######## serial_nibble_framer ########
Fig. 1: serial_nibble_framer, the metal 1 layer
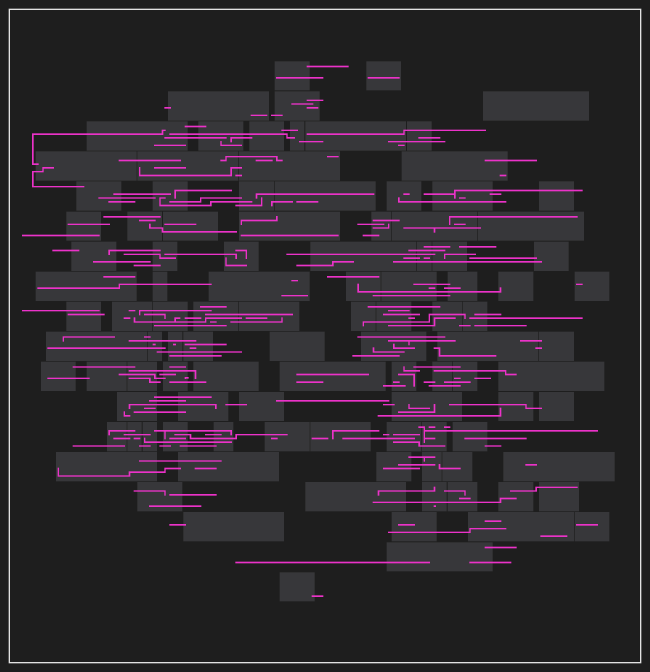

<file path="config.mk">
export PLATFORM = sky130hd
export DESIGN_NAME = serial_nibble_framer
export DESIGN_NICKNAME = d
export VERILOG_FILES = /design/src/rtl/serial_nibble_framer.sv
export SDC_FILE = /design/constraint.sdc
export NUM_CORES = 1
export LEC_CHECK = 0
export ABC_CLOCK_PERIOD_IN_PS = 1400
export CAP_MARGIN = 20
export CORE_AREA = 2 2 55 57
export CTS_BUF_LIST = sky130_fd_sc_hd__clkbuf_8
export DETAILED_ROUTE_END_ITERATION = 6
export DIE_AREA = 0 0 57 59
export GPL_TIMING_DRIVEN = 0
export PLACE_DENSITY = 0.74
export SYNTH_ARGS = -nofsm -noshare
export SYNTH_HDL_FRONTEND = slang
export SYNTH_SLANG_ARGS = --single-unit
</file>
<file path="constraint.sdc">
create_clock -name clk -period 1.4 [get_ports clk]
set_clock_uncertainty 0.1 [all_clocks]
set_input_delay 0.14 -clock clk [delete_from_list [all_inputs] [get_ports clk]]
set_output_delay 0.14 -clock clk [all_outputs]
set_load 0.02 [all_outputs]
</file>
<file path="src/rtl/serial_nibble_framer.sv">
// serial_nibble_framer: deframes a start/stop-framed serial stream into registered
// 4-bit nibbles with framing-error pulse and saturating error count.
`default_nettype none

module serial_nibble_framer #(
  parameter bit MSB_FIRST = 1'b1,
  parameter bit HOLD_LAST = 1'b1,
  parameter int CNT_W     = 8
) (
  input  logic             clk,
  input  logic             reset,
  input  logic             serial_in,
  input  logic             bit_en,
  output logic [3:0]       nibble,
  output logic             nib_valid,
  output logic             frame_err,
  output logic             busy,
  output logic [CNT_W-1:0] err_cnt
);

  localparam logic [1:0] ST_IDLE  = 2'd0;
  localparam logic [1:0] ST_DATA  = 2'd1;
  localparam logic [1:0] ST_STOP  = 2'd2;
  localparam logic [1:0] ST_BREAK = 2'd3;

  logic [1:0] state, state_next;
  logic [3:0] shreg, shreg_next;
  logic [1:0] bit_cnt, bit_cnt_next;
  logic       load_nib;
  logic       flag_err;

  always_ff @(posedge clk or negedge reset) begin
    if (!reset) begin
      state   <= ST_IDLE;
      shreg   <= 4'b0000;
      bit_cnt <= 2'd0;
    end else begin
      state   <= state_next;
      shreg   <= shreg_next;
      bit_cnt <= bit_cnt_next;
    end
  end

  always_comb begin
    state_next   = state;
    shreg_next   = shreg;
    bit_cnt_next = bit_cnt;
    case (state)
      ST_IDLE: begin
        if (bit_en && !serial_in) begin
          state_next   = ST_DATA;
          bit_cnt_next = 2'd0;
          shreg_next   = 4'b0000;
        end
      end
      ST_DATA: begin
        if (bit_en) begin
          shreg_next   = MSB_FIRST ? {shreg[2:0], serial_in} : {serial_in, shreg[3:1]};
          bit_cnt_next = bit_cnt + 2'd1;
          if (bit_cnt == 2'd3) begin
            state_next = ST_STOP;
          end
        end
      end
      ST_STOP: begin
        if (bit_en) begin
          state_next = serial_in ? ST_IDLE : ST_BREAK;
        end
      end
      ST_BREAK: begin
        if (bit_en && serial_in) begin
          state_next = ST_IDLE;
        end
      end
      default: state_next = ST_IDLE;
    endcase
  end

  always_comb begin
    load_nib = 1'b0;
    flag_err = 1'b0;
    if (state == ST_STOP && bit_en) begin
      load_nib = serial_in;
      flag_err = !serial_in;
    end
  end

  // Pulses are cleared every clock, so they stay one cycle wide even with bit_en low.
  always_ff @(posedge clk or negedge reset) begin
    if (!reset) begin
      nibble    <= 4'b0000;
      nib_valid <= 1'b0;
      frame_err <= 1'b0;
      busy      <= 1'b0;
      err_cnt   <= '0;
    end else begin
      nib_valid <= load_nib;
      frame_err <= flag_err;
      busy      <= (state_next != ST_IDLE);
      if (load_nib) begin
        nibble <= shreg;
      end else if (!HOLD_LAST && nib_valid) begin
        nibble <= 4'b0000;
      end
      if (flag_err && (err_cnt != {CNT_W{1'b1}})) begin
        err_cnt <= err_cnt + CNT_W'(1);
      end
    end
  end

endmodule

`default_nettype wire

</file>
######## tff_counter_flat ########
[config.mk]
export PLATFORM = sky130hd
export DESIGN_NAME = tff_counter_flat
export DESIGN_NICKNAME = d
export VERILOG_FILES = /design/src/rtl/tff_counter_if.sv /design/src/rtl/tff_counter.sv /design/src/flat_wrapper.sv
export SDC_FILE = /design/constraint.sdc
export NUM_CORES = 1
export LEC_CHECK = 0
export CAP_MARGIN = 5
export CORE_AREA = 10 10 47 49
export DETAILED_ROUTE_END_ITERATION = 7
export DIE_AREA = 0 0 57 59
export DONT_BUFFER_PORTS = 1
export HOLD_SLACK_MARGIN = 0.06
export PLACE_DENSITY = 0.52
export SETUP_SLACK_MARGIN = 0.2
export SLEW_MARGIN = 15
export SYNTH_ARGS = -nofsm -noshare
export SYNTH_HDL_FRONTEND = slang
export SYNTH_SLANG_ARGS = --single-unit
export TNS_END_PERCENT = 100
[constraint.sdc]
create_clock -name clk -period 2.74 [get_ports clk]
set_input_delay 0.548 -clock clk [delete_from_list [all_inputs] [get_ports clk]]
set_output_delay 0.548 -clock clk [all_outputs]
set_load 0.1 [all_outputs]
[src/rtl/tff_counter_if.sv]
// Control/status bundle for the modulo-N toggle counter.
// The master drives count controls; the slave returns count and flags.
interface tff_counter_if #(
  parameter int WIDTH = 4
) ();
  logic             en;
  logic             up;
  logic             load;
  logic [WIDTH-1:0] d;
  logic [WIDTH-1:0] q;
  logic             tc;
  logic             wrap;

  modport master (output en, output up, output load, output d,
                  input  q,  input  tc, input  wrap);
  modport slave  (input  en, input  up, input  load, input  d,
                  output q,  output tc, output wrap);
endinterface

[src/rtl/tff_counter.sv]
// Modulo-MODULUS up/down counter built from one toggle stage per bit:
// each bit flips when its t bit is set, t being q XOR the selected next count.
module tff_counter #(
  parameter int WIDTH   = 4,
  parameter int MODULUS = 10
) (
  input  logic          clk,
  input  logic          reset,
  tff_counter_if.slave  bus
);

  localparam logic [WIDTH-1:0] MAX = WIDTH'(MODULUS - 1);

  logic [WIDTH-1:0] r_q;
  logic             r_wrap;
  logic [WIDTH-1:0] w_next;
  logic [WIDTH-1:0] w_t;
  logic             w_wrap_next;
  logic             w_at_max;
  logic             w_at_zero;

  // Out-of-range load values saturate to the top of the count range.
  function automatic logic [WIDTH-1:0] f_clamp(input logic [WIDTH-1:0] val);
    f_clamp = (val > MAX) ? MAX : val;
  endfunction

  function automatic logic [WIDTH-1:0] f_step(input logic [WIDTH-1:0] cur,
                                              input logic             dir_up);
    if (dir_up) f_step = (cur == MAX) ? '0  : cur + WIDTH'(1);
    else        f_step = (cur == '0)  ? MAX : cur - WIDTH'(1);
  endfunction

  assign w_at_max  = (r_q == MAX);
  assign w_at_zero = (r_q == '0);

  always_comb begin
    w_next      = r_q;
    w_wrap_next = 1'b0;
    if (bus.load) begin
      w_next = f_clamp(bus.d);
    end else if (bus.en) begin
      w_next      = f_step(r_q, bus.up);
      w_wrap_next = bus.up ? w_at_max : w_at_zero;
    end
  end

  assign w_t = r_q ^ w_next;

  // Toggle stage bank: the only state besides the wrap pulse.
  always_ff @(posedge clk or negedge reset) begin
    if (!reset) begin
      r_q    <= '0;
      r_wrap <= 1'b0;
    end else begin
      r_q    <= r_q ^ w_t;
      r_wrap <= w_wrap_next;
    end
  end

  assign bus.q    = r_q;
  assign bus.wrap = r_wrap;
  assign bus.tc   = bus.en & ((bus.up & w_at_max) | (~bus.up & w_at_zero));

endmodule
[src/flat_wrapper.sv]
// flat-port wrapper written by rule: the top's interface ports become plain ports
module tff_counter_flat 
#(
  parameter int WIDTH   = 4,
  parameter int MODULUS = 10
)
  (clk, reset, bus_en, bus_up, bus_load, bus_d, bus_q, bus_tc, bus_wrap);
  tff_counter_if #(.WIDTH(WIDTH)) bus_i ();
  input  logic clk;
  input  logic reset;
  input wire logic [$bits(bus_i.en)-1:0] bus_en;
  input wire logic [$bits(bus_i.up)-1:0] bus_up;
  input wire logic [$bits(bus_i.load)-1:0] bus_load;
  input wire logic [$bits(bus_i.d)-1:0] bus_d;
  output wire logic [$bits(bus_i.q)-1:0] bus_q;
  output wire logic [$bits(bus_i.tc)-1:0] bus_tc;
  output wire logic [$bits(bus_i.wrap)-1:0] bus_wrap;
  assign bus_i.en = bus_en;
  assign bus_i.up = bus_up;
  assign bus_i.load = bus_load;
  assign bus_i.d = bus_d;
  assign bus_q = bus_i.q;
  assign bus_tc = bus_i.tc;
  assign bus_wrap = bus_i.wrap;
  tff_counter #(.WIDTH(WIDTH), .MODULUS(MODULUS)) u_core (.clk(clk), .reset(reset), .bus(bus_i));
endmodule
######## microcode_loader_flat ########
$ cat src/rtl/microcode_loader_pkg.sv
// rtl/microcode_loader_pkg.sv - shared constants and state encoding for the microcode loader
package microcode_loader_pkg;

    localparam int LOADER_MAX_LEN = 4096;
    localparam int CSUM_W         = 8;

    typedef logic [3:0] state_t;

    localparam state_t ST_HDR_LO    = 4'd0;
    localparam state_t ST_HDR_HI    = 4'd1;
    localparam state_t ST_WAIT_BYTE = 4'd2;
    localparam state_t ST_SETUP     = 4'd3;
    localparam state_t ST_STROBE    = 4'd4;
    localparam state_t ST_HOLD      = 4'd5;
    localparam state_t ST_CSUM      = 4'd6;
    localparam state_t ST_DONE      = 4'd7;
    localparam state_t ST_FAIL      = 4'd8;

    function automatic logic accepts_byte(input state_t st);
        return (st == ST_HDR_LO) || (st == ST_HDR_HI) ||
               (st == ST_WAIT_BYTE) || (st == ST_CSUM);
    endfunction

endpackage

$ cat src/rtl/microcode_loader_if.sv
// rtl/microcode_loader_if.sv - image byte stream plus LUT bootstrap port of the loader
interface microcode_loader_if #(
    parameter int ADDR_W = 12
);
    logic [7:0]        IN_DATA;
    logic              IN_VALID;
    logic              IN_READY;
    logic [ADDR_W-1:0] BOOTSTRAP_ADDR;
    logic [7:0]        BOOTSTRAP_DATA;
    logic              BOOTSTRAP_N_WE;
    logic              N_BOOTED;
    logic              ERROR;

    modport slave (
        input  IN_DATA, IN_VALID,
        output IN_READY, BOOTSTRAP_ADDR, BOOTSTRAP_DATA, BOOTSTRAP_N_WE, N_BOOTED, ERROR
    );

    modport master (
        output IN_DATA, IN_VALID,
        input  IN_READY, BOOTSTRAP_ADDR, BOOTSTRAP_DATA, BOOTSTRAP_N_WE, N_BOOTED, ERROR
    );
endinterface

$ cat src/rtl/microcode_loader.sv
// rtl/microcode_loader.sv - framed byte-stream writer filling the microcode LUT at power-up
module microcode_loader
    import microcode_loader_pkg::*;
#(
    parameter int ADDR_W = 12,
    parameter int DEPTH  = LOADER_MAX_LEN
) (
    input  logic              CLK,
    input  logic              N_RST,
    microcode_loader_if.slave bus
);
    localparam logic [16:0] DEPTH_L = 17'(DEPTH);

    state_t              state_q, state_d;
    logic [15:0]         len_q, len_d;
    logic [15:0]         cnt_q, cnt_d;
    logic [CSUM_W-1:0]   sum_q, sum_d;
    logic [ADDR_W-1:0]   addr_q, addr_d;
    logic [7:0]          data_q, data_d;
    logic                n_we_q, n_booted_q, error_q, in_ready_q;

    logic                xfer;
    logic [15:0]         hdr_len;
    logic                last_byte;

    assign xfer      = bus.IN_VALID & in_ready_q;
    assign hdr_len   = {bus.IN_DATA, len_q[7:0]};
    assign last_byte = (cnt_q + 16'd1) == len_q;

    always_comb begin
        state_d = state_q;
        len_d   = len_q;
        cnt_d   = cnt_q;
        sum_d   = sum_q;
        addr_d  = addr_q;
        data_d  = data_q;
        case (state_q)
            ST_HDR_LO: if (xfer) begin
                len_d[7:0] = bus.IN_DATA;
                state_d    = ST_HDR_HI;
            end
            ST_HDR_HI: if (xfer) begin
                len_d[15:8] = bus.IN_DATA;
                if ({1'b0, hdr_len} > DEPTH_L) state_d = ST_FAIL;
                else if (hdr_len == 16'd0)     state_d = ST_CSUM;
                else                           state_d = ST_WAIT_BYTE;
            end
            ST_WAIT_BYTE: if (xfer) begin
                data_d  = bus.IN_DATA;
                sum_d   = sum_q + bus.IN_DATA;
                state_d = ST_SETUP;
            end
            ST_SETUP:  state_d = ST_STROBE;
            ST_STROBE: state_d = ST_HOLD;
            // Address only advances when another byte follows, so a full-depth image never wraps.
            ST_HOLD: begin
                cnt_d = cnt_q + 16'd1;
                if (last_byte) begin
                    state_d = ST_CSUM;
                end else begin
                    addr_d  = addr_q + 1'b1;
                    state_d = ST_WAIT_BYTE;
                end
            end
            ST_CSUM: if (xfer) begin
                state_d = (bus.IN_DATA == sum_q) ? ST_DONE : ST_FAIL;
            end
            ST_DONE:  state_d = ST_DONE;
            ST_FAIL:  state_d = ST_FAIL;
            default:  state_d = ST_FAIL;
        endcase
    end

    always_ff @(posedge CLK) begin
        if (!N_RST) begin
            state_q    <= ST_HDR_LO;
            len_q      <= '0;
            cnt_q      <= '0;
            sum_q      <= '0;
            addr_q     <= '0;
            data_q     <= '0;
            n_we_q     <= 1'b1;
            n_booted_q <= 1'b1;
            error_q    <= 1'b0;
            in_ready_q <= 1'b0;
        end else begin
            state_q    <= state_d;
            len_q      <= len_d;
            cnt_q      <= cnt_d;
            sum_q      <= sum_d;
            addr_q     <= addr_d;
            data_q     <= data_d;
            n_we_q     <= (state_d != ST_STROBE);
            n_booted_q <= (state_d != ST_DONE);
            error_q    <= (state_d == ST_FAIL);
            in_ready_q <= accepts_byte(state_d);
        end
    end

    assign bus.IN_READY       = in_ready_q;
    assign bus.BOOTSTRAP_ADDR = addr_q;
    assign bus.BOOTSTRAP_DATA = data_q;
    assign bus.BOOTSTRAP_N_WE = n_we_q;
    assign bus.N_BOOTED       = n_booted_q;
    assign bus.ERROR          = error_q;

endmodule

$ cat src/flat_wrapper.sv
// flat-port wrapper written by rule: the top's interface ports become plain ports
module microcode_loader_flat import microcode_loader_pkg::*;
#(
    parameter int ADDR_W = 12,
    parameter int DEPTH  = LOADER_MAX_LEN
)
  (CLK, N_RST, bus_IN_DATA, bus_IN_VALID, bus_IN_READY, bus_BOOTSTRAP_ADDR, bus_BOOTSTRAP_DATA, bus_BOOTSTRAP_N_WE, bus_N_BOOTED, bus_ERROR);
  microcode_loader_if #(.ADDR_W(ADDR_W)) bus_i ();
  input  logic CLK;
  input  logic N_RST;
  input wire logic [$bits(bus_i.IN_DATA)-1:0] bus_IN_DATA;
  input wire logic [$bits(bus_i.IN_VALID)-1:0] bus_IN_VALID;
  output wire logic [$bits(bus_i.IN_READY)-1:0] bus_IN_READY;
  output wire logic [$bits(bus_i.BOOTSTRAP_ADDR)-1:0] bus_BOOTSTRAP_ADDR;
  output wire logic [$bits(bus_i.BOOTSTRAP_DATA)-1:0] bus_BOOTSTRAP_DATA;
  output wire logic [$bits(bus_i.BOOTSTRAP_N_WE)-1:0] bus_BOOTSTRAP_N_WE;
  output wire logic [$bits(bus_i.N_BOOTED)-1:0] bus_N_BOOTED;
  output wire logic [$bits(bus_i.ERROR)-1:0] bus_ERROR;
  assign bus_i.IN_DATA = bus_IN_DATA;
  assign bus_i.IN_VALID = bus_IN_VALID;
  assign bus_IN_READY = bus_i.IN_READY;
  assign bus_BOOTSTRAP_ADDR = bus_i.BOOTSTRAP_ADDR;
  assign bus_BOOTSTRAP_DATA = bus_i.BOOTSTRAP_DATA;
  assign bus_BOOTSTRAP_N_WE = bus_i.BOOTSTRAP_N_WE;
  assign bus_N_BOOTED = bus_i.N_BOOTED;
  assign bus_ERROR = bus_i.ERROR;
  microcode_loader #(.ADDR_W(ADDR_W), .DEPTH(DEPTH)) u_core (.CLK(CLK), .N_RST(N_RST), .bus(bus_i));
endmodule
$ cat config.mk
export PLATFORM = sky130hd
export DESIGN_NAME = microcode_loader_flat
export DESIGN_NICKNAME = d
export VERILOG_FILES = /design/src/rtl/microcode_loader_pkg.sv /design/src/rtl/microcode_loader_if.sv /design/src/rtl/microcode_loader.sv /design/src/flat_wrapper.sv
export SDC_FILE = /design/constraint.sdc
export NUM_CORES = 1
export LEC_CHECK = 0
export ABC_AREA = 1
export CAP_MARGIN = 20
export CORE_ASPECT_RATIO = 0.75
export CORE_MARGIN = 1.5
export CORE_UTILIZATION = 45
export DETAILED_ROUTE_END_ITERATION = 8
export SLEW_MARGIN = 10
export SYNTH_ARGS = -nofsm -noshare
export SYNTH_HDL_FRONTEND = slang
export SYNTH_SLANG_ARGS = --single-unit
$ cat constraint.sdc
create_clock -name CLK -period 2.26 [get_ports CLK]
set_input_delay 0.452 -clock CLK [delete_from_list [all_inputs] [get_ports CLK]]
set_output_delay 0.452 -clock CLK [all_outputs]
set_load 0.1 [all_outputs]

==> layout pictures side by side <==
Clock wiring as the flow saved it.
Plate I
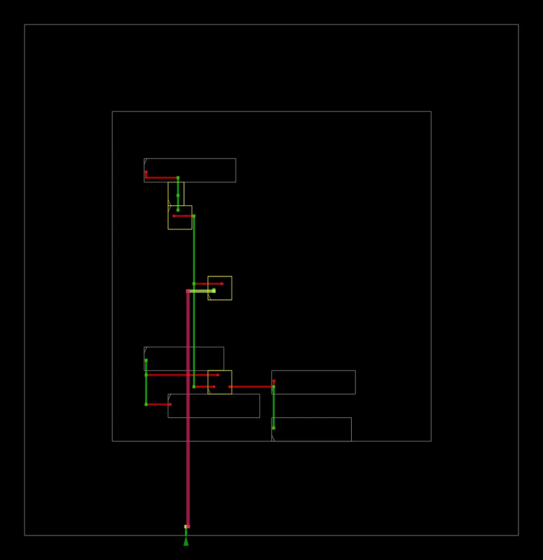
Plate II
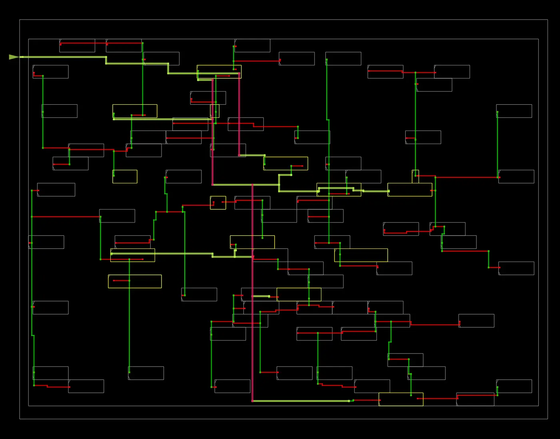
Plate III
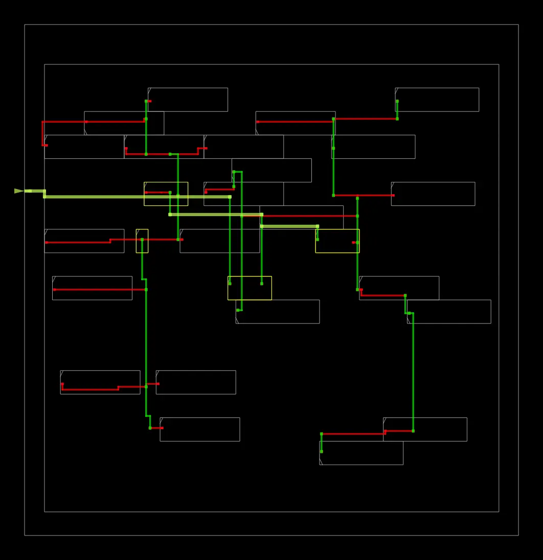
Plate II: microcode_loader_flat
Plate III: serial_nibble_framer
Plate I: tff_counter_flat
The one with the most sequential cells is Plate II.
The one with the fewest sequential cells is Plate I.

Fig. 2: serial_nibble_framer, signal wires on met2
Scale bar: 20 um.
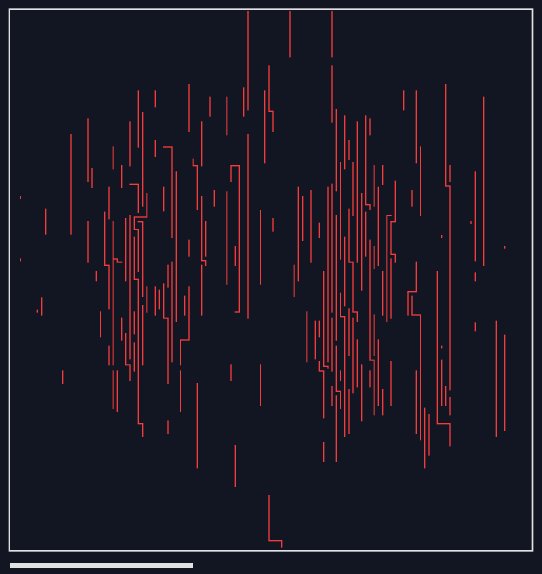
The layer holds 49% of the routed length. 102 nets have wire on it. The longest straight run is 22.3 um. The layer carries 986 um of wire. The wires run mostly vertical.

Notes on Fig. 1 above:
The longest straight run is 17.5 um. The wires run mostly horizontal. The layer holds 46% of the routed length. The layer carries 922 um of wire. 92 nets have wire on it.
total length of routed wires: 2.021 mm
via total after detailed routing: 725
global-route met1 utilization: 0.1585

==> summary.txt, serial_nibble_framer <==
Results of the implementation run.

The run finished, with violations left. The checks that failed: setup timing. The number of warnings the tools reported is 29. The clock group power came out at 401 uW. The critical path's top delay family is buffers and inverters. For this run, the final setup violation count is recorded as 14. The synthesized area per cell is 13.35 um^2. Once layout is complete, the cells apart from fillers number 136.

The script computed the net switching share of total power as 0.3401. The fraction of area in multi-input gates is 0.3252. OpenSTA lists the critical path endpoint as bit_cnt[0]. The number of cells in Yosys stat came out at 76. The highest metal layer with signal wires is met3. For this run, the script counts the antenna cells in the layout as 0.

The overall global routing resource usage is 0.1273. The last weighted congestion value of the routability-driven placer came out at 0.7310. The area share of the largest cell type after synthesis came out at 0.5672.

The number of top-level design ports is 19. Setup repair after global routing could not meet its margin everywhere. The final worst-path setup slack came out at -0.04938 ns.

The clock network fraction of total power is 0.172. The synthesis report names the predominant flop master as dfrtp_1.
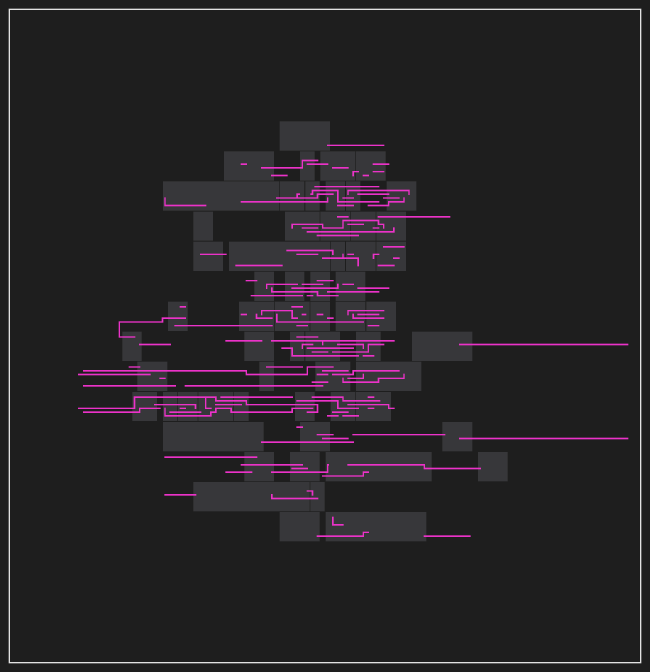
Fig. 3. The metal 1 layer (tff_counter_flat).
The wires run mostly horizontal. The layer carries 513 um of wire.
via total after detailed routing: 421
global-route met1 utilization: 0.07775

==> summary.txt, tff_counter_flat <==
Results of the implementation run.

The dominant power group in this design is combinational logic. The run finished with clean final reports. The part of the power in registers is 0.353. The largest non-sequential cell family by area is AND-OR/OR-AND gates. The tally of buffers added on design ports is 0.

The number of antenna violations at the first check in global routing was 0. The number of hold violations in the final report is 0. The share of synthesized area occupied by flip-flops and latches is 0.2740. The diode insertion count for antenna repair came out at 0. The synthesis report lists the most area-consuming cells as dfrtp_1 27%, ha_1 8.2%, nor3b_1 6.6%, o21ai_0 4.4%, a2111oi_0 3.8%. The critical path endpoint has a required time of 2.19 ns.

Per the detail_route log, the uppermost layer with routed signals is met4. The count of inserted tapcells came out at 16. The routed wire length per instance is 15.14 um. The average via count per standard cell is 5.539. The internal power of the cells is 179.7 uW. Once synthesis finished, the tally of register bits stood at 5.

Yosys instantiated no cell more often than dfrtp_1. The clock transition at the registers of the reported paths is 0.05 ns. The switching part of the total power is 0.4505.

Combinational cells consume a total of 126 uW. The number of flops mapped to enable cells by yosys is 0. The tightest min-delay check is of the in -> reg type.

The origin of the worst min-delay path is bus_load. The net count after synthesis came out at 67. In the global route stage, met2 resource usage came out at 0.1163. The count of inverters other than clock inverters in the layout is 4.

The number of standard cells after synthesis came out at 55. By area, logic gates come first. The final sequential cell count came out at 5. The share of the cycle needed by the critical path after routing came out at 0.8952.

The placeable core region came out at 1401 um^2. Yosys reported that registers with async set or reset make up 1.000. The final period demand of the worst path came out at 2.453 ns. Post-synth the commonest register cell is dfrtp_1. After synthesis, the chip area reported by Yosys is 456.7 um^2.

The met1 layer wirelength in the final routing came out at 512 um. The last weighted congestion value of the routability-driven placer came out at 0.7500.
Fig. 4: microcode_loader_flat, signal wires on met2
Scale bar: 20 um.
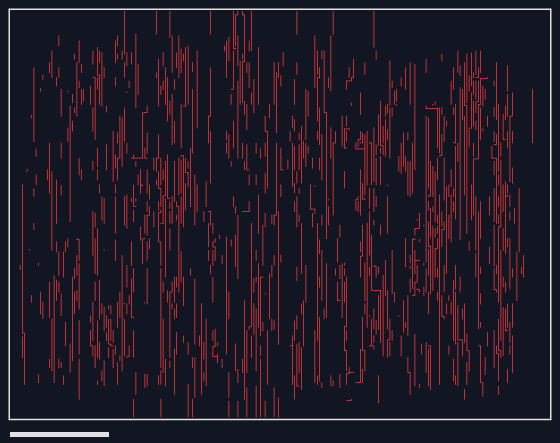
The wires run mostly vertical. The layer holds 43% of the routed length. The longest straight run is 38.4 um.
met2 Usage GRT: 0.3529
via total after detailed routing: 3643
total length of routed wires: 9.454 mm

==> summary.txt, microcode_loader_flat <==
Results of the implementation run.

The flow ran to the end, and the final reports show no timing, DRC or antenna violations. The reported sequential group power is 1.24 mW. The share of the core filled with cells came out at 0.5919. CTS placed an instance of clkbuf_16 at the clock tree root. The peak per-stage delay on the critical path is 0.43 ns. The overall power came out at 2.999 mW. Counting pins that exceed their max-slew limit in the final report gives 0. The total power per unit cell area came out at 628.7 nW/um^2. The final timing summary puts the cycle share of the worst path at 0.9365. The data arrival at the endpoint of the critical path is 2.34 ns. Detailed placement ended at an HPWL of 6.982 mm.

Once synthesis finished, the tally of register bits stood at 68. The relative contribution of combinational cells to total power came out at 0.082. The number of antenna violations at the first check in global routing came out at 0. The switching part of the total power came out at 0.2299. The worst hold slack came out at 0.4931 ns. The setup slack on the worst flop-to-flop path came out at 0.18 ns. Multi-input combinational cells in the finished layout were counted as 395.

Per the synthesis report, the XOR/XNOR share of the synthesized area is 0.04931. The transition time of the tightest slew-check pin came out at 0.7026 ns. The final period demand of the worst path came out at 2.116 ns. The critical path's most frequent cell is nand2_1. The worst setup path is captured at a register. The total clock buffers created by CTS came out at 9. The area of the mapped netlist came out at 3831 um^2.

The number of cells on the worst hold path is listed as 2. Setup repair after global routing left no endpoint under its margin. The async set-or-reset flop fraction in the synthesized netlist came out at 0. The clock tree from TritonCTS is done. Yosys shows that the main logic family after synthesis is simple AND/OR/NAND/NOR gates. The arithmetic-cell share of the synthesized area counting full adders, half adders and majority gates came out at 0.03462.

The number of design rule violations left after detail routing came out at 0. The flip-flop and latch area is 1365 um^2. The last weighted congestion value of the routability-driven placer came out at 0.9136. The placeable core region is 8058 um^2. The number of top-level design ports came out at 35. The number of different library cells used by synthesis comes to 36. Synthesis produced 556 cells. The final worst-path setup slack came out at 0.1436 ns.

The highest-utilization routing layer at the global route stage is met2. The number of warnings the tools reported came out at 26. The warning tally printed by Yosys for this design is 0. The sequential share of cell area is 0.2862.

######## csr_trap_unit ########
Fig. 5: csr_trap_unit, M3 wires
Scale bar: 100 um.
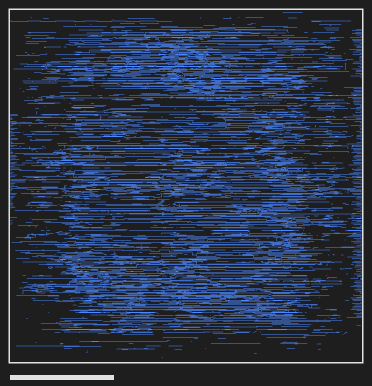

### config.mk
export PLATFORM = sky130hd
export DESIGN_NAME = csr_trap_unit
export DESIGN_NICKNAME = d
export VERILOG_FILES = /design/src/rtl/csr_pkg.sv /design/src/rtl/csr_counters.sv /design/src/rtl/csr_trap_unit.sv
export SDC_FILE = /design/constraint.sdc
export NUM_CORES = 2
export LEC_CHECK = 0
export CORE_UTILIZATION = 40
export DETAILED_ROUTE_END_ITERATION = 10
export GPL_TIMING_DRIVEN = 0
export SLEW_MARGIN = 20
export SYNTH_ARGS = -nofsm -noshare
export SYNTH_HDL_FRONTEND = slang
export SYNTH_SLANG_ARGS = --single-unit
### constraint.sdc
create_clock -name clk -period 52.8 [get_ports clk]
set_clock_uncertainty 0.2 [all_clocks]
set_input_delay 5.28 -clock clk [delete_from_list [all_inputs] [get_ports clk]]
set_output_delay 5.28 -clock clk [all_outputs]
set_load 0.005 [all_outputs]
### src/rtl/csr_pkg.sv
// Shared CSR definitions for the trap unit: addresses, write masks, cause codes
// and the compact mstatus state type.
package csr_pkg;

  typedef enum logic [1:0] {
    PRIV_U = 2'b00,
    PRIV_M = 2'b11
  } priv_e;

  typedef enum logic [1:0] {
    CSR_OP_RW = 2'b01,
    CSR_OP_RS = 2'b10,
    CSR_OP_RC = 2'b11
  } csr_op_e;

  // Only the implemented mstatus fields are stored; everything else reads as 0.
  typedef struct packed {
    priv_e mpp;
    logic  mpie;
    logic  mie;
  } mstatus_t;

  localparam logic [11:0] CSR_MSTATUS      = 12'h300;
  localparam logic [11:0] CSR_MIE          = 12'h304;
  localparam logic [11:0] CSR_MTVEC        = 12'h305;
  localparam logic [11:0] CSR_MHPMEVENT3   = 12'h323;
  localparam logic [11:0] CSR_MSCRATCH     = 12'h340;
  localparam logic [11:0] CSR_MEPC         = 12'h341;
  localparam logic [11:0] CSR_MCAUSE       = 12'h342;
  localparam logic [11:0] CSR_MTVAL        = 12'h343;
  localparam logic [11:0] CSR_MIP          = 12'h344;
  localparam logic [11:0] CSR_MCYCLE       = 12'hB00;
  localparam logic [11:0] CSR_MINSTRET     = 12'hB02;
  localparam logic [11:0] CSR_MHPMCOUNTER3 = 12'hB03;
  localparam logic [11:0] CSR_MHARTID      = 12'hF14;

  localparam logic [63:0] WMASK_MSTATUS = 64'h0000_0000_0000_1888;
  localparam logic [63:0] WMASK_MIE     = 64'h0000_0000_0000_0888;
  localparam logic [63:0] WMASK_MTVEC   = 64'hFFFF_FFFF_FFFF_FFFD;
  localparam logic [63:0] WMASK_MEPC    = 64'hFFFF_FFFF_FFFF_FFFC;
  localparam logic [63:0] WMASK_FULL    = 64'hFFFF_FFFF_FFFF_FFFF;
  localparam logic [63:0] WMASK_NONE    = 64'h0000_0000_0000_0000;

  localparam logic [3:0] CAUSE_MSI = 4'd3;
  localparam logic [3:0] CAUSE_MTI = 4'd7;
  localparam logic [3:0] CAUSE_MEI = 4'd11;

  function automatic logic [12:0] mstatus_pack(input mstatus_t s);
    return {s.mpp, 3'b000, s.mpie, 3'b000, s.mie, 3'b000};
  endfunction

endpackage

### src/rtl/csr_counters.sv
// Counter bank: mcycle, minstret and the mhpmcounter/mhpmevent pairs.
// A CSR write to a counter in the same cycle overrides its increment.
module csr_counters
  import csr_pkg::*;
#(
  parameter int XLEN    = 64,
  parameter int NUM_HPM = 2,
  localparam int HPM_W  = (NUM_HPM > 0) ? NUM_HPM : 1
) (
  input  logic            clk,
  input  logic            rst,
  input  logic            retire,
  input  logic [HPM_W-1:0] hpm_event,
  input  logic            wen,
  input  logic [11:0]     waddr,
  input  logic [XLEN-1:0] wdata,
  output logic [XLEN-1:0] mcycle,
  output logic [XLEN-1:0] minstret,
  output logic [XLEN-1:0] hpm_count [HPM_W],
  output logic [XLEN-1:0] hpm_sel   [HPM_W]
);

  always_ff @(posedge clk or posedge rst) begin
    if (rst) begin
      mcycle   <= '0;
      minstret <= '0;
    end else begin
      if (wen && waddr == CSR_MCYCLE) mcycle <= wdata;
      else                            mcycle <= mcycle + XLEN'(1);
      if (wen && waddr == CSR_MINSTRET) minstret <= wdata;
      else if (retire)                  minstret <= minstret + XLEN'(1);
    end
  end

  for (genvar i = 0; i < HPM_W; i++) begin : g_hpm
    if (i < NUM_HPM) begin : g_on
      logic [XLEN-1:0] cnt;
      logic [XLEN-1:0] sel;

      always_ff @(posedge clk or posedge rst) begin
        if (rst) begin
          cnt <= '0;
          sel <= '0;
        end else begin
          if (wen && waddr == CSR_MHPMEVENT3 + 12'(i)) sel <= wdata;
          if (wen && waddr == CSR_MHPMCOUNTER3 + 12'(i)) cnt <= wdata;
          else if (hpm_event[i] && sel != '0)            cnt <= cnt + XLEN'(1);
        end
      end

      assign hpm_count[i] = cnt;
      assign hpm_sel[i]   = sel;
    end else begin : g_off
      assign hpm_count[i] = '0;
      assign hpm_sel[i]   = '0;
    end
  end

endmodule

### src/rtl/csr_trap_unit.sv
// Machine-mode CSR file with trap entry/return and interrupt arbitration.
// Event priority: exception > taken interrupt > mret > CSR write.
module csr_trap_unit
  import csr_pkg::*;
#(
  parameter int XLEN    = 64,
  parameter int NUM_HPM = 2,
  localparam int HPM_W  = (NUM_HPM > 0) ? NUM_HPM : 1
) (
  input  logic             clk,
  input  logic             rst,
  input  logic             csr_valid,
  input  logic [1:0]       csr_op,
  input  logic [11:0]      csr_addr,
  input  logic [XLEN-1:0]  csr_wdata,
  input  logic             csr_wen,
  output logic [XLEN-1:0]  csr_rdata,
  output logic             csr_illegal,
  input  logic             retire,
  input  logic [HPM_W-1:0] hpm_event,
  input  logic             exc_valid,
  input  logic [3:0]       exc_cause,
  input  logic [XLEN-1:0]  exc_pc,
  input  logic [XLEN-1:0]  exc_tval,
  input  logic             mret,
  input  logic             irq_msip,
  input  logic             irq_mtip,
  input  logic             irq_meip,
  input  logic             irq_take,
  input  logic [XLEN-1:0]  irq_pc,
  output logic             irq_pending,
  output logic             redirect_valid,
  output logic [XLEN-1:0]  redirect_pc,
  output logic [1:0]       priv
);

  priv_e           priv_q;
  mstatus_t        mstatus_q;
  logic [XLEN-1:0] mie_q, mtvec_q, mscratch_q, mepc_q, mcause_q, mtval_q;
  logic [XLEN-1:0] mcycle, minstret;
  logic [XLEN-1:0] hpm_count [HPM_W];
  logic [XLEN-1:0] hpm_sel   [HPM_W];

  logic [XLEN-1:0] mip, irq_en, mtvec_base, trap_pc, trap_cause;
  logic [XLEN-1:0] rdata_mux, wmask, wr_raw, wr_val;
  logic [3:0]      irq_cause;
  logic            impl, take_exc, take_irq, do_mret, trap, csr_write;

  function automatic logic [XLEN-1:0] csr_apply(input logic [1:0] op,
                                                input logic [XLEN-1:0] old,
                                                input logic [XLEN-1:0] operand);
    case (op)
      CSR_OP_RW: return operand;
      CSR_OP_RS: return old | operand;
      CSR_OP_RC: return old & ~operand;
      default:   return old;
    endcase
  endfunction

  assign mip    = XLEN'({irq_meip, 3'b000, irq_mtip, 3'b000, irq_msip, 3'b000});
  assign irq_en = mip & mie_q;
  assign irq_cause = irq_en[11] ? CAUSE_MEI : (irq_en[3] ? CAUSE_MSI : CAUSE_MTI);

  assign irq_pending = !rst && (|irq_en) && (priv_q == PRIV_U || mstatus_q.mie);
  assign take_exc    = !rst && exc_valid;
  assign take_irq    = !rst && !exc_valid && irq_take && irq_pending;
  assign do_mret     = !rst && !exc_valid && !take_irq && mret;
  assign trap        = take_exc || take_irq;

  assign redirect_valid = trap || do_mret;
  assign mtvec_base     = mtvec_q & ~XLEN'(3);
  assign redirect_pc    = do_mret                 ? mepc_q :
                          (take_irq && mtvec_q[0]) ? mtvec_base + XLEN'({irq_cause, 2'b00}) :
                                                     mtvec_base;

  assign trap_pc    = take_exc ? exc_pc : irq_pc;
  assign trap_cause = take_irq ? ({1'b1, {(XLEN-1){1'b0}}} | XLEN'(irq_cause))
                               : XLEN'(exc_cause);

  always_comb begin
    rdata_mux = '0;
    impl      = 1'b1;
    wmask     = XLEN'(WMASK_FULL);
    case (csr_addr)
      CSR_MSTATUS:  begin rdata_mux = XLEN'(mstatus_pack(mstatus_q)); wmask = XLEN'(WMASK_MSTATUS); end
      CSR_MIE:      begin rdata_mux = mie_q;   wmask = XLEN'(WMASK_MIE);   end
      CSR_MTVEC:    begin rdata_mux = mtvec_q; wmask = XLEN'(WMASK_MTVEC); end
      CSR_MSCRATCH: rdata_mux = mscratch_q;
      CSR_MEPC:     begin rdata_mux = mepc_q;  wmask = XLEN'(WMASK_MEPC);  end
      CSR_MCAUSE:   rdata_mux = mcause_q;
      CSR_MTVAL:    rdata_mux = mtval_q;
      CSR_MIP:      begin rdata_mux = mip;     wmask = XLEN'(WMASK_NONE);  end
      CSR_MCYCLE:   rdata_mux = mcycle;
      CSR_MINSTRET: rdata_mux = minstret;
      CSR_MHARTID:  wmask = XLEN'(WMASK_NONE);
      default:      impl = 1'b0;
    endcase
    for (int i = 0; i < NUM_HPM; i++) begin
      if (csr_addr == CSR_MHPMCOUNTER3 + 12'(i)) begin rdata_mux = hpm_count[i]; impl = 1'b1; end
      if (csr_addr == CSR_MHPMEVENT3 + 12'(i))   begin rdata_mux = hpm_sel[i];   impl = 1'b1; end
    end
  end

  assign csr_rdata   = rdata_mux;
  assign csr_illegal = !rst && csr_valid &&
                       (!impl || (csr_wen && csr_addr[11:10] == 2'b11) ||
                        (priv_q == PRIV_U && csr_addr[9:8] == 2'b11));
  assign csr_write   = csr_valid && csr_wen && !csr_illegal && !trap && !do_mret;
  assign wr_raw      = csr_apply(csr_op, rdata_mux, csr_wdata);
  assign wr_val      = wr_raw & wmask;
  assign priv        = priv_q;

  always_ff @(posedge clk or posedge rst) begin
    if (rst) begin
      priv_q     <= PRIV_M;
      mstatus_q  <= '{mpp: PRIV_U, mpie: 1'b0, mie: 1'b0};
      mie_q      <= '0;
      mtvec_q    <= '0;
      mscratch_q <= '0;
      mepc_q     <= '0;
      mcause_q   <= '0;
      mtval_q    <= '0;
    end else if (trap) begin
      mepc_q         <= trap_pc & XLEN'(WMASK_MEPC);
      mcause_q       <= trap_cause;
      mtval_q        <= take_exc ? exc_tval : '0;
      mstatus_q.mpie <= mstatus_q.mie;
      mstatus_q.mie  <= 1'b0;
      mstatus_q.mpp  <= priv_q;
      priv_q         <= PRIV_M;
    end else if (do_mret) begin
      mstatus_q.mie  <= mstatus_q.mpie;
      mstatus_q.mpie <= 1'b1;
      mstatus_q.mpp  <= PRIV_U;
      priv_q         <= mstatus_q.mpp;
    end else if (csr_write) begin
      case (csr_addr)
        // MPP only holds U or M; any nonzero write selects M.
        CSR_MSTATUS:  mstatus_q <= '{mpp:  (wr_val[12:11] != 2'b00) ? PRIV_M : PRIV_U,
                                     mpie: wr_val[7], mie: wr_val[3]};
        CSR_MIE:      mie_q      <= wr_val;
        CSR_MTVEC:    mtvec_q    <= {wr_val[XLEN-1:2], 1'b0, wr_raw[1:0] == 2'b01};
        CSR_MSCRATCH: mscratch_q <= wr_val;
        CSR_MEPC:     mepc_q     <= wr_val;
        CSR_MCAUSE:   mcause_q   <= wr_val;
        CSR_MTVAL:    mtval_q    <= wr_val;
        default: ;
      endcase
    end
  end

  csr_counters #(
    .XLEN    (XLEN),
    .NUM_HPM (NUM_HPM)
  ) u_counters (
    .clk       (clk),
    .rst       (rst),
    .retire    (retire),
    .hpm_event (hpm_event),
    .wen       (csr_write),
    .waddr     (csr_addr),
    .wdata     (wr_val),
    .mcycle    (mcycle),
    .minstret  (minstret),
    .hpm_count (hpm_count),
    .hpm_sel   (hpm_sel)
  );

endmodule

######## rooth_test_monitor_flat ########
## src/rtl/rooth_test_monitor_if.sv

```systemverilog
// Bundle carrying the test-monitor control, writeback snoop and verdict signals.
//   master: drives start and the register-file writeback port (start, wb_en,
//           wb_addr, wb_data) and observes the verdict outputs.
//   slave : the monitor; consumes start/writeback and drives busy, done, pass,
//           tmo, fail_testnum, cycles, pass_cnt and fail_cnt.
interface rooth_test_monitor_if #(
  parameter int unsigned DATA_W = 32,
  parameter int unsigned CNT_W  = 16,
  parameter int unsigned TCNT_W = 8
);
  logic              start;
  logic              wb_en;
  logic [4:0]        wb_addr;
  logic [DATA_W-1:0] wb_data;
  logic              busy;
  logic              done;
  logic              pass;
  logic              tmo;
  logic [DATA_W-1:0] fail_testnum;
  logic [CNT_W-1:0]  cycles;
  logic [TCNT_W-1:0] pass_cnt;
  logic [TCNT_W-1:0] fail_cnt;

  modport master (
    output start, wb_en, wb_addr, wb_data,
    input  busy, done, pass, tmo, fail_testnum, cycles, pass_cnt, fail_cnt
  );

  modport slave (
    input  start, wb_en, wb_addr, wb_data,
    output busy, done, pass, tmo, fail_testnum, cycles, pass_cnt, fail_cnt
  );
endinterface

```

## src/rtl/rooth_test_monitor.sv

```systemverilog
// Self-check monitor for rooth regression runs. Snoops the register-file
// writeback port, keeps shadow copies of the done/result/testnum registers,
// and issues a one-cycle verdict after a settle window or a cycle timeout.
// Ports:
//   clk  - system clock
//   rst  - asynchronous, active-high reset
//   mon  - slave side of rooth_test_monitor_if:
//          start           pulse, begin monitoring a new test (IDLE only)
//          wb_en/addr/data register-file writeback snoop
//          busy            high in RUN/SETTLE
//          done            one-cycle verdict strobe
//          pass, tmo       verdict flags, held until next start
//          fail_testnum    testnum shadow latched at verdict
//          cycles          RUN+SETTLE cycle count latched at verdict
//          pass_cnt/fail_cnt saturating tallies across tests
module rooth_test_monitor #(
  parameter int unsigned DATA_W      = 32,
  parameter int unsigned DONE_REG    = 26,
  parameter int unsigned RESULT_REG  = 27,
  parameter int unsigned TESTNUM_REG = 3,
  parameter int unsigned SETTLE_CYC  = 1,
  parameter int unsigned TIMEOUT     = 50000,
  parameter int unsigned CNT_W       = 16,
  parameter int unsigned TCNT_W      = 8
) (
  input  logic                 clk,
  input  logic                 rst,
  rooth_test_monitor_if.slave  mon
);

  localparam int unsigned     SET_W     = (SETTLE_CYC < 2) ? 1 : $clog2(SETTLE_CYC + 1);
  localparam logic [4:0]      DONE_A    = 5'(DONE_REG);
  localparam logic [4:0]      RESULT_A  = 5'(RESULT_REG);
  localparam logic [4:0]      TESTNUM_A = 5'(TESTNUM_REG);
  localparam longint unsigned TO_LAST   = longint'(TIMEOUT) - 1;

  typedef enum logic [1:0] {IDLE, RUN, SETTLE, REPORT} state_t;

  state_t              state_q, state_d;
  logic [DATA_W-1:0]   done_sh_q, done_sh_d;
  logic [DATA_W-1:0]   result_q, result_d;
  logic [DATA_W-1:0]   testnum_q, testnum_d;
  logic [CNT_W-1:0]    cnt_q, cnt_d, cnt_inc;
  logic [SET_W-1:0]    settle_q, settle_d;
  logic                pass_q, pass_d;
  logic                tmo_q, tmo_d;
  logic [DATA_W-1:0]   ftn_q, ftn_d;
  logic [CNT_W-1:0]    cycles_q, cycles_d;
  logic [TCNT_W-1:0]   pass_cnt_q, pass_cnt_d;
  logic [TCNT_W-1:0]   fail_cnt_q, fail_cnt_d;
  logic                snoop_en;
  logic                done_wr;
  logic                verdict;
  logic                timed_out;

  always_ff @(posedge clk or posedge rst) begin
    if (rst) begin
      state_q <= IDLE;
    end else begin
      state_q <= state_d;
    end
  end

  always_ff @(posedge clk or posedge rst) begin
    if (rst) begin
      done_sh_q  <= '0;
      result_q   <= '0;
      testnum_q  <= '0;
      cnt_q      <= '0;
      settle_q   <= '0;
      pass_q     <= 1'b0;
      tmo_q      <= 1'b0;
      ftn_q      <= '0;
      cycles_q   <= '0;
      pass_cnt_q <= '0;
      fail_cnt_q <= '0;
    end else begin
      done_sh_q  <= done_sh_d;
      result_q   <= result_d;
      testnum_q  <= testnum_d;
      cnt_q      <= cnt_d;
      settle_q   <= settle_d;
      pass_q     <= pass_d;
      tmo_q      <= tmo_d;
      ftn_q      <= ftn_d;
      cycles_q   <= cycles_d;
      pass_cnt_q <= pass_cnt_d;
      fail_cnt_q <= fail_cnt_d;
    end
  end

  always_comb begin
    state_d    = state_q;
    done_sh_d  = done_sh_q;
    result_d   = result_q;
    testnum_d  = testnum_q;
    cnt_d      = cnt_q;
    settle_d   = settle_q;
    pass_d     = pass_q;
    tmo_d      = tmo_q;
    ftn_d      = ftn_q;
    cycles_d   = cycles_q;
    pass_cnt_d = pass_cnt_q;
    fail_cnt_d = fail_cnt_q;
    done_wr    = 1'b0;
    verdict    = 1'b0;
    timed_out  = 1'b0;
    cnt_inc    = (cnt_q == '1) ? cnt_q : cnt_q + 1'b1;

    // x0 writes are never architectural, so they never touch a shadow.
    snoop_en = ((state_q == RUN) || (state_q == SETTLE)) && mon.wb_en && (mon.wb_addr != '0);
    if (snoop_en) begin
      if (mon.wb_addr == DONE_A) begin
        done_sh_d = mon.wb_data;
        done_wr   = 1'b1;
      end
      if (mon.wb_addr == RESULT_A)  result_d  = mon.wb_data;
      if (mon.wb_addr == TESTNUM_A) testnum_d = mon.wb_data;
    end

    case (state_q)
      IDLE: begin
        if (mon.start) begin
          state_d   = RUN;
          done_sh_d = '0;
          result_d  = '0;
          testnum_d = '0;
          cnt_d     = '0;
          pass_d    = 1'b0;
          tmo_d     = 1'b0;
          ftn_d     = '0;
          cycles_d  = '0;
        end
      end
      RUN: begin
        cnt_d = cnt_inc;
        // A qualifying done write takes priority over a coincident timeout.
        if (done_wr && (done_sh_d == DATA_W'(1))) begin
          state_d  = SETTLE;
          settle_d = SET_W'(SETTLE_CYC);
        end else if (64'(cnt_q) >= TO_LAST) begin
          state_d   = REPORT;
          verdict   = 1'b1;
          timed_out = 1'b1;
        end
      end
      SETTLE: begin
        cnt_d = cnt_inc;
        if (settle_q <= SET_W'(1)) begin
          state_d = REPORT;
          verdict = 1'b1;
        end else begin
          settle_d = settle_q - 1'b1;
        end
      end
      REPORT: begin
        state_d = IDLE;
      end
      default: begin
        state_d = IDLE;
      end
    endcase

    // Verdict registers load on the edge entering REPORT so they are valid
    // while done is high; result_d includes a write in the final SETTLE cycle.
    if (verdict) begin
      pass_d   = !timed_out && (result_d == DATA_W'(1));
      tmo_d    = timed_out;
      ftn_d    = testnum_d;
      cycles_d = cnt_d;
      if (pass_d) begin
        pass_cnt_d = (pass_cnt_q == '1) ? pass_cnt_q : pass_cnt_q + 1'b1;
      end else begin
        fail_cnt_d = (fail_cnt_q == '1) ? fail_cnt_q : fail_cnt_q + 1'b1;
      end
    end
  end

  assign mon.busy         = (state_q == RUN) || (state_q == SETTLE);
  assign mon.done         = (state_q == REPORT);
  assign mon.pass         = pass_q;
  assign mon.tmo          = tmo_q;
  assign mon.fail_testnum = ftn_q;
  assign mon.cycles       = cycles_q;
  assign mon.pass_cnt     = pass_cnt_q;
  assign mon.fail_cnt     = fail_cnt_q;

endmodule

```

## src/flat_wrapper.sv

```systemverilog
// flat-port wrapper written by rule: the top's interface ports become plain ports
module rooth_test_monitor_flat 
#(
  parameter int unsigned DATA_W      = 32,
  parameter int unsigned DONE_REG    = 26,
  parameter int unsigned RESULT_REG  = 27,
  parameter int unsigned TESTNUM_REG = 3,
  parameter int unsigned SETTLE_CYC  = 1,
  parameter int unsigned TIMEOUT     = 50000,
  parameter int unsigned CNT_W       = 16,
  parameter int unsigned TCNT_W      = 8
)
  (clk, rst, mon_start, mon_wb_en, mon_wb_addr, mon_wb_data, mon_busy, mon_done, mon_pass, mon_tmo, mon_fail_testnum, mon_cycles, mon_pass_cnt, mon_fail_cnt);
  rooth_test_monitor_if #(.DATA_W(DATA_W), .CNT_W(CNT_W), .TCNT_W(TCNT_W)) mon_i ();
  input  logic clk;
  input  logic rst;
  input wire logic [$bits(mon_i.start)-1:0] mon_start;
  input wire logic [$bits(mon_i.wb_en)-1:0] mon_wb_en;
  input wire logic [$bits(mon_i.wb_addr)-1:0] mon_wb_addr;
  input wire logic [$bits(mon_i.wb_data)-1:0] mon_wb_data;
  output wire logic [$bits(mon_i.busy)-1:0] mon_busy;
  output wire logic [$bits(mon_i.done)-1:0] mon_done;
  output wire logic [$bits(mon_i.pass)-1:0] mon_pass;
  output wire logic [$bits(mon_i.tmo)-1:0] mon_tmo;
  output wire logic [$bits(mon_i.fail_testnum)-1:0] mon_fail_testnum;
  output wire logic [$bits(mon_i.cycles)-1:0] mon_cycles;
  output wire logic [$bits(mon_i.pass_cnt)-1:0] mon_pass_cnt;
  output wire logic [$bits(mon_i.fail_cnt)-1:0] mon_fail_cnt;
  assign mon_i.start = mon_start;
  assign mon_i.wb_en = mon_wb_en;
  assign mon_i.wb_addr = mon_wb_addr;
  assign mon_i.wb_data = mon_wb_data;
  assign mon_busy = mon_i.busy;
  assign mon_done = mon_i.done;
  assign mon_pass = mon_i.pass;
  assign mon_tmo = mon_i.tmo;
  assign mon_fail_testnum = mon_i.fail_testnum;
  assign mon_cycles = mon_i.cycles;
  assign mon_pass_cnt = mon_i.pass_cnt;
  assign mon_fail_cnt = mon_i.fail_cnt;
  rooth_test_monitor #(.DATA_W(DATA_W), .DONE_REG(DONE_REG), .RESULT_REG(RESULT_REG), .TESTNUM_REG(TESTNUM_REG), .SETTLE_CYC(SETTLE_CYC), .TIMEOUT(TIMEOUT), .CNT_W(CNT_W), .TCNT_W(TCNT_W)) u_core (.clk(clk), .rst(rst), .mon(mon_i));
endmodule
```

## config.mk

```make
export PLATFORM = sky130hd
export DESIGN_NAME = rooth_test_monitor_flat
export DESIGN_NICKNAME = d
export VERILOG_FILES = /design/src/rtl/rooth_test_monitor_if.sv /design/src/rtl/rooth_test_monitor.sv /design/src/flat_wrapper.sv
export SDC_FILE = /design/constraint.sdc
export NUM_CORES = 1
export LEC_CHECK = 0
export CORE_MARGIN = 1
export CORE_UTILIZATION = 53
export DETAILED_ROUTE_END_ITERATION = 6
export PLACE_DENSITY = 0.76
export SLEW_MARGIN = 5
export SYNTH_ARGS = -nofsm -noshare
export SYNTH_HDL_FRONTEND = slang
export SYNTH_SLANG_ARGS = --single-unit
export TNS_END_PERCENT = 5
```

## constraint.sdc

```tcl
create_clock -name clk -period 6.27 [get_ports clk]
set_input_delay 1.881 -clock clk [delete_from_list [all_inputs] [get_ports clk]]
set_output_delay 1.881 -clock clk [all_outputs]
set_load 0.005 [all_outputs]
```

Fig. 6: rooth_test_monitor_flat, the metal 4 layer
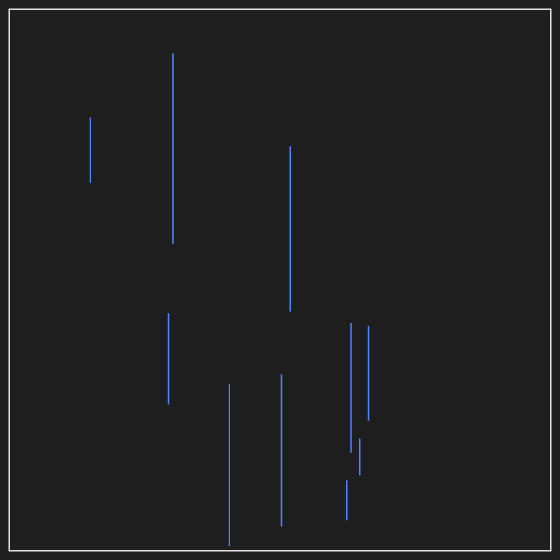
The layer carries 236 um of wire. The longest straight run is 40.1 um. The layer holds 1.4% of the routed length.
via total after detailed routing: 5523
total length of routed wires: 16.40 mm

==> summary.txt, rooth_test_monitor_flat <==
Results of the implementation run.

The count of multi-input combinational gates came out at 474. The growth of design area from synthesis to finish came out at 26.28%. The reported sequential group power came out at 1.21 mW.

The run finished with clean final reports. The clock group power came out at 979 uW. The number of synthesis warnings is 0. The final worst-path setup slack is 1.534 ns. The placed cell area came out at 7866 um^2. CTS built an H-tree with a depth of 4. The number of cells in Yosys stat is 673.

The diode insertion count for antenna repair is 0. The internal power of the cells came out at 2.083 mW. The most common logic cells in the final layout are 148 x dfrtp_1, 108 x clkdlybuf4s50_1, 96 x nand2_1. The flip-flop and latch area came out at 3704 um^2. The routed wire length per instance came out at 17.41 um. The number of antenna violations at the first check in global routing came out at 0. The clock transition at the registers of the reported paths came out at 0.06 ns. The part of the power in registers is 0.387. The critical path's most frequent cell is nor4_1. The worst-case reg-to-reg setup slack stands at 2.76 ns. The region available for standard cell placement spans 12160 um^2. The largest clock skew in the final design is 0.004685 ns. The synthesis run shows the most used standard cells to be 148 x dfrtp_1, 97 x nand2_1, 60 x nor2_1, 48 x a21oi_1, 48 x nand3_1.
Fig. 7: csr_trap_unit, the metal 4 layer
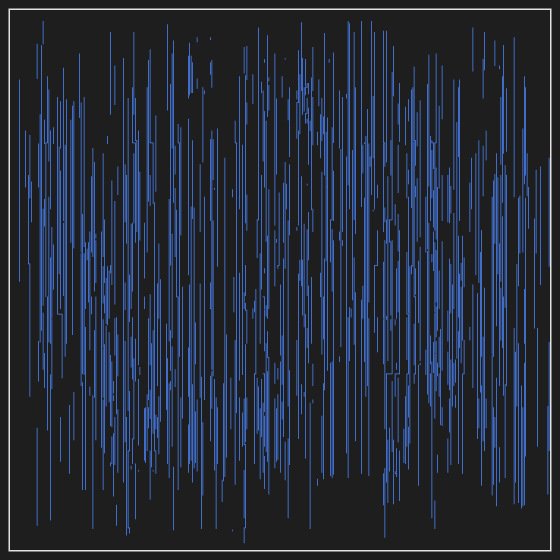
The layer carries 30.3 mm of wire. 375 nets have wire on it. The layer holds 9.5% of the routed length.
via total after detailed routing: 51820
total length of routed wires: 320.8 mm

Fig. 8: csr_trap_unit, the metal 1 layer
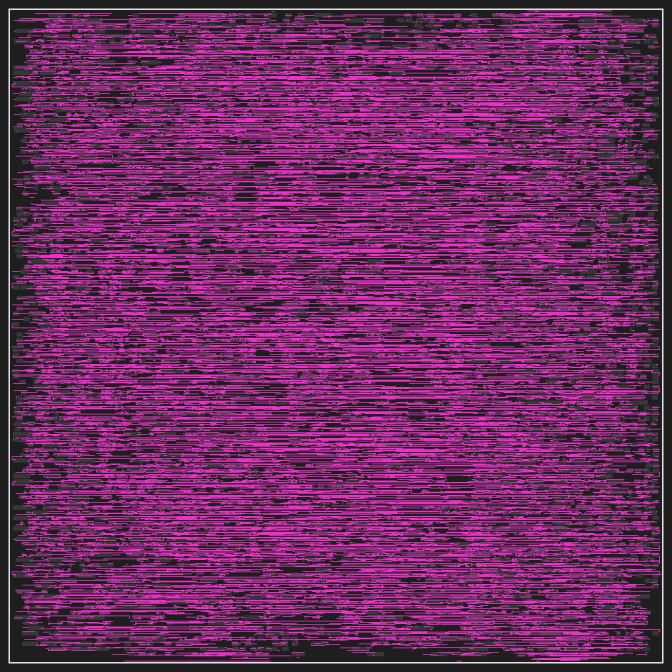
The layer holds 36% of the routed length. 5692 nets have wire on it. The wires run mostly horizontal.

## Picture notes: Fig. 5
The layer holds 16% of the routed length. The wires run mostly horizontal. The layer carries 50.1 mm of wire. The longest straight run is 225 um.

==> summary.txt, csr_trap_unit <==
Results of the implementation run.

For the worst min-delay path, the startpoint reported by OpenROAD is mcause_q[35]. The met1 layer wirelength in the final routing is 117.1 mm. Leaving out the clock tree, the finished layout contains an inverter count of 41. The clock sink total came out at 773. The timing report shows the most common cell along the critical path to be buf_2. Looking at the critical path, the single cell with the biggest stage delay is a222oi_1. Of the total power, the share spent switching nets is 0.3097.

The placed cell area came out at 51930 um^2. The leakage power summed over all cells is 22.59 nW. Before CTS, the worst setup slack after placement is 36.59 ns. dfrtp_1 takes more of the synthesized area than any other cell. The final reports fail on DRC. The flow ran to the end, but the final reports show violations.

The number of design rule violations left after detail routing came out at 6. The power report attributes to the combinational group a share of 0.138.

==> gallery <==
Clock wiring as the flow saved it.
panel A
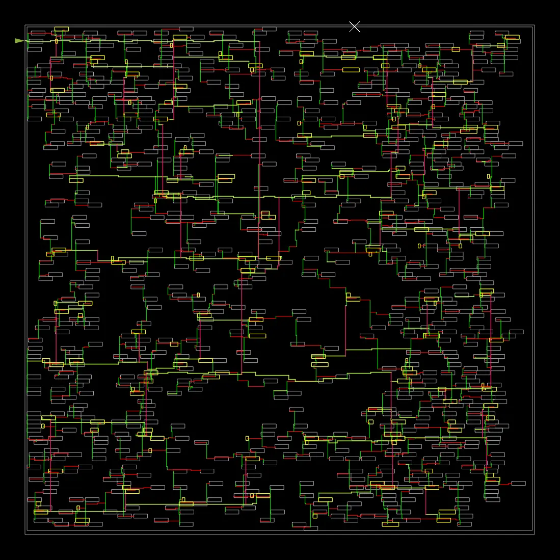
panel B
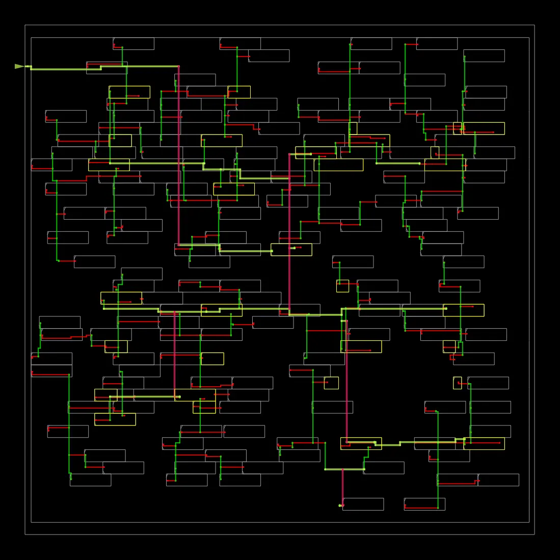
rooth_test_monitor_flat: panel B
csr_trap_unit: panel A
Of these, most clock buffers: panel A
Of these, most sequential cells: panel A


######## ddr_gearbox_ser ########
Fig. 9: ddr_gearbox_ser, M3 wires
Scale bar: 20 um.
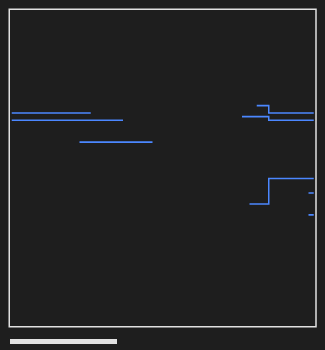

File: src/rtl/ddr_gearbox_ser.sv
// N:1 output serializer: a RATIO-slice parallel word enters through valid/ready,
// is double-buffered (hold + shift register) and leaves one W-bit slice per clock.
module ddr_gearbox_ser #(
    parameter int unsigned     W         = 1,
    parameter int unsigned     RATIO     = 2,
    parameter int unsigned     MSB_FIRST = 0,
    parameter logic [W-1:0]    INIT      = '0,
    parameter int unsigned     IDLE_MODE = 0
) (
    input  logic                 C,
    input  logic                 CLR_N,
    input  logic                 CE,
    input  logic                 R,
    input  logic                 S,
    input  logic [W*RATIO-1:0]   D,
    input  logic                 D_VALID,
    output logic                 D_READY,
    output logic [W-1:0]         Q,
    output logic                 Q_VALID,
    output logic                 UNDERRUN
);

    localparam int unsigned DW = W * RATIO;
    localparam int unsigned IW = $clog2(RATIO);

    logic [DW-1:0] hold;
    logic          hold_full;
    logic [DW-1:0] sr;
    logic [IW-1:0] idx;
    logic [IW-1:0] rem;
    logic          accept;

    // Slice k of a word; MSB_FIRST mirrors the order at slice granularity only.
    function automatic logic [W-1:0] slice_of(input logic [DW-1:0] word,
                                              input logic [IW-1:0] k);
        slice_of = '0;
        for (int unsigned i = 0; i < RATIO; i++) begin
            if (k == IW'(i)) begin
                slice_of = word[W*((MSB_FIRST != 0) ? (RATIO-1-i) : i) +: W];
            end
        end
    endfunction

    assign D_READY = !hold_full && CE && !R && !S;
    assign accept  = D_VALID && D_READY;

    always_ff @(posedge C or negedge CLR_N) begin
        if (!CLR_N) begin
            hold      <= '0;
            hold_full <= 1'b0;
            sr        <= '0;
            idx       <= '0;
            rem       <= '0;
            Q         <= INIT;
            Q_VALID   <= 1'b0;
            UNDERRUN  <= 1'b0;
        end else if (CE) begin
            if (R) begin
                hold_full <= 1'b0;
                idx       <= '0;
                rem       <= '0;
                Q         <= '0;
                Q_VALID   <= 1'b0;
                UNDERRUN  <= 1'b0;
            end else if (S) begin
                Q         <= '1;
                Q_VALID   <= 1'b0;
                UNDERRUN  <= 1'b0;
            end else begin
                UNDERRUN <= 1'b0;
                if (rem != '0) begin
                    Q       <= slice_of(sr, idx);
                    idx     <= idx + IW'(1);
                    rem     <= rem - IW'(1);
                    Q_VALID <= 1'b1;
                end else if (hold_full) begin
                    Q         <= slice_of(hold, '0);
                    sr        <= hold;
                    idx       <= IW'(1);
                    rem       <= IW'(RATIO - 1);
                    hold_full <= 1'b0;
                    Q_VALID   <= 1'b1;
                end else begin
                    if (IDLE_MODE == 0) begin
                        Q <= INIT;
                    end
                    Q_VALID  <= 1'b0;
                    UNDERRUN <= Q_VALID;
                end
                // Accept never coincides with the load above: loading needs hold_full.
                if (accept) begin
                    hold      <= D;
                    hold_full <= 1'b1;
                end
            end
        end
    end

endmodule

File: config.mk
export PLATFORM = sky130hd
export DESIGN_NAME = ddr_gearbox_ser
export DESIGN_NICKNAME = d
export VERILOG_FILES = /design/src/rtl/ddr_gearbox_ser.sv
export SDC_FILE = /design/constraint.sdc
export NUM_CORES = 1
export LEC_CHECK = 0
export CORE_AREA = 10 10 47 49
export CTS_CLUSTER_SIZE = 30
export DETAILED_ROUTE_END_ITERATION = 8
export DIE_AREA = 0 0 57 59
export GPL_ROUTABILITY_DRIVEN = 0
export HOLD_SLACK_MARGIN = 0.08
export PLACE_DENSITY_LB_ADDON = 0.1
export SLEW_MARGIN = 25
export SYNTH_ARGS = -nofsm -noshare
export SYNTH_HDL_FRONTEND = slang
export SYNTH_SLANG_ARGS = --single-unit
File: constraint.sdc
create_clock -name C -period 1.65 [get_ports C]
set_clock_uncertainty 0.1 [all_clocks]
set_input_delay 0.495 -clock C [delete_from_list [all_inputs] [get_ports C]]
set_output_delay 0.495 -clock C [all_outputs]
set_load 0.02 [all_outputs]
######## pe_agu_ctrl ########
$ cat src/rtl/pe_agu_ctrl_pkg.sv
// Shared types and constants for the PE AGU sequencer and its helpers.
package pe_agu_ctrl_pkg;

    localparam int unsigned MODE_W     = 2;
    localparam int unsigned IDX_CNT_W  = 8;
    localparam int unsigned TRIP_CNT_W = 8;
    localparam int unsigned PAD_W      = 4;

    localparam logic [MODE_W-1:0] MODE_CONV    = 2'b00;
    localparam logic [MODE_W-1:0] MODE_FC      = 2'b01;
    localparam logic [MODE_W-1:0] MODE_CONV_BP = 2'b10;
    localparam logic [MODE_W-1:0] MODE_FC_BP   = 2'b11;

    // Instruction payload handed to the AGU, held stable while it runs
    typedef struct packed {
        logic [MODE_W-1:0]     mode;
        logic [IDX_CNT_W-1:0]  idx_cnt;
        logic [TRIP_CNT_W-1:0] trip_cnt;
        logic                  is_new;
        logic [PAD_W-1:0]      pad_code;
        logic                  cut_y;
    } agu_ins_t;

endpackage

$ cat src/rtl/pe_agu_ctrl_idx_pp_tracker.sv
// Ping-pong index buffer bookkeeping: write-half full, read-half valid,
// and a sticky overflow flag when a load lands on an already full half.
module pe_agu_ctrl_idx_pp_tracker
    import pe_agu_ctrl_pkg::*;
(
    input  logic clk,
    input  logic rst,
    input  logic load_done,
    input  logic swap,
    output logic wr_full,
    output logic rd_valid,
    output logic wr_free,
    output logic err_ovf
);

    logic wr_full_n;

    // A load coincident with a swap refills the freshly freed half
    always_comb begin
        wr_full_n = load_done | (wr_full & ~swap);
    end

    // Flag registers
    always_ff @(posedge clk) begin
        if (rst) begin
            wr_full  <= 1'b0;
            rd_valid <= 1'b0;
            wr_free  <= 1'b1;
            err_ovf  <= 1'b0;
        end else begin
            wr_full <= wr_full_n;
            wr_free <= ~wr_full_n;
            if (swap) begin
                rd_valid <= 1'b1;
            end
            if (load_done && wr_full && !swap) begin
                err_ovf <= 1'b1;
            end
        end
    end

endmodule

$ cat src/rtl/pe_agu_ctrl.sv
// Per-PE sequencer feeding pe_agu: accepts one instruction at a time,
// swaps the index ping-pong buffer when needed, starts the AGU and waits
// for its done. Define PE_AGU_CTRL_PERF_EN to add stall/run counters.
module pe_agu_ctrl
    import pe_agu_ctrl_pkg::*;
#(
    parameter int unsigned GRP_ID_X = 0,
    parameter int unsigned GRP_ID_Y = 0,
    parameter int unsigned CNT_W    = 16
) (
    input  logic                  clk,
    input  logic                  rst,
    input  logic                  ins_valid,
    output logic                  ins_ready,
    input  logic [MODE_W-1:0]     ins_mode,
    input  logic [IDX_CNT_W-1:0]  ins_idx_cnt,
    input  logic [TRIP_CNT_W-1:0] ins_trip_cnt,
    input  logic                  ins_is_new,
    input  logic [PAD_W-1:0]      ins_pad_code,
    input  logic                  ins_cut_y,
    input  logic                  ins_reuse_idx,
    input  logic                  idx_load_done,
    output logic                  idx_wr_free,
    output logic                  switch_idx_buf,
    output logic                  agu_start,
    output logic [MODE_W-1:0]     agu_mode,
    output logic [IDX_CNT_W-1:0]  agu_idx_cnt,
    output logic [TRIP_CNT_W-1:0] agu_trip_cnt,
    output logic                  agu_is_new,
    output logic [PAD_W-1:0]      agu_pad_code,
    output logic                  agu_cut_y,
    input  logic                  agu_done,
    output logic                  busy,
    output logic [CNT_W-1:0]      ins_done_cnt,
    output logic                  err_ovf
`ifdef PE_AGU_CTRL_PERF_EN
    ,
    output logic [CNT_W-1:0]      stall_idx_cnt,
    output logic [CNT_W-1:0]      run_cyc_cnt
`endif
);

    typedef enum logic [2:0] {
        IDLE,
        CHECK,
        SWITCH,
        START,
        ARM,
        RUN,
        FIN
    } state_t;

    // Group id kept visible as a debug tag only
    localparam logic [15:0] GRP_TAG = {GRP_ID_Y[7:0], GRP_ID_X[7:0]};
    logic [15:0] grp_tag_unused;
    assign grp_tag_unused = GRP_TAG;

    state_t   state, state_n;
    agu_ins_t cfg;
    logic     reuse_q;
    logic     wr_full, rd_valid;
    logic     accept;
    logic     ins_ready_n, switch_n, start_n, busy_n;

    assign accept = ins_valid & ins_ready;

    assign agu_mode     = cfg.mode;
    assign agu_idx_cnt  = cfg.idx_cnt;
    assign agu_trip_cnt = cfg.trip_cnt;
    assign agu_is_new   = cfg.is_new;
    assign agu_pad_code = cfg.pad_code;
    assign agu_cut_y    = cfg.cut_y;

    // Index half tracking; the registered swap pulse is what the buffer sees
    pe_agu_ctrl_idx_pp_tracker u_idx_pp (
        .clk       (clk),
        .rst       (rst),
        .load_done (idx_load_done),
        .swap      (switch_idx_buf),
        .wr_full   (wr_full),
        .rd_valid  (rd_valid),
        .wr_free   (idx_wr_free),
        .err_ovf   (err_ovf)
    );

    // Next state; outputs are registered copies decoded from the next state
    always_comb begin
        state_n     = state;
        ins_ready_n = 1'b0;
        switch_n    = 1'b0;
        start_n     = 1'b0;
        busy_n      = 1'b0;
        case (state)
            IDLE:   if (accept) state_n = CHECK;
            CHECK: begin
                if (reuse_q && rd_valid) begin
                    state_n = START;
                end else if (wr_full) begin
                    state_n = SWITCH;
                end
            end
            SWITCH: state_n = START;
            START:  state_n = ARM;
            ARM:    state_n = RUN;     // done may still show the previous level
            RUN:    if (agu_done) state_n = FIN;
            FIN:    state_n = IDLE;
            default: state_n = IDLE;
        endcase
        ins_ready_n = (state_n == IDLE);
        switch_n    = (state_n == SWITCH);
        start_n     = (state_n == START);
        busy_n      = (state_n != IDLE);
    end

    // State, handshake outputs, latched config and completion counter
    always_ff @(posedge clk) begin
        if (rst) begin
            state          <= IDLE;
            ins_ready      <= 1'b0;
            switch_idx_buf <= 1'b0;
            agu_start      <= 1'b0;
            busy           <= 1'b0;
            cfg            <= '0;
            reuse_q        <= 1'b0;
            ins_done_cnt   <= '0;
        end else begin
            state          <= state_n;
            ins_ready      <= ins_ready_n;
            switch_idx_buf <= switch_n;
            agu_start      <= start_n;
            busy           <= busy_n;
            if (accept) begin
                cfg     <= '{mode: ins_mode, idx_cnt: ins_idx_cnt,
                             trip_cnt: ins_trip_cnt, is_new: ins_is_new,
                             pad_code: ins_pad_code, cut_y: ins_cut_y};
                reuse_q <= ins_reuse_idx;
            end
            if (state == FIN) begin
                ins_done_cnt <= ins_done_cnt + CNT_W'(1);
            end
        end
    end

`ifdef PE_AGU_CTRL_PERF_EN
    logic stall_c;
    logic run_c;

    assign stall_c = (state == CHECK) && !(reuse_q && rd_valid) && !wr_full;
    assign run_c   = (state == ARM) || (state == RUN);

    // Saturating performance counters, cleared only by reset
    always_ff @(posedge clk) begin
        if (rst) begin
            stall_idx_cnt <= '0;
            run_cyc_cnt   <= '0;
        end else begin
            if (stall_c && (stall_idx_cnt != '1)) begin
                stall_idx_cnt <= stall_idx_cnt + CNT_W'(1);
            end
            if (run_c && (run_cyc_cnt != '1)) begin
                run_cyc_cnt <= run_cyc_cnt + CNT_W'(1);
            end
        end
    end
`endif

endmodule
$ cat config.mk
export PLATFORM = sky130hd
export DESIGN_NAME = pe_agu_ctrl
export DESIGN_NICKNAME = d
export VERILOG_FILES = /design/src/rtl/pe_agu_ctrl_pkg.sv /design/src/rtl/pe_agu_ctrl_idx_pp_tracker.sv /design/src/rtl/pe_agu_ctrl.sv
export SDC_FILE = /design/constraint.sdc
export NUM_CORES = 1
export LEC_CHECK = 0
export CAP_MARGIN = 20
export CORE_UTILIZATION = 47
export CTS_BUF_LIST = sky130_fd_sc_hd__clkbuf_16
export CTS_CLUSTER_DIAMETER = 120
export DETAILED_ROUTE_END_ITERATION = 8
export PLACE_DENSITY_LB_ADDON = 0.08
export SKIP_LAST_GASP = 1
export SLEW_MARGIN = 20
export SYNTH_ARGS = -nofsm -noshare
export SYNTH_HDL_FRONTEND = slang
export SYNTH_SLANG_ARGS = --single-unit
$ cat constraint.sdc
create_clock -name clk -period 2.35 [get_ports clk]
set_input_delay 0.5875 -clock clk [delete_from_list [all_inputs] [get_ports clk]]
set_output_delay 0.5875 -clock clk [all_outputs]
set_load 0.02 [all_outputs]
######## hazard_ctrl_flat ########
[src/rtl/hazard_ctrl_if.sv]
// Signal bundle between the 5-stage pipeline and its hazard/stall sequencer.
// master = pipeline side, slave = hazard_ctrl.
interface hazard_ctrl_if #(
  parameter int CNT_W = 32
);
  logic [4:0]       rs1_IF;
  logic [4:0]       rs2_IF;
  logic             uses_rs1;
  logic             uses_rs2;
  logic [4:0]       rd_ID;
  logic             RegWrite_ID;
  logic [1:0]       ResultSrc_ID;
  logic             isMD_ID;
  logic             redirect_EX;
  logic             md_done;
  logic             Stall_PC;
  logic             Stall_IFID;
  logic             Stall_IDEX;
  logic             Flush_IFID;
  logic             Flush;
  logic             md_start;
  logic             md_err;
  logic [1:0]       state;
  logic [CNT_W-1:0] stall_cnt;
  logic [CNT_W-1:0] flush_cnt;

  modport master (
    output rs1_IF, rs2_IF, uses_rs1, uses_rs2, rd_ID, RegWrite_ID, ResultSrc_ID,
           isMD_ID, redirect_EX, md_done,
    input  Stall_PC, Stall_IFID, Stall_IDEX, Flush_IFID, Flush, md_start, md_err,
           state, stall_cnt, flush_cnt
  );

  modport slave (
    input  rs1_IF, rs2_IF, uses_rs1, uses_rs2, rd_ID, RegWrite_ID, ResultSrc_ID,
           isMD_ID, redirect_EX, md_done,
    output Stall_PC, Stall_IFID, Stall_IDEX, Flush_IFID, Flush, md_start, md_err,
           state, stall_cnt, flush_cnt
  );
endinterface

[src/rtl/hazard_ctrl.sv]
// Pipeline hazard and stall sequencer: load-use bubbles, redirect squashes, mul/div waits.
// Define HAZARD_CTRL_PERF_EN to build the stall/flush performance counters.
module hazard_ctrl #(
  parameter int MD_TIMEOUT = 64,
  parameter int CNT_W      = 32
) (
  input  logic         clk,
  input  logic         rst,
  hazard_ctrl_if.slave hz
);

  localparam int            TW       = (MD_TIMEOUT > 1) ? $clog2(MD_TIMEOUT) : 1;
  localparam logic [TW-1:0] TMO_LAST = TW'(MD_TIMEOUT - 1);
  localparam logic [TW-1:0] TMO_MAX  = '1;

  typedef enum logic [1:0] {
    RUN     = 2'd0,
    MD_WAIT = 2'd1
  } state_e;

  state_e        state_q, state_d;
  logic [TW-1:0] tmo_q, tmo_d;
  logic          md_err_q, md_err_d;

  logic load_use;
  logic hit_rs1, hit_rs2;
  logic stall_pc, stall_ifid, stall_idex;
  logic flush_ifid, flush_idex, md_start;

  always_comb begin
    hit_rs1  = hz.uses_rs1 && (hz.rs1_IF == hz.rd_ID);
    hit_rs2  = hz.uses_rs2 && (hz.rs2_IF == hz.rd_ID);
    load_use = hz.RegWrite_ID && (hz.ResultSrc_ID == 2'b01) && (hz.rd_ID != 5'd0)
               && (hit_rs1 || hit_rs2);
  end

  always_comb begin
    state_d    = state_q;
    tmo_d      = tmo_q;
    md_err_d   = md_err_q;
    stall_pc   = 1'b0;
    stall_ifid = 1'b0;
    stall_idex = 1'b0;
    flush_ifid = 1'b0;
    flush_idex = 1'b0;
    md_start   = 1'b0;

    case (state_q)
      RUN: begin
        if (hz.isMD_ID) begin
          md_start   = 1'b1;
          stall_pc   = 1'b1;
          stall_ifid = 1'b1;
          stall_idex = 1'b1;
          tmo_d      = '0;
          state_d    = MD_WAIT;
        end else if (hz.redirect_EX) begin
          flush_ifid = 1'b1;
          flush_idex = 1'b1;
        end else if (load_use) begin
          stall_pc   = 1'b1;
          stall_ifid = 1'b1;
          flush_idex = 1'b1;
        end
      end
      MD_WAIT: begin
        if (hz.md_done) begin
          state_d = RUN;
        end else if (tmo_q == TMO_LAST) begin
          // abort: let the stuck instruction retire and flag it
          md_err_d = 1'b1;
          state_d  = RUN;
        end else begin
          stall_pc   = 1'b1;
          stall_ifid = 1'b1;
          stall_idex = 1'b1;
          if (tmo_q != TMO_MAX) tmo_d = tmo_q + TW'(1);
        end
      end
      default: state_d = RUN;
    endcase

    flush_ifid = flush_ifid & ~stall_ifid;
    flush_idex = flush_idex & ~stall_idex;

    // while in reset the downstream registers are fed a bubble
    if (rst) begin
      stall_pc   = 1'b0;
      stall_ifid = 1'b0;
      stall_idex = 1'b0;
      md_start   = 1'b0;
      flush_ifid = 1'b1;
      flush_idex = 1'b1;
    end
  end

  always_ff @(posedge clk or posedge rst) begin
    if (rst) begin
      state_q  <= RUN;
      tmo_q    <= '0;
      md_err_q <= 1'b0;
    end else begin
      state_q  <= state_d;
      tmo_q    <= tmo_d;
      md_err_q <= md_err_d;
    end
  end

  assign hz.Stall_PC   = stall_pc;
  assign hz.Stall_IFID = stall_ifid;
  assign hz.Stall_IDEX = stall_idex;
  assign hz.Flush_IFID = flush_ifid;
  assign hz.Flush      = flush_idex;
  assign hz.md_start   = md_start;
  assign hz.md_err     = md_err_q;
  assign hz.state      = state_q;

`ifdef HAZARD_CTRL_PERF_EN
  logic [CNT_W-1:0] stall_cnt_q, stall_cnt_d;
  logic [CNT_W-1:0] flush_cnt_q, flush_cnt_d;

  always_comb begin
    stall_cnt_d = stall_cnt_q + (stall_pc ? CNT_W'(1) : CNT_W'(0));
    flush_cnt_d = flush_cnt_q + (flush_idex ? CNT_W'(1) : CNT_W'(0));
  end

  always_ff @(posedge clk or posedge rst) begin
    if (rst) begin
      stall_cnt_q <= '0;
      flush_cnt_q <= '0;
    end else begin
      stall_cnt_q <= stall_cnt_d;
      flush_cnt_q <= flush_cnt_d;
    end
  end

  assign hz.stall_cnt = stall_cnt_q;
  assign hz.flush_cnt = flush_cnt_q;
`else
  assign hz.stall_cnt = {CNT_W{1'b0}};
  assign hz.flush_cnt = {CNT_W{1'b0}};
`endif

endmodule
[src/flat_wrapper.sv]
// flat-port wrapper written by rule: the top's interface ports become plain ports
module hazard_ctrl_flat 
#(
  parameter int MD_TIMEOUT = 64,
  parameter int CNT_W      = 32
)
  (clk, rst, hz_rs1_IF, hz_rs2_IF, hz_uses_rs1, hz_uses_rs2, hz_rd_ID, hz_RegWrite_ID, hz_ResultSrc_ID, hz_isMD_ID, hz_redirect_EX, hz_md_done, hz_Stall_PC, hz_Stall_IFID, hz_Stall_IDEX, hz_Flush_IFID, hz_Flush, hz_md_start, hz_md_err, hz_state, hz_stall_cnt, hz_flush_cnt);
  hazard_ctrl_if #(.CNT_W(CNT_W)) hz_i ();
  input  logic clk;
  input  logic rst;
  input wire logic [$bits(hz_i.rs1_IF)-1:0] hz_rs1_IF;
  input wire logic [$bits(hz_i.rs2_IF)-1:0] hz_rs2_IF;
  input wire logic [$bits(hz_i.uses_rs1)-1:0] hz_uses_rs1;
  input wire logic [$bits(hz_i.uses_rs2)-1:0] hz_uses_rs2;
  input wire logic [$bits(hz_i.rd_ID)-1:0] hz_rd_ID;
  input wire logic [$bits(hz_i.RegWrite_ID)-1:0] hz_RegWrite_ID;
  input wire logic [$bits(hz_i.ResultSrc_ID)-1:0] hz_ResultSrc_ID;
  input wire logic [$bits(hz_i.isMD_ID)-1:0] hz_isMD_ID;
  input wire logic [$bits(hz_i.redirect_EX)-1:0] hz_redirect_EX;
  input wire logic [$bits(hz_i.md_done)-1:0] hz_md_done;
  output wire logic [$bits(hz_i.Stall_PC)-1:0] hz_Stall_PC;
  output wire logic [$bits(hz_i.Stall_IFID)-1:0] hz_Stall_IFID;
  output wire logic [$bits(hz_i.Stall_IDEX)-1:0] hz_Stall_IDEX;
  output wire logic [$bits(hz_i.Flush_IFID)-1:0] hz_Flush_IFID;
  output wire logic [$bits(hz_i.Flush)-1:0] hz_Flush;
  output wire logic [$bits(hz_i.md_start)-1:0] hz_md_start;
  output wire logic [$bits(hz_i.md_err)-1:0] hz_md_err;
  output wire logic [$bits(hz_i.state)-1:0] hz_state;
  output wire logic [$bits(hz_i.stall_cnt)-1:0] hz_stall_cnt;
  output wire logic [$bits(hz_i.flush_cnt)-1:0] hz_flush_cnt;
  assign hz_i.rs1_IF = hz_rs1_IF;
  assign hz_i.rs2_IF = hz_rs2_IF;
  assign hz_i.uses_rs1 = hz_uses_rs1;
  assign hz_i.uses_rs2 = hz_uses_rs2;
  assign hz_i.rd_ID = hz_rd_ID;
  assign hz_i.RegWrite_ID = hz_RegWrite_ID;
  assign hz_i.ResultSrc_ID = hz_ResultSrc_ID;
  assign hz_i.isMD_ID = hz_isMD_ID;
  assign hz_i.redirect_EX = hz_redirect_EX;
  assign hz_i.md_done = hz_md_done;
  assign hz_Stall_PC = hz_i.Stall_PC;
  assign hz_Stall_IFID = hz_i.Stall_IFID;
  assign hz_Stall_IDEX = hz_i.Stall_IDEX;
  assign hz_Flush_IFID = hz_i.Flush_IFID;
  assign hz_Flush = hz_i.Flush;
  assign hz_md_start = hz_i.md_start;
  assign hz_md_err = hz_i.md_err;
  assign hz_state = hz_i.state;
  assign hz_stall_cnt = hz_i.stall_cnt;
  assign hz_flush_cnt = hz_i.flush_cnt;
  hazard_ctrl #(.MD_TIMEOUT(MD_TIMEOUT), .CNT_W(CNT_W)) u_core (.clk(clk), .rst(rst), .hz(hz_i));
endmodule
[config.mk]
export PLATFORM = sky130hd
export DESIGN_NAME = hazard_ctrl_flat
export DESIGN_NICKNAME = d
export VERILOG_FILES = /design/src/rtl/hazard_ctrl_if.sv /design/src/rtl/hazard_ctrl.sv /design/src/flat_wrapper.sv
export SDC_FILE = /design/constraint.sdc
export NUM_CORES = 1
export LEC_CHECK = 0
export CORE_MARGIN = 2
export CORE_UTILIZATION = 36
export CTS_BUF_LIST = sky130_fd_sc_hd__clkbuf_4 sky130_fd_sc_hd__clkbuf_8
export DETAILED_ROUTE_END_ITERATION = 12
export PLACE_DENSITY = 0.87
export SLEW_MARGIN = 10
export SYNTH_ARGS = -nofsm -noshare
export SYNTH_HDL_FRONTEND = slang
export SYNTH_SLANG_ARGS = --single-unit
[constraint.sdc]
create_clock -name clk -period 3.2 [get_ports clk]
set_input_delay 0.64 -clock clk [delete_from_list [all_inputs] [get_ports clk]]
set_output_delay 0.64 -clock clk [all_outputs]
set_load 0.02 [all_outputs]
######## mux_pipe_nto1 ########
<file path="config.mk">
export PLATFORM = sky130hd
export DESIGN_NAME = mux_pipe_nto1
export DESIGN_NICKNAME = d
export VERILOG_FILES = /design/src/rtl/mux_pipe_nto1_pkg.sv /design/src/rtl/mux_skid_buf.sv /design/src/rtl/mux_pipe_nto1.sv
export SDC_FILE = /design/constraint.sdc
export NUM_CORES = 1
export LEC_CHECK = 0
export CELL_PAD_IN_SITES_DETAIL_PLACEMENT = 0
export CELL_PAD_IN_SITES_GLOBAL_PLACEMENT = 1
export CORE_ASPECT_RATIO = 0.8
export CORE_MARGIN = 2
export CORE_UTILIZATION = 35
export CTS_CLUSTER_DIAMETER = 200
export DETAILED_ROUTE_END_ITERATION = 10
export PLACE_DENSITY_LB_ADDON = 0.1
export SYNTH_ARGS = -nofsm -noshare
export SYNTH_HDL_FRONTEND = slang
export SYNTH_HIERARCHICAL = 1
export SYNTH_SLANG_ARGS = --single-unit
</file>
<file path="constraint.sdc">
create_clock -name Clk -period 3.2 [get_ports Clk]
set_clock_uncertainty 0.1 [all_clocks]
set_input_delay 0.64 -clock Clk [delete_from_list [all_inputs] [get_ports Clk]]
set_output_delay 0.64 -clock Clk [all_outputs]
set_load 0.05 [all_outputs]
</file>
<file path="src/rtl/mux_pipe_nto1_pkg.sv">
// ============================================================================
// Module   : mux_pipe_nto1_pkg
// Purpose  : Shared constants for the registered N:1 mux and its skid buffer.
//            Holds the skid-buffer state encodings and the NUM_IN legality check.
// Revision : 1.0 - initial release
// ============================================================================
`default_nettype none

package mux_pipe_nto1_pkg;

  // Skid-buffer occupancy states
  localparam logic [1:0] ST_EMPTY = 2'd0;
  localparam logic [1:0] ST_ONE   = 2'd1;
  localparam logic [1:0] ST_FULL  = 2'd2;

  // Supported input counts for the selector
  function automatic bit num_in_legal(input int n);
    return (n >= 2) && (n <= 16);
  endfunction

endpackage

`default_nettype wire

</file>
<file path="src/rtl/mux_skid_buf.sv">
// ============================================================================
// Module   : mux_skid_buf
// Purpose  : Generic 2-entry skid buffer (main register M, skid register S).
//            Outputs come straight from M. in_ready depends only on the
//            occupancy state, so there is no out_ready -> in_ready path.
// Revision : 1.0 - initial release
// ============================================================================
`default_nettype none

module mux_skid_buf
  import mux_pipe_nto1_pkg::*;
#(
  parameter int WIDTH_TOTAL = 8
) (
  input  logic                   clk,
  input  logic                   rst,
  input  logic [WIDTH_TOTAL-1:0] in_data,
  input  logic                   in_valid,
  output logic                   in_ready,
  output logic [WIDTH_TOTAL-1:0] out_data,
  output logic                   out_valid,
  input  logic                   out_ready
);

  logic [1:0]             state_q, state_d;
  logic [WIDTH_TOTAL-1:0] m_q, m_d;
  logic [WIDTH_TOTAL-1:0] s_q, s_d;
  logic                   w_accept;
  logic                   w_transfer;

  // in_ready is held low while reset is asserted, otherwise it reflects only
  // whether the skid slot is still free.
  assign in_ready   = !rst && (state_q != ST_FULL);
  assign out_valid  = (state_q != ST_EMPTY);
  assign out_data   = m_q;
  assign w_accept   = in_valid && in_ready;
  assign w_transfer = out_valid && out_ready;

  // Next-state and register-load decisions for the occupancy FSM
  always_comb begin
    state_d = state_q;
    m_d     = m_q;
    s_d     = s_q;
    case (state_q)
      ST_EMPTY: begin
        if (w_accept) begin
          m_d     = in_data;
          state_d = ST_ONE;
        end
      end
      ST_ONE: begin
        if (w_accept && w_transfer) begin
          m_d = in_data;
        end else if (w_accept) begin
          s_d     = in_data;
          state_d = ST_FULL;
        end else if (w_transfer) begin
          state_d = ST_EMPTY;
        end
      end
      ST_FULL: begin
        // Upstream is blocked here; only the downstream drain moves data.
        if (w_transfer) begin
          m_d     = s_q;
          state_d = ST_ONE;
        end
      end
      default: state_d = ST_EMPTY;
    endcase
  end

  // State and data registers; reset discards any held words
  always_ff @(posedge clk or posedge rst) begin
    if (rst) begin
      state_q <= ST_EMPTY;
      m_q     <= '0;
      s_q     <= '0;
    end else begin
      state_q <= state_d;
      m_q     <= m_d;
      s_q     <= s_d;
    end
  end

endmodule

`default_nettype wire

</file>
<file path="src/rtl/mux_pipe_nto1.sv">
// ============================================================================
// Module   : mux_pipe_nto1
// Purpose  : N:1 WIDTH-bit word mux with a registered 2-entry skid output
//            stage and valid/ready handshakes on both sides. Out-of-range
//            selects pass an all-zero word and set a sticky sel_err flag.
// Options  : MUX_PIPE_PARITY_EN adds out_parity (XOR of the stored word).
// Revision : 1.0 - initial release
// ============================================================================
`default_nettype none

module mux_pipe_nto1
  import mux_pipe_nto1_pkg::*;
#(
  parameter int WIDTH  = 32,
  parameter int NUM_IN = 4,
  parameter int SEL_W  = $clog2(NUM_IN)
) (
  input  logic                    Clk,
  input  logic                    Reset,
  input  logic [NUM_IN*WIDTH-1:0] in_data,
  input  logic [SEL_W-1:0]        sel,
  input  logic                    in_valid,
  output logic                    in_ready,
  output logic [WIDTH-1:0]        out_data,
  output logic [SEL_W-1:0]        out_sel,
  output logic                    out_valid,
  input  logic                    out_ready,
  output logic                    sel_err
`ifdef MUX_PIPE_PARITY_EN
  ,
  output logic                    out_parity
`endif
);

  generate
    if (!num_in_legal(NUM_IN)) begin : g_num_in_check
      $error("mux_pipe_nto1: NUM_IN must be within 2..16");
    end
  endgenerate

`ifdef MUX_PIPE_PARITY_EN
  localparam int PAR_W = 1;
`else
  localparam int PAR_W = 0;
`endif
  localparam int PAYLOAD_W = PAR_W + SEL_W + WIDTH;

  logic [WIDTH-1:0]     w_word;
  logic                 w_sel_bad;
  logic                 w_accept;
  logic [PAYLOAD_W-1:0] w_payload_in;
  logic [PAYLOAD_W-1:0] w_payload_out;
  logic                 sel_err_q, sel_err_d;

  // Word selector; any index without a matching input yields zero
  always_comb begin
    w_word = '0;
    for (int k = 0; k < NUM_IN; k++) begin
      if (sel == SEL_W'(k)) begin
        w_word = in_data[k*WIDTH +: WIDTH];
      end
    end
  end

  // Extra bit so NUM_IN itself is representable when it is a power of two
  assign w_sel_bad = ({1'b0, sel} >= (SEL_W + 1)'(NUM_IN));
  assign w_accept  = in_valid && in_ready;

`ifdef MUX_PIPE_PARITY_EN
  assign w_payload_in                    = {^w_word, sel, w_word};
  assign {out_parity, out_sel, out_data} = w_payload_out;
`else
  assign w_payload_in        = {sel, w_word};
  assign {out_sel, out_data} = w_payload_out;
`endif

  mux_skid_buf #(
    .WIDTH_TOTAL (PAYLOAD_W)
  ) u_skid (
    .clk       (Clk),
    .rst       (Reset),
    .in_data   (w_payload_in),
    .in_valid  (in_valid),
    .in_ready  (in_ready),
    .out_data  (w_payload_out),
    .out_valid (out_valid),
    .out_ready (out_ready)
  );

  // Sticky error: set only when a bad select is actually accepted
  always_comb begin
    sel_err_d = sel_err_q | (w_accept & w_sel_bad);
  end

  // Error flag register, cleared only by reset
  always_ff @(posedge Clk or posedge Reset) begin
    if (Reset) begin
      sel_err_q <= 1'b0;
    end else begin
      sel_err_q <= sel_err_d;
    end
  end

  assign sel_err = sel_err_q;

endmodule

`default_nettype wire

</file>
Fig. 10: ddr_gearbox_ser, the metal 1 layer
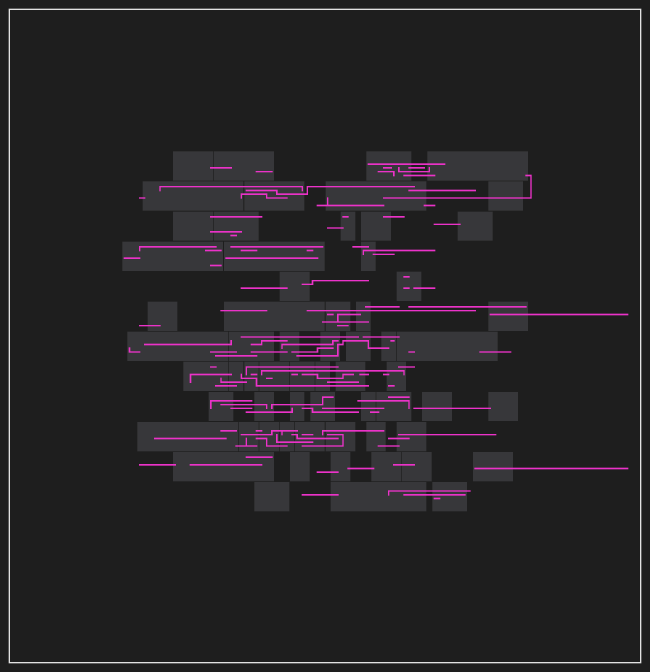
The layer holds 44% of the routed length. 63 nets have wire on it.
global-route met1 utilization: 0.07326
total length of routed wires: 1.076 mm
via total after detailed routing: 379

Fig. 11: ddr_gearbox_ser, clock wiring as the flow saved it
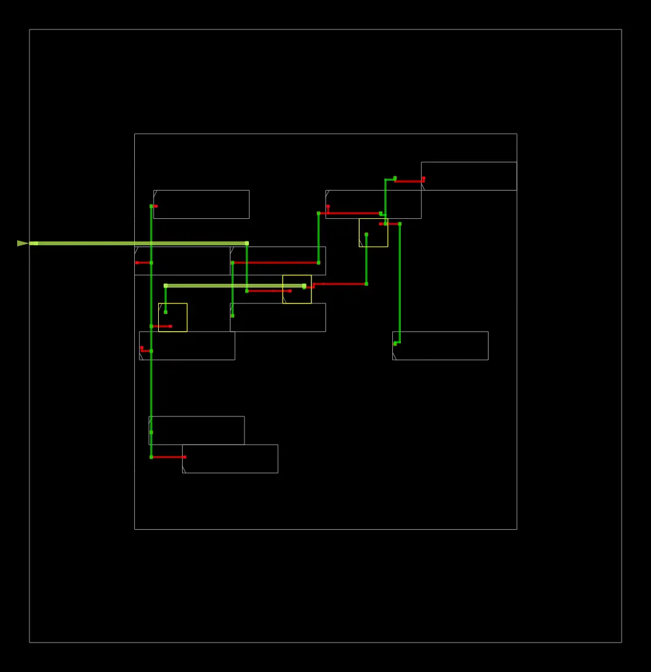
clock buffer count from CTS: 3
Clock Sink Count: 10
Clock net power: 158 uW
final sequential cell count: 10
clk ins delay skew pair: 0.26 ns

Notes on Fig. 9 above:
8 nets have wire on it. The longest straight run is 20.5 um.

==> summary.txt, ddr_gearbox_ser <==
Results of the implementation run.

The worst relative slew slack came out at 0.6879. Walking the worst path, the cells encountered are dlygate4sd2_1 -> nor4b_4 -> buf_4. Of the total power, registers draw 0.499. The final reports fail on setup timing. The length of the first detailed-routing pass in iterations came out at 1.

The final timing report gives a worst setup slack of -0.05245 ns. For reference, the critical path is captured by D_READY. For this design the static power due to leakage is 0.3261 nW.

The number of resized instances in the post-cts repair step is 13. The count of final max-slew check failures came out at 0. The number of antenna violations at the first check in global routing came to 0. In the per-layer breakdown of the detailed-route log, met1 shows 472 um. The number of standard cells after synthesis came out at 44. The relative contribution of combinational cells to total power came out at 0.273. Of the total synthesized cell area, the portion taken by AND, OR, NAND and NOR gates is 0.1865. The count of multi-input combinational gates came out at 30. The final layout report lists a filler cell count of 137.

The total setup violations reported at the end of the flow is 1. The flow ran to the end, but the final reports show violations. The number of top-level design ports came out at 12. The number of global-route vias before repair is 425.
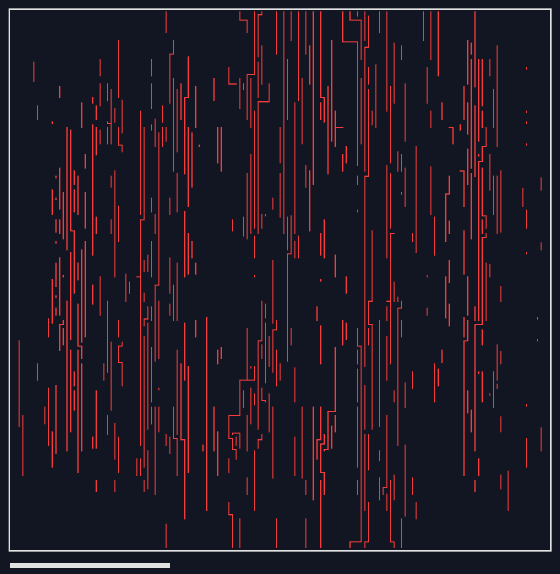
Fig. 12. Signal wires on met2 (pe_agu_ctrl).
Scale bar: 20 um.
The layer holds 46% of the routed length. The layer carries 2110 um of wire.
via total after detailed routing: 1819
total length of routed wires: 4.565 mm
met2 Usage GRT: 0.3490

==> summary.txt, pe_agu_ctrl <==
Results of the implementation run.

The run finished with clean final reports. The highest-utilization routing layer at the global route stage is met2. The critical path buffer and inverter count came out at 1.

The internal power of the cells came out at 1.434 mW. The later-pin clock latency in the skew report came out at 0.28 ns. Traced cell by cell, the critical path runs through clkdlybuf4s50_1. The largest vdd supply drop is 383.2 uV. The synthesized area per cell came out at 8.490 um^2. STA classifies the critical path endpoint as a primary output. The final sum of negative setup slack came out at 0 ns.

The number of cells on the worst hold path came out at 2. The maximum number of pins on one net before global-route repair came out at 34. Per the hold report, the tightest min-delay path originates at agu_idx_cnt[6]. In the synthesized netlist, the cells that appear most often are 61 x nand2_1, 52 x dfxtp_1, 31 x a21oi_1, 25 x nor2_1, 11 x clkbuf_1.

The average via count per standard cell came out at 5.053. For the worst reg-to-reg path, the startpoint reported by OpenROAD is state[2]. The post-place setup slack came out at 0.4178 ns. The number of clock buffer instances in the layout came out at 5. The initial DRC count came out at 47. Ranked by total area, the top cell class in this layout is flip-flops and latches.

The final period demand of the worst path came out at 1.953 ns. The OpenROAD report gives the critical path a required time of 1.76 ns. The placed cell area came out at 2810 um^2.

For this design, the CTS-stage hold fixing added 0 buffers. The height of the die came out at 67.57 um. For this design the static power due to leakage is 1.087 nW. The sequential power reported by the tool is 947 uW.

After detailed routing, the average wire length per cell comes to 12.68 um. Of all nets on the critical path, the largest fanout is 8. The total setup violations reported at the end of the flow is 0. The placeable core region came out at 4058 um^2. Of the total synthesized cell area, the portion taken by AND, OR, NAND and NOR gates is 0.2892.

The share of synthesized area occupied by flip-flops and latches came out at 0.5152.
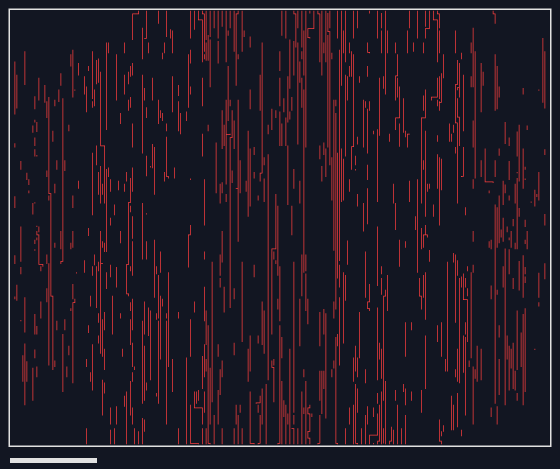
Fig. 13. Signal wires on met2 (mux_pipe_nto1).
Scale bar: 20 um.
The longest straight run is 52.0 um. The layer carries 4740 um of wire. 509 nets have wire on it.
via total after detailed routing: 2748
met2 Usage GRT: 0.2627
total length of routed wires: 9.562 mm

Fig. 14: mux_pipe_nto1, clock wiring as the flow saved it
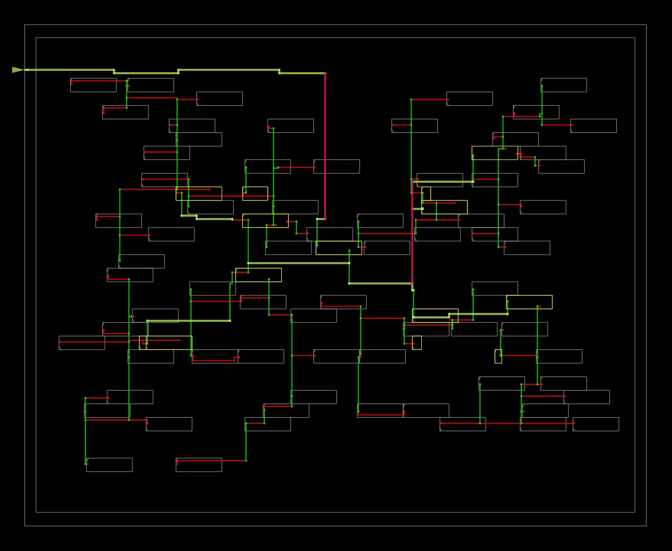
clk ins delay skew pair: 0.32 ns
Clock net power: 874 uW
clock buffer count from CTS: 9
Clock Sink Count: 70

==> summary.txt, mux_pipe_nto1 <==
Results of the implementation run.

The post-place setup slack is 0.3904 ns. The clock-cell share of area is 0.04203. The most frequently used library cell after synthesis is mux2_2. The final antenna-violating net count is 0.

The flow ran to the end, and the final reports show no timing, DRC or antenna violations. The top flip-flop cell by instance count after synthesis is dfrtp_1. The setup slack on the worst flop-to-flop path came out at 1.14 ns. According to the hold report, the worst path is of the reg -> reg type. Per the synthesis report, the XOR/XNOR share of the synthesized area is 0. The power report puts the leakage power at 2.494 nW.

The area of the mapped netlist is 4078 um^2. The total power per unit cell area came out at 663.4 nW/um^2. The share of the core filled with cells is 0.5339. Per report_power, the Combinational row totals 1.77 mW. The initial DRC count came out at 104. Among all stages on the critical path, the maximum delay recorded is 0.81 ns. The clock transition at the registers of the reported paths came out at 0.05 ns.

The final period demand of the worst path is 2.803 ns. Per report_power, the Sequential row totals 1.40 mW. Non-clock inverters in the final layout number 1. The last weighted congestion value of the routability-driven placer is 0.7183. Relative to the synthesized area, the layout overhead comes to 49.65%. The synthesis area per yosys came out at 4078 um^2. For this run, the script counts the antenna cells in the layout as 0.
Fig. 15: hazard_ctrl_flat, the metal 1 layer
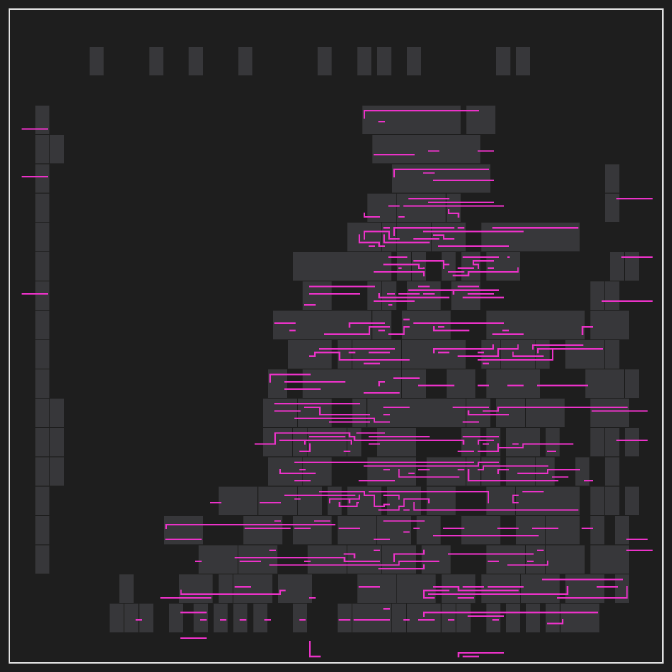
The layer carries 798 um of wire. The wires run mostly horizontal.

==> summary.txt, hazard_ctrl_flat <==
Results of the implementation run.

According to the timing report, the critical path is launched from hz_rd_ID[4]. The placeable core region is 3053 um^2. The longest clock path from root to sink contains 2 buffers. The number of standard cells after synthesis is 135.

Checking hold timing, the worst path is listed with class reg -> reg. Hold analysis shows the worst path with a depth of 1. The area share of the largest cell type after synthesis is 0.4309. In the layout the commonest cells are 65 x conb_1, 29 x clkdlybuf4s50_1. The final period demand of the worst path came out at 3.153 ns. The detailed-placement wirelength estimate came out at 1.841 mm.

The sum of met3 wire segment lengths after detailed routing came out at 151 um. The cell count of the worst reg-to-reg path is 5. The launch point of the worst min-delay path is recorded as u_core.hz.md_err.

The top flip-flop cell by instance count after synthesis is dfrtp_1. The final sum of negative setup slack came out at 0 ns. The biggest fanout along the worst timing path came out at 3.

The global-route wire length before repair is 3.056 mm. Entering global routing, the biggest net connects 9 pins. For reference, the critical path cell chain is clkdlybuf4s50_1 -> xor2_1 -> nor4_2 -> a32oi_1 -> o32ai_1 -> dlygate4sd2_1. The run finished with clean final reports.

Per the CTS log, the root buffer master is clkbuf_4. The number of clock buffer instances in the layout came out at 3. The critical path's top delay family is buffers and inverters. The largest clock skew in the final design is 0.007883 ns.

==> layout pictures side by side <==
Signal metal coverage by tile.
picture 1
Scale bar: 20 um. The die is cut into 25 by 20 equal tiles; dark purple is low, yellow is high, scaled to the fullest tile. Values are wire area over tile area, all layers added.
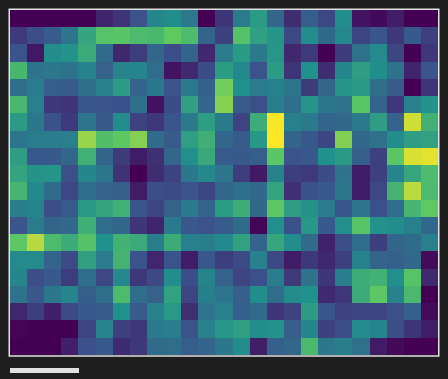
picture 2
Scale bar: 20 um. The die is cut into 11 by 12 equal tiles; dark purple is low, yellow is high, scaled to the fullest tile. Values are wire area over tile area, all layers added.
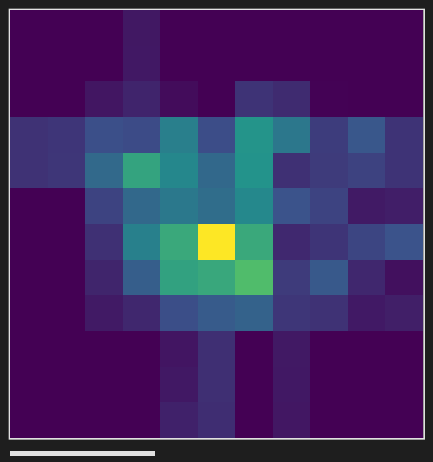
picture 3
Scale bar: 20 um. The die is cut into 12 by 12 equal tiles; dark purple is low, yellow is high, scaled to the fullest tile. Values are wire area over tile area, all layers added.
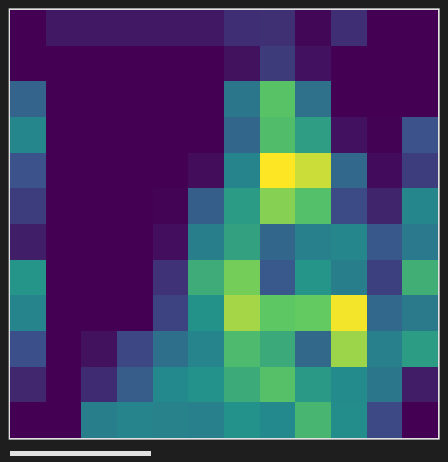
picture 4
Scale bar: 20 um. The die is cut into 14 by 14 equal tiles; dark purple is low, yellow is high, scaled to the fullest tile. Values are wire area over tile area, all layers added.
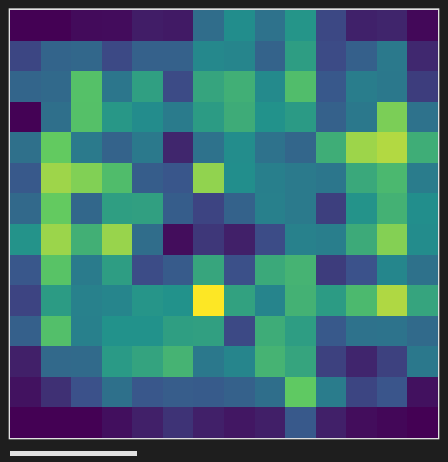
hazard_ctrl_flat -> picture 3
mux_pipe_nto1 -> picture 1
ddr_gearbox_ser -> picture 2
pe_agu_ctrl -> picture 4
- largest die: picture 1

Key to picture 1:
22% of the tiles are over half the peak. 4.6% of the tiles are nearly empty. The mean over all tiles is 0.12.


######## dds_phase_gen ########
<file path="src/rtl/dds_phase_gen.sv">
// rtl/dds_phase_gen.sv - DDS phase accumulator with handshaked FTW load, immediate or on-wrap apply.
// Optional phase dither LFSR is built when DDS_PHASE_DITHER_EN is defined.
module dds_phase_gen #(
  parameter int ACC_W   = 24,
  parameter int PHASE_W = 14
) (
  input  logic               clk,
  input  logic               rst_n,
  input  logic               ena,
  input  logic               sync,
  input  logic [ACC_W-1:0]   ftw_data,
  input  logic               ftw_valid,
  output logic               ftw_ready,
  input  logic               apply_on_wrap,
  input  logic [PHASE_W-1:0] offset,
  output logic [PHASE_W-1:0] phase,
  output logic               wrap
);
  localparam int FRAC_W = ACC_W - PHASE_W;

  typedef enum logic [1:0] {IDLE, RUN, PENDING} state_e;

  state_e             state_q, state_d;
  logic [ACC_W-1:0]   acc_q, acc_d;
  logic [ACC_W-1:0]   ftw_active_q, ftw_active_d;
  logic [ACC_W-1:0]   ftw_shadow_q, ftw_shadow_d;
  logic [PHASE_W-1:0] phase_q, phase_d;
  logic               wrap_q, wrap_d;
  logic [ACC_W:0]     sum;
  logic [ACC_W-1:0]   phase_sum;
  logic [ACC_W-1:0]   dither;
  logic               carry;
  logic               xfer;

  assign sum       = {1'b0, acc_q} + {1'b0, ftw_active_q};
  assign carry     = sum[ACC_W];
  assign ftw_ready = (state_q != PENDING);
  assign xfer      = ftw_valid && ftw_ready;
  assign phase_sum = acc_q + {offset, {FRAC_W{1'b0}}} + dither;

`ifdef DDS_PHASE_DITHER_EN
  logic [15:0] lfsr_q, lfsr_d;

  // Galois form of x^16+x^14+x^13+x^11+1, shifting right.
  always_comb begin
    lfsr_d = lfsr_q;
    if (sync) begin
      lfsr_d = 16'hACE1;
    end else if (ena) begin
      lfsr_d = {1'b0, lfsr_q[15:1]} ^ (lfsr_q[0] ? 16'hB400 : 16'h0000);
    end
  end

  always_ff @(posedge clk or negedge rst_n) begin
    if (!rst_n) lfsr_q <= 16'hACE1;
    else        lfsr_q <= lfsr_d;
  end

  always_comb begin
    dither             = '0;
    dither[FRAC_W-1:0] = lfsr_q[FRAC_W-1:0];
  end
`else
  assign dither = '0;
`endif

  always_comb begin
    state_d      = state_q;
    acc_d        = acc_q;
    ftw_active_d = ftw_active_q;
    ftw_shadow_d = ftw_shadow_q;
    phase_d      = phase_q;
    wrap_d       = 1'b0;

    if (ena) begin
      acc_d   = sum[ACC_W-1:0];
      phase_d = phase_sum[ACC_W-1 -: PHASE_W];
      wrap_d  = carry;
    end
    if (sync) begin
      acc_d  = '0;
      wrap_d = 1'b0;
    end

    case (state_q)
      IDLE: begin
        if (xfer) begin
          ftw_active_d = ftw_data;
          state_d      = RUN;
        end
      end
      RUN: begin
        if (xfer) begin
          if (apply_on_wrap) begin
            ftw_shadow_d = ftw_data;
            state_d      = PENDING;
          end else begin
            ftw_active_d = ftw_data;
          end
        end
      end
      PENDING: begin
        // Swap on the carrying add so the wrap step still uses the old word.
        if (sync || (ena && carry)) begin
          ftw_active_d = ftw_shadow_q;
          state_d      = RUN;
        end
      end
      default: state_d = IDLE;
    endcase
  end

  always_ff @(posedge clk or negedge rst_n) begin
    if (!rst_n) begin
      state_q      <= IDLE;
      acc_q        <= '0;
      ftw_active_q <= '0;
      ftw_shadow_q <= '0;
      phase_q      <= '0;
      wrap_q       <= 1'b0;
    end else begin
      state_q      <= state_d;
      acc_q        <= acc_d;
      ftw_active_q <= ftw_active_d;
      ftw_shadow_q <= ftw_shadow_d;
      phase_q      <= phase_d;
      wrap_q       <= wrap_d;
    end
  end

  assign phase = phase_q;
  assign wrap  = wrap_q;

endmodule

</file>
<file path="config.mk">
export PLATFORM = sky130hd
export DESIGN_NAME = dds_phase_gen
export DESIGN_NICKNAME = d
export VERILOG_FILES = /design/src/rtl/dds_phase_gen.sv
export SDC_FILE = /design/constraint.sdc
export NUM_CORES = 1
export LEC_CHECK = 0
export ABC_AREA = 0
export CAP_MARGIN = 10
export CORE_ASPECT_RATIO = 1.25
export CORE_UTILIZATION = 33
export DETAILED_ROUTE_END_ITERATION = 8
export MAX_ROUTING_LAYER = met4
export SLEW_MARGIN = 30
export SYNTH_ARGS = -nofsm -noshare
export SYNTH_HDL_FRONTEND = slang
export SYNTH_SLANG_ARGS = --single-unit
</file>
<file path="constraint.sdc">
create_clock -name clk -period 3.25 [get_ports clk]
set_input_delay 0.65 -clock clk [delete_from_list [all_inputs] [get_ports clk]]
set_output_delay 0.65 -clock clk [all_outputs]
set_load 0.01 [all_outputs]
</file>
######## bus_arbiter ########
### config.mk
export PLATFORM = sky130hd
export DESIGN_NAME = bus_arbiter
export DESIGN_NICKNAME = d
export VERILOG_FILES = /design/src/rtl/bus_arbiter_pkg.sv /design/src/rtl/bus_arbiter.sv
export SDC_FILE = /design/constraint.sdc
export NUM_CORES = 1
export LEC_CHECK = 0
export ABC_AREA = 1
export CAP_MARGIN = 0
export CORE_MARGIN = 8
export CORE_UTILIZATION = 38
export CTS_CLUSTER_DIAMETER = 40
export DETAILED_ROUTE_END_ITERATION = 16
export GPL_ROUTABILITY_DRIVEN = 0
export PLACE_DENSITY_LB_ADDON = 0.08
export SLEW_MARGIN = 20
export SYNTH_ARGS = -nofsm -noshare
export SYNTH_HDL_FRONTEND = slang
export SYNTH_SLANG_ARGS = --single-unit
### constraint.sdc
create_clock -name clock -period 1.6 [get_ports clock]
set_input_delay 0.32 -clock clock [delete_from_list [all_inputs] [get_ports clock]]
set_output_delay 0.32 -clock clock [all_outputs]
set_load 0.01 [all_outputs]
### src/rtl/bus_arbiter_pkg.sv
// Shared bus types for the external memory bus arbiter:
// cycle widths, arbiter states and the request legality check.
package bus_arbiter_pkg;

    typedef enum logic [1:0] {
        CW_BYTE = 2'd0,
        CW_WORD = 2'd1,
        CW_LONG = 2'd2
    } t_cycle_width;

    typedef enum logic [1:0] {
        IDLE  = 2'd0,
        FETCH = 2'd1,
        DATA  = 2'd2,
        DONE  = 2'd3
    } t_arb_state;

    // Width 3 is reserved; exactly one of read/write may be set.
    function automatic logic req_valid(
        input t_cycle_width w,
        input logic [1:0]   a,
        input logic         rd,
        input logic         wr
    );
        logic aligned;
        aligned = 1'b0;
        unique case (w)
            CW_BYTE: aligned = 1'b1;
            CW_WORD: aligned = ~a[0];
            CW_LONG: aligned = (a == 2'b00);
            default: aligned = 1'b0;
        endcase
        return aligned && (rd ^ wr);
    endfunction

endpackage

### src/rtl/bus_arbiter.sv
// Shares the external memory bus between instruction fetch and the
// memory stage: data-first priority with a fetch fairness cap.
module bus_arbiter
    import bus_arbiter_pkg::*;
#(
    parameter int MAX_DATA_STREAK = 4,
    parameter int TIMEOUT_CYCLES  = 255
) (
    input  logic         clock,
    input  logic         reset_n,
    input  logic         fetch_req,
    input  logic [31:0]  fetch_address,
    output logic         fetch_ack,
    output logic [31:0]  fetch_data,
    output logic         fetch_error,
    input  logic         data_req,
    input  logic         data_read,
    input  logic         data_write,
    input  t_cycle_width data_width,
    input  logic [31:0]  data_address,
    input  logic [31:0]  data_wdata,
    output logic         data_ack,
    output logic [31:0]  data_rdata,
    output logic         data_error,
    output logic         fetch_blocked,
    output logic [31:0]  bus_address,
    output t_cycle_width bus_cycle_width,
    output logic         bus_read,
    output logic         bus_write,
    output logic [31:0]  bus_wdata,
    input  logic [31:0]  bus_rdata,
    input  logic         bus_ready
);

    localparam logic [3:0] STREAK_CAP = 4'(MAX_DATA_STREAK);
    localparam logic [7:0] TMO_LIMIT  = 8'(TIMEOUT_CYCLES);

    t_arb_state   state_q, state_d;
    logic [3:0]   streak_q, streak_d;
    logic [7:0]   tmo_q, tmo_d;
    logic         fetch_ack_q, fetch_ack_d;
    logic         fetch_err_q, fetch_err_d;
    logic [31:0]  fetch_data_q, fetch_data_d;
    logic         data_ack_q, data_ack_d;
    logic         data_err_q, data_err_d;
    logic [31:0]  data_rdata_q, data_rdata_d;
    logic         blocked_q, blocked_d;
    logic [31:0]  bus_addr_q, bus_addr_d;
    t_cycle_width bus_width_q, bus_width_d;
    logic         bus_read_q, bus_read_d;
    logic         bus_write_q, bus_write_d;
    logic [31:0]  bus_wdata_q, bus_wdata_d;

    logic [7:0]   tmo_inc;
    logic         data_wins;
    logic         unused_fetch_lsb;

    assign tmo_inc          = tmo_q + 8'd1;
    assign data_wins        = data_req
                            && (streak_q < STREAK_CAP || !fetch_req);
    assign unused_fetch_lsb = ^fetch_address[1:0];

    always_comb begin
        state_d      = state_q;
        streak_d     = streak_q;
        tmo_d        = tmo_q;
        fetch_ack_d  = 1'b0;
        fetch_err_d  = 1'b0;
        fetch_data_d = fetch_data_q;
        data_ack_d   = 1'b0;
        data_err_d   = 1'b0;
        data_rdata_d = data_rdata_q;
        blocked_d    = blocked_q;
        bus_addr_d   = bus_addr_q;
        bus_width_d  = bus_width_q;
        bus_read_d   = bus_read_q;
        bus_write_d  = bus_write_q;
        bus_wdata_d  = bus_wdata_q;
        unique case (state_q)
            IDLE: begin
                if (data_wins) begin
                    streak_d = fetch_req ? streak_q + 4'd1 : 4'd0;
                    if (req_valid(data_width, data_address[1:0],
                                  data_read, data_write)) begin
                        state_d     = DATA;
                        bus_addr_d  = data_address;
                        bus_width_d = data_width;
                        bus_wdata_d = data_wdata;
                        bus_read_d  = data_read;
                        bus_write_d = data_write;
                        blocked_d   = 1'b1;
                    end else begin
                        state_d    = DONE;
                        data_ack_d = 1'b1;
                        data_err_d = 1'b1;
                    end
                end else if (fetch_req) begin
                    streak_d    = 4'd0;
                    state_d     = FETCH;
                    bus_addr_d  = {fetch_address[31:2], 2'b00};
                    bus_width_d = CW_LONG;
                    bus_read_d  = 1'b1;
                    bus_write_d = 1'b0;
                end else begin
                    streak_d = 4'd0;
                end
            end
            FETCH: begin
                if (bus_ready || tmo_inc == TMO_LIMIT) begin
                    state_d     = DONE;
                    tmo_d       = 8'd0;
                    bus_read_d  = 1'b0;
                    fetch_ack_d = 1'b1;
                    if (bus_ready) fetch_data_d = bus_rdata;
                    else           fetch_err_d  = 1'b1;
                end else begin
                    tmo_d = tmo_inc;
                end
            end
            DATA: begin
                if (bus_ready || tmo_inc == TMO_LIMIT) begin
                    state_d     = DONE;
                    tmo_d       = 8'd0;
                    bus_read_d  = 1'b0;
                    bus_write_d = 1'b0;
                    blocked_d   = 1'b0;
                    data_ack_d  = 1'b1;
                    if (!bus_ready)     data_err_d   = 1'b1;
                    else if (bus_read_q) data_rdata_d = bus_rdata;
                end else begin
                    tmo_d = tmo_inc;
                end
            end
            DONE:    state_d = IDLE;
            default: state_d = IDLE;
        endcase
    end

    always_ff @(posedge clock or negedge reset_n) begin
        if (!reset_n) begin
            state_q      <= IDLE;
            streak_q     <= 4'd0;
            tmo_q        <= 8'd0;
            fetch_ack_q  <= 1'b0;
            fetch_err_q  <= 1'b0;
            fetch_data_q <= 32'd0;
            data_ack_q   <= 1'b0;
            data_err_q   <= 1'b0;
            data_rdata_q <= 32'd0;
            blocked_q    <= 1'b0;
            bus_addr_q   <= 32'd0;
            bus_width_q  <= CW_LONG;
            bus_read_q   <= 1'b0;
            bus_write_q  <= 1'b0;
            bus_wdata_q  <= 32'd0;
        end else begin
            state_q      <= state_d;
            streak_q     <= streak_d;
            tmo_q        <= tmo_d;
            fetch_ack_q  <= fetch_ack_d;
            fetch_err_q  <= fetch_err_d;
            fetch_data_q <= fetch_data_d;
            data_ack_q   <= data_ack_d;
            data_err_q   <= data_err_d;
            data_rdata_q <= data_rdata_d;
            blocked_q    <= blocked_d;
            bus_addr_q   <= bus_addr_d;
            bus_width_q  <= bus_width_d;
            bus_read_q   <= bus_read_d;
            bus_write_q  <= bus_write_d;
            bus_wdata_q  <= bus_wdata_d;
        end
    end

    assign fetch_ack       = fetch_ack_q;
    assign fetch_error     = fetch_err_q;
    assign fetch_data      = fetch_data_q;
    assign data_ack        = data_ack_q;
    assign data_error      = data_err_q;
    assign data_rdata      = data_rdata_q;
    assign fetch_blocked   = blocked_q;
    assign bus_address     = bus_addr_q;
    assign bus_cycle_width = bus_width_q;
    assign bus_read        = bus_read_q;
    assign bus_write       = bus_write_q;
    assign bus_wdata       = bus_wdata_q;

endmodule
######## mem_access ########
File: src/rtl/mem_access_pkg.sv
// Shared encodings for the memory-access stage: op codes, funct3 sizes,
// FSM states and the access-legality rule used by both the stage and its aligner.
package mem_access_pkg;

  localparam int XLEN_DEF    = 32;
  localparam int REG_IDX_DEF = 5;

  typedef enum logic [1:0] {
    MEM_NONE  = 2'b00,
    MEM_LOAD  = 2'b01,
    MEM_STORE = 2'b10
  } mem_op_e;

  localparam logic [2:0] F3_B  = 3'b000;
  localparam logic [2:0] F3_H  = 3'b001;
  localparam logic [2:0] F3_W  = 3'b010;
  localparam logic [2:0] F3_BU = 3'b100;
  localparam logic [2:0] F3_HU = 3'b101;

  typedef enum logic [2:0] {
    IDLE      = 3'd0,
    WAIT_BEF  = 3'd1,
    MEM_WAIT  = 3'd2,
    SENDING   = 3'd3,
    WAIT_SEND = 3'd4
  } state_e;

  // True when a load/store must not reach memory: misaligned or unknown size.
  function automatic logic access_fault(input logic [1:0] op, input logic [2:0] f3,
                                        input logic [1:0] a);
    logic fault;
    fault = 1'b0;
    if (op == MEM_LOAD) begin
      case (f3)
        F3_B, F3_BU: fault = 1'b0;
        F3_H, F3_HU: fault = a[0];
        F3_W:        fault = |a;
        default:     fault = 1'b1;
      endcase
    end else if (op == MEM_STORE) begin
      case (f3)
        F3_B:    fault = 1'b0;
        F3_H:    fault = a[0];
        F3_W:    fault = |a;
        default: fault = 1'b1;
      endcase
    end
    return fault;
  endfunction

endpackage

File: src/rtl/mem_access_load_store_align.sv
// Byte-lane steering for stores and lane selection plus sign/zero extension for loads.
module load_store_align
  import mem_access_pkg::*;
#(
  parameter int XLEN   = XLEN_DEF,
  parameter int STRB_W = XLEN / 8
) (
  input  logic [1:0]        op_i,
  input  logic [2:0]        funct3_i,
  input  logic [1:0]        addr_lo_i,
  input  logic [XLEN-1:0]   store_data_i,
  input  logic [XLEN-1:0]   rdata_i,
  output logic [STRB_W-1:0] wstrb_o,
  output logic [XLEN-1:0]   wdata_o,
  output logic [XLEN-1:0]   load_val_o,
  output logic              misalign_o
);

  logic [7:0]  byte_sel;
  logic [15:0] half_sel;

  always_comb begin
    // NOTE: every output gets a default first so no path can infer a latch.
    wstrb_o    = '0;
    wdata_o    = '0;
    load_val_o = '0;
    misalign_o = access_fault(op_i, funct3_i, addr_lo_i);

    byte_sel = rdata_i[{addr_lo_i, 3'b000} +: 8];
    half_sel = rdata_i[{addr_lo_i[1], 4'b0000} +: 16];

    case (funct3_i)
      F3_B:    load_val_o = {{(XLEN-8){byte_sel[7]}}, byte_sel};
      F3_H:    load_val_o = {{(XLEN-16){half_sel[15]}}, half_sel};
      F3_W:    load_val_o = rdata_i;
      F3_BU:   load_val_o = {{(XLEN-8){1'b0}}, byte_sel};
      F3_HU:   load_val_o = {{(XLEN-16){1'b0}}, half_sel};
      default: load_val_o = '0;
    endcase

    if (op_i == MEM_STORE && !misalign_o) begin
      case (funct3_i)
        F3_B: begin
          wstrb_o = STRB_W'(1) << addr_lo_i;
          wdata_o = {STRB_W{store_data_i[7:0]}};
        end
        F3_H: begin
          wstrb_o = STRB_W'(3) << addr_lo_i;
          wdata_o = {(STRB_W/2){store_data_i[15:0]}};
        end
        default: begin
          wstrb_o = '1;
          wdata_o = store_data_i;
        end
      endcase
    end
  end

endmodule

File: src/rtl/mem_access.sv
// Memory-access stage of the multicycle RV32I pipeline: holds one entry from
// execute, runs its data-memory transaction, and presents the result to write-back.
module mem_access
  import mem_access_pkg::*;
#(
  parameter int XLEN    = XLEN_DEF,
  parameter int REG_IDX = REG_IDX_DEF,
  parameter int STRB_W  = XLEN / 8
) (
  input  logic               clk,
  input  logic               rst,
  input  logic               startSig,
  input  logic               beforePipReadyToSend,
  input  logic               nextPipReadyToRcv,
  input  logic               ex_valid,
  input  logic [REG_IDX-1:0] ex_rd_idx,
  input  logic [XLEN-1:0]    ex_result,
  input  logic [XLEN-1:0]    ex_store_data,
  input  logic [1:0]         ex_mem_op,
  input  logic [2:0]         ex_funct3,
  output logic               curPipReadyToRcv,
  output logic               curPipReadyToSend,
  output logic               dmem_req,
  output logic               dmem_we,
  output logic [XLEN-1:0]    dmem_addr,
  output logic [XLEN-1:0]    dmem_wdata,
  output logic [STRB_W-1:0]  dmem_wstrb,
  input  logic [XLEN-1:0]    dmem_rdata,
  input  logic               dmem_ack,
  output logic               wb_valid,
  output logic [REG_IDX-1:0] wb_idx,
  output logic [XLEN-1:0]    wb_val,
  output logic               wb_en_meta,
  output logic               wb_en_data,
  output logic [REG_IDX-1:0] bp_idx,
  output logic [XLEN-1:0]    bp_val,
  output logic               misalign_err
);

  state_e               state_q, state_d;
  logic                 valid_q, valid_d;
  logic [REG_IDX-1:0]   rd_q, rd_d;
  logic [XLEN-1:0]      result_q, result_d;
  logic [XLEN-1:0]      sdata_q, sdata_d;
  logic [1:0]           op_q, op_d;
  logic [2:0]           f3_q, f3_d;
  logic [XLEN-1:0]      val_q, val_d;

  logic [STRB_W-1:0]    al_wstrb;
  logic [XLEN-1:0]      al_wdata;
  logic [XLEN-1:0]      al_load;
  logic                 al_fault;

  logic                 presenting;
  logic                 in_mem;
  logic                 accept;
  logic                 ex_goes_mem;
  state_e               accept_state;

  load_store_align #(.XLEN(XLEN), .STRB_W(STRB_W)) u_align (
    .op_i        (op_q),
    .funct3_i    (f3_q),
    .addr_lo_i   (result_q[1:0]),
    .store_data_i(sdata_q),
    .rdata_i     (dmem_rdata),
    .wstrb_o     (al_wstrb),
    .wdata_o     (al_wdata),
    .load_val_o  (al_load),
    .misalign_o  (al_fault)
  );

  assign presenting = (state_q == SENDING) || (state_q == WAIT_SEND);
  assign in_mem     = (state_q == MEM_WAIT);

  // startSig only launches the pipeline from IDLE; elsewhere it must not
  // overwrite an entry that is in flight or still being presented.
  assign accept = beforePipReadyToSend &&
                  ((startSig && state_q == IDLE) || state_q == WAIT_BEF ||
                   (presenting && nextPipReadyToRcv));

  assign ex_goes_mem  = (ex_mem_op == MEM_LOAD || ex_mem_op == MEM_STORE) &&
                        !access_fault(ex_mem_op, ex_funct3, ex_result[1:0]);
  assign accept_state = ex_goes_mem ? MEM_WAIT : SENDING;

  always_comb begin
    state_d  = state_q;
    valid_d  = valid_q;
    rd_d     = rd_q;
    result_d = result_q;
    sdata_d  = sdata_q;
    op_d     = op_q;
    f3_d     = f3_q;
    val_d    = val_q;

    case (state_q)
      IDLE:      if (startSig) state_d = accept ? accept_state : WAIT_BEF;
      WAIT_BEF:  if (accept) state_d = accept_state;
      MEM_WAIT: begin
        if (dmem_ack) begin
          state_d = SENDING;
          if (op_q == MEM_LOAD) val_d = al_load;
        end
      end
      SENDING, WAIT_SEND: begin
        if (nextPipReadyToRcv) state_d = accept ? accept_state : WAIT_BEF;
        else                   state_d = WAIT_SEND;
      end
      default:   state_d = IDLE;
    endcase

    if (accept) begin
      valid_d  = ex_valid;
      rd_d     = ex_rd_idx;
      result_d = ex_result;
      sdata_d  = ex_store_data;
      op_d     = ex_mem_op;
      f3_d     = ex_funct3;
      val_d    = '0;
    end
  end

  // NOTE: state is written with <= only, and the synchronous reset clears every
  // register so no stale entry survives a mid-transaction reset.
  always_ff @(posedge clk) begin
    if (rst) begin
      state_q  <= IDLE;
      valid_q  <= 1'b0;
      rd_q     <= '0;
      result_q <= '0;
      sdata_q  <= '0;
      op_q     <= '0;
      f3_q     <= '0;
      val_q    <= '0;
    end else begin
      state_q  <= state_d;
      valid_q  <= valid_d;
      rd_q     <= rd_d;
      result_q <= result_d;
      sdata_q  <= sdata_d;
      op_q     <= op_d;
      f3_q     <= f3_d;
      val_q    <= val_d;
    end
  end

  assign curPipReadyToSend = presenting;
  assign curPipReadyToRcv  = (state_q == WAIT_BEF) || (presenting && nextPipReadyToRcv);

  assign dmem_req   = in_mem;
  assign dmem_we    = in_mem && (op_q == MEM_STORE);
  assign dmem_addr  = in_mem ? {result_q[XLEN-1:2], 2'b00} : '0;
  assign dmem_wdata = in_mem ? al_wdata : '0;
  assign dmem_wstrb = in_mem ? al_wstrb : '0;

  assign wb_valid     = presenting && valid_q && (op_q != MEM_STORE) && !al_fault;
  assign wb_idx       = presenting ? rd_q : '0;
  assign wb_val       = presenting ? ((op_q == MEM_LOAD) ? val_q : result_q) : '0;
  assign wb_en_meta   = presenting && nextPipReadyToRcv;
  assign wb_en_data   = presenting && nextPipReadyToRcv;
  assign misalign_err = presenting && al_fault;

  assign bp_idx = (wb_valid && rd_q != '0) ? rd_q : '0;
  assign bp_val = (wb_valid && rd_q != '0) ? wb_val : '0;

endmodule

File: config.mk
export PLATFORM = sky130hd
export DESIGN_NAME = mem_access
export DESIGN_NICKNAME = d
export VERILOG_FILES = /design/src/rtl/mem_access_pkg.sv /design/src/rtl/mem_access_load_store_align.sv /design/src/rtl/mem_access.sv
export SDC_FILE = /design/constraint.sdc
export NUM_CORES = 1
export LEC_CHECK = 0
export CELL_PAD_IN_SITES_DETAIL_PLACEMENT = 0
export CELL_PAD_IN_SITES_GLOBAL_PLACEMENT = 2
export CORE_MARGIN = 2
export CORE_UTILIZATION = 26
export CTS_CLUSTER_SIZE = 8
export DETAILED_ROUTE_END_ITERATION = 8
export GPL_ROUTABILITY_DRIVEN = 0
export PLACE_DENSITY = 0.85
export SETUP_SLACK_MARGIN = 0.5
export SLEW_MARGIN = 10
export SYNTH_ARGS = -nofsm -noshare
export SYNTH_HDL_FRONTEND = slang
export SYNTH_HIERARCHICAL = 1
export SYNTH_SLANG_ARGS = --single-unit
File: constraint.sdc
create_clock -name clk -period 3.41 [get_ports clk]
set_input_delay 0.5115 -clock clk [delete_from_list [all_inputs] [get_ports clk]]
set_output_delay 0.5115 -clock clk [all_outputs]
set_load 0.01 [all_outputs]
Fig. 16: mem_access, the metal 4 layer
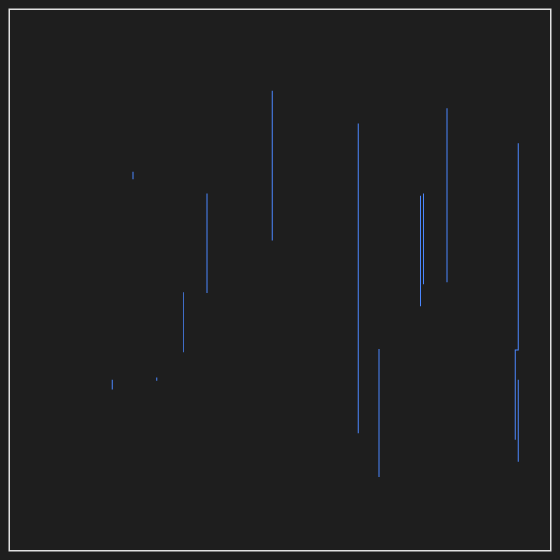
10 nets have wire on it. The layer holds 1.6% of the routed length. The longest straight run is 95.9 um.

==> summary.txt, mem_access <==
Results of the implementation run.

The flow ran to the end, and the final reports show no timing, DRC or antenna violations. In this design, the critical path's most frequently occurring cell is clkbuf_16. The fraction of cell area in sequential cells is reported as 0.2098. The relative contribution of combinational cells to total power came out at 0.319. Detailed placement finished with a half-perimeter wire length of 20.32 mm.

STA lists the startpoint of the worst register-to-register path as result_q[1]. The met1 usage is 0.2679. Per the detail_route log, met3 wirelength is 2.048 mm. The biggest fanout along the worst timing path is 14.

The synthesized area per cell is 7.276 um^2. The growth of design area from synthesis to finish is 51.36%. For this run, the leading register cell type out of synthesis is dfxtp_1. Counting cells, the worst reg-to-reg path comes to 8. The total of hold buffers inserted after clock tree synthesis is 0. The buffer levels on the longest clock path is 2.

By area the synthesized netlist is led by dfxtp_1 32%, a21oi_1 8.7%, and2_1 7.7%, mux2i_1 5.5%, nand3_1 5.5%. The arithmetic-cell share of the synthesized area counting full adders, half adders and majority gates is 0.003594. In the global route stage, overall resource usage came out at 0.2054. The max-capacitance violation count came out at 0.

The first global-routing pass estimated 45.16 mm of wire. In the power breakdown, the biggest contributor is sequential cells. The floorplan die width came out at 167.6 um. The number of buffers inserted by post-CTS setup repair is 14. For reference, the critical path cell chain is buf_8 -> a21o_4 -> a21oi_2 -> o22ai_2 -> a2111oi_4 -> o21ai_4 -> clkbuf_16 -> clkbuf_16 -> nor2_2 -> buf_2.
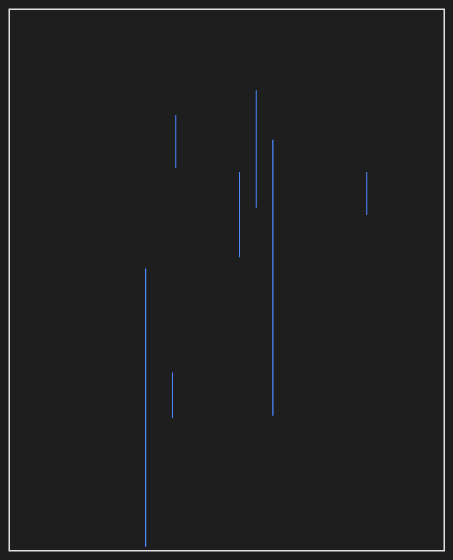
Fig. 17. The metal 4 layer (dds_phase_gen).
The longest straight run is 76.2 um. The layer carries 245 um of wire. 5 nets have wire on it.

==> summary.txt, dds_phase_gen <==
Results of the implementation run.

The multi-input logic area is 3204 um^2. The clock H-tree reported by CTS has 3 levels. Yosys reports a chip area of 5653 um^2. The met1 layer wirelength in the final routing came out at 6.103 mm.

Per the TritonCTS log, the buffer count is 9. The post-place setup slack is 0.08869 ns. The clock network fraction of total power is 0.163.

The async set-or-reset flop fraction in the synthesized netlist is 1.000. The total combinational power came out at 3.55 mW. The leakage power summed over all cells came out at 3.193 nW. The depth of the critical timing path with buffers and inverters included came out at 11. The count of cell types in the netlist came out at 66. The leftover overflow at the end of global routing came out at 0. For this run, the final setup violation count is recorded as 0. The flow ran to the end, and the final reports show no timing, DRC or antenna violations. The data required time of the critical path is 3.48 ns. By area, the combinational part of the netlist is dominated by simple AND/OR/NAND/NOR gates. Setup repair after global routing left no endpoint under its margin. The synthesized area per cell is 9.059 um^2.

The length of the first detailed-routing pass in iterations came out at 4. During synthesis, Yosys emitted a total of 0 warnings. For reference, the placement row count at floorplan is 53. After synthesis, the most frequently instantiated cells are 167 x nand2_1, 89 x dfrtp_1, 37 x ha_1, 37 x nor2_1, 34 x a21oi_1. The total power per unit cell area came out at 973.9 nW/um^2. Per the cell usage report, the commonest logic cells after layout are 167 x nand2_1, 89 x dfrtp_1, 57 x clkdlybuf4s50_1. The share of synthesized cell area in and-or and or-and compound cells came out at 0.1560. The startpoint identified for the worst register-to-register timing path is acc_q[0]. The placeable core region came out at 16780 um^2. The biggest fanout along the worst timing path is 24. The highest clock frequency the design can meet came out at 336.8 MHz.

The internal power of the cells is 3.941 mW. The final layout report lists a non-clock inverter count of 21.
Fig. 18: bus_arbiter, the metal 1 layer
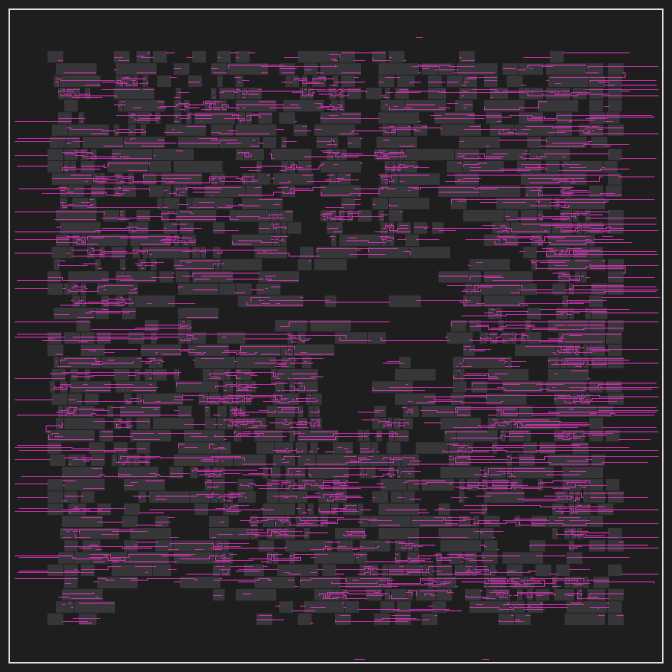
The longest straight run is 46.0 um. 966 nets have wire on it. The wires run mostly horizontal.

==> summary.txt, bus_arbiter <==
Results of the implementation run.

The run finished, with violations left. The final reports fail on setup timing. The arithmetic-cell share of the synthesized area counting full adders, half adders and majority gates is 0.01186. The overall global routing resource usage is 0.1883. The leakage power summed over all cells is 5.123 nW. The total of hold buffers inserted after clock tree synthesis came out at 1. The element type at the critical path end is a register. The worst hold path belongs to the class in -> async. The final-layout fill cell count is 1371. The area recorded from the Yosys report for this design is 6329 um^2.

Counting stages on the worst path, the most repeated cell is nand2_2. The final antenna-violating net count came out at 0. The switching part of the total power is 0.3487.

The detailed-placement wirelength estimate came out at 15.00 mm. The global routing report lists met3 layer usage as 0.07680. The final-layout non-clock buffer area share came out at 0.2936.

The top power consumer group is combinational logic. The final sum of negative setup slack came out at -0.009244 ns. The share of synthesized area occupied by flip-flops and latches is 0.5973.

The count of multi-input combinational gates came out at 398. The final sequential cell count is 151. STA classifies the critical path startpoint as a register. After detailed routing, the number of remaining DRC violations is 0. The most common cell in the synthesized netlist is dfrtp_1. For this sky-water flow run, the detailed-routed wirelength per cell is reported as 17.37 um. The floorplan die width is 145.1 um.

The met2 usage is 0.2963. The sum of met3 wire segment lengths after detailed routing is 1.882 mm. Per the power-grid run, VDD falls by no more than 955.8 uV.

Per report_power, the Sequential row totals 6.41 mW. The number of standard cells after synthesis is 635. For reference, the most critical setup path is categorized as reg -> reg. The internal power of the cells came out at 11.60 mW. The critical path in the final layout is reported with a setup slack of -0.006448 ns. The total setup violations reported at the end of the flow came out at 3. Per the GRT log, the top usage layer is met2. The final antenna diode tally reported by the flow is 0. The stage logs contain a warning count of 33.

After clock tree synthesis, the setup repair step added 3 buffers.

######## rtype_exec_ctrl_flat ########
Fig. 19: rtype_exec_ctrl_flat, M3 wires
Scale bar: 50 um.
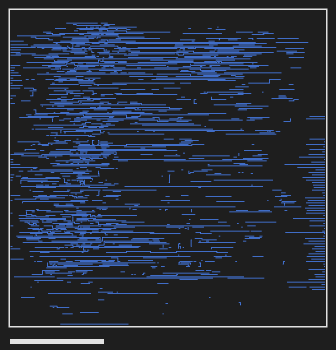

[config.mk]
export PLATFORM = sky130hd
export DESIGN_NAME = rtype_exec_ctrl_flat
export DESIGN_NICKNAME = d
export VERILOG_FILES = /design/src/rtl/rtype_exec_ctrl_pkg.sv /design/src/rtl/rtype_exec_ctrl_if.sv /design/src/rtl/rtype_exec_ctrl_alu.sv /design/src/rtl/rtype_exec_ctrl.sv /design/src/flat_wrapper.sv
export SDC_FILE = /design/constraint.sdc
export NUM_CORES = 1
export LEC_CHECK = 0
export CORE_MARGIN = 5
export CORE_UTILIZATION = 45
export CTS_CLUSTER_SIZE = 8
export DETAILED_ROUTE_END_ITERATION = 7
export HOLD_SLACK_MARGIN = 0.03
export PLACE_DENSITY = 0.8
export SLEW_MARGIN = 10
export SYNTH_ARGS = -nofsm -noshare
export SYNTH_HDL_FRONTEND = slang
export SYNTH_SLANG_ARGS = --single-unit
[constraint.sdc]
create_clock -name clk -period 1.9 [get_ports clk]
set_input_delay 0.19 -clock clk [delete_from_list [all_inputs] [get_ports clk]]
set_output_delay 0.19 -clock clk [all_outputs]
set_load 0.01 [all_outputs]
[src/rtl/rtype_exec_ctrl_pkg.sv]
// Shared encodings, ALU operation and FSM state types, and the R-type decoder
// for the register-memory execution controller.
package rtype_pkg;

  localparam logic [6:0] OPC_RTYPE = 7'b0110011;

  localparam logic [6:0] F7_BASE = 7'b0000000;
  localparam logic [6:0] F7_ALT  = 7'b0100000;

  localparam logic [2:0] F3_ADD_SUB = 3'b000;
  localparam logic [2:0] F3_SLL     = 3'b001;
  localparam logic [2:0] F3_SLT     = 3'b010;
  localparam logic [2:0] F3_SLTU    = 3'b011;
  localparam logic [2:0] F3_XOR     = 3'b100;
  localparam logic [2:0] F3_SRL_SRA = 3'b101;
  localparam logic [2:0] F3_OR      = 3'b110;
  localparam logic [2:0] F3_AND     = 3'b111;

  typedef enum logic [3:0] {
    ALU_ADD,
    ALU_SUB,
    ALU_SLL,
    ALU_SLT,
    ALU_SLTU,
    ALU_XOR,
    ALU_SRL,
    ALU_SRA,
    ALU_OR,
    ALU_AND
  } alu_op_t;

  typedef enum logic [2:0] {
    ST_IDLE,
    ST_READ,
    ST_EXEC,
    ST_WRITE,
    ST_FAULT
  } state_t;

  typedef struct packed {
    logic    legal;
    alu_op_t op;
  } decode_t;

  // Only the ten base R-type (funct7, funct3) pairs are legal; anything else
  // reports legal=0 and the op field is don't-care.
  function automatic decode_t decode(input logic [6:0] funct7, input logic [2:0] funct3);
    decode_t d;
    d.legal = 1'b0;
    d.op    = ALU_ADD;
    if (funct7 == F7_BASE) begin
      d.legal = 1'b1;
      case (funct3)
        F3_ADD_SUB: d.op = ALU_ADD;
        F3_SLL:     d.op = ALU_SLL;
        F3_SLT:     d.op = ALU_SLT;
        F3_SLTU:    d.op = ALU_SLTU;
        F3_XOR:     d.op = ALU_XOR;
        F3_SRL_SRA: d.op = ALU_SRL;
        F3_OR:      d.op = ALU_OR;
        default:    d.op = ALU_AND;
      endcase
    end else if (funct7 == F7_ALT) begin
      case (funct3)
        F3_ADD_SUB: begin
          d.legal = 1'b1;
          d.op    = ALU_SUB;
        end
        F3_SRL_SRA: begin
          d.legal = 1'b1;
          d.op    = ALU_SRA;
        end
        default: d.legal = 1'b0;
      endcase
    end
    return d;
  endfunction

endpackage

[src/rtl/rtype_exec_ctrl_if.sv]
// Instruction handshake, register-memory port and completion status bundle.
// instr_valid/instr_ready: a transfer happens on a rising edge where both are high;
// the source need only hold instr stable in that cycle, and instr_valid is ignored while busy.
interface rtype_exec_ctrl_if #(
    parameter int DATA_W = 32,
    parameter int ADDR_W = 5
);
    logic              instr_valid;
    logic [31:0]       instr;
    logic              instr_ready;
    logic              rd_en;
    logic [ADDR_W-1:0] rd_addr1;
    logic [ADDR_W-1:0] rd_addr2;
    logic [DATA_W-1:0] rd_data1;
    logic [DATA_W-1:0] rd_data2;
    logic              wr_en;
    logic [ADDR_W-1:0] wr_addr;
    logic [DATA_W-1:0] wr_data;
    logic              done;
    logic              err;
    logic [DATA_W-1:0] result;

    // Controller side: accepts instructions and initiates memory accesses.
    modport master (
        input  instr_valid, instr, rd_data1, rd_data2,
        output instr_ready, rd_en, rd_addr1, rd_addr2,
               wr_en, wr_addr, wr_data, done, err, result
    );

    // Environment side: instruction source plus the register memory.
    modport slave (
        output instr_valid, instr, rd_data1, rd_data2,
        input  instr_ready, rd_en, rd_addr1, rd_addr2,
               wr_en, wr_addr, wr_data, done, err, result
    );
endinterface

[src/rtl/rtype_exec_ctrl_alu.sv]
// Combinational RV32I R-type ALU; shifts use only the low five bits of b.
module rtype_alu
    import rtype_pkg::*;
#(
    parameter int DATA_W = 32
) (
    input  logic [DATA_W-1:0] a,
    input  logic [DATA_W-1:0] b,
    input  alu_op_t           op,
    output logic [DATA_W-1:0] y
);
    logic [4:0] shamt;
    logic       lt_signed;
    logic       lt_unsigned;

    assign shamt       = b[4:0];
    assign lt_signed   = $signed(a) < $signed(b);
    assign lt_unsigned = a < b;

    always_comb begin
        y = '0;
        case (op)
            ALU_ADD:  y = a + b;
            ALU_SUB:  y = a - b;
            ALU_SLL:  y = a << shamt;
            ALU_SLT:  y = {{(DATA_W-1){1'b0}}, lt_signed};
            ALU_SLTU: y = {{(DATA_W-1){1'b0}}, lt_unsigned};
            ALU_XOR:  y = a ^ b;
            ALU_SRL:  y = a >> shamt;
            ALU_SRA:  y = $unsigned($signed(a) >>> shamt);
            ALU_OR:   y = a | b;
            ALU_AND:  y = a & b;
            default:  y = '0;
        endcase
    end
endmodule

[src/rtl/rtype_exec_ctrl.sv]
// Sequences one R-type instruction through read, execute and write-back
// against a 2R/1W register memory; illegal words are rejected with err.
module rtype_exec_ctrl
    import rtype_pkg::*;
#(
    parameter int DATA_W = 32,
    parameter int ADDR_W = 5
) (
    input  logic                clk,
    input  logic                rst,
    rtype_exec_ctrl_if.master   bus,
    output state_t              dbg_state
);
    state_t            state;
    state_t            state_nxt;
    decode_t           dec;
    logic              legal_in;
    logic              accept;
    logic [ADDR_W-1:0] rs1_q;
    logic [ADDR_W-1:0] rs2_q;
    logic [ADDR_W-1:0] rd_q;
    alu_op_t           op_q;
    logic [DATA_W-1:0] result_q;
    logic [DATA_W-1:0] alu_y;

    assign dec      = decode(bus.instr[31:25], bus.instr[14:12]);
    assign legal_in = (bus.instr[6:0] == OPC_RTYPE) && dec.legal;
    assign accept   = (state == ST_IDLE) && bus.instr_valid;

    rtype_alu #(.DATA_W(DATA_W)) u_alu (
        .a  (bus.rd_data1),
        .b  (bus.rd_data2),
        .op (op_q),
        .y  (alu_y)
    );

    always_ff @(posedge clk or posedge rst) begin
        if (rst) begin
            state    <= ST_IDLE;
            rs1_q    <= '0;
            rs2_q    <= '0;
            rd_q     <= '0;
            op_q     <= ALU_ADD;
            result_q <= '0;
        end else begin
            state <= state_nxt;
            if (accept) begin
                rs1_q <= bus.instr[19:15];
                rs2_q <= bus.instr[24:20];
                rd_q  <= bus.instr[11:7];
                op_q  <= dec.op;
            end
            // Memory read data is only valid in EXEC, so capture the ALU there.
            if (state == ST_EXEC) begin
                result_q <= alu_y;
            end
        end
    end

    // The memory clears whatever wr_addr points at while wr_en is low, so the
    // write address and data idle at zero and only x0 is ever touched.
    always_comb begin
        state_nxt       = state;
        bus.instr_ready = 1'b0;
        bus.rd_en       = 1'b0;
        bus.rd_addr1    = '0;
        bus.rd_addr2    = '0;
        bus.wr_en       = 1'b0;
        bus.wr_addr     = '0;
        bus.wr_data     = '0;
        bus.done        = 1'b0;
        bus.err         = 1'b0;
        case (state)
            ST_IDLE: begin
                bus.instr_ready = 1'b1;
                if (bus.instr_valid) begin
                    state_nxt = legal_in ? ST_READ : ST_FAULT;
                end
            end
            ST_READ: begin
                bus.rd_en    = 1'b1;
                bus.rd_addr1 = rs1_q;
                bus.rd_addr2 = rs2_q;
                state_nxt    = ST_EXEC;
            end
            ST_EXEC: begin
                state_nxt = ST_WRITE;
            end
            ST_WRITE: begin
                bus.done = 1'b1;
                if (rd_q != '0) begin
                    bus.wr_en   = 1'b1;
                    bus.wr_addr = rd_q;
                    bus.wr_data = result_q;
                end
                state_nxt = ST_IDLE;
            end
            ST_FAULT: begin
                bus.done  = 1'b1;
                bus.err   = 1'b1;
                state_nxt = ST_IDLE;
            end
            default: begin
                state_nxt = ST_IDLE;
            end
        endcase
    end

    assign bus.result = result_q;
    assign dbg_state  = state;

endmodule

[src/flat_wrapper.sv]
// flat-port wrapper written by rule: the top's interface ports become plain ports
module rtype_exec_ctrl_flat import rtype_pkg::*;
#(
    parameter int DATA_W = 32,
    parameter int ADDR_W = 5
)
  (clk, rst, dbg_state, bus_instr_valid, bus_instr, bus_rd_data1, bus_rd_data2, bus_instr_ready, bus_rd_en, bus_rd_addr1, bus_rd_addr2, bus_wr_en, bus_wr_addr, bus_wr_data, bus_done, bus_err, bus_result);
  rtype_exec_ctrl_if #(.DATA_W(DATA_W), .ADDR_W(ADDR_W)) bus_i ();
  input  logic clk;
  input  logic rst;
  output state_t dbg_state;
  input wire logic [$bits(bus_i.instr_valid)-1:0] bus_instr_valid;
  input wire logic [$bits(bus_i.instr)-1:0] bus_instr;
  input wire logic [$bits(bus_i.rd_data1)-1:0] bus_rd_data1;
  input wire logic [$bits(bus_i.rd_data2)-1:0] bus_rd_data2;
  output wire logic [$bits(bus_i.instr_ready)-1:0] bus_instr_ready;
  output wire logic [$bits(bus_i.rd_en)-1:0] bus_rd_en;
  output wire logic [$bits(bus_i.rd_addr1)-1:0] bus_rd_addr1;
  output wire logic [$bits(bus_i.rd_addr2)-1:0] bus_rd_addr2;
  output wire logic [$bits(bus_i.wr_en)-1:0] bus_wr_en;
  output wire logic [$bits(bus_i.wr_addr)-1:0] bus_wr_addr;
  output wire logic [$bits(bus_i.wr_data)-1:0] bus_wr_data;
  output wire logic [$bits(bus_i.done)-1:0] bus_done;
  output wire logic [$bits(bus_i.err)-1:0] bus_err;
  output wire logic [$bits(bus_i.result)-1:0] bus_result;
  assign bus_i.instr_valid = bus_instr_valid;
  assign bus_i.instr = bus_instr;
  assign bus_i.rd_data1 = bus_rd_data1;
  assign bus_i.rd_data2 = bus_rd_data2;
  assign bus_instr_ready = bus_i.instr_ready;
  assign bus_rd_en = bus_i.rd_en;
  assign bus_rd_addr1 = bus_i.rd_addr1;
  assign bus_rd_addr2 = bus_i.rd_addr2;
  assign bus_wr_en = bus_i.wr_en;
  assign bus_wr_addr = bus_i.wr_addr;
  assign bus_wr_data = bus_i.wr_data;
  assign bus_done = bus_i.done;
  assign bus_err = bus_i.err;
  assign bus_result = bus_i.result;
  rtype_exec_ctrl #(.DATA_W(DATA_W), .ADDR_W(ADDR_W)) u_core (.clk(clk), .rst(rst), .bus(bus_i), .dbg_state(dbg_state));
endmodule
######## rule_confirm_flat ########
File: config.mk
export PLATFORM = sky130hd
export DESIGN_NAME = rule_confirm_flat
export DESIGN_NICKNAME = d
export VERILOG_FILES = /design/src/rtl/rule_confirm_if.sv /design/src/rtl/rule_confirm.sv /design/src/flat_wrapper.sv
export SDC_FILE = /design/constraint.sdc
export NUM_CORES = 1
export LEC_CHECK = 0
export CAP_MARGIN = 30
export CORE_ASPECT_RATIO = 1.5
export CORE_MARGIN = 1
export CORE_UTILIZATION = 32
export CTS_BUF_LIST = sky130_fd_sc_hd__clkbuf_2 sky130_fd_sc_hd__clkbuf_4 sky130_fd_sc_hd__clkbuf_8
export CTS_CLUSTER_DIAMETER = 150
export DETAILED_ROUTE_END_ITERATION = 16
export GPL_ROUTABILITY_DRIVEN = 1
export GPL_TIMING_DRIVEN = 0
export HOLD_SLACK_MARGIN = 0.1
export PLACE_DENSITY = 0.79
export SKIP_CTS_REPAIR_TIMING = 1
export SYNTH_ARGS = -nofsm -noshare
export SYNTH_HDL_FRONTEND = slang
export SYNTH_SLANG_ARGS = --single-unit
File: constraint.sdc
create_clock -name clk -period 1.3 [get_ports clk]
set_input_delay 0.39 -clock clk [delete_from_list [all_inputs] [get_ports clk]]
set_output_delay 0.39 -clock clk [all_outputs]
set_load 0.03 [all_outputs]
File: src/rtl/rule_confirm_if.sv
// Search/segment/confirm bundle for rule_confirm.
// Optional macro RULE_CONFIRM_MATCH_COUNT_EN adds the o_match_count signal.
interface rule_confirm_if #(
    parameter int DATA_BITS = 10,
    parameter int IDWID     = 2,
    parameter int MASKWID   = 5
);
    localparam int KWID    = DATA_BITS;
    localparam int PRIOWID = IDWID;
    localparam int SEGWID  = 2 + IDWID + MASKWID + KWID + PRIOWID;

    logic [KWID-1:0]    i_search_key;
    logic               i_search_valid;
    logic               o_search_ready;
    logic [SEGWID-1:0]  i_seg_data;
    logic               i_seg_valid;
    logic               i_seg_last;
    logic               o_seg_ready;
    logic [IDWID-1:0]   o_confirm_ruleid;
    logic [PRIOWID-1:0] o_confirm_priority;
    logic               o_confirm_valid;
    logic               o_confirm_complete;
    logic               i_priority_complete;
`ifdef RULE_CONFIRM_MATCH_COUNT_EN
    logic [IDWID+1:0]   o_match_count;
`endif

    modport master (
        output i_search_key, i_search_valid, i_seg_data, i_seg_valid, i_seg_last,
        output i_priority_complete,
        input  o_search_ready, o_seg_ready, o_confirm_ruleid, o_confirm_priority,
        input  o_confirm_valid, o_confirm_complete
`ifdef RULE_CONFIRM_MATCH_COUNT_EN
        , input o_match_count
`endif
    );

    modport slave (
        input  i_search_key, i_search_valid, i_seg_data, i_seg_valid, i_seg_last,
        input  i_priority_complete,
        output o_search_ready, o_seg_ready, o_confirm_ruleid, o_confirm_priority,
        output o_confirm_valid, o_confirm_complete
`ifdef RULE_CONFIRM_MATCH_COUNT_EN
        , output o_match_count
`endif
    );
endinterface

File: src/rtl/rule_confirm.sv
// rule_confirm: compares a stream of candidate rule segments against a captured
// search key, pulses the ID/priority of every match, then signals completion
// three cycles after the last segment so the priority engine can settle.
// Optional macro RULE_CONFIRM_MATCH_COUNT_EN adds a saturating match counter.
module rule_confirm #(
    parameter int DATA_BITS = 10,
    parameter int IDWID     = 2,
    parameter int MASKWID   = 5
) (
    input  logic          clk,
    input  logic          reset,
    rule_confirm_if.slave bus
);
    localparam int KWID    = DATA_BITS;
    localparam int PRIOWID = IDWID;
    localparam int SEGWID  = 2 + IDWID + MASKWID + KWID + PRIOWID;
    localparam int G       = KWID / MASKWID;

    typedef enum logic [2:0] {IDLE, SCAN, FLUSH, REPORT, HOLD} state_t;

    state_t              state, state_nxt;
    logic                flush_cnt;
    logic [KWID-1:0]     key_q;
    logic [1:0]          seg_status;
    logic [IDWID-1:0]    seg_id;
    logic [MASKWID-1:0]  seg_mask;
    logic [KWID-1:0]     seg_key;
    logic [PRIOWID-1:0]  seg_prio;
    logic                search_hs;
    logic                seg_hs;
    logic                seg_match;

    assign seg_status = bus.i_seg_data[SEGWID-1 -: 2];
    assign seg_id     = bus.i_seg_data[SEGWID-3 -: IDWID];
    assign seg_mask   = bus.i_seg_data[PRIOWID+KWID +: MASKWID];
    assign seg_key    = bus.i_seg_data[PRIOWID +: KWID];
    assign seg_prio   = bus.i_seg_data[PRIOWID-1:0];

    assign search_hs = bus.i_search_valid & bus.o_search_ready;
    assign seg_hs    = bus.i_seg_valid & bus.o_seg_ready;

    // Segment match: valid status and every unmasked key group equal.
    always_comb begin
        seg_match = (seg_status == 2'b01);
        for (int unsigned i = 0; i < MASKWID; i++) begin
            if (!seg_mask[i] && (seg_key[i*G +: G] != key_q[i*G +: G])) begin
                seg_match = 1'b0;
            end
        end
    end

    // State register and two-cycle FLUSH counter.
    always_ff @(posedge clk or posedge reset) begin
        if (reset) begin
            state     <= IDLE;
            flush_cnt <= 1'b0;
        end else begin
            state     <= state_nxt;
            flush_cnt <= (state == FLUSH) ? ~flush_cnt : 1'b0;
        end
    end

    // Next-state and state-decoded handshake/complete outputs.
    // Transitions use the raw valids: the matching ready is implied by the state.
    always_comb begin
        state_nxt              = state;
        bus.o_search_ready     = 1'b0;
        bus.o_seg_ready        = 1'b0;
        bus.o_confirm_complete = 1'b0;
        case (state)
            IDLE: begin
                bus.o_search_ready = 1'b1;
                if (bus.i_search_valid) state_nxt = SCAN;
            end
            SCAN: begin
                bus.o_seg_ready = 1'b1;
                if (bus.i_seg_valid && bus.i_seg_last) state_nxt = FLUSH;
            end
            FLUSH: begin
                if (flush_cnt) state_nxt = REPORT;
            end
            REPORT: begin
                bus.o_confirm_complete = 1'b1;
                if (bus.i_priority_complete) state_nxt = HOLD;
            end
            HOLD: begin
                bus.o_search_ready     = 1'b1;
                bus.o_confirm_complete = 1'b1;
                if (bus.i_search_valid) state_nxt = SCAN;
            end
            default: state_nxt = IDLE;
        endcase
    end

    // Capture the search key on the search handshake.
    always_ff @(posedge clk or posedge reset) begin
        if (reset) begin
            key_q <= '0;
        end else if (search_hs) begin
            key_q <= bus.i_search_key;
        end
    end

    // Registered confirm pulse; ID and priority hold until the next match.
    always_ff @(posedge clk or posedge reset) begin
        if (reset) begin
            bus.o_confirm_valid    <= 1'b0;
            bus.o_confirm_ruleid   <= '0;
            bus.o_confirm_priority <= '0;
        end else begin
            bus.o_confirm_valid <= seg_hs & seg_match;
            if (seg_hs && seg_match) begin
                bus.o_confirm_ruleid   <= seg_id;
                bus.o_confirm_priority <= seg_prio;
            end
        end
    end

`ifdef RULE_CONFIRM_MATCH_COUNT_EN
    // Saturating count of confirm pulses in the current search.
    always_ff @(posedge clk or posedge reset) begin
        if (reset) begin
            bus.o_match_count <= '0;
        end else if (search_hs) begin
            bus.o_match_count <= '0;
        end else if (bus.o_confirm_valid && (bus.o_match_count != '1)) begin
            bus.o_match_count <= bus.o_match_count + 1'b1;
        end
    end
`endif
endmodule

File: src/flat_wrapper.sv
// flat-port wrapper written by rule: the top's interface ports become plain ports
module rule_confirm_flat 
#(
    parameter int DATA_BITS = 10,
    parameter int IDWID     = 2,
    parameter int MASKWID   = 5
)
  (clk, reset, bus_i_search_key, bus_i_search_valid, bus_i_seg_data, bus_i_seg_valid, bus_i_seg_last, bus_i_priority_complete, bus_o_search_ready, bus_o_seg_ready, bus_o_confirm_ruleid, bus_o_confirm_priority, bus_o_confirm_valid, bus_o_confirm_complete);
  rule_confirm_if #(.DATA_BITS(DATA_BITS), .IDWID(IDWID), .MASKWID(MASKWID)) bus_i ();
  input  logic clk;
  input  logic reset;
  input wire logic [$bits(bus_i.i_search_key)-1:0] bus_i_search_key;
  input wire logic [$bits(bus_i.i_search_valid)-1:0] bus_i_search_valid;
  input wire logic [$bits(bus_i.i_seg_data)-1:0] bus_i_seg_data;
  input wire logic [$bits(bus_i.i_seg_valid)-1:0] bus_i_seg_valid;
  input wire logic [$bits(bus_i.i_seg_last)-1:0] bus_i_seg_last;
  input wire logic [$bits(bus_i.i_priority_complete)-1:0] bus_i_priority_complete;
  output wire logic [$bits(bus_i.o_search_ready)-1:0] bus_o_search_ready;
  output wire logic [$bits(bus_i.o_seg_ready)-1:0] bus_o_seg_ready;
  output wire logic [$bits(bus_i.o_confirm_ruleid)-1:0] bus_o_confirm_ruleid;
  output wire logic [$bits(bus_i.o_confirm_priority)-1:0] bus_o_confirm_priority;
  output wire logic [$bits(bus_i.o_confirm_valid)-1:0] bus_o_confirm_valid;
  output wire logic [$bits(bus_i.o_confirm_complete)-1:0] bus_o_confirm_complete;
  assign bus_i.i_search_key = bus_i_search_key;
  assign bus_i.i_search_valid = bus_i_search_valid;
  assign bus_i.i_seg_data = bus_i_seg_data;
  assign bus_i.i_seg_valid = bus_i_seg_valid;
  assign bus_i.i_seg_last = bus_i_seg_last;
  assign bus_i.i_priority_complete = bus_i_priority_complete;
  assign bus_o_search_ready = bus_i.o_search_ready;
  assign bus_o_seg_ready = bus_i.o_seg_ready;
  assign bus_o_confirm_ruleid = bus_i.o_confirm_ruleid;
  assign bus_o_confirm_priority = bus_i.o_confirm_priority;
  assign bus_o_confirm_valid = bus_i.o_confirm_valid;
  assign bus_o_confirm_complete = bus_i.o_confirm_complete;
  rule_confirm #(.DATA_BITS(DATA_BITS), .IDWID(IDWID), .MASKWID(MASKWID)) u_core (.clk(clk), .reset(reset), .bus(bus_i));
endmodule
######## arith_unit ########
### config.mk
export PLATFORM = sky130hd
export DESIGN_NAME = arith_unit
export DESIGN_NICKNAME = d
export VERILOG_FILES = /design/src/rtl/arith_unit.sv
export SDC_FILE = /design/constraint.sdc
export NUM_CORES = 2
export LEC_CHECK = 0
export CAP_MARGIN = 5
export CORE_UTILIZATION = 60
export DETAILED_ROUTE_END_ITERATION = 6
export HOLD_SLACK_MARGIN = 0.12
export PLACE_DENSITY = 0.88
export SLEW_MARGIN = 25
export SYNTH_ARGS = -nofsm -noshare
export SYNTH_HDL_FRONTEND = slang
export SYNTH_SLANG_ARGS = --single-unit
### constraint.sdc
create_clock -name clk -period 53.5 [get_ports clk]
set_input_delay 10.7 -clock clk [delete_from_list [all_inputs] [get_ports clk]]
set_output_delay 10.7 -clock clk [all_outputs]
set_load 0.1 [all_outputs]
### src/rtl/arith_unit.sv
// arith_unit: 16-bit integer ALU with a registered 32-bit result
module arith_unit (
  input  logic        clk,
  input  logic        rst,
  input  logic [15:0] in_a,
  input  logic [15:0] in_b,
  input  logic [2:0]  opcode,
  output logic [31:0] out_arith
);
  logic [31:0] a_ext;
  logic [31:0] b_ext;
  logic [31:0] as_ext;
  logic [31:0] bs_ext;
  logic [31:0] prod_u;
  logic [31:0] prod_s;
  logic [15:0] quot;
  logic [15:0] rem;
  logic        div_zero;
  logic [31:0] result;
  assign a_ext    = {16'h0000, in_a};
  assign b_ext    = {16'h0000, in_b};
  assign as_ext   = {{16{in_a[15]}}, in_a};
  assign bs_ext   = {{16{in_b[15]}}, in_b};
  assign prod_u   = a_ext * b_ext;
  assign prod_s   = as_ext * bs_ext;
  assign div_zero = in_b == 16'h0000;
  assign quot     = div_zero ? 16'hFFFF : in_a / in_b;
  assign rem      = div_zero ? in_a : in_a % in_b;
  always_comb begin
    result = 32'h0000_0000;
    case (opcode)
      3'd0: result = a_ext + b_ext;
      3'd1: result = a_ext - b_ext;
      3'd2: result = prod_u;
      3'd3: result = {16'h0000, quot};
      3'd4: result = {16'h0000, rem};
      3'd5: result = a_ext + 32'd1;
      3'd6: result = a_ext - 32'd1;
      3'd7: result = prod_s;
      default: result = 32'h0000_0000;
    endcase
  end
  always_ff @(posedge clk) begin
    if (rst) out_arith <= 32'h0000_0000;
    else     out_arith <= result;
  end
endmodule

######## knob_cfg_ctrl ########
### config.mk
export PLATFORM = sky130hd
export DESIGN_NAME = knob_cfg_ctrl
export DESIGN_NICKNAME = d
export VERILOG_FILES = /design/src/rtl/knob_cfg_pkg.sv /design/src/rtl/knob_button.sv /design/src/rtl/knob_cfg_ctrl.sv
export SDC_FILE = /design/constraint.sdc
export NUM_CORES = 1
export LEC_CHECK = 0
export CAP_MARGIN = 20
export CORE_MARGIN = 8
export CORE_UTILIZATION = 55
export CTS_CLUSTER_SIZE = 25
export DETAILED_ROUTE_END_ITERATION = 12
export MAX_ROUTING_LAYER = met4
export PLACE_DENSITY = 0.84
export SKIP_CTS_REPAIR_TIMING = 1
export SYNTH_ARGS = -nofsm -noshare
export SYNTH_HDL_FRONTEND = slang
export SYNTH_HIERARCHICAL = 1
export SYNTH_SLANG_ARGS = --single-unit
### constraint.sdc
create_clock -name clk_i -period 5.65 [get_ports clk_i]
set_clock_uncertainty 0.15 [all_clocks]
set_input_delay 0.8475 -clock clk_i [delete_from_list [all_inputs] [get_ports clk_i]]
set_output_delay 0.8475 -clock clk_i [all_outputs]
set_load 0.02 [all_outputs]
### src/rtl/knob_cfg_pkg.sv
// rtl/knob_cfg_pkg.sv - shared types and helpers for the rotary configuration menu
// Purpose: menu state encoding, width helpers and saturating step arithmetic.
// Ports: none (package).
package knob_cfg_pkg;

    typedef enum logic {
        ST_SELECT = 1'b0,
        ST_EDIT   = 1'b1
    } state_e;

    // Width of the field selector; a single-field menu still needs one bit.
    function automatic int sel_width(input int k);
        return (k > 1) ? $clog2(k) : 1;
    endfunction

    // Width of the upstream rotary counter value.
    function automatic int cnt_width(input int cn);
        return (cn > 1) ? $clog2(cn) : 1;
    endfunction

    // val + step clamped to 2^w - 1; the extra top bit keeps the carry visible.
    function automatic logic [31:0] sat_add(input logic [31:0] val, input logic [31:0] step,
                                            input int w);
        logic [32:0] sum;
        logic [32:0] lim;
        sum = {1'b0, val} + {1'b0, step};
        lim = (33'd1 << w) - 33'd1;
        return (sum > lim) ? lim[31:0] : sum[31:0];
    endfunction

    // val - step clamped to 0.
    function automatic logic [31:0] sat_sub(input logic [31:0] val, input logic [31:0] step,
                                            input int w);
        logic [32:0] lim;
        lim = (33'd1 << w) - 33'd1;
        return (step > val) ? 32'd0 : ((val - step) & lim[31:0]);
    endfunction

endpackage

### src/rtl/knob_button.sv
// rtl/knob_button.sv - push-button debounce with short/long press classification
// Purpose: debounces the raw active-low button and classifies presses.
// Ports:
//   clk_i, rst_i : clock, synchronous active-high reset
//   btn_ni       : raw button, active low, already synchronised
//   short_o      : one-cycle pulse on a release before LONG held cycles
//   long_o       : one-cycle pulse when a press has been held LONG cycles
//   edge_o       : one-cycle pulse on any debounced level change
module knob_button #(
    parameter int DB   = 40000,
    parameter int LONG = 50000000
) (
    input  logic clk_i,
    input  logic rst_i,
    input  logic btn_ni,
    output logic short_o,
    output logic long_o,
    output logic edge_o
);

    localparam int DBW = $clog2(DB + 1);
    localparam int LW  = $clog2(LONG + 1);

    logic           raw_press;
    logic           db_q, db_d;
    logic [DBW-1:0] dcnt_q, dcnt_d;
    logic [LW-1:0]  hold_q, hold_d;
    logic           holding_q, holding_d;
    logic           long_done_q, long_done_d;
    logic           armed_q, armed_d;

    assign raw_press = ~btn_ni;

    always_comb begin
        db_d        = db_q;
        dcnt_d      = '0;
        edge_o      = 1'b0;
        short_o     = 1'b0;
        hold_d      = hold_q;
        holding_d   = holding_q;

        if (raw_press != db_q) begin
            if (dcnt_q == DBW'(DB - 1)) begin
                db_d   = raw_press;
                edge_o = 1'b1;
            end else begin
                dcnt_d = dcnt_q + 1'b1;
            end
        end

        // A press only counts once the button has been seen released since
        // reset, so a button held through reset cannot fire.
        armed_d = armed_q | (~db_q & ~raw_press);

        long_o      = holding_q & db_q & ~long_done_q & (hold_q == LW'(LONG - 1));
        long_done_d = long_done_q | long_o;

        if (holding_q & db_q & ~long_done_q & ~long_o) begin
            hold_d = hold_q + 1'b1;
        end

        if (edge_o & db_d) begin
            if (armed_q) begin
                holding_d   = 1'b1;
                hold_d      = '0;
                long_done_d = 1'b0;
            end
        end else if (edge_o & ~db_d) begin
            // A release after the long press already fired is swallowed.
            short_o   = holding_q & ~long_done_q & ~long_o;
            holding_d = 1'b0;
        end
    end

    always_ff @(posedge clk_i) begin
        if (rst_i) begin
            db_q        <= 1'b0;
            dcnt_q      <= '0;
            hold_q      <= '0;
            holding_q   <= 1'b0;
            long_done_q <= 1'b0;
            armed_q     <= 1'b0;
        end else begin
            db_q        <= db_d;
            dcnt_q      <= dcnt_d;
            hold_q      <= hold_d;
            holding_q   <= holding_d;
            long_done_q <= long_done_d;
            armed_q     <= armed_d;
        end
    end

endmodule

### src/rtl/knob_cfg_ctrl.sv
// rtl/knob_cfg_ctrl.sv - rotary encoder + button menu driving K persistent config fields
// Purpose: SELECT mode picks a field, EDIT mode steps it with saturation;
//          short press toggles mode, long press restores defaults, EDIT times out.
// Ports:
//   clk_i, rst_i : clock, synchronous active-high reset
//   cnt_i        : wrapping rotary counter value (modulus CN)
//   btn_ni       : raw push button, active low, already synchronised
//   cfg_o        : packed fields, field i at [i*W +: W]
//   sel_o        : selected field index
//   edit_o       : 1 = EDIT, 0 = SELECT
//   upd_o        : one-cycle pulse when any field changes
module knob_cfg_ctrl
    import knob_cfg_pkg::*;
#(
    parameter int             K        = 4,
    parameter int             W        = 8,
    parameter int             CN       = 12,
    parameter int             STEP     = 1,
    parameter int             DB       = 40000,
    parameter int             LONG     = 50000000,
    parameter int             TMO      = 500000000,
    parameter logic [K*W-1:0] DEFAULTS = '0
) (
    input  logic                   clk_i,
    input  logic                   rst_i,
    input  logic [$clog2(CN)-1:0]  cnt_i,
    input  logic                   btn_ni,
    output logic [K*W-1:0]         cfg_o,
    output logic [$clog2(K)-1:0]   sel_o,
    output logic                   edit_o,
    output logic                   upd_o
);

    localparam int CW = cnt_width(CN);
    localparam int SW = sel_width(K);
    localparam int IW = $clog2(TMO + 1);
    localparam logic [CW-1:0] CN_LAST = CW'(CN - 1);
    localparam logic [SW-1:0] K_LAST  = SW'(K - 1);

    state_e         state_q, state_d;
    logic [SW-1:0]  sel_q, sel_d;
    logic [K*W-1:0] cfg_q, cfg_d;
    logic [IW-1:0]  idle_q, idle_d;
    logic           upd_q, upd_d;
    logic [CW-1:0]  prev_q;
    logic           trk_vld_q;

    logic [CW-1:0]  cnt_up, cnt_dn;
    logic           inc, dec;
    logic           short_w, long_w, btn_edge;
    logic [W-1:0]   field_cur, field_inc, field_dec, field_nxt;

    knob_button #(
        .DB   (DB),
        .LONG (LONG)
    ) u_button (
        .clk_i   (clk_i),
        .rst_i   (rst_i),
        .btn_ni  (btn_ni),
        .short_o (short_w),
        .long_o  (long_w),
        .edge_o  (btn_edge)
    );

    // Only a single-detent move counts as a step; larger jumps just resync.
    assign cnt_up = (prev_q == CN_LAST) ? '0 : prev_q + 1'b1;
    assign cnt_dn = (prev_q == '0) ? CN_LAST : prev_q - 1'b1;
    assign inc    = trk_vld_q & (cnt_i == cnt_up);
    assign dec    = trk_vld_q & (cnt_i == cnt_dn) & ~inc;

    assign field_cur = cfg_q[sel_q*W +: W];
    assign field_inc = W'(sat_add(32'(field_cur), 32'(STEP), W));
    assign field_dec = W'(sat_sub(32'(field_cur), 32'(STEP), W));

    always_comb begin
        state_d   = state_q;
        sel_d     = sel_q;
        cfg_d     = cfg_q;
        idle_d    = idle_q;
        upd_d     = 1'b0;
        field_nxt = field_cur;

        if (long_w) begin
            // Restore wins over any coincident step.
            cfg_d   = DEFAULTS;
            sel_d   = '0;
            state_d = ST_SELECT;
            idle_d  = '0;
            upd_d   = 1'b1;
        end else begin
            if (state_q == ST_SELECT) begin
                if (inc) begin
                    sel_d = (sel_q == K_LAST) ? '0 : sel_q + 1'b1;
                end else if (dec) begin
                    sel_d = (sel_q == '0) ? K_LAST : sel_q - 1'b1;
                end
                idle_d = '0;
            end else begin
                if (inc) begin
                    field_nxt = field_inc;
                end else if (dec) begin
                    field_nxt = field_dec;
                end
                if (field_nxt != field_cur) begin
                    cfg_d[sel_q*W +: W] = field_nxt;
                    upd_d               = 1'b1;
                end
                // Any activity cancels a timeout landing in the same cycle.
                if (inc | dec | btn_edge) begin
                    idle_d = '0;
                end else if (idle_q == IW'(TMO - 1)) begin
                    state_d = ST_SELECT;
                    idle_d  = '0;
                end else begin
                    idle_d = idle_q + 1'b1;
                end
            end

            // The step above used the pre-toggle mode.
            if (short_w) begin
                state_d = (state_q == ST_SELECT) ? ST_EDIT : ST_SELECT;
                idle_d  = '0;
            end
        end
    end

    always_ff @(posedge clk_i) begin
        if (rst_i) begin
            state_q   <= ST_SELECT;
            sel_q     <= '0;
            cfg_q     <= DEFAULTS;
            idle_q    <= '0;
            upd_q     <= 1'b0;
            prev_q    <= '0;
            trk_vld_q <= 1'b0;
        end else begin
            state_q   <= state_d;
            sel_q     <= sel_d;
            cfg_q     <= cfg_d;
            idle_q    <= idle_d;
            upd_q     <= upd_d;
            prev_q    <= cnt_i;
            trk_vld_q <= 1'b1;
        end
    end

    assign cfg_o  = cfg_q;
    assign sel_o  = sel_q;
    assign edit_o = (state_q == ST_EDIT);
    assign upd_o  = upd_q;

endmodule

Fig. 20: knob_cfg_ctrl, clock wiring as the flow saved it
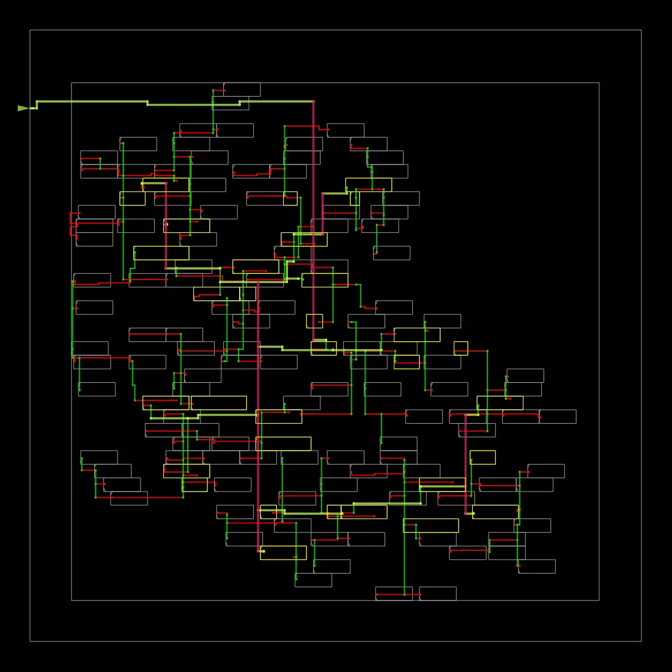
clk ins delay skew pair: 0.52 ns
final sequential cell count: 116

==> summary.txt, knob_cfg_ctrl <==
Results of the implementation run.

The flip-flop count of the largest register after layout came out at 32. The detailed-placement wirelength estimate came out at 11.04 mm. The final instance count without filler cells came out at 886. The diode insertion count for antenna repair is 0. The critical path buffer and inverter count is 0.

The XOR/XNOR share of the synthesized area is 0.1019. Sorting the synthesized cells by area gives the leading types as dfxtp_1 38%, xor2_1 7.2%, nor2_1 5.8%, ha_1 3.0%, nand2_1 3.0%. The synthesis area per yosys is 6186 um^2.

Looking at the max-slew report, the worst-margin pin has a slew of 0.9692 ns. The placeable core region came out at 10890 um^2. The final timing report lists a max-slew violation count of 0. The flow ran to the end, and the final reports show no timing, DRC or antenna violations. The capture instance of the worst register-to-register path is cfg_o[20]. Adding up every negative setup slack in the final design gives 0 ns. The launch point of the worst reg-to-reg path is sel_o[1].

The master cell of the clock root buffer is clkbuf_8. The final-layout fill cell count came out at 815. The number of hold violations in the final report is 0. The synthesized netlist contains 73 unique library cells.

Setup repair after global routing left no endpoint under its margin. The count of multi-input combinational gates is 533. The global-route wire length before repair is 26.24 mm. The worst hold slack came out at 0.3194 ns.

The number of design rule violations left after detail routing is 0. Based on the critical path, the design can be clocked at up to 228.3 MHz. The placed cell area is 6644 um^2. The clock transition at the registers of the reported paths is 0.06 ns. The highest metal layer with signal wires is met4. The commonest register cell is dfxtp_1. The mux cell area share after synthesis is 0.04551. The most critical setup path has its startpoint at sel_o[1]. The number of rows created at floorplan is 38.
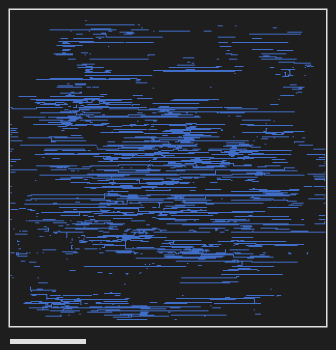
Fig. 21. M3 wires (arith_unit).
Scale bar: 50 um.
The longest straight run is 97.8 um. The wires run mostly horizontal.
via total after detailed routing: 24080
total length of routed wires: 89.09 mm

==> summary.txt, arith_unit <==
Results of the implementation run.

The flow ran to the end, and the final reports show no timing, DRC or antenna violations. The worst hold slack is 11.41 ns. A synthesized cell averages 8.137 um^2. In the post-synthesis netlist, the biggest area contributors are fa_1 29%, ha_1 17%, inv_1 6.7%, nand2_1 4.5%, xnor2_1 4.0%. The critical path buffer and inverter count came out at 5.

The last weighted congestion value of the routability-driven placer came out at 1.017. Per the synth stats, the flop cell with the highest instance count is dfxtp_1. The slowest cell on the critical path is clkdlybuf4s50_1. The average via count per standard cell came out at 6.572. The STA report counts the stages on the worst setup path as 113. The synthesis report lists the Yosys warning total as 0. In the final design database the tool counted 3878 nets. The placeable core region is 41200 um^2.

The arithmetic-cell share of the synthesized area counting full adders, half adders and majority gates is 0.4616. The die outline area came out at 42950 um^2. The fraction of area in multi-input gates is 0.8401. Of all the cell area in the finished design, the clock network holds 0.005563.

Yosys reports a chip area of 25270 um^2. The number of different library cells used by synthesis comes to 95.

With fillers left out, the area of the finished cells amounts to 26770 um^2. The diode insertion count for antenna repair came out at 0. The async set-or-reset flop fraction in the synthesized netlist came out at 0. The largest non-sequential cell family by area is adder cells.

The multi-input logic area came out at 22490 um^2. For reference, the clock transition at the flip-flops on the worst setup and hold paths is 0.07 ns. During I/O placement, the number of pins put on the boundary was 69.
Fig. 22: rule_confirm_flat, the metal 1 layer
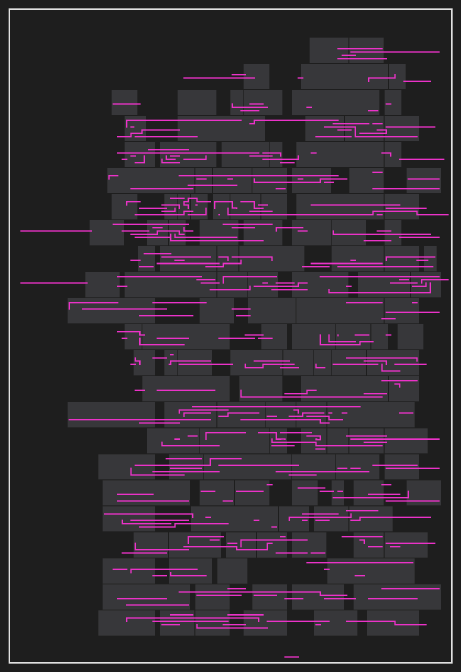
The wires run mostly horizontal. 159 nets have wire on it.

==> summary.txt, rule_confirm_flat <==
Results of the implementation run.

In this run the top signal layer used is met4. The share of final-layout standard cells stronger than drive strength 1 came out at 0.3796. The sum of met3 wire segment lengths after detailed routing came out at 191 um.

The timing report notes that buffer and inverter cells on the critical path total 0. The OpenROAD report gives the critical path a required time of 1.44 ns. The run finished, with violations left. The flip-flop count of the largest register after layout is 10.

Per the finish-stage timing summary, setup violations number 19. The number of global-route vias before repair is 888. The final layout net count is 175. For met1 alone, demand over resource in global routing was 0.1832.

The launch point of the worst min-delay path is recorded as u_core.flush_cnt. The share of synthesized cell area in and-or and or-and compound cells came out at 0.06836. The final reports fail on setup timing. The final worst-path setup slack came out at -0.3169 ns.

The path class of the tightest hold or removal check is reg -> reg.
Fig. 23: rtype_exec_ctrl_flat, clock wiring as the flow saved it
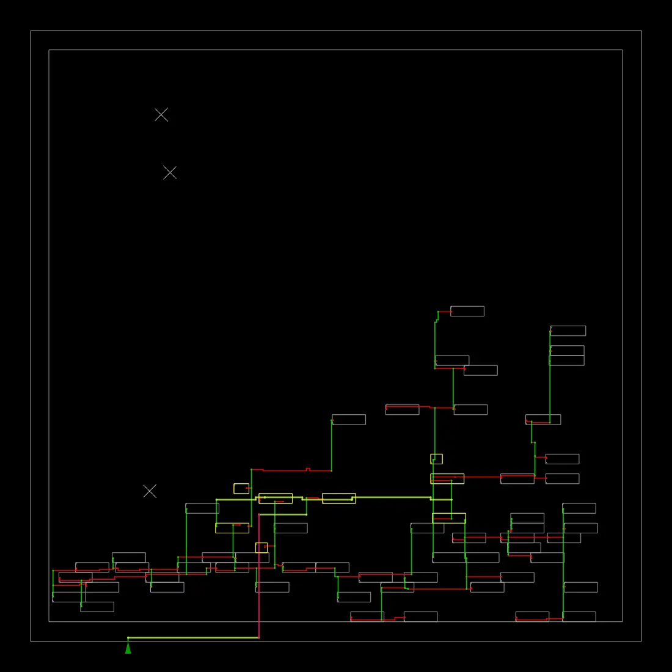
clk ins delay skew pair: 0.31 ns
Clock Sink Count: 54
clock buffer count from CTS: 5
final sequential cell count: 54
count of clock buffers in the final design: 5

About Fig. 19:
The layer carries 9060 um of wire. The longest straight run is 108 um. The layer holds 13% of the routed length. The wires run mostly horizontal. 592 nets have wire on it.

==> summary.txt, rtype_exec_ctrl_flat <==
Results of the implementation run.

The run finished, with violations left. The checks that failed: DRC, setup timing. The share of the cycle needed by the critical path after routing is 1.593.

Across all stage logs, warnings added up to 94. The final report lists the setup-violating endpoint count as 65. The fraction of met3 tracks used by global routing is 0.08547. Ranking logic cells in the layout by count gives the top entries 514 x buf_4, 150 x nand2_1, 130 x nor2_1. The highest-utilization routing layer at the global route stage is met2.

The die outline area is 28410 um^2. The number of antenna violations at the first check in global routing came out at 2. STA reports the tightest min-delay check as being of type in -> async. The synthesized area per cell is 7.526 um^2. The number of design rule violations left after detail routing is 3. In this design, the critical path's most frequently occurring cell is a21oi_4. Of all the cell area in the finished design, the clock network holds 0.007517. The placeable core region is 24960 um^2. For this sky-water flow run, the detailed-routed wirelength per cell is reported as 27.86 um.

The worst-case reg-to-reg setup slack stands at -0.57 ns. The final worst-path setup slack came out at -1.127 ns. The floorplan die width is 168.5 um.

==> gallery <==
Signal wires on met2.
(a)
Scale bar: 50 um.
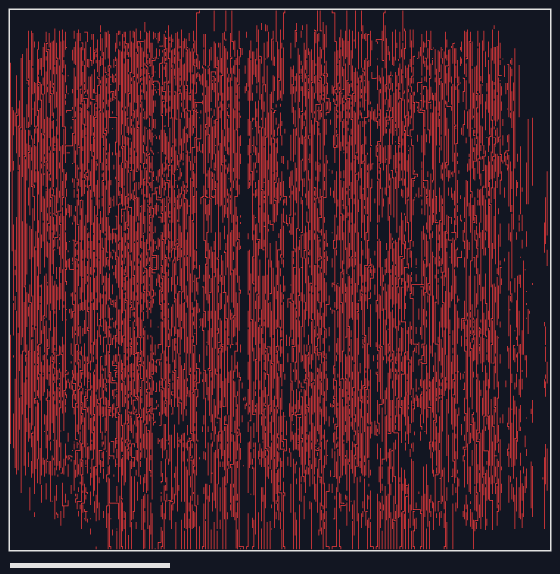
(b)
Scale bar: 50 um.
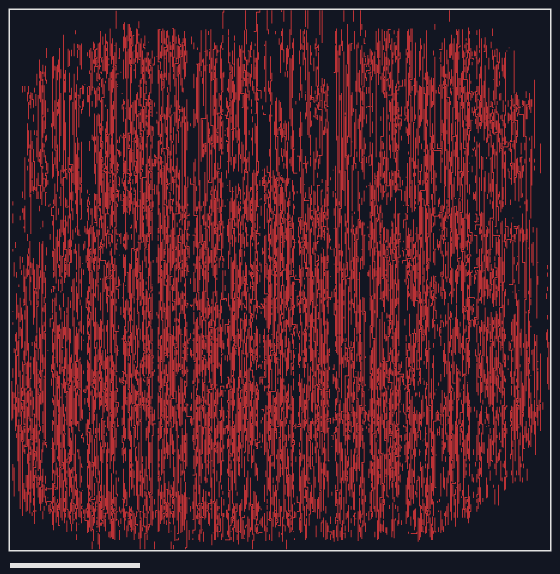
(c)
Scale bar: 20 um.
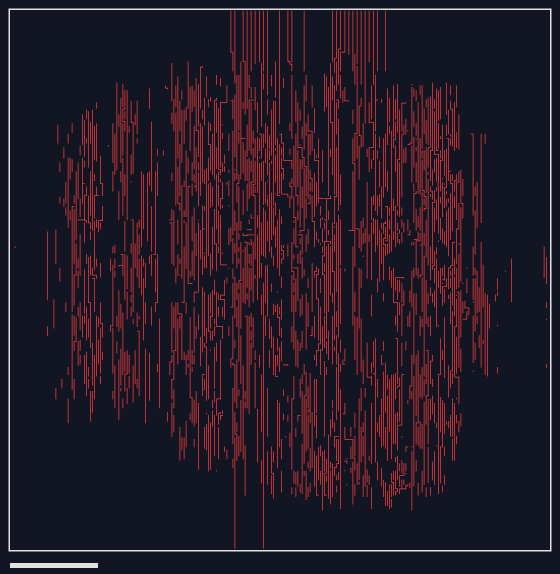
(d)
Scale bar: 10 um.
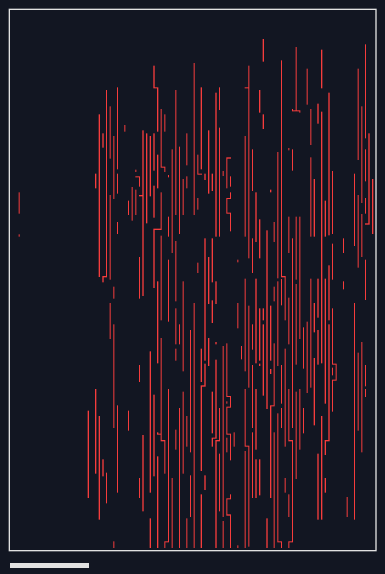
- largest die: (b)
- (d) = rule_confirm_flat
- (c) = knob_cfg_ctrl
- (a) = rtype_exec_ctrl_flat
- (b) = arith_unit


######## riscv_csr_counters ########
Fig. 24: riscv_csr_counters, signal wires on met2
Scale bar: 100 um.
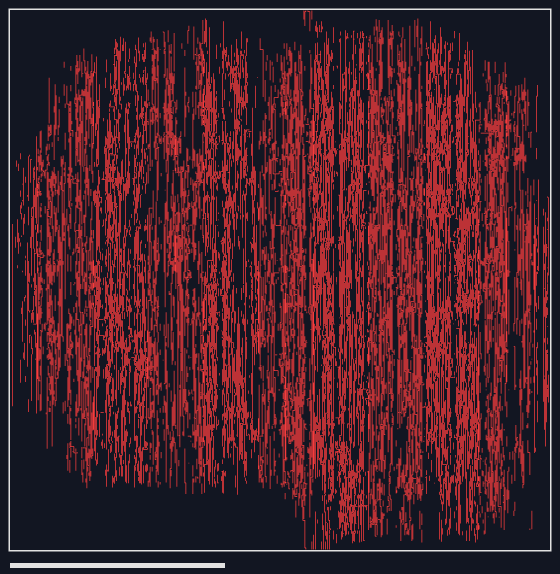

==> src/rtl/riscv_csr_counters_pkg.sv <==
// riscv_csr_counters_pkg: CSR addresses, op encoding and the read-modify-write ALU
package riscv_csr_counters_pkg;
    localparam logic [11:0] CSR_ADDR_MCYCLE         = 12'hB00;
    localparam logic [11:0] CSR_ADDR_MCYCLEH        = 12'hB80;
    localparam logic [11:0] CSR_ADDR_MINSTRET       = 12'hB02;
    localparam logic [11:0] CSR_ADDR_MINSTRETH      = 12'hB82;
    localparam logic [11:0] CSR_ADDR_MHPMCOUNTER3   = 12'hB03;
    localparam logic [11:0] CSR_ADDR_MHPMCOUNTER3H  = 12'hB83;
    localparam logic [11:0] CSR_ADDR_MHPMEVENT3     = 12'h323;
    localparam logic [11:0] CSR_ADDR_MCOUNTINHIBIT  = 12'h320;
    localparam int CSR_OP_T_WIDTH = 2;
    typedef enum logic [CSR_OP_T_WIDTH-1:0] {
        CSR_OP_READ  = 2'b00,
        CSR_OP_WRITE = 2'b01,
        CSR_OP_SET   = 2'b10,
        CSR_OP_CLEAR = 2'b11
    } csr_op_t;
    function automatic logic [31:0] csr_alu(csr_op_t op, logic [31:0] old, logic [31:0] wdata);
        return op == CSR_OP_WRITE ? wdata :
               op == CSR_OP_SET   ? old | wdata :
               op == CSR_OP_CLEAR ? old & ~wdata : old;
    endfunction
    // bank slot i holds mcycle (0), minstret (2), then mhpmcounter3.. in order
    function automatic logic [4:0] cnt_num(int i);
        return 5'(i == 0 ? 0 : i == 1 ? 2 : i + 1);
    endfunction
endpackage

==> src/rtl/riscv_split_counter.sv <==
// riscv_split_counter: CNT_W-bit counter with independently writable 32-bit halves
module riscv_split_counter #(
    parameter int CNT_W = 64
) (
    input  logic             clk_i,
    input  logic             rst_ni,
    input  logic             inc,
    input  logic             wr_lo,
    input  logic             wr_hi,
    input  logic [31:0]      wdata,
    output logic [CNT_W-1:0] cnt
);
    localparam int HW = CNT_W - 32;
    logic [31:0]   lo;
    logic [HW-1:0] hi;
    assign cnt = {hi, lo};
    // a low-half write swallows the carry; a high-half write drops it
    always_ff @(posedge clk_i or negedge rst_ni) begin
        if (!rst_ni) begin
            lo <= '0;
            hi <= '0;
        end else begin
            lo <= wr_lo ? wdata : lo + 32'(inc);
            hi <= wr_hi ? wdata[HW-1:0] : hi + HW'(!wr_lo && inc && &lo);
        end
    end
endmodule

==> src/rtl/riscv_csr_counters.sv <==
// riscv_csr_counters: machine-mode cycle/instret/HPM counter bank with CSR RMW access
module riscv_csr_counters
    import riscv_csr_counters_pkg::*;
#(
    parameter int NUM_HPM    = 4,
    parameter int NUM_EVENTS = 8,
    parameter int CNT_W      = 64
) (
    input  logic                  clk_i,
    input  logic                  rst_ni,
    input  logic                  csr_valid_i,
    input  logic [11:0]           csr_addr_i,
    input  logic [1:0]            csr_op_i,
    input  logic [31:0]           csr_wdata_i,
    input  logic                  instr_retired_i,
    input  logic [NUM_EVENTS-1:0] events_i,
    output logic                  csr_rvalid_o,
    output logic [31:0]           csr_rdata_o,
    output logic                  csr_illegal_o
);
    localparam int NC = NUM_HPM + 2;
    localparam int NH = NUM_HPM > 0 ? NUM_HPM : 1;
    localparam int EW = $clog2(NUM_EVENTS + 1);
    localparam logic [31:0] INH_MASK = 32'((64'd1 << (3 + NUM_HPM)) - 64'd1) & 32'hFFFF_FFFD;
    logic [CNT_W-1:0] cnt [NC];
    logic [NC-1:0]    inc, wr_lo, wr_hi;
    logic [EW-1:0]    hpm_event [NH];
    logic [31:0]      inhibit, old_val, new_val;
    logic [4:0]       n;
    logic             is_lo, is_hi, is_evt, is_inh, legal, wr;
    assign n       = csr_addr_i[4:0];
    assign is_lo   = csr_addr_i[11:5] == CSR_ADDR_MCYCLE[11:5] && n != 5'd1;
    assign is_hi   = csr_addr_i[11:5] == CSR_ADDR_MCYCLEH[11:5] && n != 5'd1;
    assign is_evt  = csr_addr_i[11:5] == CSR_ADDR_MHPMEVENT3[11:5] && n >= 5'd3;
    assign is_inh  = csr_addr_i == CSR_ADDR_MCOUNTINHIBIT;
    assign legal   = is_lo || is_hi || is_evt || is_inh;
    assign wr      = csr_valid_i && legal && csr_op_i != CSR_OP_READ;
    assign new_val = csr_alu(csr_op_t'(csr_op_i), old_val, csr_wdata_i);
    // unimplemented HPM slots fall through every match and read 0
    always_comb begin
        old_val = '0;
        for (int i = 0; i < NC; i++)
            if ((is_lo || is_hi) && n == cnt_num(i))
                old_val = is_hi ? 32'(cnt[i][CNT_W-1:32]) : cnt[i][31:0];
        for (int j = 0; j < NUM_HPM; j++)
            if (is_evt && n == 5'(j + 3))
                old_val = 32'(hpm_event[j]);
        if (is_inh)
            old_val = inhibit;
    end
    always_comb begin
        inc   = '0;
        wr_lo = '0;
        wr_hi = '0;
        for (int i = 0; i < NC; i++) begin
            wr_lo[i] = wr && is_lo && n == cnt_num(i);
            wr_hi[i] = wr && is_hi && n == cnt_num(i);
        end
        inc[0] = !inhibit[0];
        inc[1] = instr_retired_i && !inhibit[2];
        for (int j = 0; j < NUM_HPM; j++) begin
            for (int e = 1; e <= NUM_EVENTS; e++)
                inc[j+2] = inc[j+2] | (hpm_event[j] == EW'(e) && events_i[e-1]);
            inc[j+2] = inc[j+2] && !inhibit[j+3];
        end
    end
    for (genvar i = 0; i < NC; i++) begin : g_cnt
        riscv_split_counter #(.CNT_W(CNT_W)) u_cnt (
            .clk_i  (clk_i),
            .rst_ni (rst_ni),
            .inc    (inc[i]),
            .wr_lo  (wr_lo[i]),
            .wr_hi  (wr_hi[i]),
            .wdata  (new_val),
            .cnt    (cnt[i])
        );
    end
    always_ff @(posedge clk_i or negedge rst_ni) begin
        if (!rst_ni) begin
            inhibit       <= '0;
            csr_rvalid_o  <= 1'b0;
            csr_rdata_o   <= '0;
            csr_illegal_o <= 1'b0;
            for (int j = 0; j < NH; j++)
                hpm_event[j] <= '0;
        end else begin
            if (wr && is_inh)
                inhibit <= new_val & INH_MASK;
            for (int j = 0; j < NUM_HPM; j++)
                if (wr && is_evt && n == 5'(j + 3))
                    hpm_event[j] <= new_val <= 32'(NUM_EVENTS) ? EW'(new_val) : '0;
            csr_rvalid_o  <= csr_valid_i;
            csr_rdata_o   <= csr_valid_i ? old_val : '0;
            csr_illegal_o <= csr_valid_i && !legal;
        end
    end
endmodule

==> config.mk <==
export PLATFORM = sky130hd
export DESIGN_NAME = riscv_csr_counters
export DESIGN_NICKNAME = d
export VERILOG_FILES = /design/src/rtl/riscv_csr_counters_pkg.sv /design/src/rtl/riscv_split_counter.sv /design/src/rtl/riscv_csr_counters.sv
export SDC_FILE = /design/constraint.sdc
export NUM_CORES = 1
export LEC_CHECK = 0
export CORE_MARGIN = 2
export CORE_UTILIZATION = 45
export CTS_BUF_LIST = sky130_fd_sc_hd__clkbuf_16
export DETAILED_ROUTE_END_ITERATION = 10
export GPL_ROUTABILITY_DRIVEN = 0
export SYNTH_ARGS = -nofsm -noshare
export SYNTH_HDL_FRONTEND = slang
export SYNTH_SLANG_ARGS = --single-unit
==> constraint.sdc <==
create_clock -name clk_i -period 5.1 [get_ports clk_i]
set_clock_uncertainty 0.2 [all_clocks]
set_input_delay 1.02 -clock clk_i [delete_from_list [all_inputs] [get_ports clk_i]]
set_output_delay 1.02 -clock clk_i [all_outputs]
set_load 0.02 [all_outputs]
######## keypad_scan_fifo_flat ########
==> src/rtl/keypad_pkg.sv <==
// keypad_pkg: shared types and the 4x4 legend helper for the keypad scanner.
// Used by keypad_scan_fifo and by downstream legend decode.
package keypad_pkg;

  localparam int KEY_CODE_W = 8;

  typedef enum logic [1:0] {
    SCAN,
    PRESS_DB,
    HELD,
    RELEASE_DB
  } scan_state_t;

  typedef struct packed {
    logic                  rel;
    logic [KEY_CODE_W-1:0] code;
  } key_evt_t;

  function automatic logic [3:0] code_to_bcd4x4(
    input logic [3:0] code
  );
    logic [3:0] bcd;
    bcd = 4'h0;
    unique case (code)
      4'd0:  bcd = 4'h1;
      4'd1:  bcd = 4'h2;
      4'd2:  bcd = 4'h3;
      4'd3:  bcd = 4'hA;
      4'd4:  bcd = 4'h4;
      4'd5:  bcd = 4'h5;
      4'd6:  bcd = 4'h6;
      4'd7:  bcd = 4'hB;
      4'd8:  bcd = 4'h7;
      4'd9:  bcd = 4'h8;
      4'd10: bcd = 4'h9;
      4'd11: bcd = 4'hC;
      4'd12: bcd = 4'hE;
      4'd13: bcd = 4'h0;
      4'd14: bcd = 4'hF;
      4'd15: bcd = 4'hD;
    endcase
    return bcd;
  endfunction

endpackage

==> src/rtl/keypad_scan_fifo_if.sv <==
// keypad_scan_fifo_if: valid/ready key-event stream.
// master = event producer, slave = consumer.
interface keypad_scan_fifo_if #(
  parameter int CODE_W = 4
);
  logic              evt_valid;
  logic              evt_ready;
  logic [CODE_W-1:0] evt_code;
  logic              evt_release;

  modport master (
    output evt_valid,
    output evt_code,
    output evt_release,
    input  evt_ready
  );

  modport slave (
    input  evt_valid,
    input  evt_code,
    input  evt_release,
    output evt_ready
  );
endinterface

==> src/rtl/keypad_evt_fifo.sv <==
// keypad_evt_fifo: synchronous show-ahead FIFO with full/empty/drop flags.
// When empty, dout holds the last popped entry.
module keypad_evt_fifo #(
  parameter int W     = 8,
  parameter int DEPTH = 8
) (
  input  logic         clk,
  input  logic         rst,
  input  logic         push,
  input  logic [W-1:0] din,
  input  logic         pop,
  output logic [W-1:0] dout,
  output logic         full,
  output logic         empty,
  output logic         drop
);
  localparam int AW = $clog2(DEPTH);

  logic [W-1:0]  mem [DEPTH];
  logic [AW-1:0] wr_q;
  logic [AW-1:0] rd_q;
  logic [AW:0]   cnt_q;
  logic [W-1:0]  last_q;
  logic          do_push;
  logic          do_pop;

  assign empty   = (cnt_q == '0);
  assign full    = (cnt_q == (AW+1)'(DEPTH));
  assign do_pop  = pop && !empty;
  assign do_push = push && (!full || do_pop);
  assign drop    = push && full && !do_pop;
  assign dout    = empty ? last_q : mem[rd_q];

  always_ff @(posedge clk) begin
    if (do_push) mem[wr_q] <= din;
  end

  always_ff @(posedge clk or posedge rst) begin
    if (rst) begin
      wr_q   <= '0;
      rd_q   <= '0;
      cnt_q  <= '0;
      last_q <= '0;
    end else begin
      if (do_push) wr_q <= wr_q + 1'b1;
      if (do_pop) begin
        rd_q   <= rd_q + 1'b1;
        last_q <= mem[rd_q];
      end
      if (do_push && !do_pop)
        cnt_q <= cnt_q + 1'b1;
      else if (do_pop && !do_push)
        cnt_q <= cnt_q - 1'b1;
    end
  end
endmodule

==> src/rtl/keypad_scan_fifo.sv <==
// keypad_scan_fifo: row scanner, press/release debounce, event FIFO.
// Define KEYPAD_AUTOREPEAT_EN for repeat press events while held.
module keypad_scan_fifo
  import keypad_pkg::*;
#(
  parameter int N_ROWS          = 4,
  parameter int N_COLS          = 4,
  parameter int SCAN_DWELL      = 2,
  parameter int DEBOUNCE_CYCLES = 300,
  parameter int FIFO_DEPTH      = 8
`ifdef KEYPAD_AUTOREPEAT_EN
  ,
  parameter int REPEAT_DELAY    = 500,
  parameter int REPEAT_PERIOD   = 100
`endif
) (
  input  logic              clk,
  input  logic              rst,
  output logic [N_ROWS-1:0] row_drive_n,
  input  logic [N_COLS-1:0] col_sense_n,
  keypad_scan_fifo_if.master evt,
  output logic              key_held,
  output logic              overflow,
  input  logic              overflow_clr
);
  localparam int CODE_W = $clog2(N_ROWS*N_COLS);
  localparam int ROW_W  = $clog2(N_ROWS);
  localparam int COL_W  = $clog2(N_COLS);
  localparam int DW_W   = (SCAN_DWELL > 1) ? $clog2(SCAN_DWELL) : 1;
  localparam int DB_W   = $clog2(DEBOUNCE_CYCLES);
  localparam logic [DW_W-1:0] DW_LAST = DW_W'(SCAN_DWELL-1);
  localparam logic [DB_W-1:0] DB_LAST = DB_W'(DEBOUNCE_CYCLES-1);

  scan_state_t state_q, state_d;
  logic [ROW_W-1:0] row_q, row_d, row_nxt;
  logic [COL_W-1:0] col_q, col_d, low_idx;
  logic [DW_W-1:0]  dwell_q, dwell_d;
  logic [DB_W-1:0]  db_q, db_d;
  logic [N_COLS-1:0] col_pat;
  logic all_ones;
  logic fsm_push, push, push_rel, pop;
  logic fifo_full, fifo_empty, drop;
  key_evt_t push_evt, head;

  assign all_ones = &col_sense_n;
  assign col_pat  = ~(N_COLS'(1) << col_q);
  assign row_nxt  = (row_q == ROW_W'(N_ROWS-1)) ? '0 : row_q + 1'b1;

  always_comb begin
    low_idx = '0;
    for (int c = 0; c < N_COLS; c++)
      if (!col_sense_n[c]) low_idx = COL_W'(c);
  end

  always_comb begin
    state_d  = state_q;
    row_d    = row_q;
    col_d    = col_q;
    dwell_d  = dwell_q;
    db_d     = db_q;
    fsm_push = 1'b0;
    push_rel = 1'b0;
    unique case (state_q)
      SCAN: begin
        if (dwell_q == DW_LAST) begin
          dwell_d = '0;
          if ($onehot(~col_sense_n)) begin
            state_d = PRESS_DB;
            col_d   = low_idx;
            db_d    = '0;
          end else begin
            row_d = row_nxt;
          end
        end else begin
          dwell_d = dwell_q + 1'b1;
        end
      end
      PRESS_DB: begin
        if (col_sense_n != col_pat) begin
          state_d = SCAN;
          row_d   = row_nxt;
          dwell_d = '0;
        end else if (db_q == DB_LAST) begin
          fsm_push = 1'b1;
          state_d  = HELD;
        end else begin
          db_d = db_q + 1'b1;
        end
      end
      HELD: begin
        if (all_ones) begin
          state_d = RELEASE_DB;
          db_d    = '0;
        end
      end
      RELEASE_DB: begin
        // a stray other key breaks the all-ones run without re-arming
        if (!col_sense_n[col_q]) begin
          state_d = HELD;
        end else if (!all_ones) begin
          db_d = '0;
        end else if (db_q == DB_LAST) begin
          fsm_push = 1'b1;
          push_rel = 1'b1;
          state_d  = SCAN;
          row_d    = row_nxt;
          dwell_d  = '0;
        end else begin
          db_d = db_q + 1'b1;
        end
      end
      default: state_d = SCAN;
    endcase
  end

  always_ff @(posedge clk or posedge rst) begin
    if (rst) begin
      state_q <= SCAN;
      row_q   <= '0;
      col_q   <= '0;
      dwell_q <= '0;
      db_q    <= '0;
    end else begin
      state_q <= state_d;
      row_q   <= row_d;
      col_q   <= col_d;
      dwell_q <= dwell_d;
      db_q    <= db_d;
    end
  end

`ifdef KEYPAD_AUTOREPEAT_EN
  localparam int RPT_MAX = (REPEAT_DELAY > REPEAT_PERIOD) ?
                           REPEAT_DELAY : REPEAT_PERIOD;
  localparam int RPT_W   = $clog2(RPT_MAX + 1);

  logic [RPT_W-1:0] rpt_q, rpt_d, rpt_lim;
  logic rpt_first_q, rpt_first_d, rpt_push;

  assign rpt_lim = rpt_first_q ? RPT_W'(REPEAT_DELAY-1)
                               : RPT_W'(REPEAT_PERIOD-1);

  always_comb begin
    rpt_d       = '0;
    rpt_first_d = 1'b1;
    rpt_push    = 1'b0;
    if (state_q == HELD && !all_ones) begin
      rpt_first_d = rpt_first_q;
      if (rpt_q == rpt_lim) begin
        rpt_push    = 1'b1;
        rpt_first_d = 1'b0;
      end else begin
        rpt_d = rpt_q + 1'b1;
      end
    end
  end

  always_ff @(posedge clk or posedge rst) begin
    if (rst) begin
      rpt_q       <= '0;
      rpt_first_q <= 1'b1;
    end else begin
      rpt_q       <= rpt_d;
      rpt_first_q <= rpt_first_d;
    end
  end

  assign push = fsm_push | rpt_push;
`else
  assign push = fsm_push;
`endif

  always_comb begin
    push_evt      = '0;
    push_evt.rel  = push_rel;
    push_evt.code = KEY_CODE_W'(row_q * N_COLS + col_q);
  end

  assign pop = evt.evt_valid && evt.evt_ready;

  keypad_evt_fifo #(
    .W     ($bits(key_evt_t)),
    .DEPTH (FIFO_DEPTH)
  ) u_fifo (
    .clk   (clk),
    .rst   (rst),
    .push  (push),
    .din   (push_evt),
    .pop   (pop),
    .dout  (head),
    .full  (fifo_full),
    .empty (fifo_empty),
    .drop  (drop)
  );

  logic unused_ok;
  assign unused_ok = ^{fifo_full, head.code};

  always_ff @(posedge clk or posedge rst) begin
    if (rst)               overflow <= 1'b0;
    else if (drop)         overflow <= 1'b1;
    else if (overflow_clr) overflow <= 1'b0;
  end

  assign row_drive_n     = ~(N_ROWS'(1) << row_q);
  assign key_held        = (state_q == HELD) || (state_q == RELEASE_DB);
  assign evt.evt_valid   = !fifo_empty;
  assign evt.evt_code    = head.code[CODE_W-1:0];
  assign evt.evt_release = head.rel;
endmodule

==> src/flat_wrapper.sv <==
// flat-port wrapper written by rule: the top's interface ports become plain ports
module keypad_scan_fifo_flat import keypad_pkg::*;
#(
  parameter int N_ROWS          = 4,
  parameter int N_COLS          = 4,
  parameter int SCAN_DWELL      = 2,
  parameter int DEBOUNCE_CYCLES = 300,
  parameter int FIFO_DEPTH      = 8

)
  (clk, rst, row_drive_n, col_sense_n, key_held, overflow, overflow_clr, evt_evt_valid, evt_evt_code, evt_evt_release, evt_evt_ready);
  keypad_scan_fifo_if #(.CODE_W(4)) evt_i ();
  input  logic clk;
  input  logic rst;
  output logic [N_ROWS-1:0] row_drive_n;
  input  logic [N_COLS-1:0] col_sense_n;
  output logic key_held;
  output logic overflow;
  input  logic overflow_clr;
  output wire logic [$bits(evt_i.evt_valid)-1:0] evt_evt_valid;
  output wire logic [$bits(evt_i.evt_code)-1:0] evt_evt_code;
  output wire logic [$bits(evt_i.evt_release)-1:0] evt_evt_release;
  input wire logic [$bits(evt_i.evt_ready)-1:0] evt_evt_ready;
  assign evt_evt_valid = evt_i.evt_valid;
  assign evt_evt_code = evt_i.evt_code;
  assign evt_evt_release = evt_i.evt_release;
  assign evt_i.evt_ready = evt_evt_ready;
  keypad_scan_fifo #(.N_ROWS(N_ROWS), .N_COLS(N_COLS), .SCAN_DWELL(SCAN_DWELL), .DEBOUNCE_CYCLES(DEBOUNCE_CYCLES), .FIFO_DEPTH(FIFO_DEPTH)) u_core (.clk(clk), .rst(rst), .row_drive_n(row_drive_n), .col_sense_n(col_sense_n), .evt(evt_i), .key_held(key_held), .overflow(overflow), .overflow_clr(overflow_clr));
endmodule
==> config.mk <==
export PLATFORM = sky130hd
export DESIGN_NAME = keypad_scan_fifo_flat
export DESIGN_NICKNAME = d
export VERILOG_FILES = /design/src/rtl/keypad_pkg.sv /design/src/rtl/keypad_scan_fifo_if.sv /design/src/rtl/keypad_evt_fifo.sv /design/src/rtl/keypad_scan_fifo.sv /design/src/flat_wrapper.sv
export SDC_FILE = /design/constraint.sdc
export NUM_CORES = 1
export LEC_CHECK = 0
export CORE_MARGIN = 3
export CORE_UTILIZATION = 41
export CTS_CLUSTER_SIZE = 8
export DETAILED_ROUTE_END_ITERATION = 16
export GPL_TIMING_DRIVEN = 0
export MAX_ROUTING_LAYER = met4
export SLEW_MARGIN = 20
export SYNTH_ARGS = -nofsm -noshare
export SYNTH_HDL_FRONTEND = slang
export SYNTH_SLANG_ARGS = --single-unit
==> constraint.sdc <==
create_clock -name clk -period 3.1 [get_ports clk]
set_input_delay 0.465 -clock clk [delete_from_list [all_inputs] [get_ports clk]]
set_output_delay 0.465 -clock clk [all_outputs]
set_load 0.05 [all_outputs]
######## wptr_full ########
## src/rtl/wptr_full.sv

```systemverilog
// Write-domain pointer and full/level logic for the async FIFO.
// Keeps a binary write pointer, publishes it Gray-coded, and derives full, almost-full, level and overflow.
module wptr_full #(
  parameter int addr_size          = 3,
  parameter int almost_full_margin = 1
) (
  input  logic                 clk,
  input  logic                 rst_n,
  input  logic                 winc,
  input  logic [addr_size:0]   wq2_rptr,
  input  logic                 ovf_clr,
  output logic [addr_size-1:0] waddr,
  output logic [addr_size:0]   wptr,
  output logic                 wfull,
  output logic                 w_almost_full,
  output logic [addr_size:0]   wlevel,
  output logic                 woverflow
);

  localparam int PW = addr_size + 1;
  localparam logic [PW-1:0] DEPTH     = {1'b1, {addr_size{1'b0}}};
  localparam logic [PW-1:0] AF_THRESH = DEPTH - PW'(almost_full_margin);

  logic [PW-1:0] wbin;
  logic [PW-1:0] wbin_next;
  logic [PW-1:0] wgray_next;
  logic [PW-1:0] rbin;
  logic [PW-1:0] level_next;
  logic [PW-1:0] full_ptr;
  logic          accept;

  assign accept     = winc & ~wfull;
  assign wbin_next  = wbin + {{addr_size{1'b0}}, accept};
  assign wgray_next = (wbin_next >> 1) ^ wbin_next;

  // Gray-to-binary: each bit is the XOR of itself and every bit above it.
  always_comb begin
    rbin = '0;
    for (int i = 0; i < PW; i++) begin
      rbin[i] = ^(wq2_rptr >> i);
    end
  end

  // Full when the write pointer has lapped the read pointer by exactly one depth.
  assign full_ptr   = {~wq2_rptr[addr_size:addr_size-1], wq2_rptr[addr_size-2:0]};
  assign level_next = wbin_next - rbin;

  always_ff @(posedge clk or negedge rst_n) begin
    if (!rst_n) begin
      wbin          <= '0;
      wptr          <= '0;
      wfull         <= 1'b0;
      w_almost_full <= 1'b0;
      wlevel        <= '0;
      woverflow     <= 1'b0;
    end else begin
      wbin          <= wbin_next;
      wptr          <= wgray_next;
      wfull         <= (wgray_next == full_ptr);
      w_almost_full <= (level_next >= AF_THRESH);
      wlevel        <= level_next;
      if (winc & wfull) begin
        woverflow <= 1'b1;
      end else if (ovf_clr) begin
        woverflow <= 1'b0;
      end
    end
  end

  assign waddr = wbin[addr_size-1:0];

endmodule
```

## config.mk

```make
export PLATFORM = sky130hd
export DESIGN_NAME = wptr_full
export DESIGN_NICKNAME = d
export VERILOG_FILES = /design/src/rtl/wptr_full.sv
export SDC_FILE = /design/constraint.sdc
export NUM_CORES = 1
export LEC_CHECK = 0
export CORE_MARGIN = 5
export CORE_UTILIZATION = 47
export CTS_BUF_LIST = sky130_fd_sc_hd__clkbuf_8
export CTS_CLUSTER_DIAMETER = 100
export DETAILED_ROUTE_END_ITERATION = 7
export GPL_TIMING_DRIVEN = 0
export PLACE_DENSITY = 0.83
export SETUP_SLACK_MARGIN = 0.3
export SYNTH_ARGS = -nofsm -noshare
export SYNTH_HDL_FRONTEND = slang
export SYNTH_SLANG_ARGS = --single-unit
```

## constraint.sdc

```tcl
create_clock -name clk -period 2.4 [get_ports clk]
set_input_delay 0.24 -clock clk [delete_from_list [all_inputs] [get_ports clk]]
set_output_delay 0.24 -clock clk [all_outputs]
set_load 0.05 [all_outputs]
```


## Gallery

M3 wires.
image #1
Scale bar: 10 um.
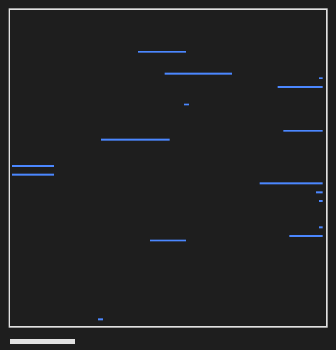
image #2
Scale bar: 100 um.
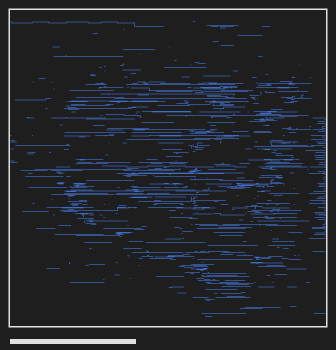
image #3
Scale bar: 20 um.
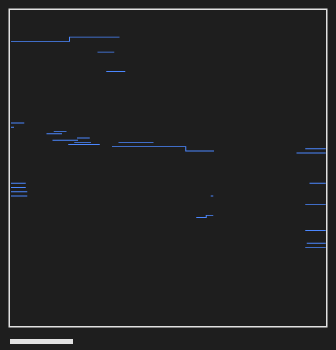
For riscv_csr_counters, see image #2.
For wptr_full, see image #1.
For keypad_scan_fifo_flat, see image #3.
The one with the smallest die is image #1.

Fig. 25: keypad_scan_fifo_flat, signal wires on met2
Scale bar: 20 um.
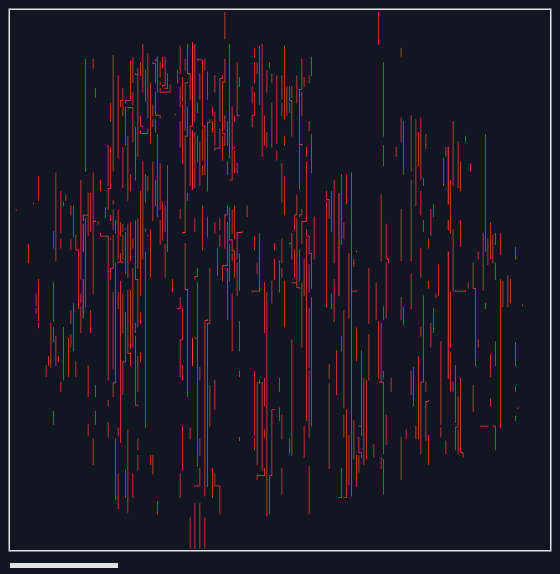
The longest straight run is 59.8 um. The layer holds 49% of the routed length. The layer carries 3350 um of wire. 281 nets have wire on it. The wires run mostly vertical.
met2 Usage GRT: 0.2463
total length of routed wires: 6.830 mm

==> summary.txt, keypad_scan_fifo_flat <==
Results of the implementation run.

The most critical setup path has its startpoint at u_core.db_q[0]. The overall global routing resource usage is 0.1546.

The later-pin clock latency in the skew report came out at 0.34 ns. In the routed design, unresolved DRC markers number 0. The top flip-flop cell by instance count after synthesis is edfxtp_1. The number of register bits inferred by synthesis is 72.

The cell count of the worst reg-to-reg path is 14.

The routed wire length per instance came out at 15.96 um.

The final layout net count is 343. The number of antenna violations at the first check in global routing is 0. The worst path needs 2.932 ns of the cycle, external delays included. Logged for this run, the post-placement worst setup slack is -0.6617 ns. Detailed routing placed a total of 197 um of wire on met3. The count of final max-slew check failures is 0. The maximum number of pins on one net before global-route repair is 33. The top cell types in the final layout, fill and taps aside, are 40 x edfxtp_1, 30 x dfrtp_1, 18 x nand2_1. The number of flops mapped to enable cells by yosys came out at 40. The non-clock buffer count in the final layout came out at 39. The peak per-stage delay on the critical path is 0.39 ns.

The flow ran to the end, and the final reports show no timing, DRC or antenna violations. The flip-flop and latch area came out at 2004 um^2. The synthesized area per cell came out at 12.90 um^2. The final report lists the setup-violating endpoint count as 0. 20 I/O pins were placed.

The main area contributors are edfxtp_1 33%, dfrtp_1 22%, mux4_2 6.8%, ha_1 5.2%, a21oi_1 2.1%. The worst relative slew slack is 0.5024. The share of synthesized cell area in and-or and or-and compound cells is 0.08696.
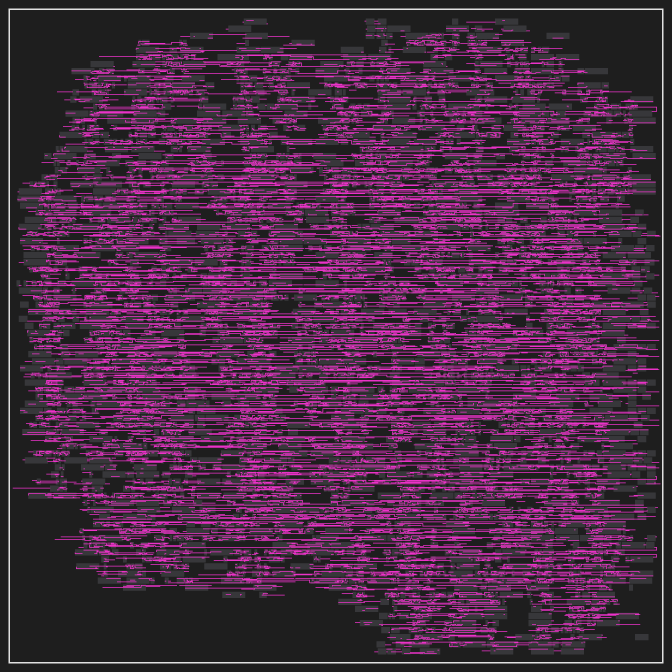
Fig. 26. The metal 1 layer (riscv_csr_counters).
The wires run mostly horizontal. The layer holds 41% of the routed length. The layer carries 41.6 mm of wire. The longest straight run is 78.7 um.

Notes on Fig. 24 above:
The wires run mostly vertical. The layer carries 46.6 mm of wire. 2894 nets have wire on it. The longest straight run is 116 um.
via total after detailed routing: 25830
met2 Usage GRT: 0.5221
total length of routed wires: 101.7 mm

==> summary.txt, riscv_csr_counters <==
Results of the implementation run.

The run finished with clean final reports. Yosys reports a chip area of 27380 um^2. Among logic cells in the layout, the one with the most instances is nor2_1.

The fraction of met3 tracks used by global routing came out at 0.05227. The overall global routing resource usage is 0.3219. The die is 250.7 um wide. The slowest cell on the critical path is or3_1. The number of buffers inserted by post-CTS setup repair is 0. The cell count of the worst reg-to-reg path is 19.

The transition time of the tightest slew-check pin came out at 1.192 ns. For this configuration, the core starts out at a cell density of 0.4544. Of all the cell area in the finished design, non-clock buffers hold 0.09585.

Detailed routing placed a total of 8.515 mm of wire on met3. Setup repair after global routing left no endpoint under its margin. The fraction of area in multi-input gates came out at 0.4824. The leftover overflow at the end of global routing came out at 0. The setup slack on the worst flop-to-flop path came out at 0.71 ns. dfrtp_1 takes more of the synthesized area than any other cell. The number of global-route vias before repair is 24960.

Per the synth log, the flip-flop and latch total comes to 440. The worst relative slew slack is 0.1950. The share of synthesized cell area in and-or and or-and compound cells came out at 0.1471. The timing report attributes the biggest portion of critical-path delay to buffers and inverters. The count of cell types in the netlist is 78.

Non-clock inverters in the final layout number 30. The count of inserted tapcells is 782.
Fig. 27: wptr_full, signal metal coverage by tile
Scale bar: 10 um. The die is cut into 10 by 10 equal tiles; dark purple is low, yellow is high, scaled to the fullest tile. Values are wire area over tile area, all layers added.
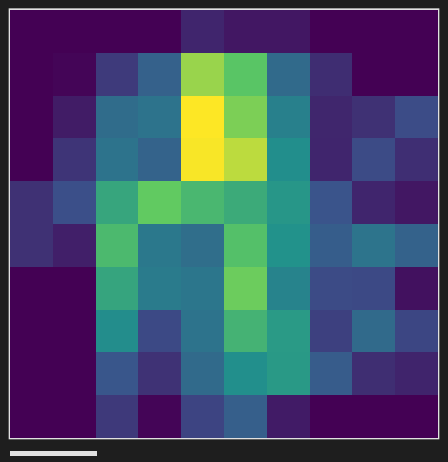
The mean over all tiles is 0.11. The densest ninth of the die: middle. The fullest tile reaches 0.39. 25% of the tiles are nearly empty.

==> summary.txt, wptr_full <==
Results of the implementation run.

The final-layout fill cell count came out at 90. The area of all placed cells without fillers came out at 1140 um^2. Per STA, the highest per-stage delay on the worst path measures 0.43 ns. The share of the core filled with cells is 0.7747. Setup repair after global routing left no endpoint under its margin. The end point of the most critical hold path is woverflow.

The most frequently placed logic cell in the final layout is clkdlybuf4s50_1. The routed layout has 519 vias. Dividing the synthesized area by the synthesized cell count gives 12.53 um^2. The report counts max-capacitance violations totalling 0. The final instance count without filler cells is 106. Routability-driven placement finished with a final weighted congestion of 0.7590. The worst register-to-register path depth is 9. The master cell of the clock root buffer is clkbuf_8.

The synthesized netlist has a Yosys-reported chip area of 714.4 um^2. Clock tree synthesis inserted a total of 3 buffers. The XOR/XNOR share of the synthesized area is 0.2399.

STA lists the startpoint of the worst hold path as winc. The worst relative slew slack is 0.5962. The number of resized instances in the post-cts repair step came out at 12. Per the synthesis report, the dominant area consumer among library cells is dfrtp_1. The data arrival at the endpoint of the critical path came out at 2.09 ns. In this run, placement finished with an instance count of 94. The placeable core region is 1471 um^2. The HPWL after detailed placement is 1.019 mm. The highest clock frequency the design can meet is 508.2 MHz. The cell-mix breakdown from Yosys lists the compound-gate area share as 0.07356.

The count of inverters other than clock inverters in the layout came out at 6. The total of hold buffers inserted after clock tree synthesis is 0. The share of final-layout standard cells stronger than drive strength 1 came out at 0.3333. The category of the most critical setup path is reg -> reg.

The count of multi-input combinational gates is 37. The number of global-route vias before repair came to 563. The fraction of area in multi-input gates is 0.3820. The flip-flop and latch area came out at 352.8 um^2. The largest clock skew in the final design came out at 0.002238 ns. The tightest hold path in the finished design has a slack of 0.3735 ns. The flow ran to the end, and the final reports show no timing, DRC or antenna violations. Measured along the y axis, the die boundary spans 48.99 um.

######## ob_unloader ########
Fig. 28: ob_unloader, M3 wires
Scale bar: 20 um.
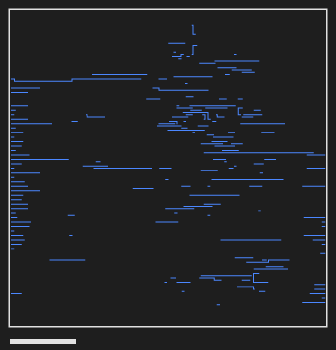

===== config.mk =====
export PLATFORM = sky130hd
export DESIGN_NAME = ob_unloader
export DESIGN_NICKNAME = d
export VERILOG_FILES = /design/src/rtl/sa_pkg.sv /design/src/rtl/ob_unloader.sv
export SDC_FILE = /design/constraint.sdc
export NUM_CORES = 1
export LEC_CHECK = 0
export ABC_AREA = 1
export CORE_MARGIN = 3
export CORE_UTILIZATION = 45
export CTS_BUF_LIST = sky130_fd_sc_hd__clkbuf_8
export CTS_CLUSTER_SIZE = 28
export DETAILED_ROUTE_END_ITERATION = 7
export PLACE_DENSITY = 0.8
export SLEW_MARGIN = 30
export SYNTH_ARGS = -nofsm -noshare
export SYNTH_HDL_FRONTEND = slang
export SYNTH_SLANG_ARGS = --single-unit

===== constraint.sdc =====
create_clock -name clk_i -period 1.7 [get_ports clk_i]
set_clock_uncertainty 0.1 [all_clocks]
set_input_delay 0.255 -clock clk_i [delete_from_list [all_inputs] [get_ports clk_i]]
set_output_delay 0.255 -clock clk_i [all_outputs]
set_load 0.01 [all_outputs]

===== src/rtl/sa_pkg.sv =====
// Shared systolic-array types and constants for the output-buffer unloader.
// Defining OB_CLEAR_EN adds the OB_CLR state to ob_unld_state_e.
package sa_pkg;

  localparam int SA_WIDTH  = 8;
  localparam int SA_COL    = 4;
  localparam int SA_O_SIZE = 256;

  // SRAM strobes are active low
  localparam logic MEM_EN = 1'b0;
  localparam logic MEM_WR = 1'b0;

  typedef logic [SA_COL-1:0][SA_WIDTH-1:0] ob_row_t;

  typedef enum logic [2:0] {
    OB_IDLE = 3'd0,
    OB_RD   = 3'd1,
    OB_CAP  = 3'd2,
    OB_SEND = 3'd3,
`ifdef OB_CLEAR_EN
    OB_CLR  = 3'd4,
`endif
    OB_FIN  = 3'd5
  } ob_unld_state_e;

endpackage


===== src/rtl/ob_unloader.sv =====
// Drains rows from the output-buffer SRAM and serializes them onto a word stream.
// Defining OB_CLEAR_EN writes each row back to zero after it has been sent.
//
// state | meaning
// IDLE  | waiting for start_i; base/num latched here
// RD    | read issued for row base+row_cnt
// CAP   | SRAM read data captured into row_q
// SEND  | streaming elements of row_q, element 0 first
// CLR   | (OB_CLEAR_EN) zero the row just sent
// FIN   | one-cycle done pulse
module ob_unloader
  import sa_pkg::*;
#(
  parameter int WIDTH  = SA_WIDTH,
  parameter int COL    = SA_COL,
  parameter int O_SIZE = SA_O_SIZE,
  localparam int AW    = $clog2(O_SIZE)
) (
  input  logic                 clk_i,
  input  logic                 rst_i,
  input  logic                 start_i,
  input  logic [AW-1:0]        base_addr_i,
  input  logic [AW:0]          num_rows_i,
  output logic                 ob_mem_cenb_o,
  output logic                 ob_mem_wenb_o,
  output logic [AW-1:0]        ob_mem_addr_o,
  output logic [COL*WIDTH-1:0] ob_mem_data_o,
  input  logic [COL*WIDTH-1:0] ob_mem_data_i,
  output logic                 m_valid_o,
  output logic [WIDTH-1:0]     m_data_o,
  output logic                 m_last_o,
  input  logic                 m_ready_i,
  output logic                 busy_o,
  output logic                 done_o
);

  localparam int NW = AW + 1;
  localparam int EW = (COL > 1) ? $clog2(COL) : 1;
  localparam logic [NW-1:0] ONE_ROW  = NW'(1);
  localparam logic [EW-1:0] ONE_ELEM = EW'(1);
  localparam logic [EW-1:0] LAST_ELEM = EW'(COL - 1);

  typedef logic [COL-1:0][WIDTH-1:0] row_t;

  ob_unld_state_e  state_q, state_d;
  logic [AW-1:0]   base_q, base_d;
  logic [NW-1:0]   num_q, num_d;
  logic [NW-1:0]   row_cnt_q, row_cnt_d;
  row_t            row_q, row_d;
  logic [EW-1:0]   elem_q, elem_d;

  logic            last_row;
  logic            last_elem;
  logic [NW-1:0]   addr_sum;
  logic [AW-1:0]   row_addr;
  logic            rd_acc;
  logic            wr_acc;

  assign last_row  = (row_cnt_q == (num_q - ONE_ROW));
  assign last_elem = (elem_q == LAST_ELEM);

  // base and row_cnt are both below O_SIZE, so one conditional subtract wraps
  assign addr_sum = {1'b0, base_q} + row_cnt_q;
  assign row_addr = (addr_sum >= NW'(O_SIZE)) ? AW'(addr_sum - NW'(O_SIZE))
                                              : addr_sum[AW-1:0];

  always_ff @(posedge clk_i) begin
    if (rst_i) begin
      state_q   <= OB_IDLE;
      base_q    <= '0;
      num_q     <= '0;
      row_cnt_q <= '0;
      row_q     <= '0;
      elem_q    <= '0;
    end else begin
      state_q   <= state_d;
      base_q    <= base_d;
      num_q     <= num_d;
      row_cnt_q <= row_cnt_d;
      row_q     <= row_d;
      elem_q    <= elem_d;
    end
  end

  always_comb begin
    state_d   = state_q;
    base_d    = base_q;
    num_d     = num_q;
    row_cnt_d = row_cnt_q;
    row_d     = row_q;
    elem_d    = elem_q;
    unique case (state_q)
      OB_IDLE: begin
        if (start_i) begin
          base_d    = base_addr_i;
          num_d     = num_rows_i;
          row_cnt_d = '0;
          state_d   = (num_rows_i == '0) ? OB_FIN : OB_RD;
        end
      end
      OB_RD: state_d = OB_CAP;
      OB_CAP: begin
        row_d   = ob_mem_data_i;
        elem_d  = '0;
        state_d = OB_SEND;
      end
      OB_SEND: begin
        if (m_ready_i) begin
          if (!last_elem) begin
            elem_d = elem_q + ONE_ELEM;
          end else begin
`ifdef OB_CLEAR_EN
            state_d = OB_CLR;
`else
            row_cnt_d = row_cnt_q + ONE_ROW;
            state_d   = last_row ? OB_FIN : OB_RD;
`endif
          end
        end
      end
`ifdef OB_CLEAR_EN
      // row_cnt advances only here so the clear reuses the read address
      OB_CLR: begin
        row_cnt_d = row_cnt_q + ONE_ROW;
        state_d   = last_row ? OB_FIN : OB_RD;
      end
`endif
      OB_FIN:  state_d = OB_IDLE;
      default: state_d = OB_IDLE;
    endcase
  end

  // Accesses are suppressed while rst_i is high, even if the old state would access
  assign rd_acc = (state_q == OB_RD) && !rst_i;
`ifdef OB_CLEAR_EN
  assign wr_acc = (state_q == OB_CLR) && !rst_i;
`else
  assign wr_acc = 1'b0;
`endif

  assign ob_mem_cenb_o = (rd_acc || wr_acc) ? MEM_EN : ~MEM_EN;
  assign ob_mem_wenb_o = wr_acc ? MEM_WR : ~MEM_WR;
  assign ob_mem_addr_o = (rd_acc || wr_acc) ? row_addr : '0;
  assign ob_mem_data_o = '0;

  assign m_valid_o = (state_q == OB_SEND);
  assign m_data_o  = m_valid_o ? row_q[elem_q] : '0;
  assign m_last_o  = m_valid_o && last_elem && last_row;
  assign busy_o    = (state_q != OB_IDLE);
  assign done_o    = (state_q == OB_FIN);

endmodule


######## soc_riscv_termination_monitor ########
### src/rtl/soc_riscv_termination_monitor.sv
// ---------------------------------------------------------------------------
// soc_riscv_termination_monitor
//
// Run-control monitor for multi-core compute-tile benches and FPGA self-test.
// Each core's retirement trace is watched for the termination marker
// instruction. The monitor shadows every core's x3 (r3) so that the exit code
// can be latched when the core terminates. It also summarises global
// completion and failure, and runs an idle watchdog that flags a hung system.
//
// Ports
//   clk           system clock, the only clock
//   rst_n         asynchronous active-low reset
//   trace_valid   [NUM_CORES]     core i retired one instruction this cycle
//   trace_insn    [NUM_CORES*32]  retired instruction, core i at [32*i +: 32]
//   trace_wben    [NUM_CORES]     retiring instruction writes a GPR
//   trace_wbreg   [NUM_CORES*5]   destination register index
//   trace_wbdata  [NUM_CORES*32]  destination write data
//   term_mask     [NUM_CORES]     sticky: core i executed TERM_INSN
//   term_count    popcount of term_mask & CORE_MASK (registered)
//   exit_code     [NUM_CORES*32]  r3 latched at core i termination
//   all_done      every CORE_MASK core has terminated (registered)
//   any_fail      some terminated masked core has a non-zero exit code
//   fail_core     lowest-index failing core, valid while any_fail
//   timeout       watchdog expired before all_done
// ---------------------------------------------------------------------------
module soc_riscv_termination_monitor #(
  parameter int                   NUM_CORES      = 1,
  parameter logic [31:0]          TERM_INSN      = 32'h0010_0013,
  parameter logic [NUM_CORES-1:0] CORE_MASK      = '1,
  parameter int unsigned          TIMEOUT_CYCLES = 0,
  parameter int                   CNT_W          = 32,
  localparam int                  TC_W           = $clog2(NUM_CORES + 1),
  localparam int                  FC_W           = (NUM_CORES > 1) ? $clog2(NUM_CORES) : 1
) (
  input  logic                    clk,
  input  logic                    rst_n,
  input  logic [NUM_CORES-1:0]    trace_valid,
  input  logic [NUM_CORES*32-1:0] trace_insn,
  input  logic [NUM_CORES-1:0]    trace_wben,
  input  logic [NUM_CORES*5-1:0]  trace_wbreg,
  input  logic [NUM_CORES*32-1:0] trace_wbdata,
  output logic [NUM_CORES-1:0]    term_mask,
  output logic [TC_W-1:0]         term_count,
  output logic [NUM_CORES*32-1:0] exit_code,
  output logic                    all_done,
  output logic                    any_fail,
  output logic [FC_W-1:0]         fail_core,
  output logic                    timeout
);

  typedef enum logic [1:0] {
    ST_RUN,
    ST_DONE,
    ST_TIMEOUT
  } state_e;

  localparam bit               WD_EN   = (TIMEOUT_CYCLES != 0);
  localparam logic [CNT_W-1:0] WD_LAST = WD_EN ? CNT_W'(TIMEOUT_CYCLES - 1) : '0;

  // Per-core state; element i of a packed array sits at [32*i +: 32],
  // matching the flattened exit_code layout.
  logic [NUM_CORES-1:0][31:0] r3_q, r3_d;
  logic [NUM_CORES-1:0][31:0] exit_q, exit_d;
  logic [NUM_CORES-1:0]       term_mask_q, term_mask_d;
  logic [NUM_CORES-1:0]       x3_wr, term_hit;

  logic [TC_W-1:0]            count_d;
  logic                       all_done_d, any_fail_d;
  logic [FC_W-1:0]            fail_core_d;

  state_e                     state_q, state_d;
  logic [CNT_W-1:0]           wd_q, wd_d;
  logic                       wd_expire, timeout_d;

  // Per-core shadow and termination capture.
  always_comb begin
    // NOTE: every variable gets a default before any conditional assignment,
    // so no path leaves a value held and no latch is inferred.
    r3_d     = r3_q;
    exit_d   = exit_q;
    x3_wr    = '0;
    term_hit = '0;
    for (int i = 0; i < NUM_CORES; i++) begin
      x3_wr[i]    = trace_valid[i] & trace_wben[i] & (trace_wbreg[5*i +: 5] == 5'd3);
      term_hit[i] = trace_valid[i] & (trace_insn[32*i +: 32] == TERM_INSN) & ~term_mask_q[i];
      if (x3_wr[i]) r3_d[i] = trace_wbdata[32*i +: 32];
      // r3_d already carries this beat's x3 write, which gives the bypass
      // when the terminating beat itself writes x3.
      if (term_hit[i]) exit_d[i] = r3_d[i];
    end
  end

  assign term_mask_d = term_mask_q | term_hit;

  // Summary flags are computed from the registered term_mask/exit_code, so
  // they trail the termination beat by one cycle.
  always_comb begin
    count_d     = '0;
    any_fail_d  = 1'b0;
    fail_core_d = '0;
    all_done_d  = &(term_mask_q | ~CORE_MASK);
    // Scan from the top so the lowest failing index is written last and wins.
    for (int i = NUM_CORES - 1; i >= 0; i--) begin
      if (CORE_MASK[i] && term_mask_q[i]) begin
        count_d = count_d + TC_W'(1);
        if (exit_q[i] != '0) begin
          any_fail_d  = 1'b1;
          fail_core_d = FC_W'(i);
        end
      end
    end
  end

  // Watchdog expiry: the counter has already seen TIMEOUT_CYCLES-1 idle
  // cycles and this cycle is idle as well.
  assign wd_expire = WD_EN && (wd_q == WD_LAST) && !(|trace_valid);

  always_comb begin
    state_d   = state_q;
    wd_d      = wd_q;
    timeout_d = timeout;
    unique case (state_q)
      ST_RUN: begin
        // Completion is evaluated first so it wins over a simultaneous expiry.
        if (all_done_d) begin
          state_d = ST_DONE;
        end else if (wd_expire) begin
          state_d   = ST_TIMEOUT;
          timeout_d = 1'b1;
        end
        if (WD_EN) begin
          if (|trace_valid)    wd_d = '0;
          else if (wd_q != '1) wd_d = wd_q + CNT_W'(1);
        end
      end
      default: ;  // DONE and TIMEOUT hold until reset
    endcase
  end

  always_ff @(posedge clk or negedge rst_n) begin
    if (!rst_n) begin
      // NOTE: the per-core shadow and exit-code arrays are reset too, because
      // a reset mid-run must not leave stale exit codes visible.
      r3_q        <= '0;
      exit_q      <= '0;
      term_mask_q <= '0;
      term_count  <= '0;
      all_done    <= 1'b0;
      any_fail    <= 1'b0;
      fail_core   <= '0;
      timeout     <= 1'b0;
      wd_q        <= '0;
      state_q     <= ST_RUN;
    end else begin
      // NOTE: non-blocking assignments here so every register samples the
      // pre-edge values regardless of statement order.
      r3_q        <= r3_d;
      exit_q      <= exit_d;
      term_mask_q <= term_mask_d;
      term_count  <= count_d;
      all_done    <= all_done_d;
      any_fail    <= any_fail_d;
      fail_core   <= fail_core_d;
      timeout     <= timeout_d;
      wd_q        <= wd_d;
      state_q     <= state_d;
    end
  end

  assign term_mask = term_mask_q;
  assign exit_code = exit_q;

endmodule

### config.mk
export PLATFORM = sky130hd
export DESIGN_NAME = soc_riscv_termination_monitor
export DESIGN_NICKNAME = d
export VERILOG_FILES = /design/src/rtl/soc_riscv_termination_monitor.sv
export SDC_FILE = /design/constraint.sdc
export NUM_CORES = 1
export LEC_CHECK = 0
export CORE_MARGIN = 3
export CORE_UTILIZATION = 44
export CTS_BUF_LIST = sky130_fd_sc_hd__clkbuf_8
export DETAILED_ROUTE_END_ITERATION = 8
export PLACE_DENSITY = 0.84
export SLEW_MARGIN = 20
export SYNTH_ARGS = -nofsm -noshare
export SYNTH_HDL_FRONTEND = slang
export SYNTH_SLANG_ARGS = --single-unit
export TNS_END_PERCENT = 10
### constraint.sdc
create_clock -name clk -period 1.7 [get_ports clk]
set_input_delay 0.425 -clock clk [delete_from_list [all_inputs] [get_ports clk]]
set_output_delay 0.425 -clock clk [all_outputs]
set_load 0.02 [all_outputs]
######## key_cmd_decoder_flat ########
===== src/rtl/key_cmd_decoder_pkg.sv =====
// Shared types, keycode constants and key classification for the keyboard command decoder.
// Optional macro KEY_ARROW_EN: USB arrow keys also classify as direction keys.
package pokemaze_key_pkg;

    typedef enum logic [1:0] {
        UP    = 2'd0,
        DOWN  = 2'd1,
        LEFT  = 2'd2,
        RIGHT = 2'd3
    } dir_t;

    typedef enum logic [1:0] {
        ST_IDLE,
        ST_PEND,
        ST_DELAY,
        ST_REPEAT
    } rpt_state_t;

    localparam logic [7:0] KC_W     = 8'h1A;
    localparam logic [7:0] KC_A     = 8'h04;
    localparam logic [7:0] KC_S     = 8'h16;
    localparam logic [7:0] KC_D     = 8'h07;
    localparam logic [7:0] KC_ENTER = 8'h28;
    localparam logic [7:0] KC_ESC   = 8'h29;
    localparam logic [7:0] KC_UP    = 8'h52;
    localparam logic [7:0] KC_DOWN  = 8'h51;
    localparam logic [7:0] KC_LEFT  = 8'h50;
    localparam logic [7:0] KC_RIGHT = 8'h4F;

    typedef struct packed {
        logic valid;
        dir_t dir;
    } key_class_t;

    function automatic key_class_t classify(input logic [7:0] code);
        key_class_t kc;
        kc.valid = 1'b1;
        kc.dir   = UP;
        case (code)
            KC_W:     kc.dir = UP;
            KC_S:     kc.dir = DOWN;
            KC_A:     kc.dir = LEFT;
            KC_D:     kc.dir = RIGHT;
`ifdef KEY_ARROW_EN
            KC_UP:    kc.dir = UP;
            KC_DOWN:  kc.dir = DOWN;
            KC_LEFT:  kc.dir = LEFT;
            KC_RIGHT: kc.dir = RIGHT;
`endif
            default:  kc.valid = 1'b0;
        endcase
        return kc;
    endfunction

endpackage


===== src/rtl/key_cmd_decoder_if.sv =====
// Keyboard/frame inputs and command outputs of the decoder, bundled as one interface.
interface key_cmd_decoder_if;
    logic       frame_clk;
    logic [7:0] keycode;
    logic       enable;
    logic       frame_tick;
    logic       move_pulse;
    logic [1:0] move_dir;
    logic       start_pulse;
    logic       esc_pulse;
    logic [7:0] deb_code;

    modport master (
        output frame_clk, keycode, enable,
        input  frame_tick, move_pulse, move_dir, start_pulse, esc_pulse, deb_code
    );

    modport slave (
        input  frame_clk, keycode, enable,
        output frame_tick, move_pulse, move_dir, start_pulse, esc_pulse, deb_code
    );
endinterface


===== src/rtl/key_cmd_decoder_debounce.sv =====
// Keycode debouncer: accepts a new code once it has been sampled unchanged for STABLE_CYCLES cycles.
module key_debounce #(
    parameter int unsigned STABLE_CYCLES = 16
) (
    input  logic       Clk,
    input  logic       Reset,
    input  logic [7:0] keycode,
    output logic [7:0] deb_code
);
    localparam int unsigned CW = $clog2(STABLE_CYCLES);
    localparam logic [CW-1:0] SAT = CW'(STABLE_CYCLES - 1);
    // stab_cnt counts repeats after the first sample, so N samples are seen at count N-2
    localparam logic [CW-1:0] THR = CW'(STABLE_CYCLES - 2);

    logic [7:0]    prev;
    logic [CW-1:0] stab_cnt;

    always_ff @(posedge Clk) begin
        if (Reset) begin
            prev     <= '0;
            stab_cnt <= '0;
            deb_code <= '0;
        end else begin
            prev <= keycode;
            if (keycode != prev)
                stab_cnt <= '0;
            else if (stab_cnt != SAT)
                stab_cnt <= stab_cnt + 1'b1;
            if (keycode == prev && keycode != deb_code && stab_cnt >= THR)
                deb_code <= keycode;
        end
    end
endmodule


===== src/rtl/key_cmd_decoder.sv =====
// Keyboard command decoder: debounce, frame-strobe sync, auto-repeat move commands, Enter/Esc pulses.
// Optional macro KEY_ARROW_EN (see pokemaze_key_pkg) adds arrow keys as directions.
module key_cmd_decoder
    import pokemaze_key_pkg::*;
#(
    parameter int unsigned STABLE_CYCLES = 16,
    parameter int unsigned REPEAT_DELAY  = 20,
    parameter int unsigned REPEAT_RATE   = 4
) (
    input  logic               Clk,
    input  logic               Reset,
    key_cmd_decoder_if.slave   bus
);
    logic [7:0] deb_code;
    logic [7:0] deb_prev;
    logic [3:0] fsync;
    logic       frame_tick;
    logic       start_q, esc_q;

    key_debounce #(.STABLE_CYCLES(STABLE_CYCLES)) u_debounce (
        .Clk      (Clk),
        .Reset    (Reset),
        .keycode  (bus.keycode),
        .deb_code (deb_code)
    );

    // fsync[1:0] synchronise; fsync[3:2] place the edge detect so the tick lands 3 edges after capture
    always_ff @(posedge Clk) begin
        if (Reset) begin
            fsync      <= '0;
            frame_tick <= 1'b0;
            deb_prev   <= '0;
            start_q    <= 1'b0;
            esc_q      <= 1'b0;
        end else begin
            fsync      <= {fsync[2:0], bus.frame_clk};
            frame_tick <= fsync[2] & ~fsync[3];
            deb_prev   <= deb_code;
            start_q    <= (deb_code == KC_ENTER) && (deb_prev != KC_ENTER);
            esc_q      <= (deb_code == KC_ESC) && (deb_prev != KC_ESC);
        end
    end

    rpt_state_t state, state_nxt;
    dir_t       cur_dir, cur_dir_nxt;
    dir_t       move_dir_q, move_dir_nxt;
    logic [7:0] frame_cnt, frame_cnt_nxt;
    logic       move_q, move_nxt;
    key_class_t kc;

    always_ff @(posedge Clk) begin
        if (Reset) begin
            state      <= ST_IDLE;
            cur_dir    <= UP;
            move_dir_q <= UP;
            frame_cnt  <= '0;
            move_q     <= 1'b0;
        end else begin
            state      <= state_nxt;
            cur_dir    <= cur_dir_nxt;
            move_dir_q <= move_dir_nxt;
            frame_cnt  <= frame_cnt_nxt;
            move_q     <= move_nxt;
        end
    end

    always_comb begin
        kc            = classify(deb_code);
        state_nxt     = state;
        cur_dir_nxt   = cur_dir;
        move_dir_nxt  = move_dir_q;
        frame_cnt_nxt = frame_cnt;
        move_nxt      = 1'b0;
        if (state == ST_IDLE) begin
            if (bus.enable && kc.valid) begin
                state_nxt     = ST_PEND;
                cur_dir_nxt   = kc.dir;
                frame_cnt_nxt = '0;
            end
        // abort/redirect checks take priority over a coincident frame_tick
        end else if (!bus.enable || !kc.valid) begin
            state_nxt     = ST_IDLE;
            frame_cnt_nxt = '0;
        end else if (kc.dir != cur_dir) begin
            state_nxt     = ST_PEND;
            cur_dir_nxt   = kc.dir;
            frame_cnt_nxt = '0;
        end else if (frame_tick) begin
            case (state)
                ST_PEND: begin
                    move_nxt      = 1'b1;
                    move_dir_nxt  = cur_dir;
                    state_nxt     = ST_DELAY;
                    frame_cnt_nxt = '0;
                end
                ST_DELAY: begin
                    if (frame_cnt == 8'(REPEAT_DELAY - 1)) begin
                        move_nxt      = 1'b1;
                        move_dir_nxt  = cur_dir;
                        state_nxt     = ST_REPEAT;
                        frame_cnt_nxt = '0;
                    end else begin
                        frame_cnt_nxt = frame_cnt + 8'd1;
                    end
                end
                ST_REPEAT: begin
                    if (frame_cnt == 8'(REPEAT_RATE - 1)) begin
                        move_nxt      = 1'b1;
                        move_dir_nxt  = cur_dir;
                        frame_cnt_nxt = '0;
                    end else begin
                        frame_cnt_nxt = frame_cnt + 8'd1;
                    end
                end
                default: state_nxt = ST_IDLE;
            endcase
        end
    end

    assign bus.frame_tick  = frame_tick;
    assign bus.move_pulse  = move_q;
    assign bus.move_dir    = move_dir_q;
    assign bus.start_pulse = start_q;
    assign bus.esc_pulse   = esc_q;
    assign bus.deb_code    = deb_code;
endmodule


===== src/flat_wrapper.sv =====
// flat-port wrapper written by rule: the top's interface ports become plain ports
module key_cmd_decoder_flat import pokemaze_key_pkg::*;
#(
    parameter int unsigned STABLE_CYCLES = 16,
    parameter int unsigned REPEAT_DELAY  = 20,
    parameter int unsigned REPEAT_RATE   = 4
)
  (Clk, Reset, bus_frame_clk, bus_keycode, bus_enable, bus_frame_tick, bus_move_pulse, bus_move_dir, bus_start_pulse, bus_esc_pulse, bus_deb_code);
  key_cmd_decoder_if bus_i ();
  input  logic Clk;
  input  logic Reset;
  input wire logic [$bits(bus_i.frame_clk)-1:0] bus_frame_clk;
  input wire logic [$bits(bus_i.keycode)-1:0] bus_keycode;
  input wire logic [$bits(bus_i.enable)-1:0] bus_enable;
  output wire logic [$bits(bus_i.frame_tick)-1:0] bus_frame_tick;
  output wire logic [$bits(bus_i.move_pulse)-1:0] bus_move_pulse;
  output wire logic [$bits(bus_i.move_dir)-1:0] bus_move_dir;
  output wire logic [$bits(bus_i.start_pulse)-1:0] bus_start_pulse;
  output wire logic [$bits(bus_i.esc_pulse)-1:0] bus_esc_pulse;
  output wire logic [$bits(bus_i.deb_code)-1:0] bus_deb_code;
  assign bus_i.frame_clk = bus_frame_clk;
  assign bus_i.keycode = bus_keycode;
  assign bus_i.enable = bus_enable;
  assign bus_frame_tick = bus_i.frame_tick;
  assign bus_move_pulse = bus_i.move_pulse;
  assign bus_move_dir = bus_i.move_dir;
  assign bus_start_pulse = bus_i.start_pulse;
  assign bus_esc_pulse = bus_i.esc_pulse;
  assign bus_deb_code = bus_i.deb_code;
  key_cmd_decoder #(.STABLE_CYCLES(STABLE_CYCLES), .REPEAT_DELAY(REPEAT_DELAY), .REPEAT_RATE(REPEAT_RATE)) u_core (.Clk(Clk), .Reset(Reset), .bus(bus_i));
endmodule

===== config.mk =====
export PLATFORM = sky130hd
export DESIGN_NAME = key_cmd_decoder_flat
export DESIGN_NICKNAME = d
export VERILOG_FILES = /design/src/rtl/key_cmd_decoder_pkg.sv /design/src/rtl/key_cmd_decoder_if.sv /design/src/rtl/key_cmd_decoder_debounce.sv /design/src/rtl/key_cmd_decoder.sv /design/src/flat_wrapper.sv
export SDC_FILE = /design/constraint.sdc
export NUM_CORES = 1
export LEC_CHECK = 0
export CAP_MARGIN = 20
export CORE_ASPECT_RATIO = 1.75
export CORE_UTILIZATION = 50
export DETAILED_ROUTE_END_ITERATION = 12
export GPL_TIMING_DRIVEN = 0
export PLACE_DENSITY = 0.71
export SETUP_SLACK_MARGIN = 0.4
export SLEW_MARGIN = 25
export SYNTH_ARGS = -nofsm -noshare
export SYNTH_HDL_FRONTEND = slang
export SYNTH_SLANG_ARGS = --single-unit

===== constraint.sdc =====
create_clock -name Clk -period 2.1 [get_ports Clk]
set_input_delay 0.21 -clock Clk [delete_from_list [all_inputs] [get_ports Clk]]
set_output_delay 0.21 -clock Clk [all_outputs]
set_load 0.02 [all_outputs]


==> layout pictures side by side <==
Signal wires on met2.
Scale bar: 20 um.
shot_01.png
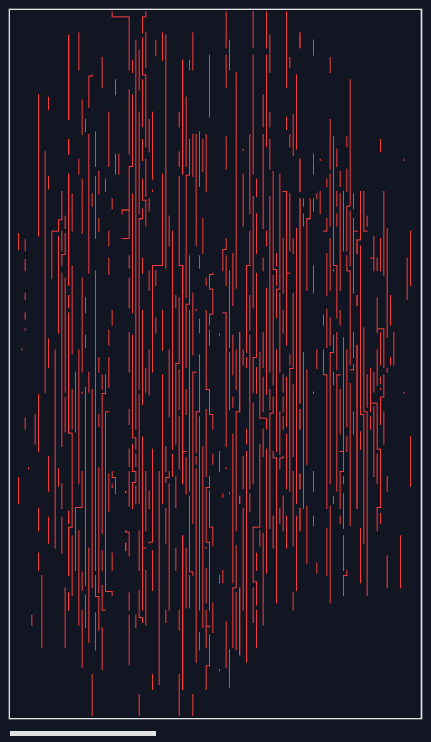
shot_02.png
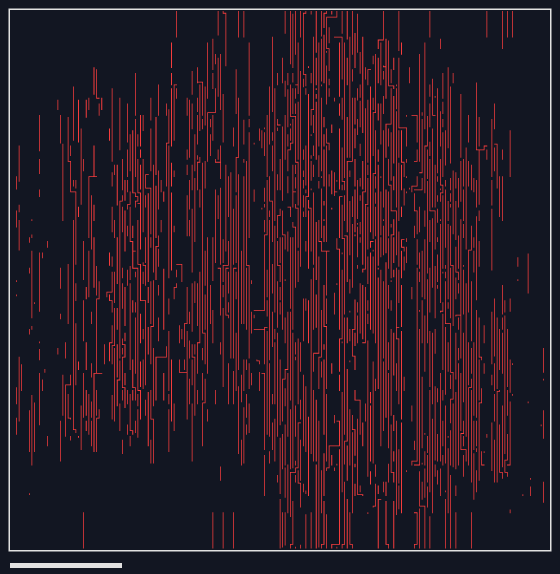
shot_03.png
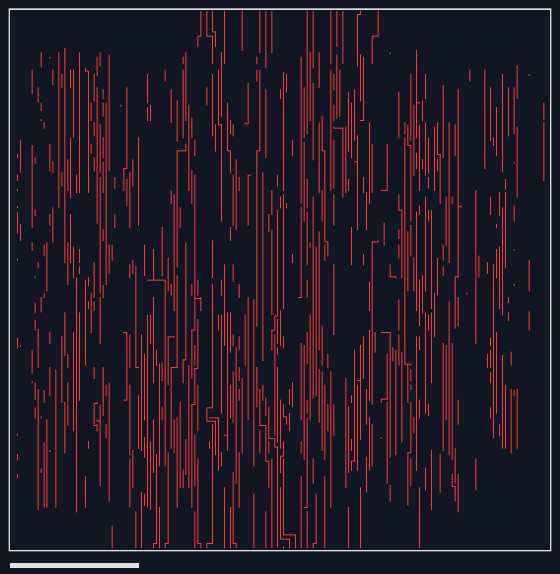
shot_03.png comes from soc_riscv_termination_monitor.
shot_02.png comes from ob_unloader.
shot_01.png comes from key_cmd_decoder_flat.
- largest die: shot_02.png
- smallest die: shot_01.png

Fig. 29: soc_riscv_termination_monitor, signal metal coverage by tile
Scale bar: 20 um. The die is cut into 17 by 17 equal tiles; dark purple is low, yellow is high, scaled to the fullest tile. Values are wire area over tile area, all layers added.
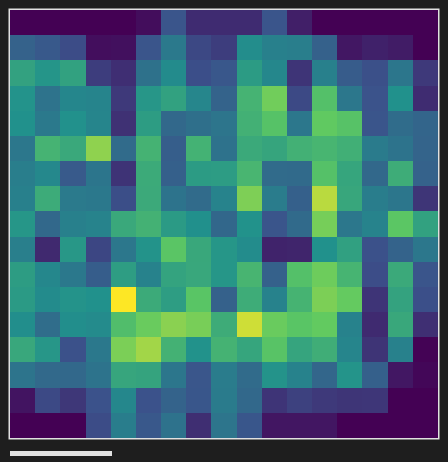
7.6% of the tiles are nearly empty. 34% of the tiles are over half the peak. The fullest tile reaches 0.42. The mean over all tiles is 0.17.

Fig. 30: soc_riscv_termination_monitor, the metal 1 layer
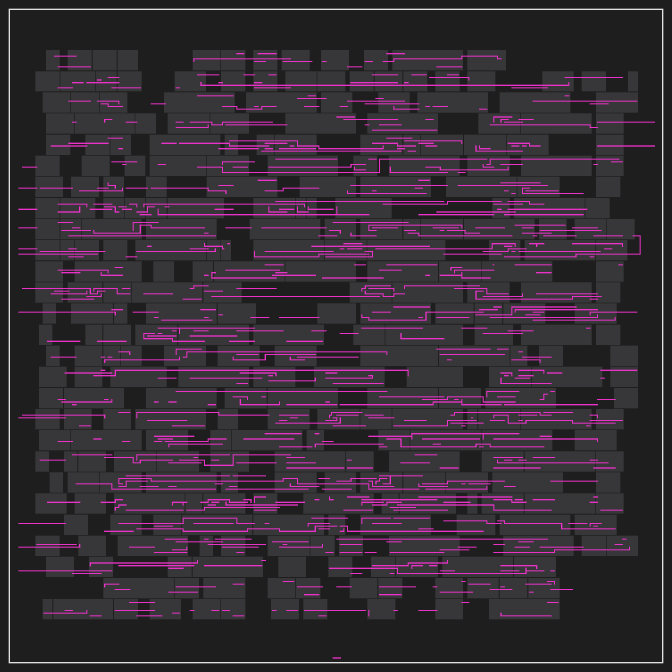
The wires run mostly horizontal. The longest straight run is 47.4 um. The layer carries 3050 um of wire. The layer holds 41% of the routed length.

==> summary.txt, soc_riscv_termination_monitor <==
Results of the implementation run.

Once layout is complete, the cells apart from fillers number 381. The number of global-route vias before repair came out at 2271. In the power breakdown, the biggest contributor is sequential cells. Endpoints with negative setup slack in the final report add up to 33. The share of synthesized cell area in and-or and or-and compound cells came out at 0.002805. The worst relative slew slack came out at 0.6651. Of the total power, the clock network draws 0.333.

The checks that failed: setup timing. The critical path in the final layout is reported with a setup slack of -0.1214 ns. The detailed router reported a total wirelength of 7.460 mm.

TritonCTS built the clock tree. The Yosys step of the flow raised 0 warnings. Of all flip-flops after synthesis, the portion carrying an async set or reset was 1.000. The run finished, with violations left. For reference, the mux area share after synthesis is 0.2693.

The relative contribution of combinational cells to total power came out at 0.123. The data arrival at the endpoint of the critical path came out at 2.04 ns. Per the post-CTS timing run, clock transition at the registers of the reported paths is 0.07 ns. The type recorded for the worst min-delay path is in -> async.

Leaving out fill and tap cells, the most frequent cell in the layout is dfrtp_1.
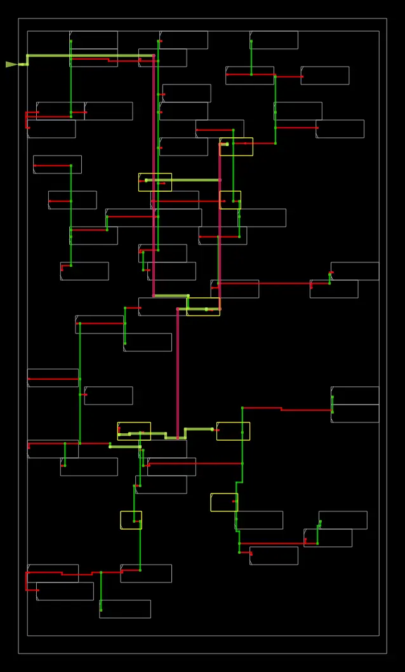
Fig. 31. Clock wiring as the flow saved it (key_cmd_decoder_flat).
Clock Sink Count: 50
Post-Route Skew: 0.007401 ns
final sequential cell count: 50

Fig. 32: key_cmd_decoder_flat, the metal 4 layer
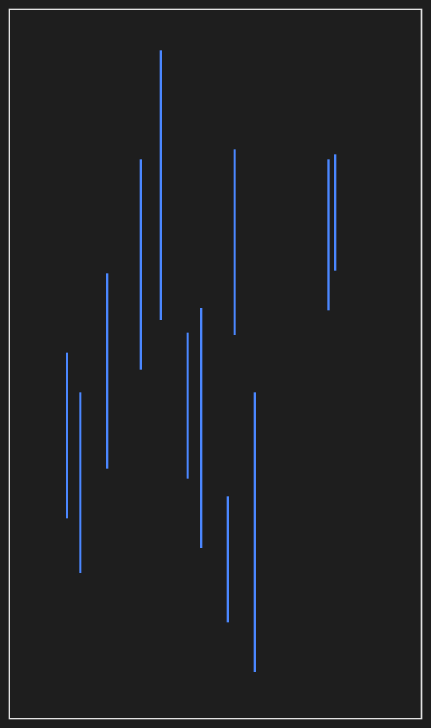
The layer holds 4.9% of the routed length. The wires run mostly vertical. The layer carries 307 um of wire. 11 nets have wire on it.

==> summary.txt, key_cmd_decoder_flat <==
Results of the implementation run.

The flow ran to the end, and the final reports show no timing, DRC or antenna violations. For the worst setup path, the data arrival time is 2.23 ns. Global routing finished with a remaining overflow of 0. The mux cell area share after synthesis is 0.05467. Using the TritonRoute via totals, the vias-per-cell ratio works out to 5.864. The critical path is of the reg -> reg type.

The fraction of met3 tracks used by global routing is 0.03462. TritonCTS built the clock tree. The maximum number of pins on one net before global-route repair came out at 19. In the detailed route, the total length drawn on met3 is 189 um.

The area taken by sequential standard cells is reported as 1016 um^2. Per the synthesis report, the adder-cell share of the synthesized area is 0.03290. Looking at area per cell type in the netlist, the leader is dfxtp_1. The final-layout fill cell count is 416. The top power consumer group is sequential cells. Looking at the reg2reg group, the worst path ends at u_core.cur_dir[0]. The final period demand of the worst path came out at 2.039 ns. The detailed-placement wirelength estimate is 4.330 mm. The diode insertion count for antenna repair came out at 0.

The root buffer cell chosen for the clock tree is clkbuf_8. The critical path in the final layout is reported with a setup slack of 0.06133 ns. The post-place setup slack came out at -0.3900 ns. For this run, the number of standard cells in the final layout without fillers is 376. In the synthesis report, Yosys lists the chip area as 2586 um^2. Per the layout report, the design carries 13 non-clock inverters. The biggest fanout along the worst timing path is 5. For this design, Yosys synthesis ends with a cell count of 275. From synthesis to final layout, the design area changed by 29.90%.
Fig. 33: ob_unloader, clock wiring as the flow saved it
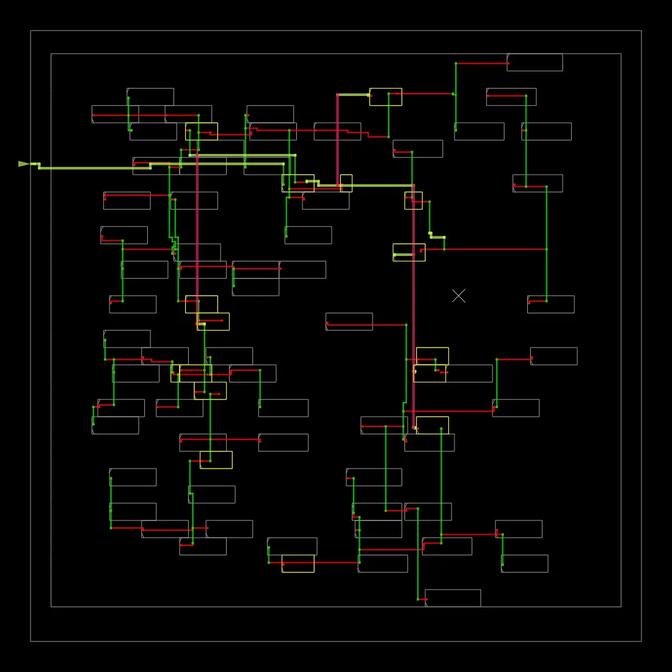
clock buffer count from CTS: 9
clk ins delay skew pair: 0.34 ns
final sequential cell count: 63
count of clock buffers in the final design: 13

Fig. 34: ob_unloader, the metal 4 layer
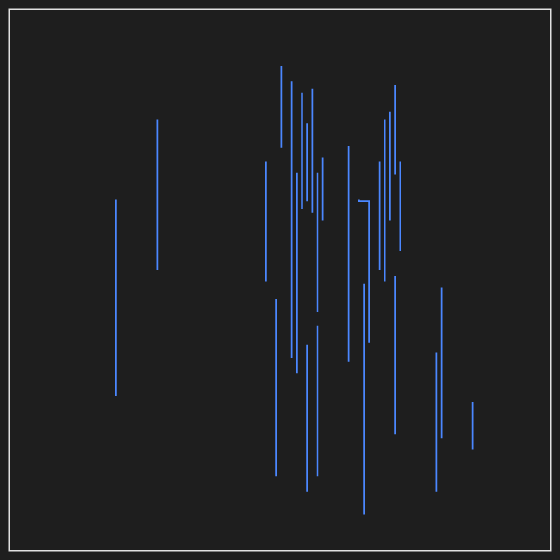
The layer carries 647 um of wire. 23 nets have wire on it. The layer holds 5.0% of the routed length. The wires run mostly vertical. The longest straight run is 49.0 um.
via total after detailed routing: 4300
total length of routed wires: 13.00 mm

## Picture notes: Fig. 28
The layer holds 6.0% of the routed length. The layer carries 780 um of wire. 120 nets have wire on it. The longest straight run is 33.1 um.
met3 Resource Use GR: 0.03597

==> summary.txt, ob_unloader <==
Results of the implementation run.

The number of cells in Yosys stat is 561. The worst setup path is of the reg -> out kind. Adding up every negative setup slack in the final design gives -7.896 ns.

Setup repair after global routing could not meet its margin everywhere. The number of design rule violations left after detail routing is 1. After its last routability iteration, the placer logged a weighted congestion of 0.8448. The buffer levels on the longest clock path came out at 2. The number of synthesis warnings came out at 0. The arithmetic-cell share of the synthesized area counting full adders, half adders and majority gates came out at 0.03971. The capture point of the worst register-to-register path is recorded as row_cnt_q[6]. By area the synthesized netlist is led by dfxtp_1 35%, nor2_1 14%, nand2_1 8.8%, o21ai_0 7.7%, buf_4 6.8%. Post-synth the commonest register cell is dfxtp_1. The overall global routing resource usage came out at 0.2414. The final reports fail on DRC, setup timing.

The critical path endpoint is ob_mem_addr_o[6]. Per the placement report, the placed cell count is 779. The flow ran to the end, but the final reports show violations. Of all the cell area in the finished design, the clock network holds 0.03385. The share of synthesized cell area in and-or and or-and compound cells came out at 0.1462. The total setup violations reported at the end of the flow came out at 32. The final worst-path setup slack is -0.6610 ns.


==> screenshots <==
The metal 1 layer.
image #1
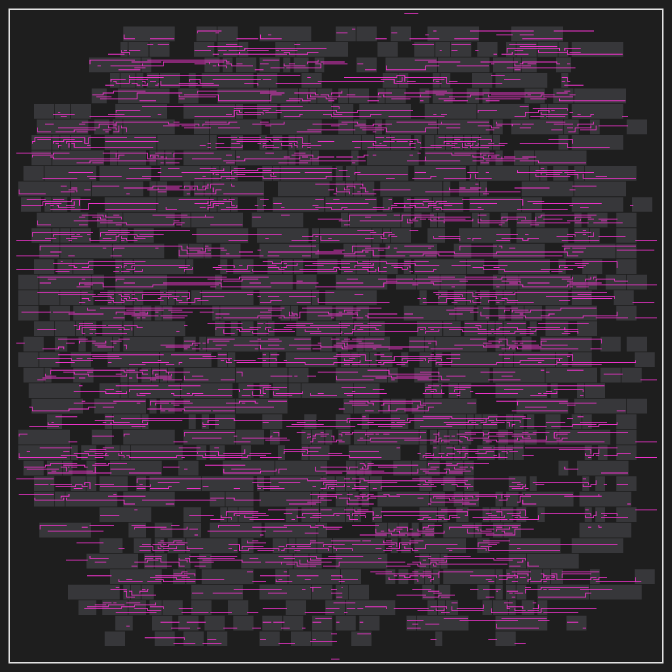
image #2
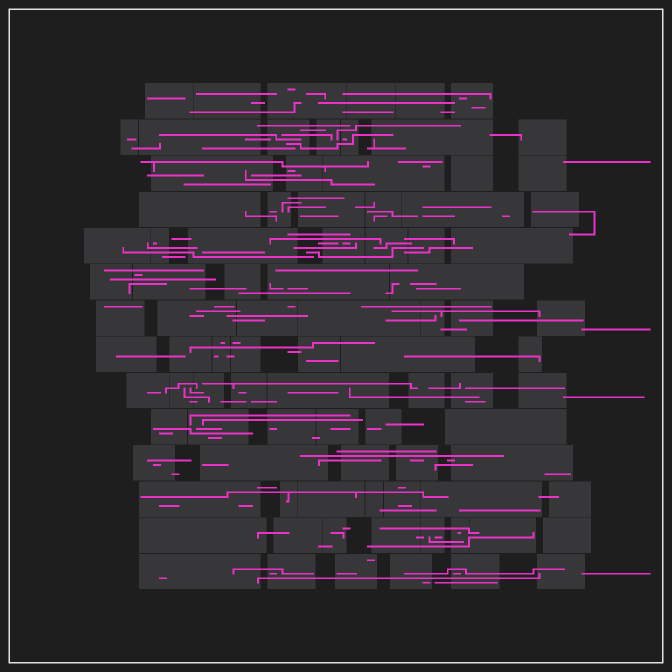
image #3
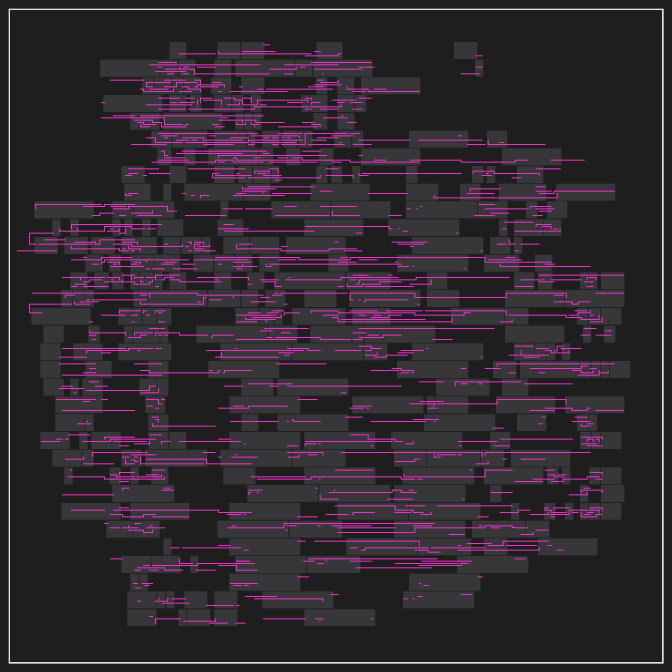
image #4
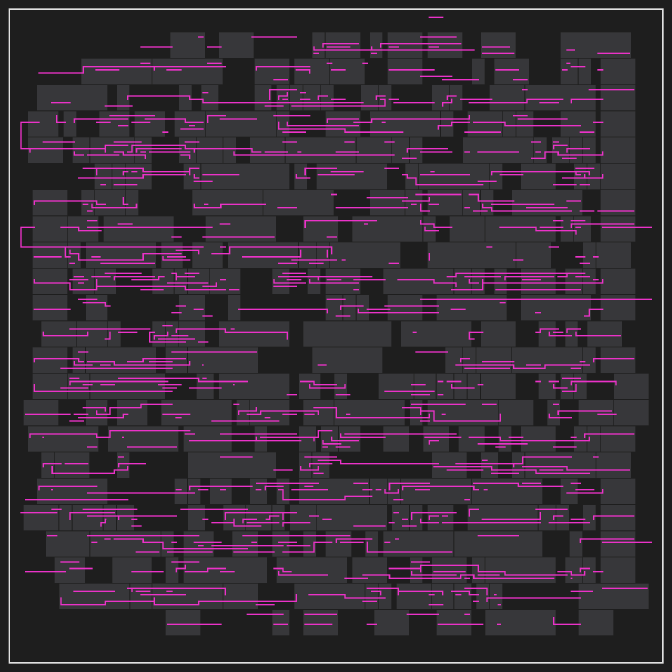
image #5
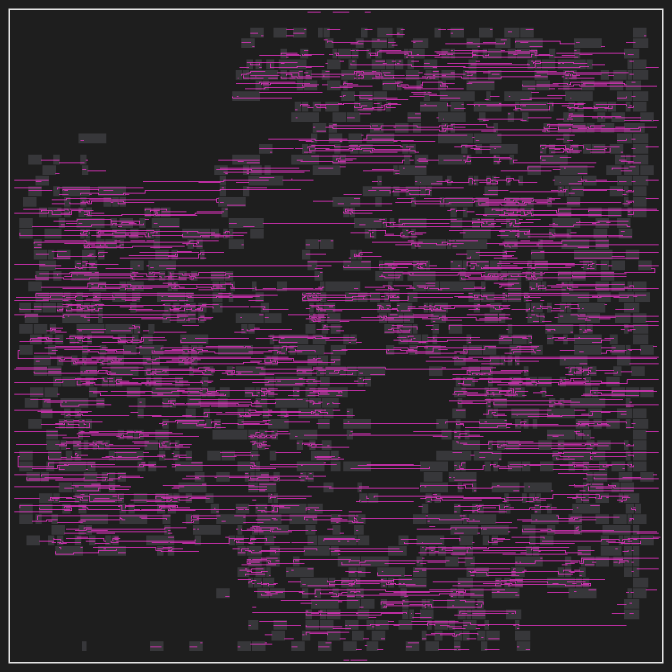
image #6
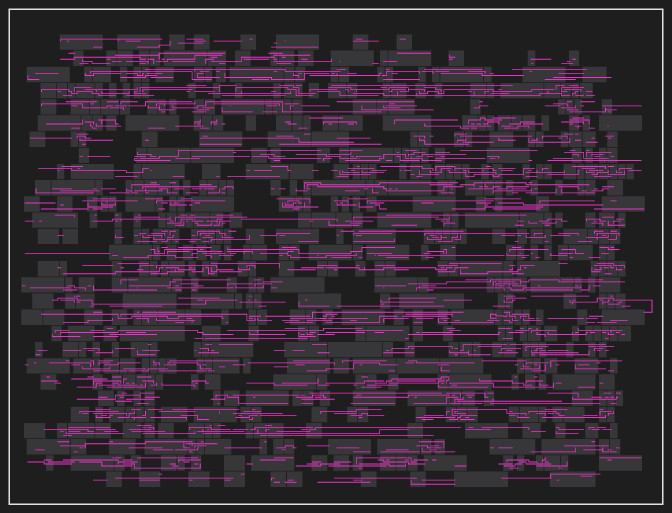
- image #5 = mem_access
- image #6 = microcode_loader_flat
- image #2 = wptr_full
- image #1 = rooth_test_monitor_flat
- image #4 = pe_agu_ctrl
- image #3 = keypad_scan_fifo_flat

Key to image #5:
The wires run mostly horizontal. The layer holds 44% of the routed length. The layer carries 13100 um of wire. The longest straight run is 53.8 um.


==> gallery <==
M3 wires.
picture 1
Scale bar: 20 um.
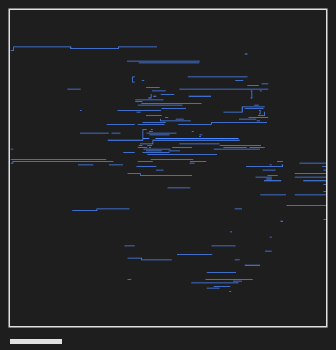
picture 2
Scale bar: 20 um.
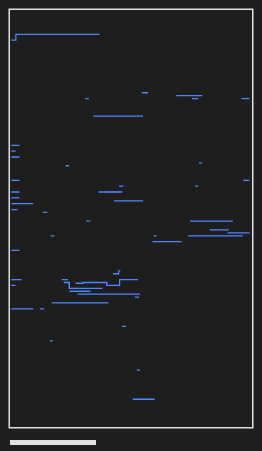
picture 3
Scale bar: 20 um.
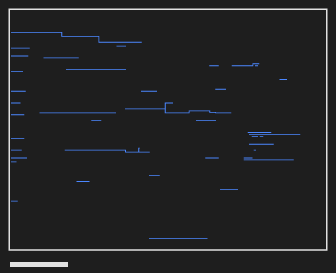
picture 4
Scale bar: 50 um.
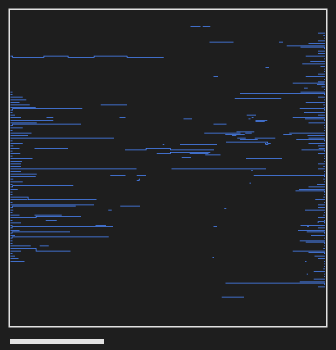
picture 5
Scale bar: 20 um.
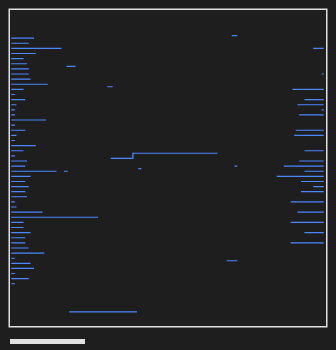
picture 6
Scale bar: 20 um.
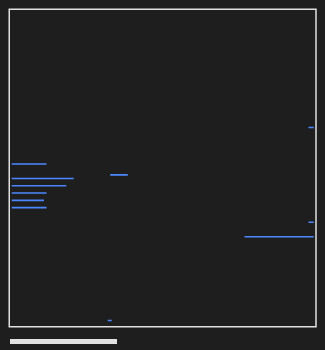
- microcode_loader_flat = picture 3
- tff_counter_flat = picture 6
- knob_cfg_ctrl = picture 1
- key_cmd_decoder_flat = picture 2
- mem_access = picture 4
- soc_riscv_termination_monitor = picture 5
The one with the smallest die is picture 6.

Key to picture 4:
The longest straight run is 66.5 um. The layer carries 2050 um of wire. The wires run mostly horizontal. The layer holds 6.9% of the routed length.

Power and IR drop assume default switching activity.
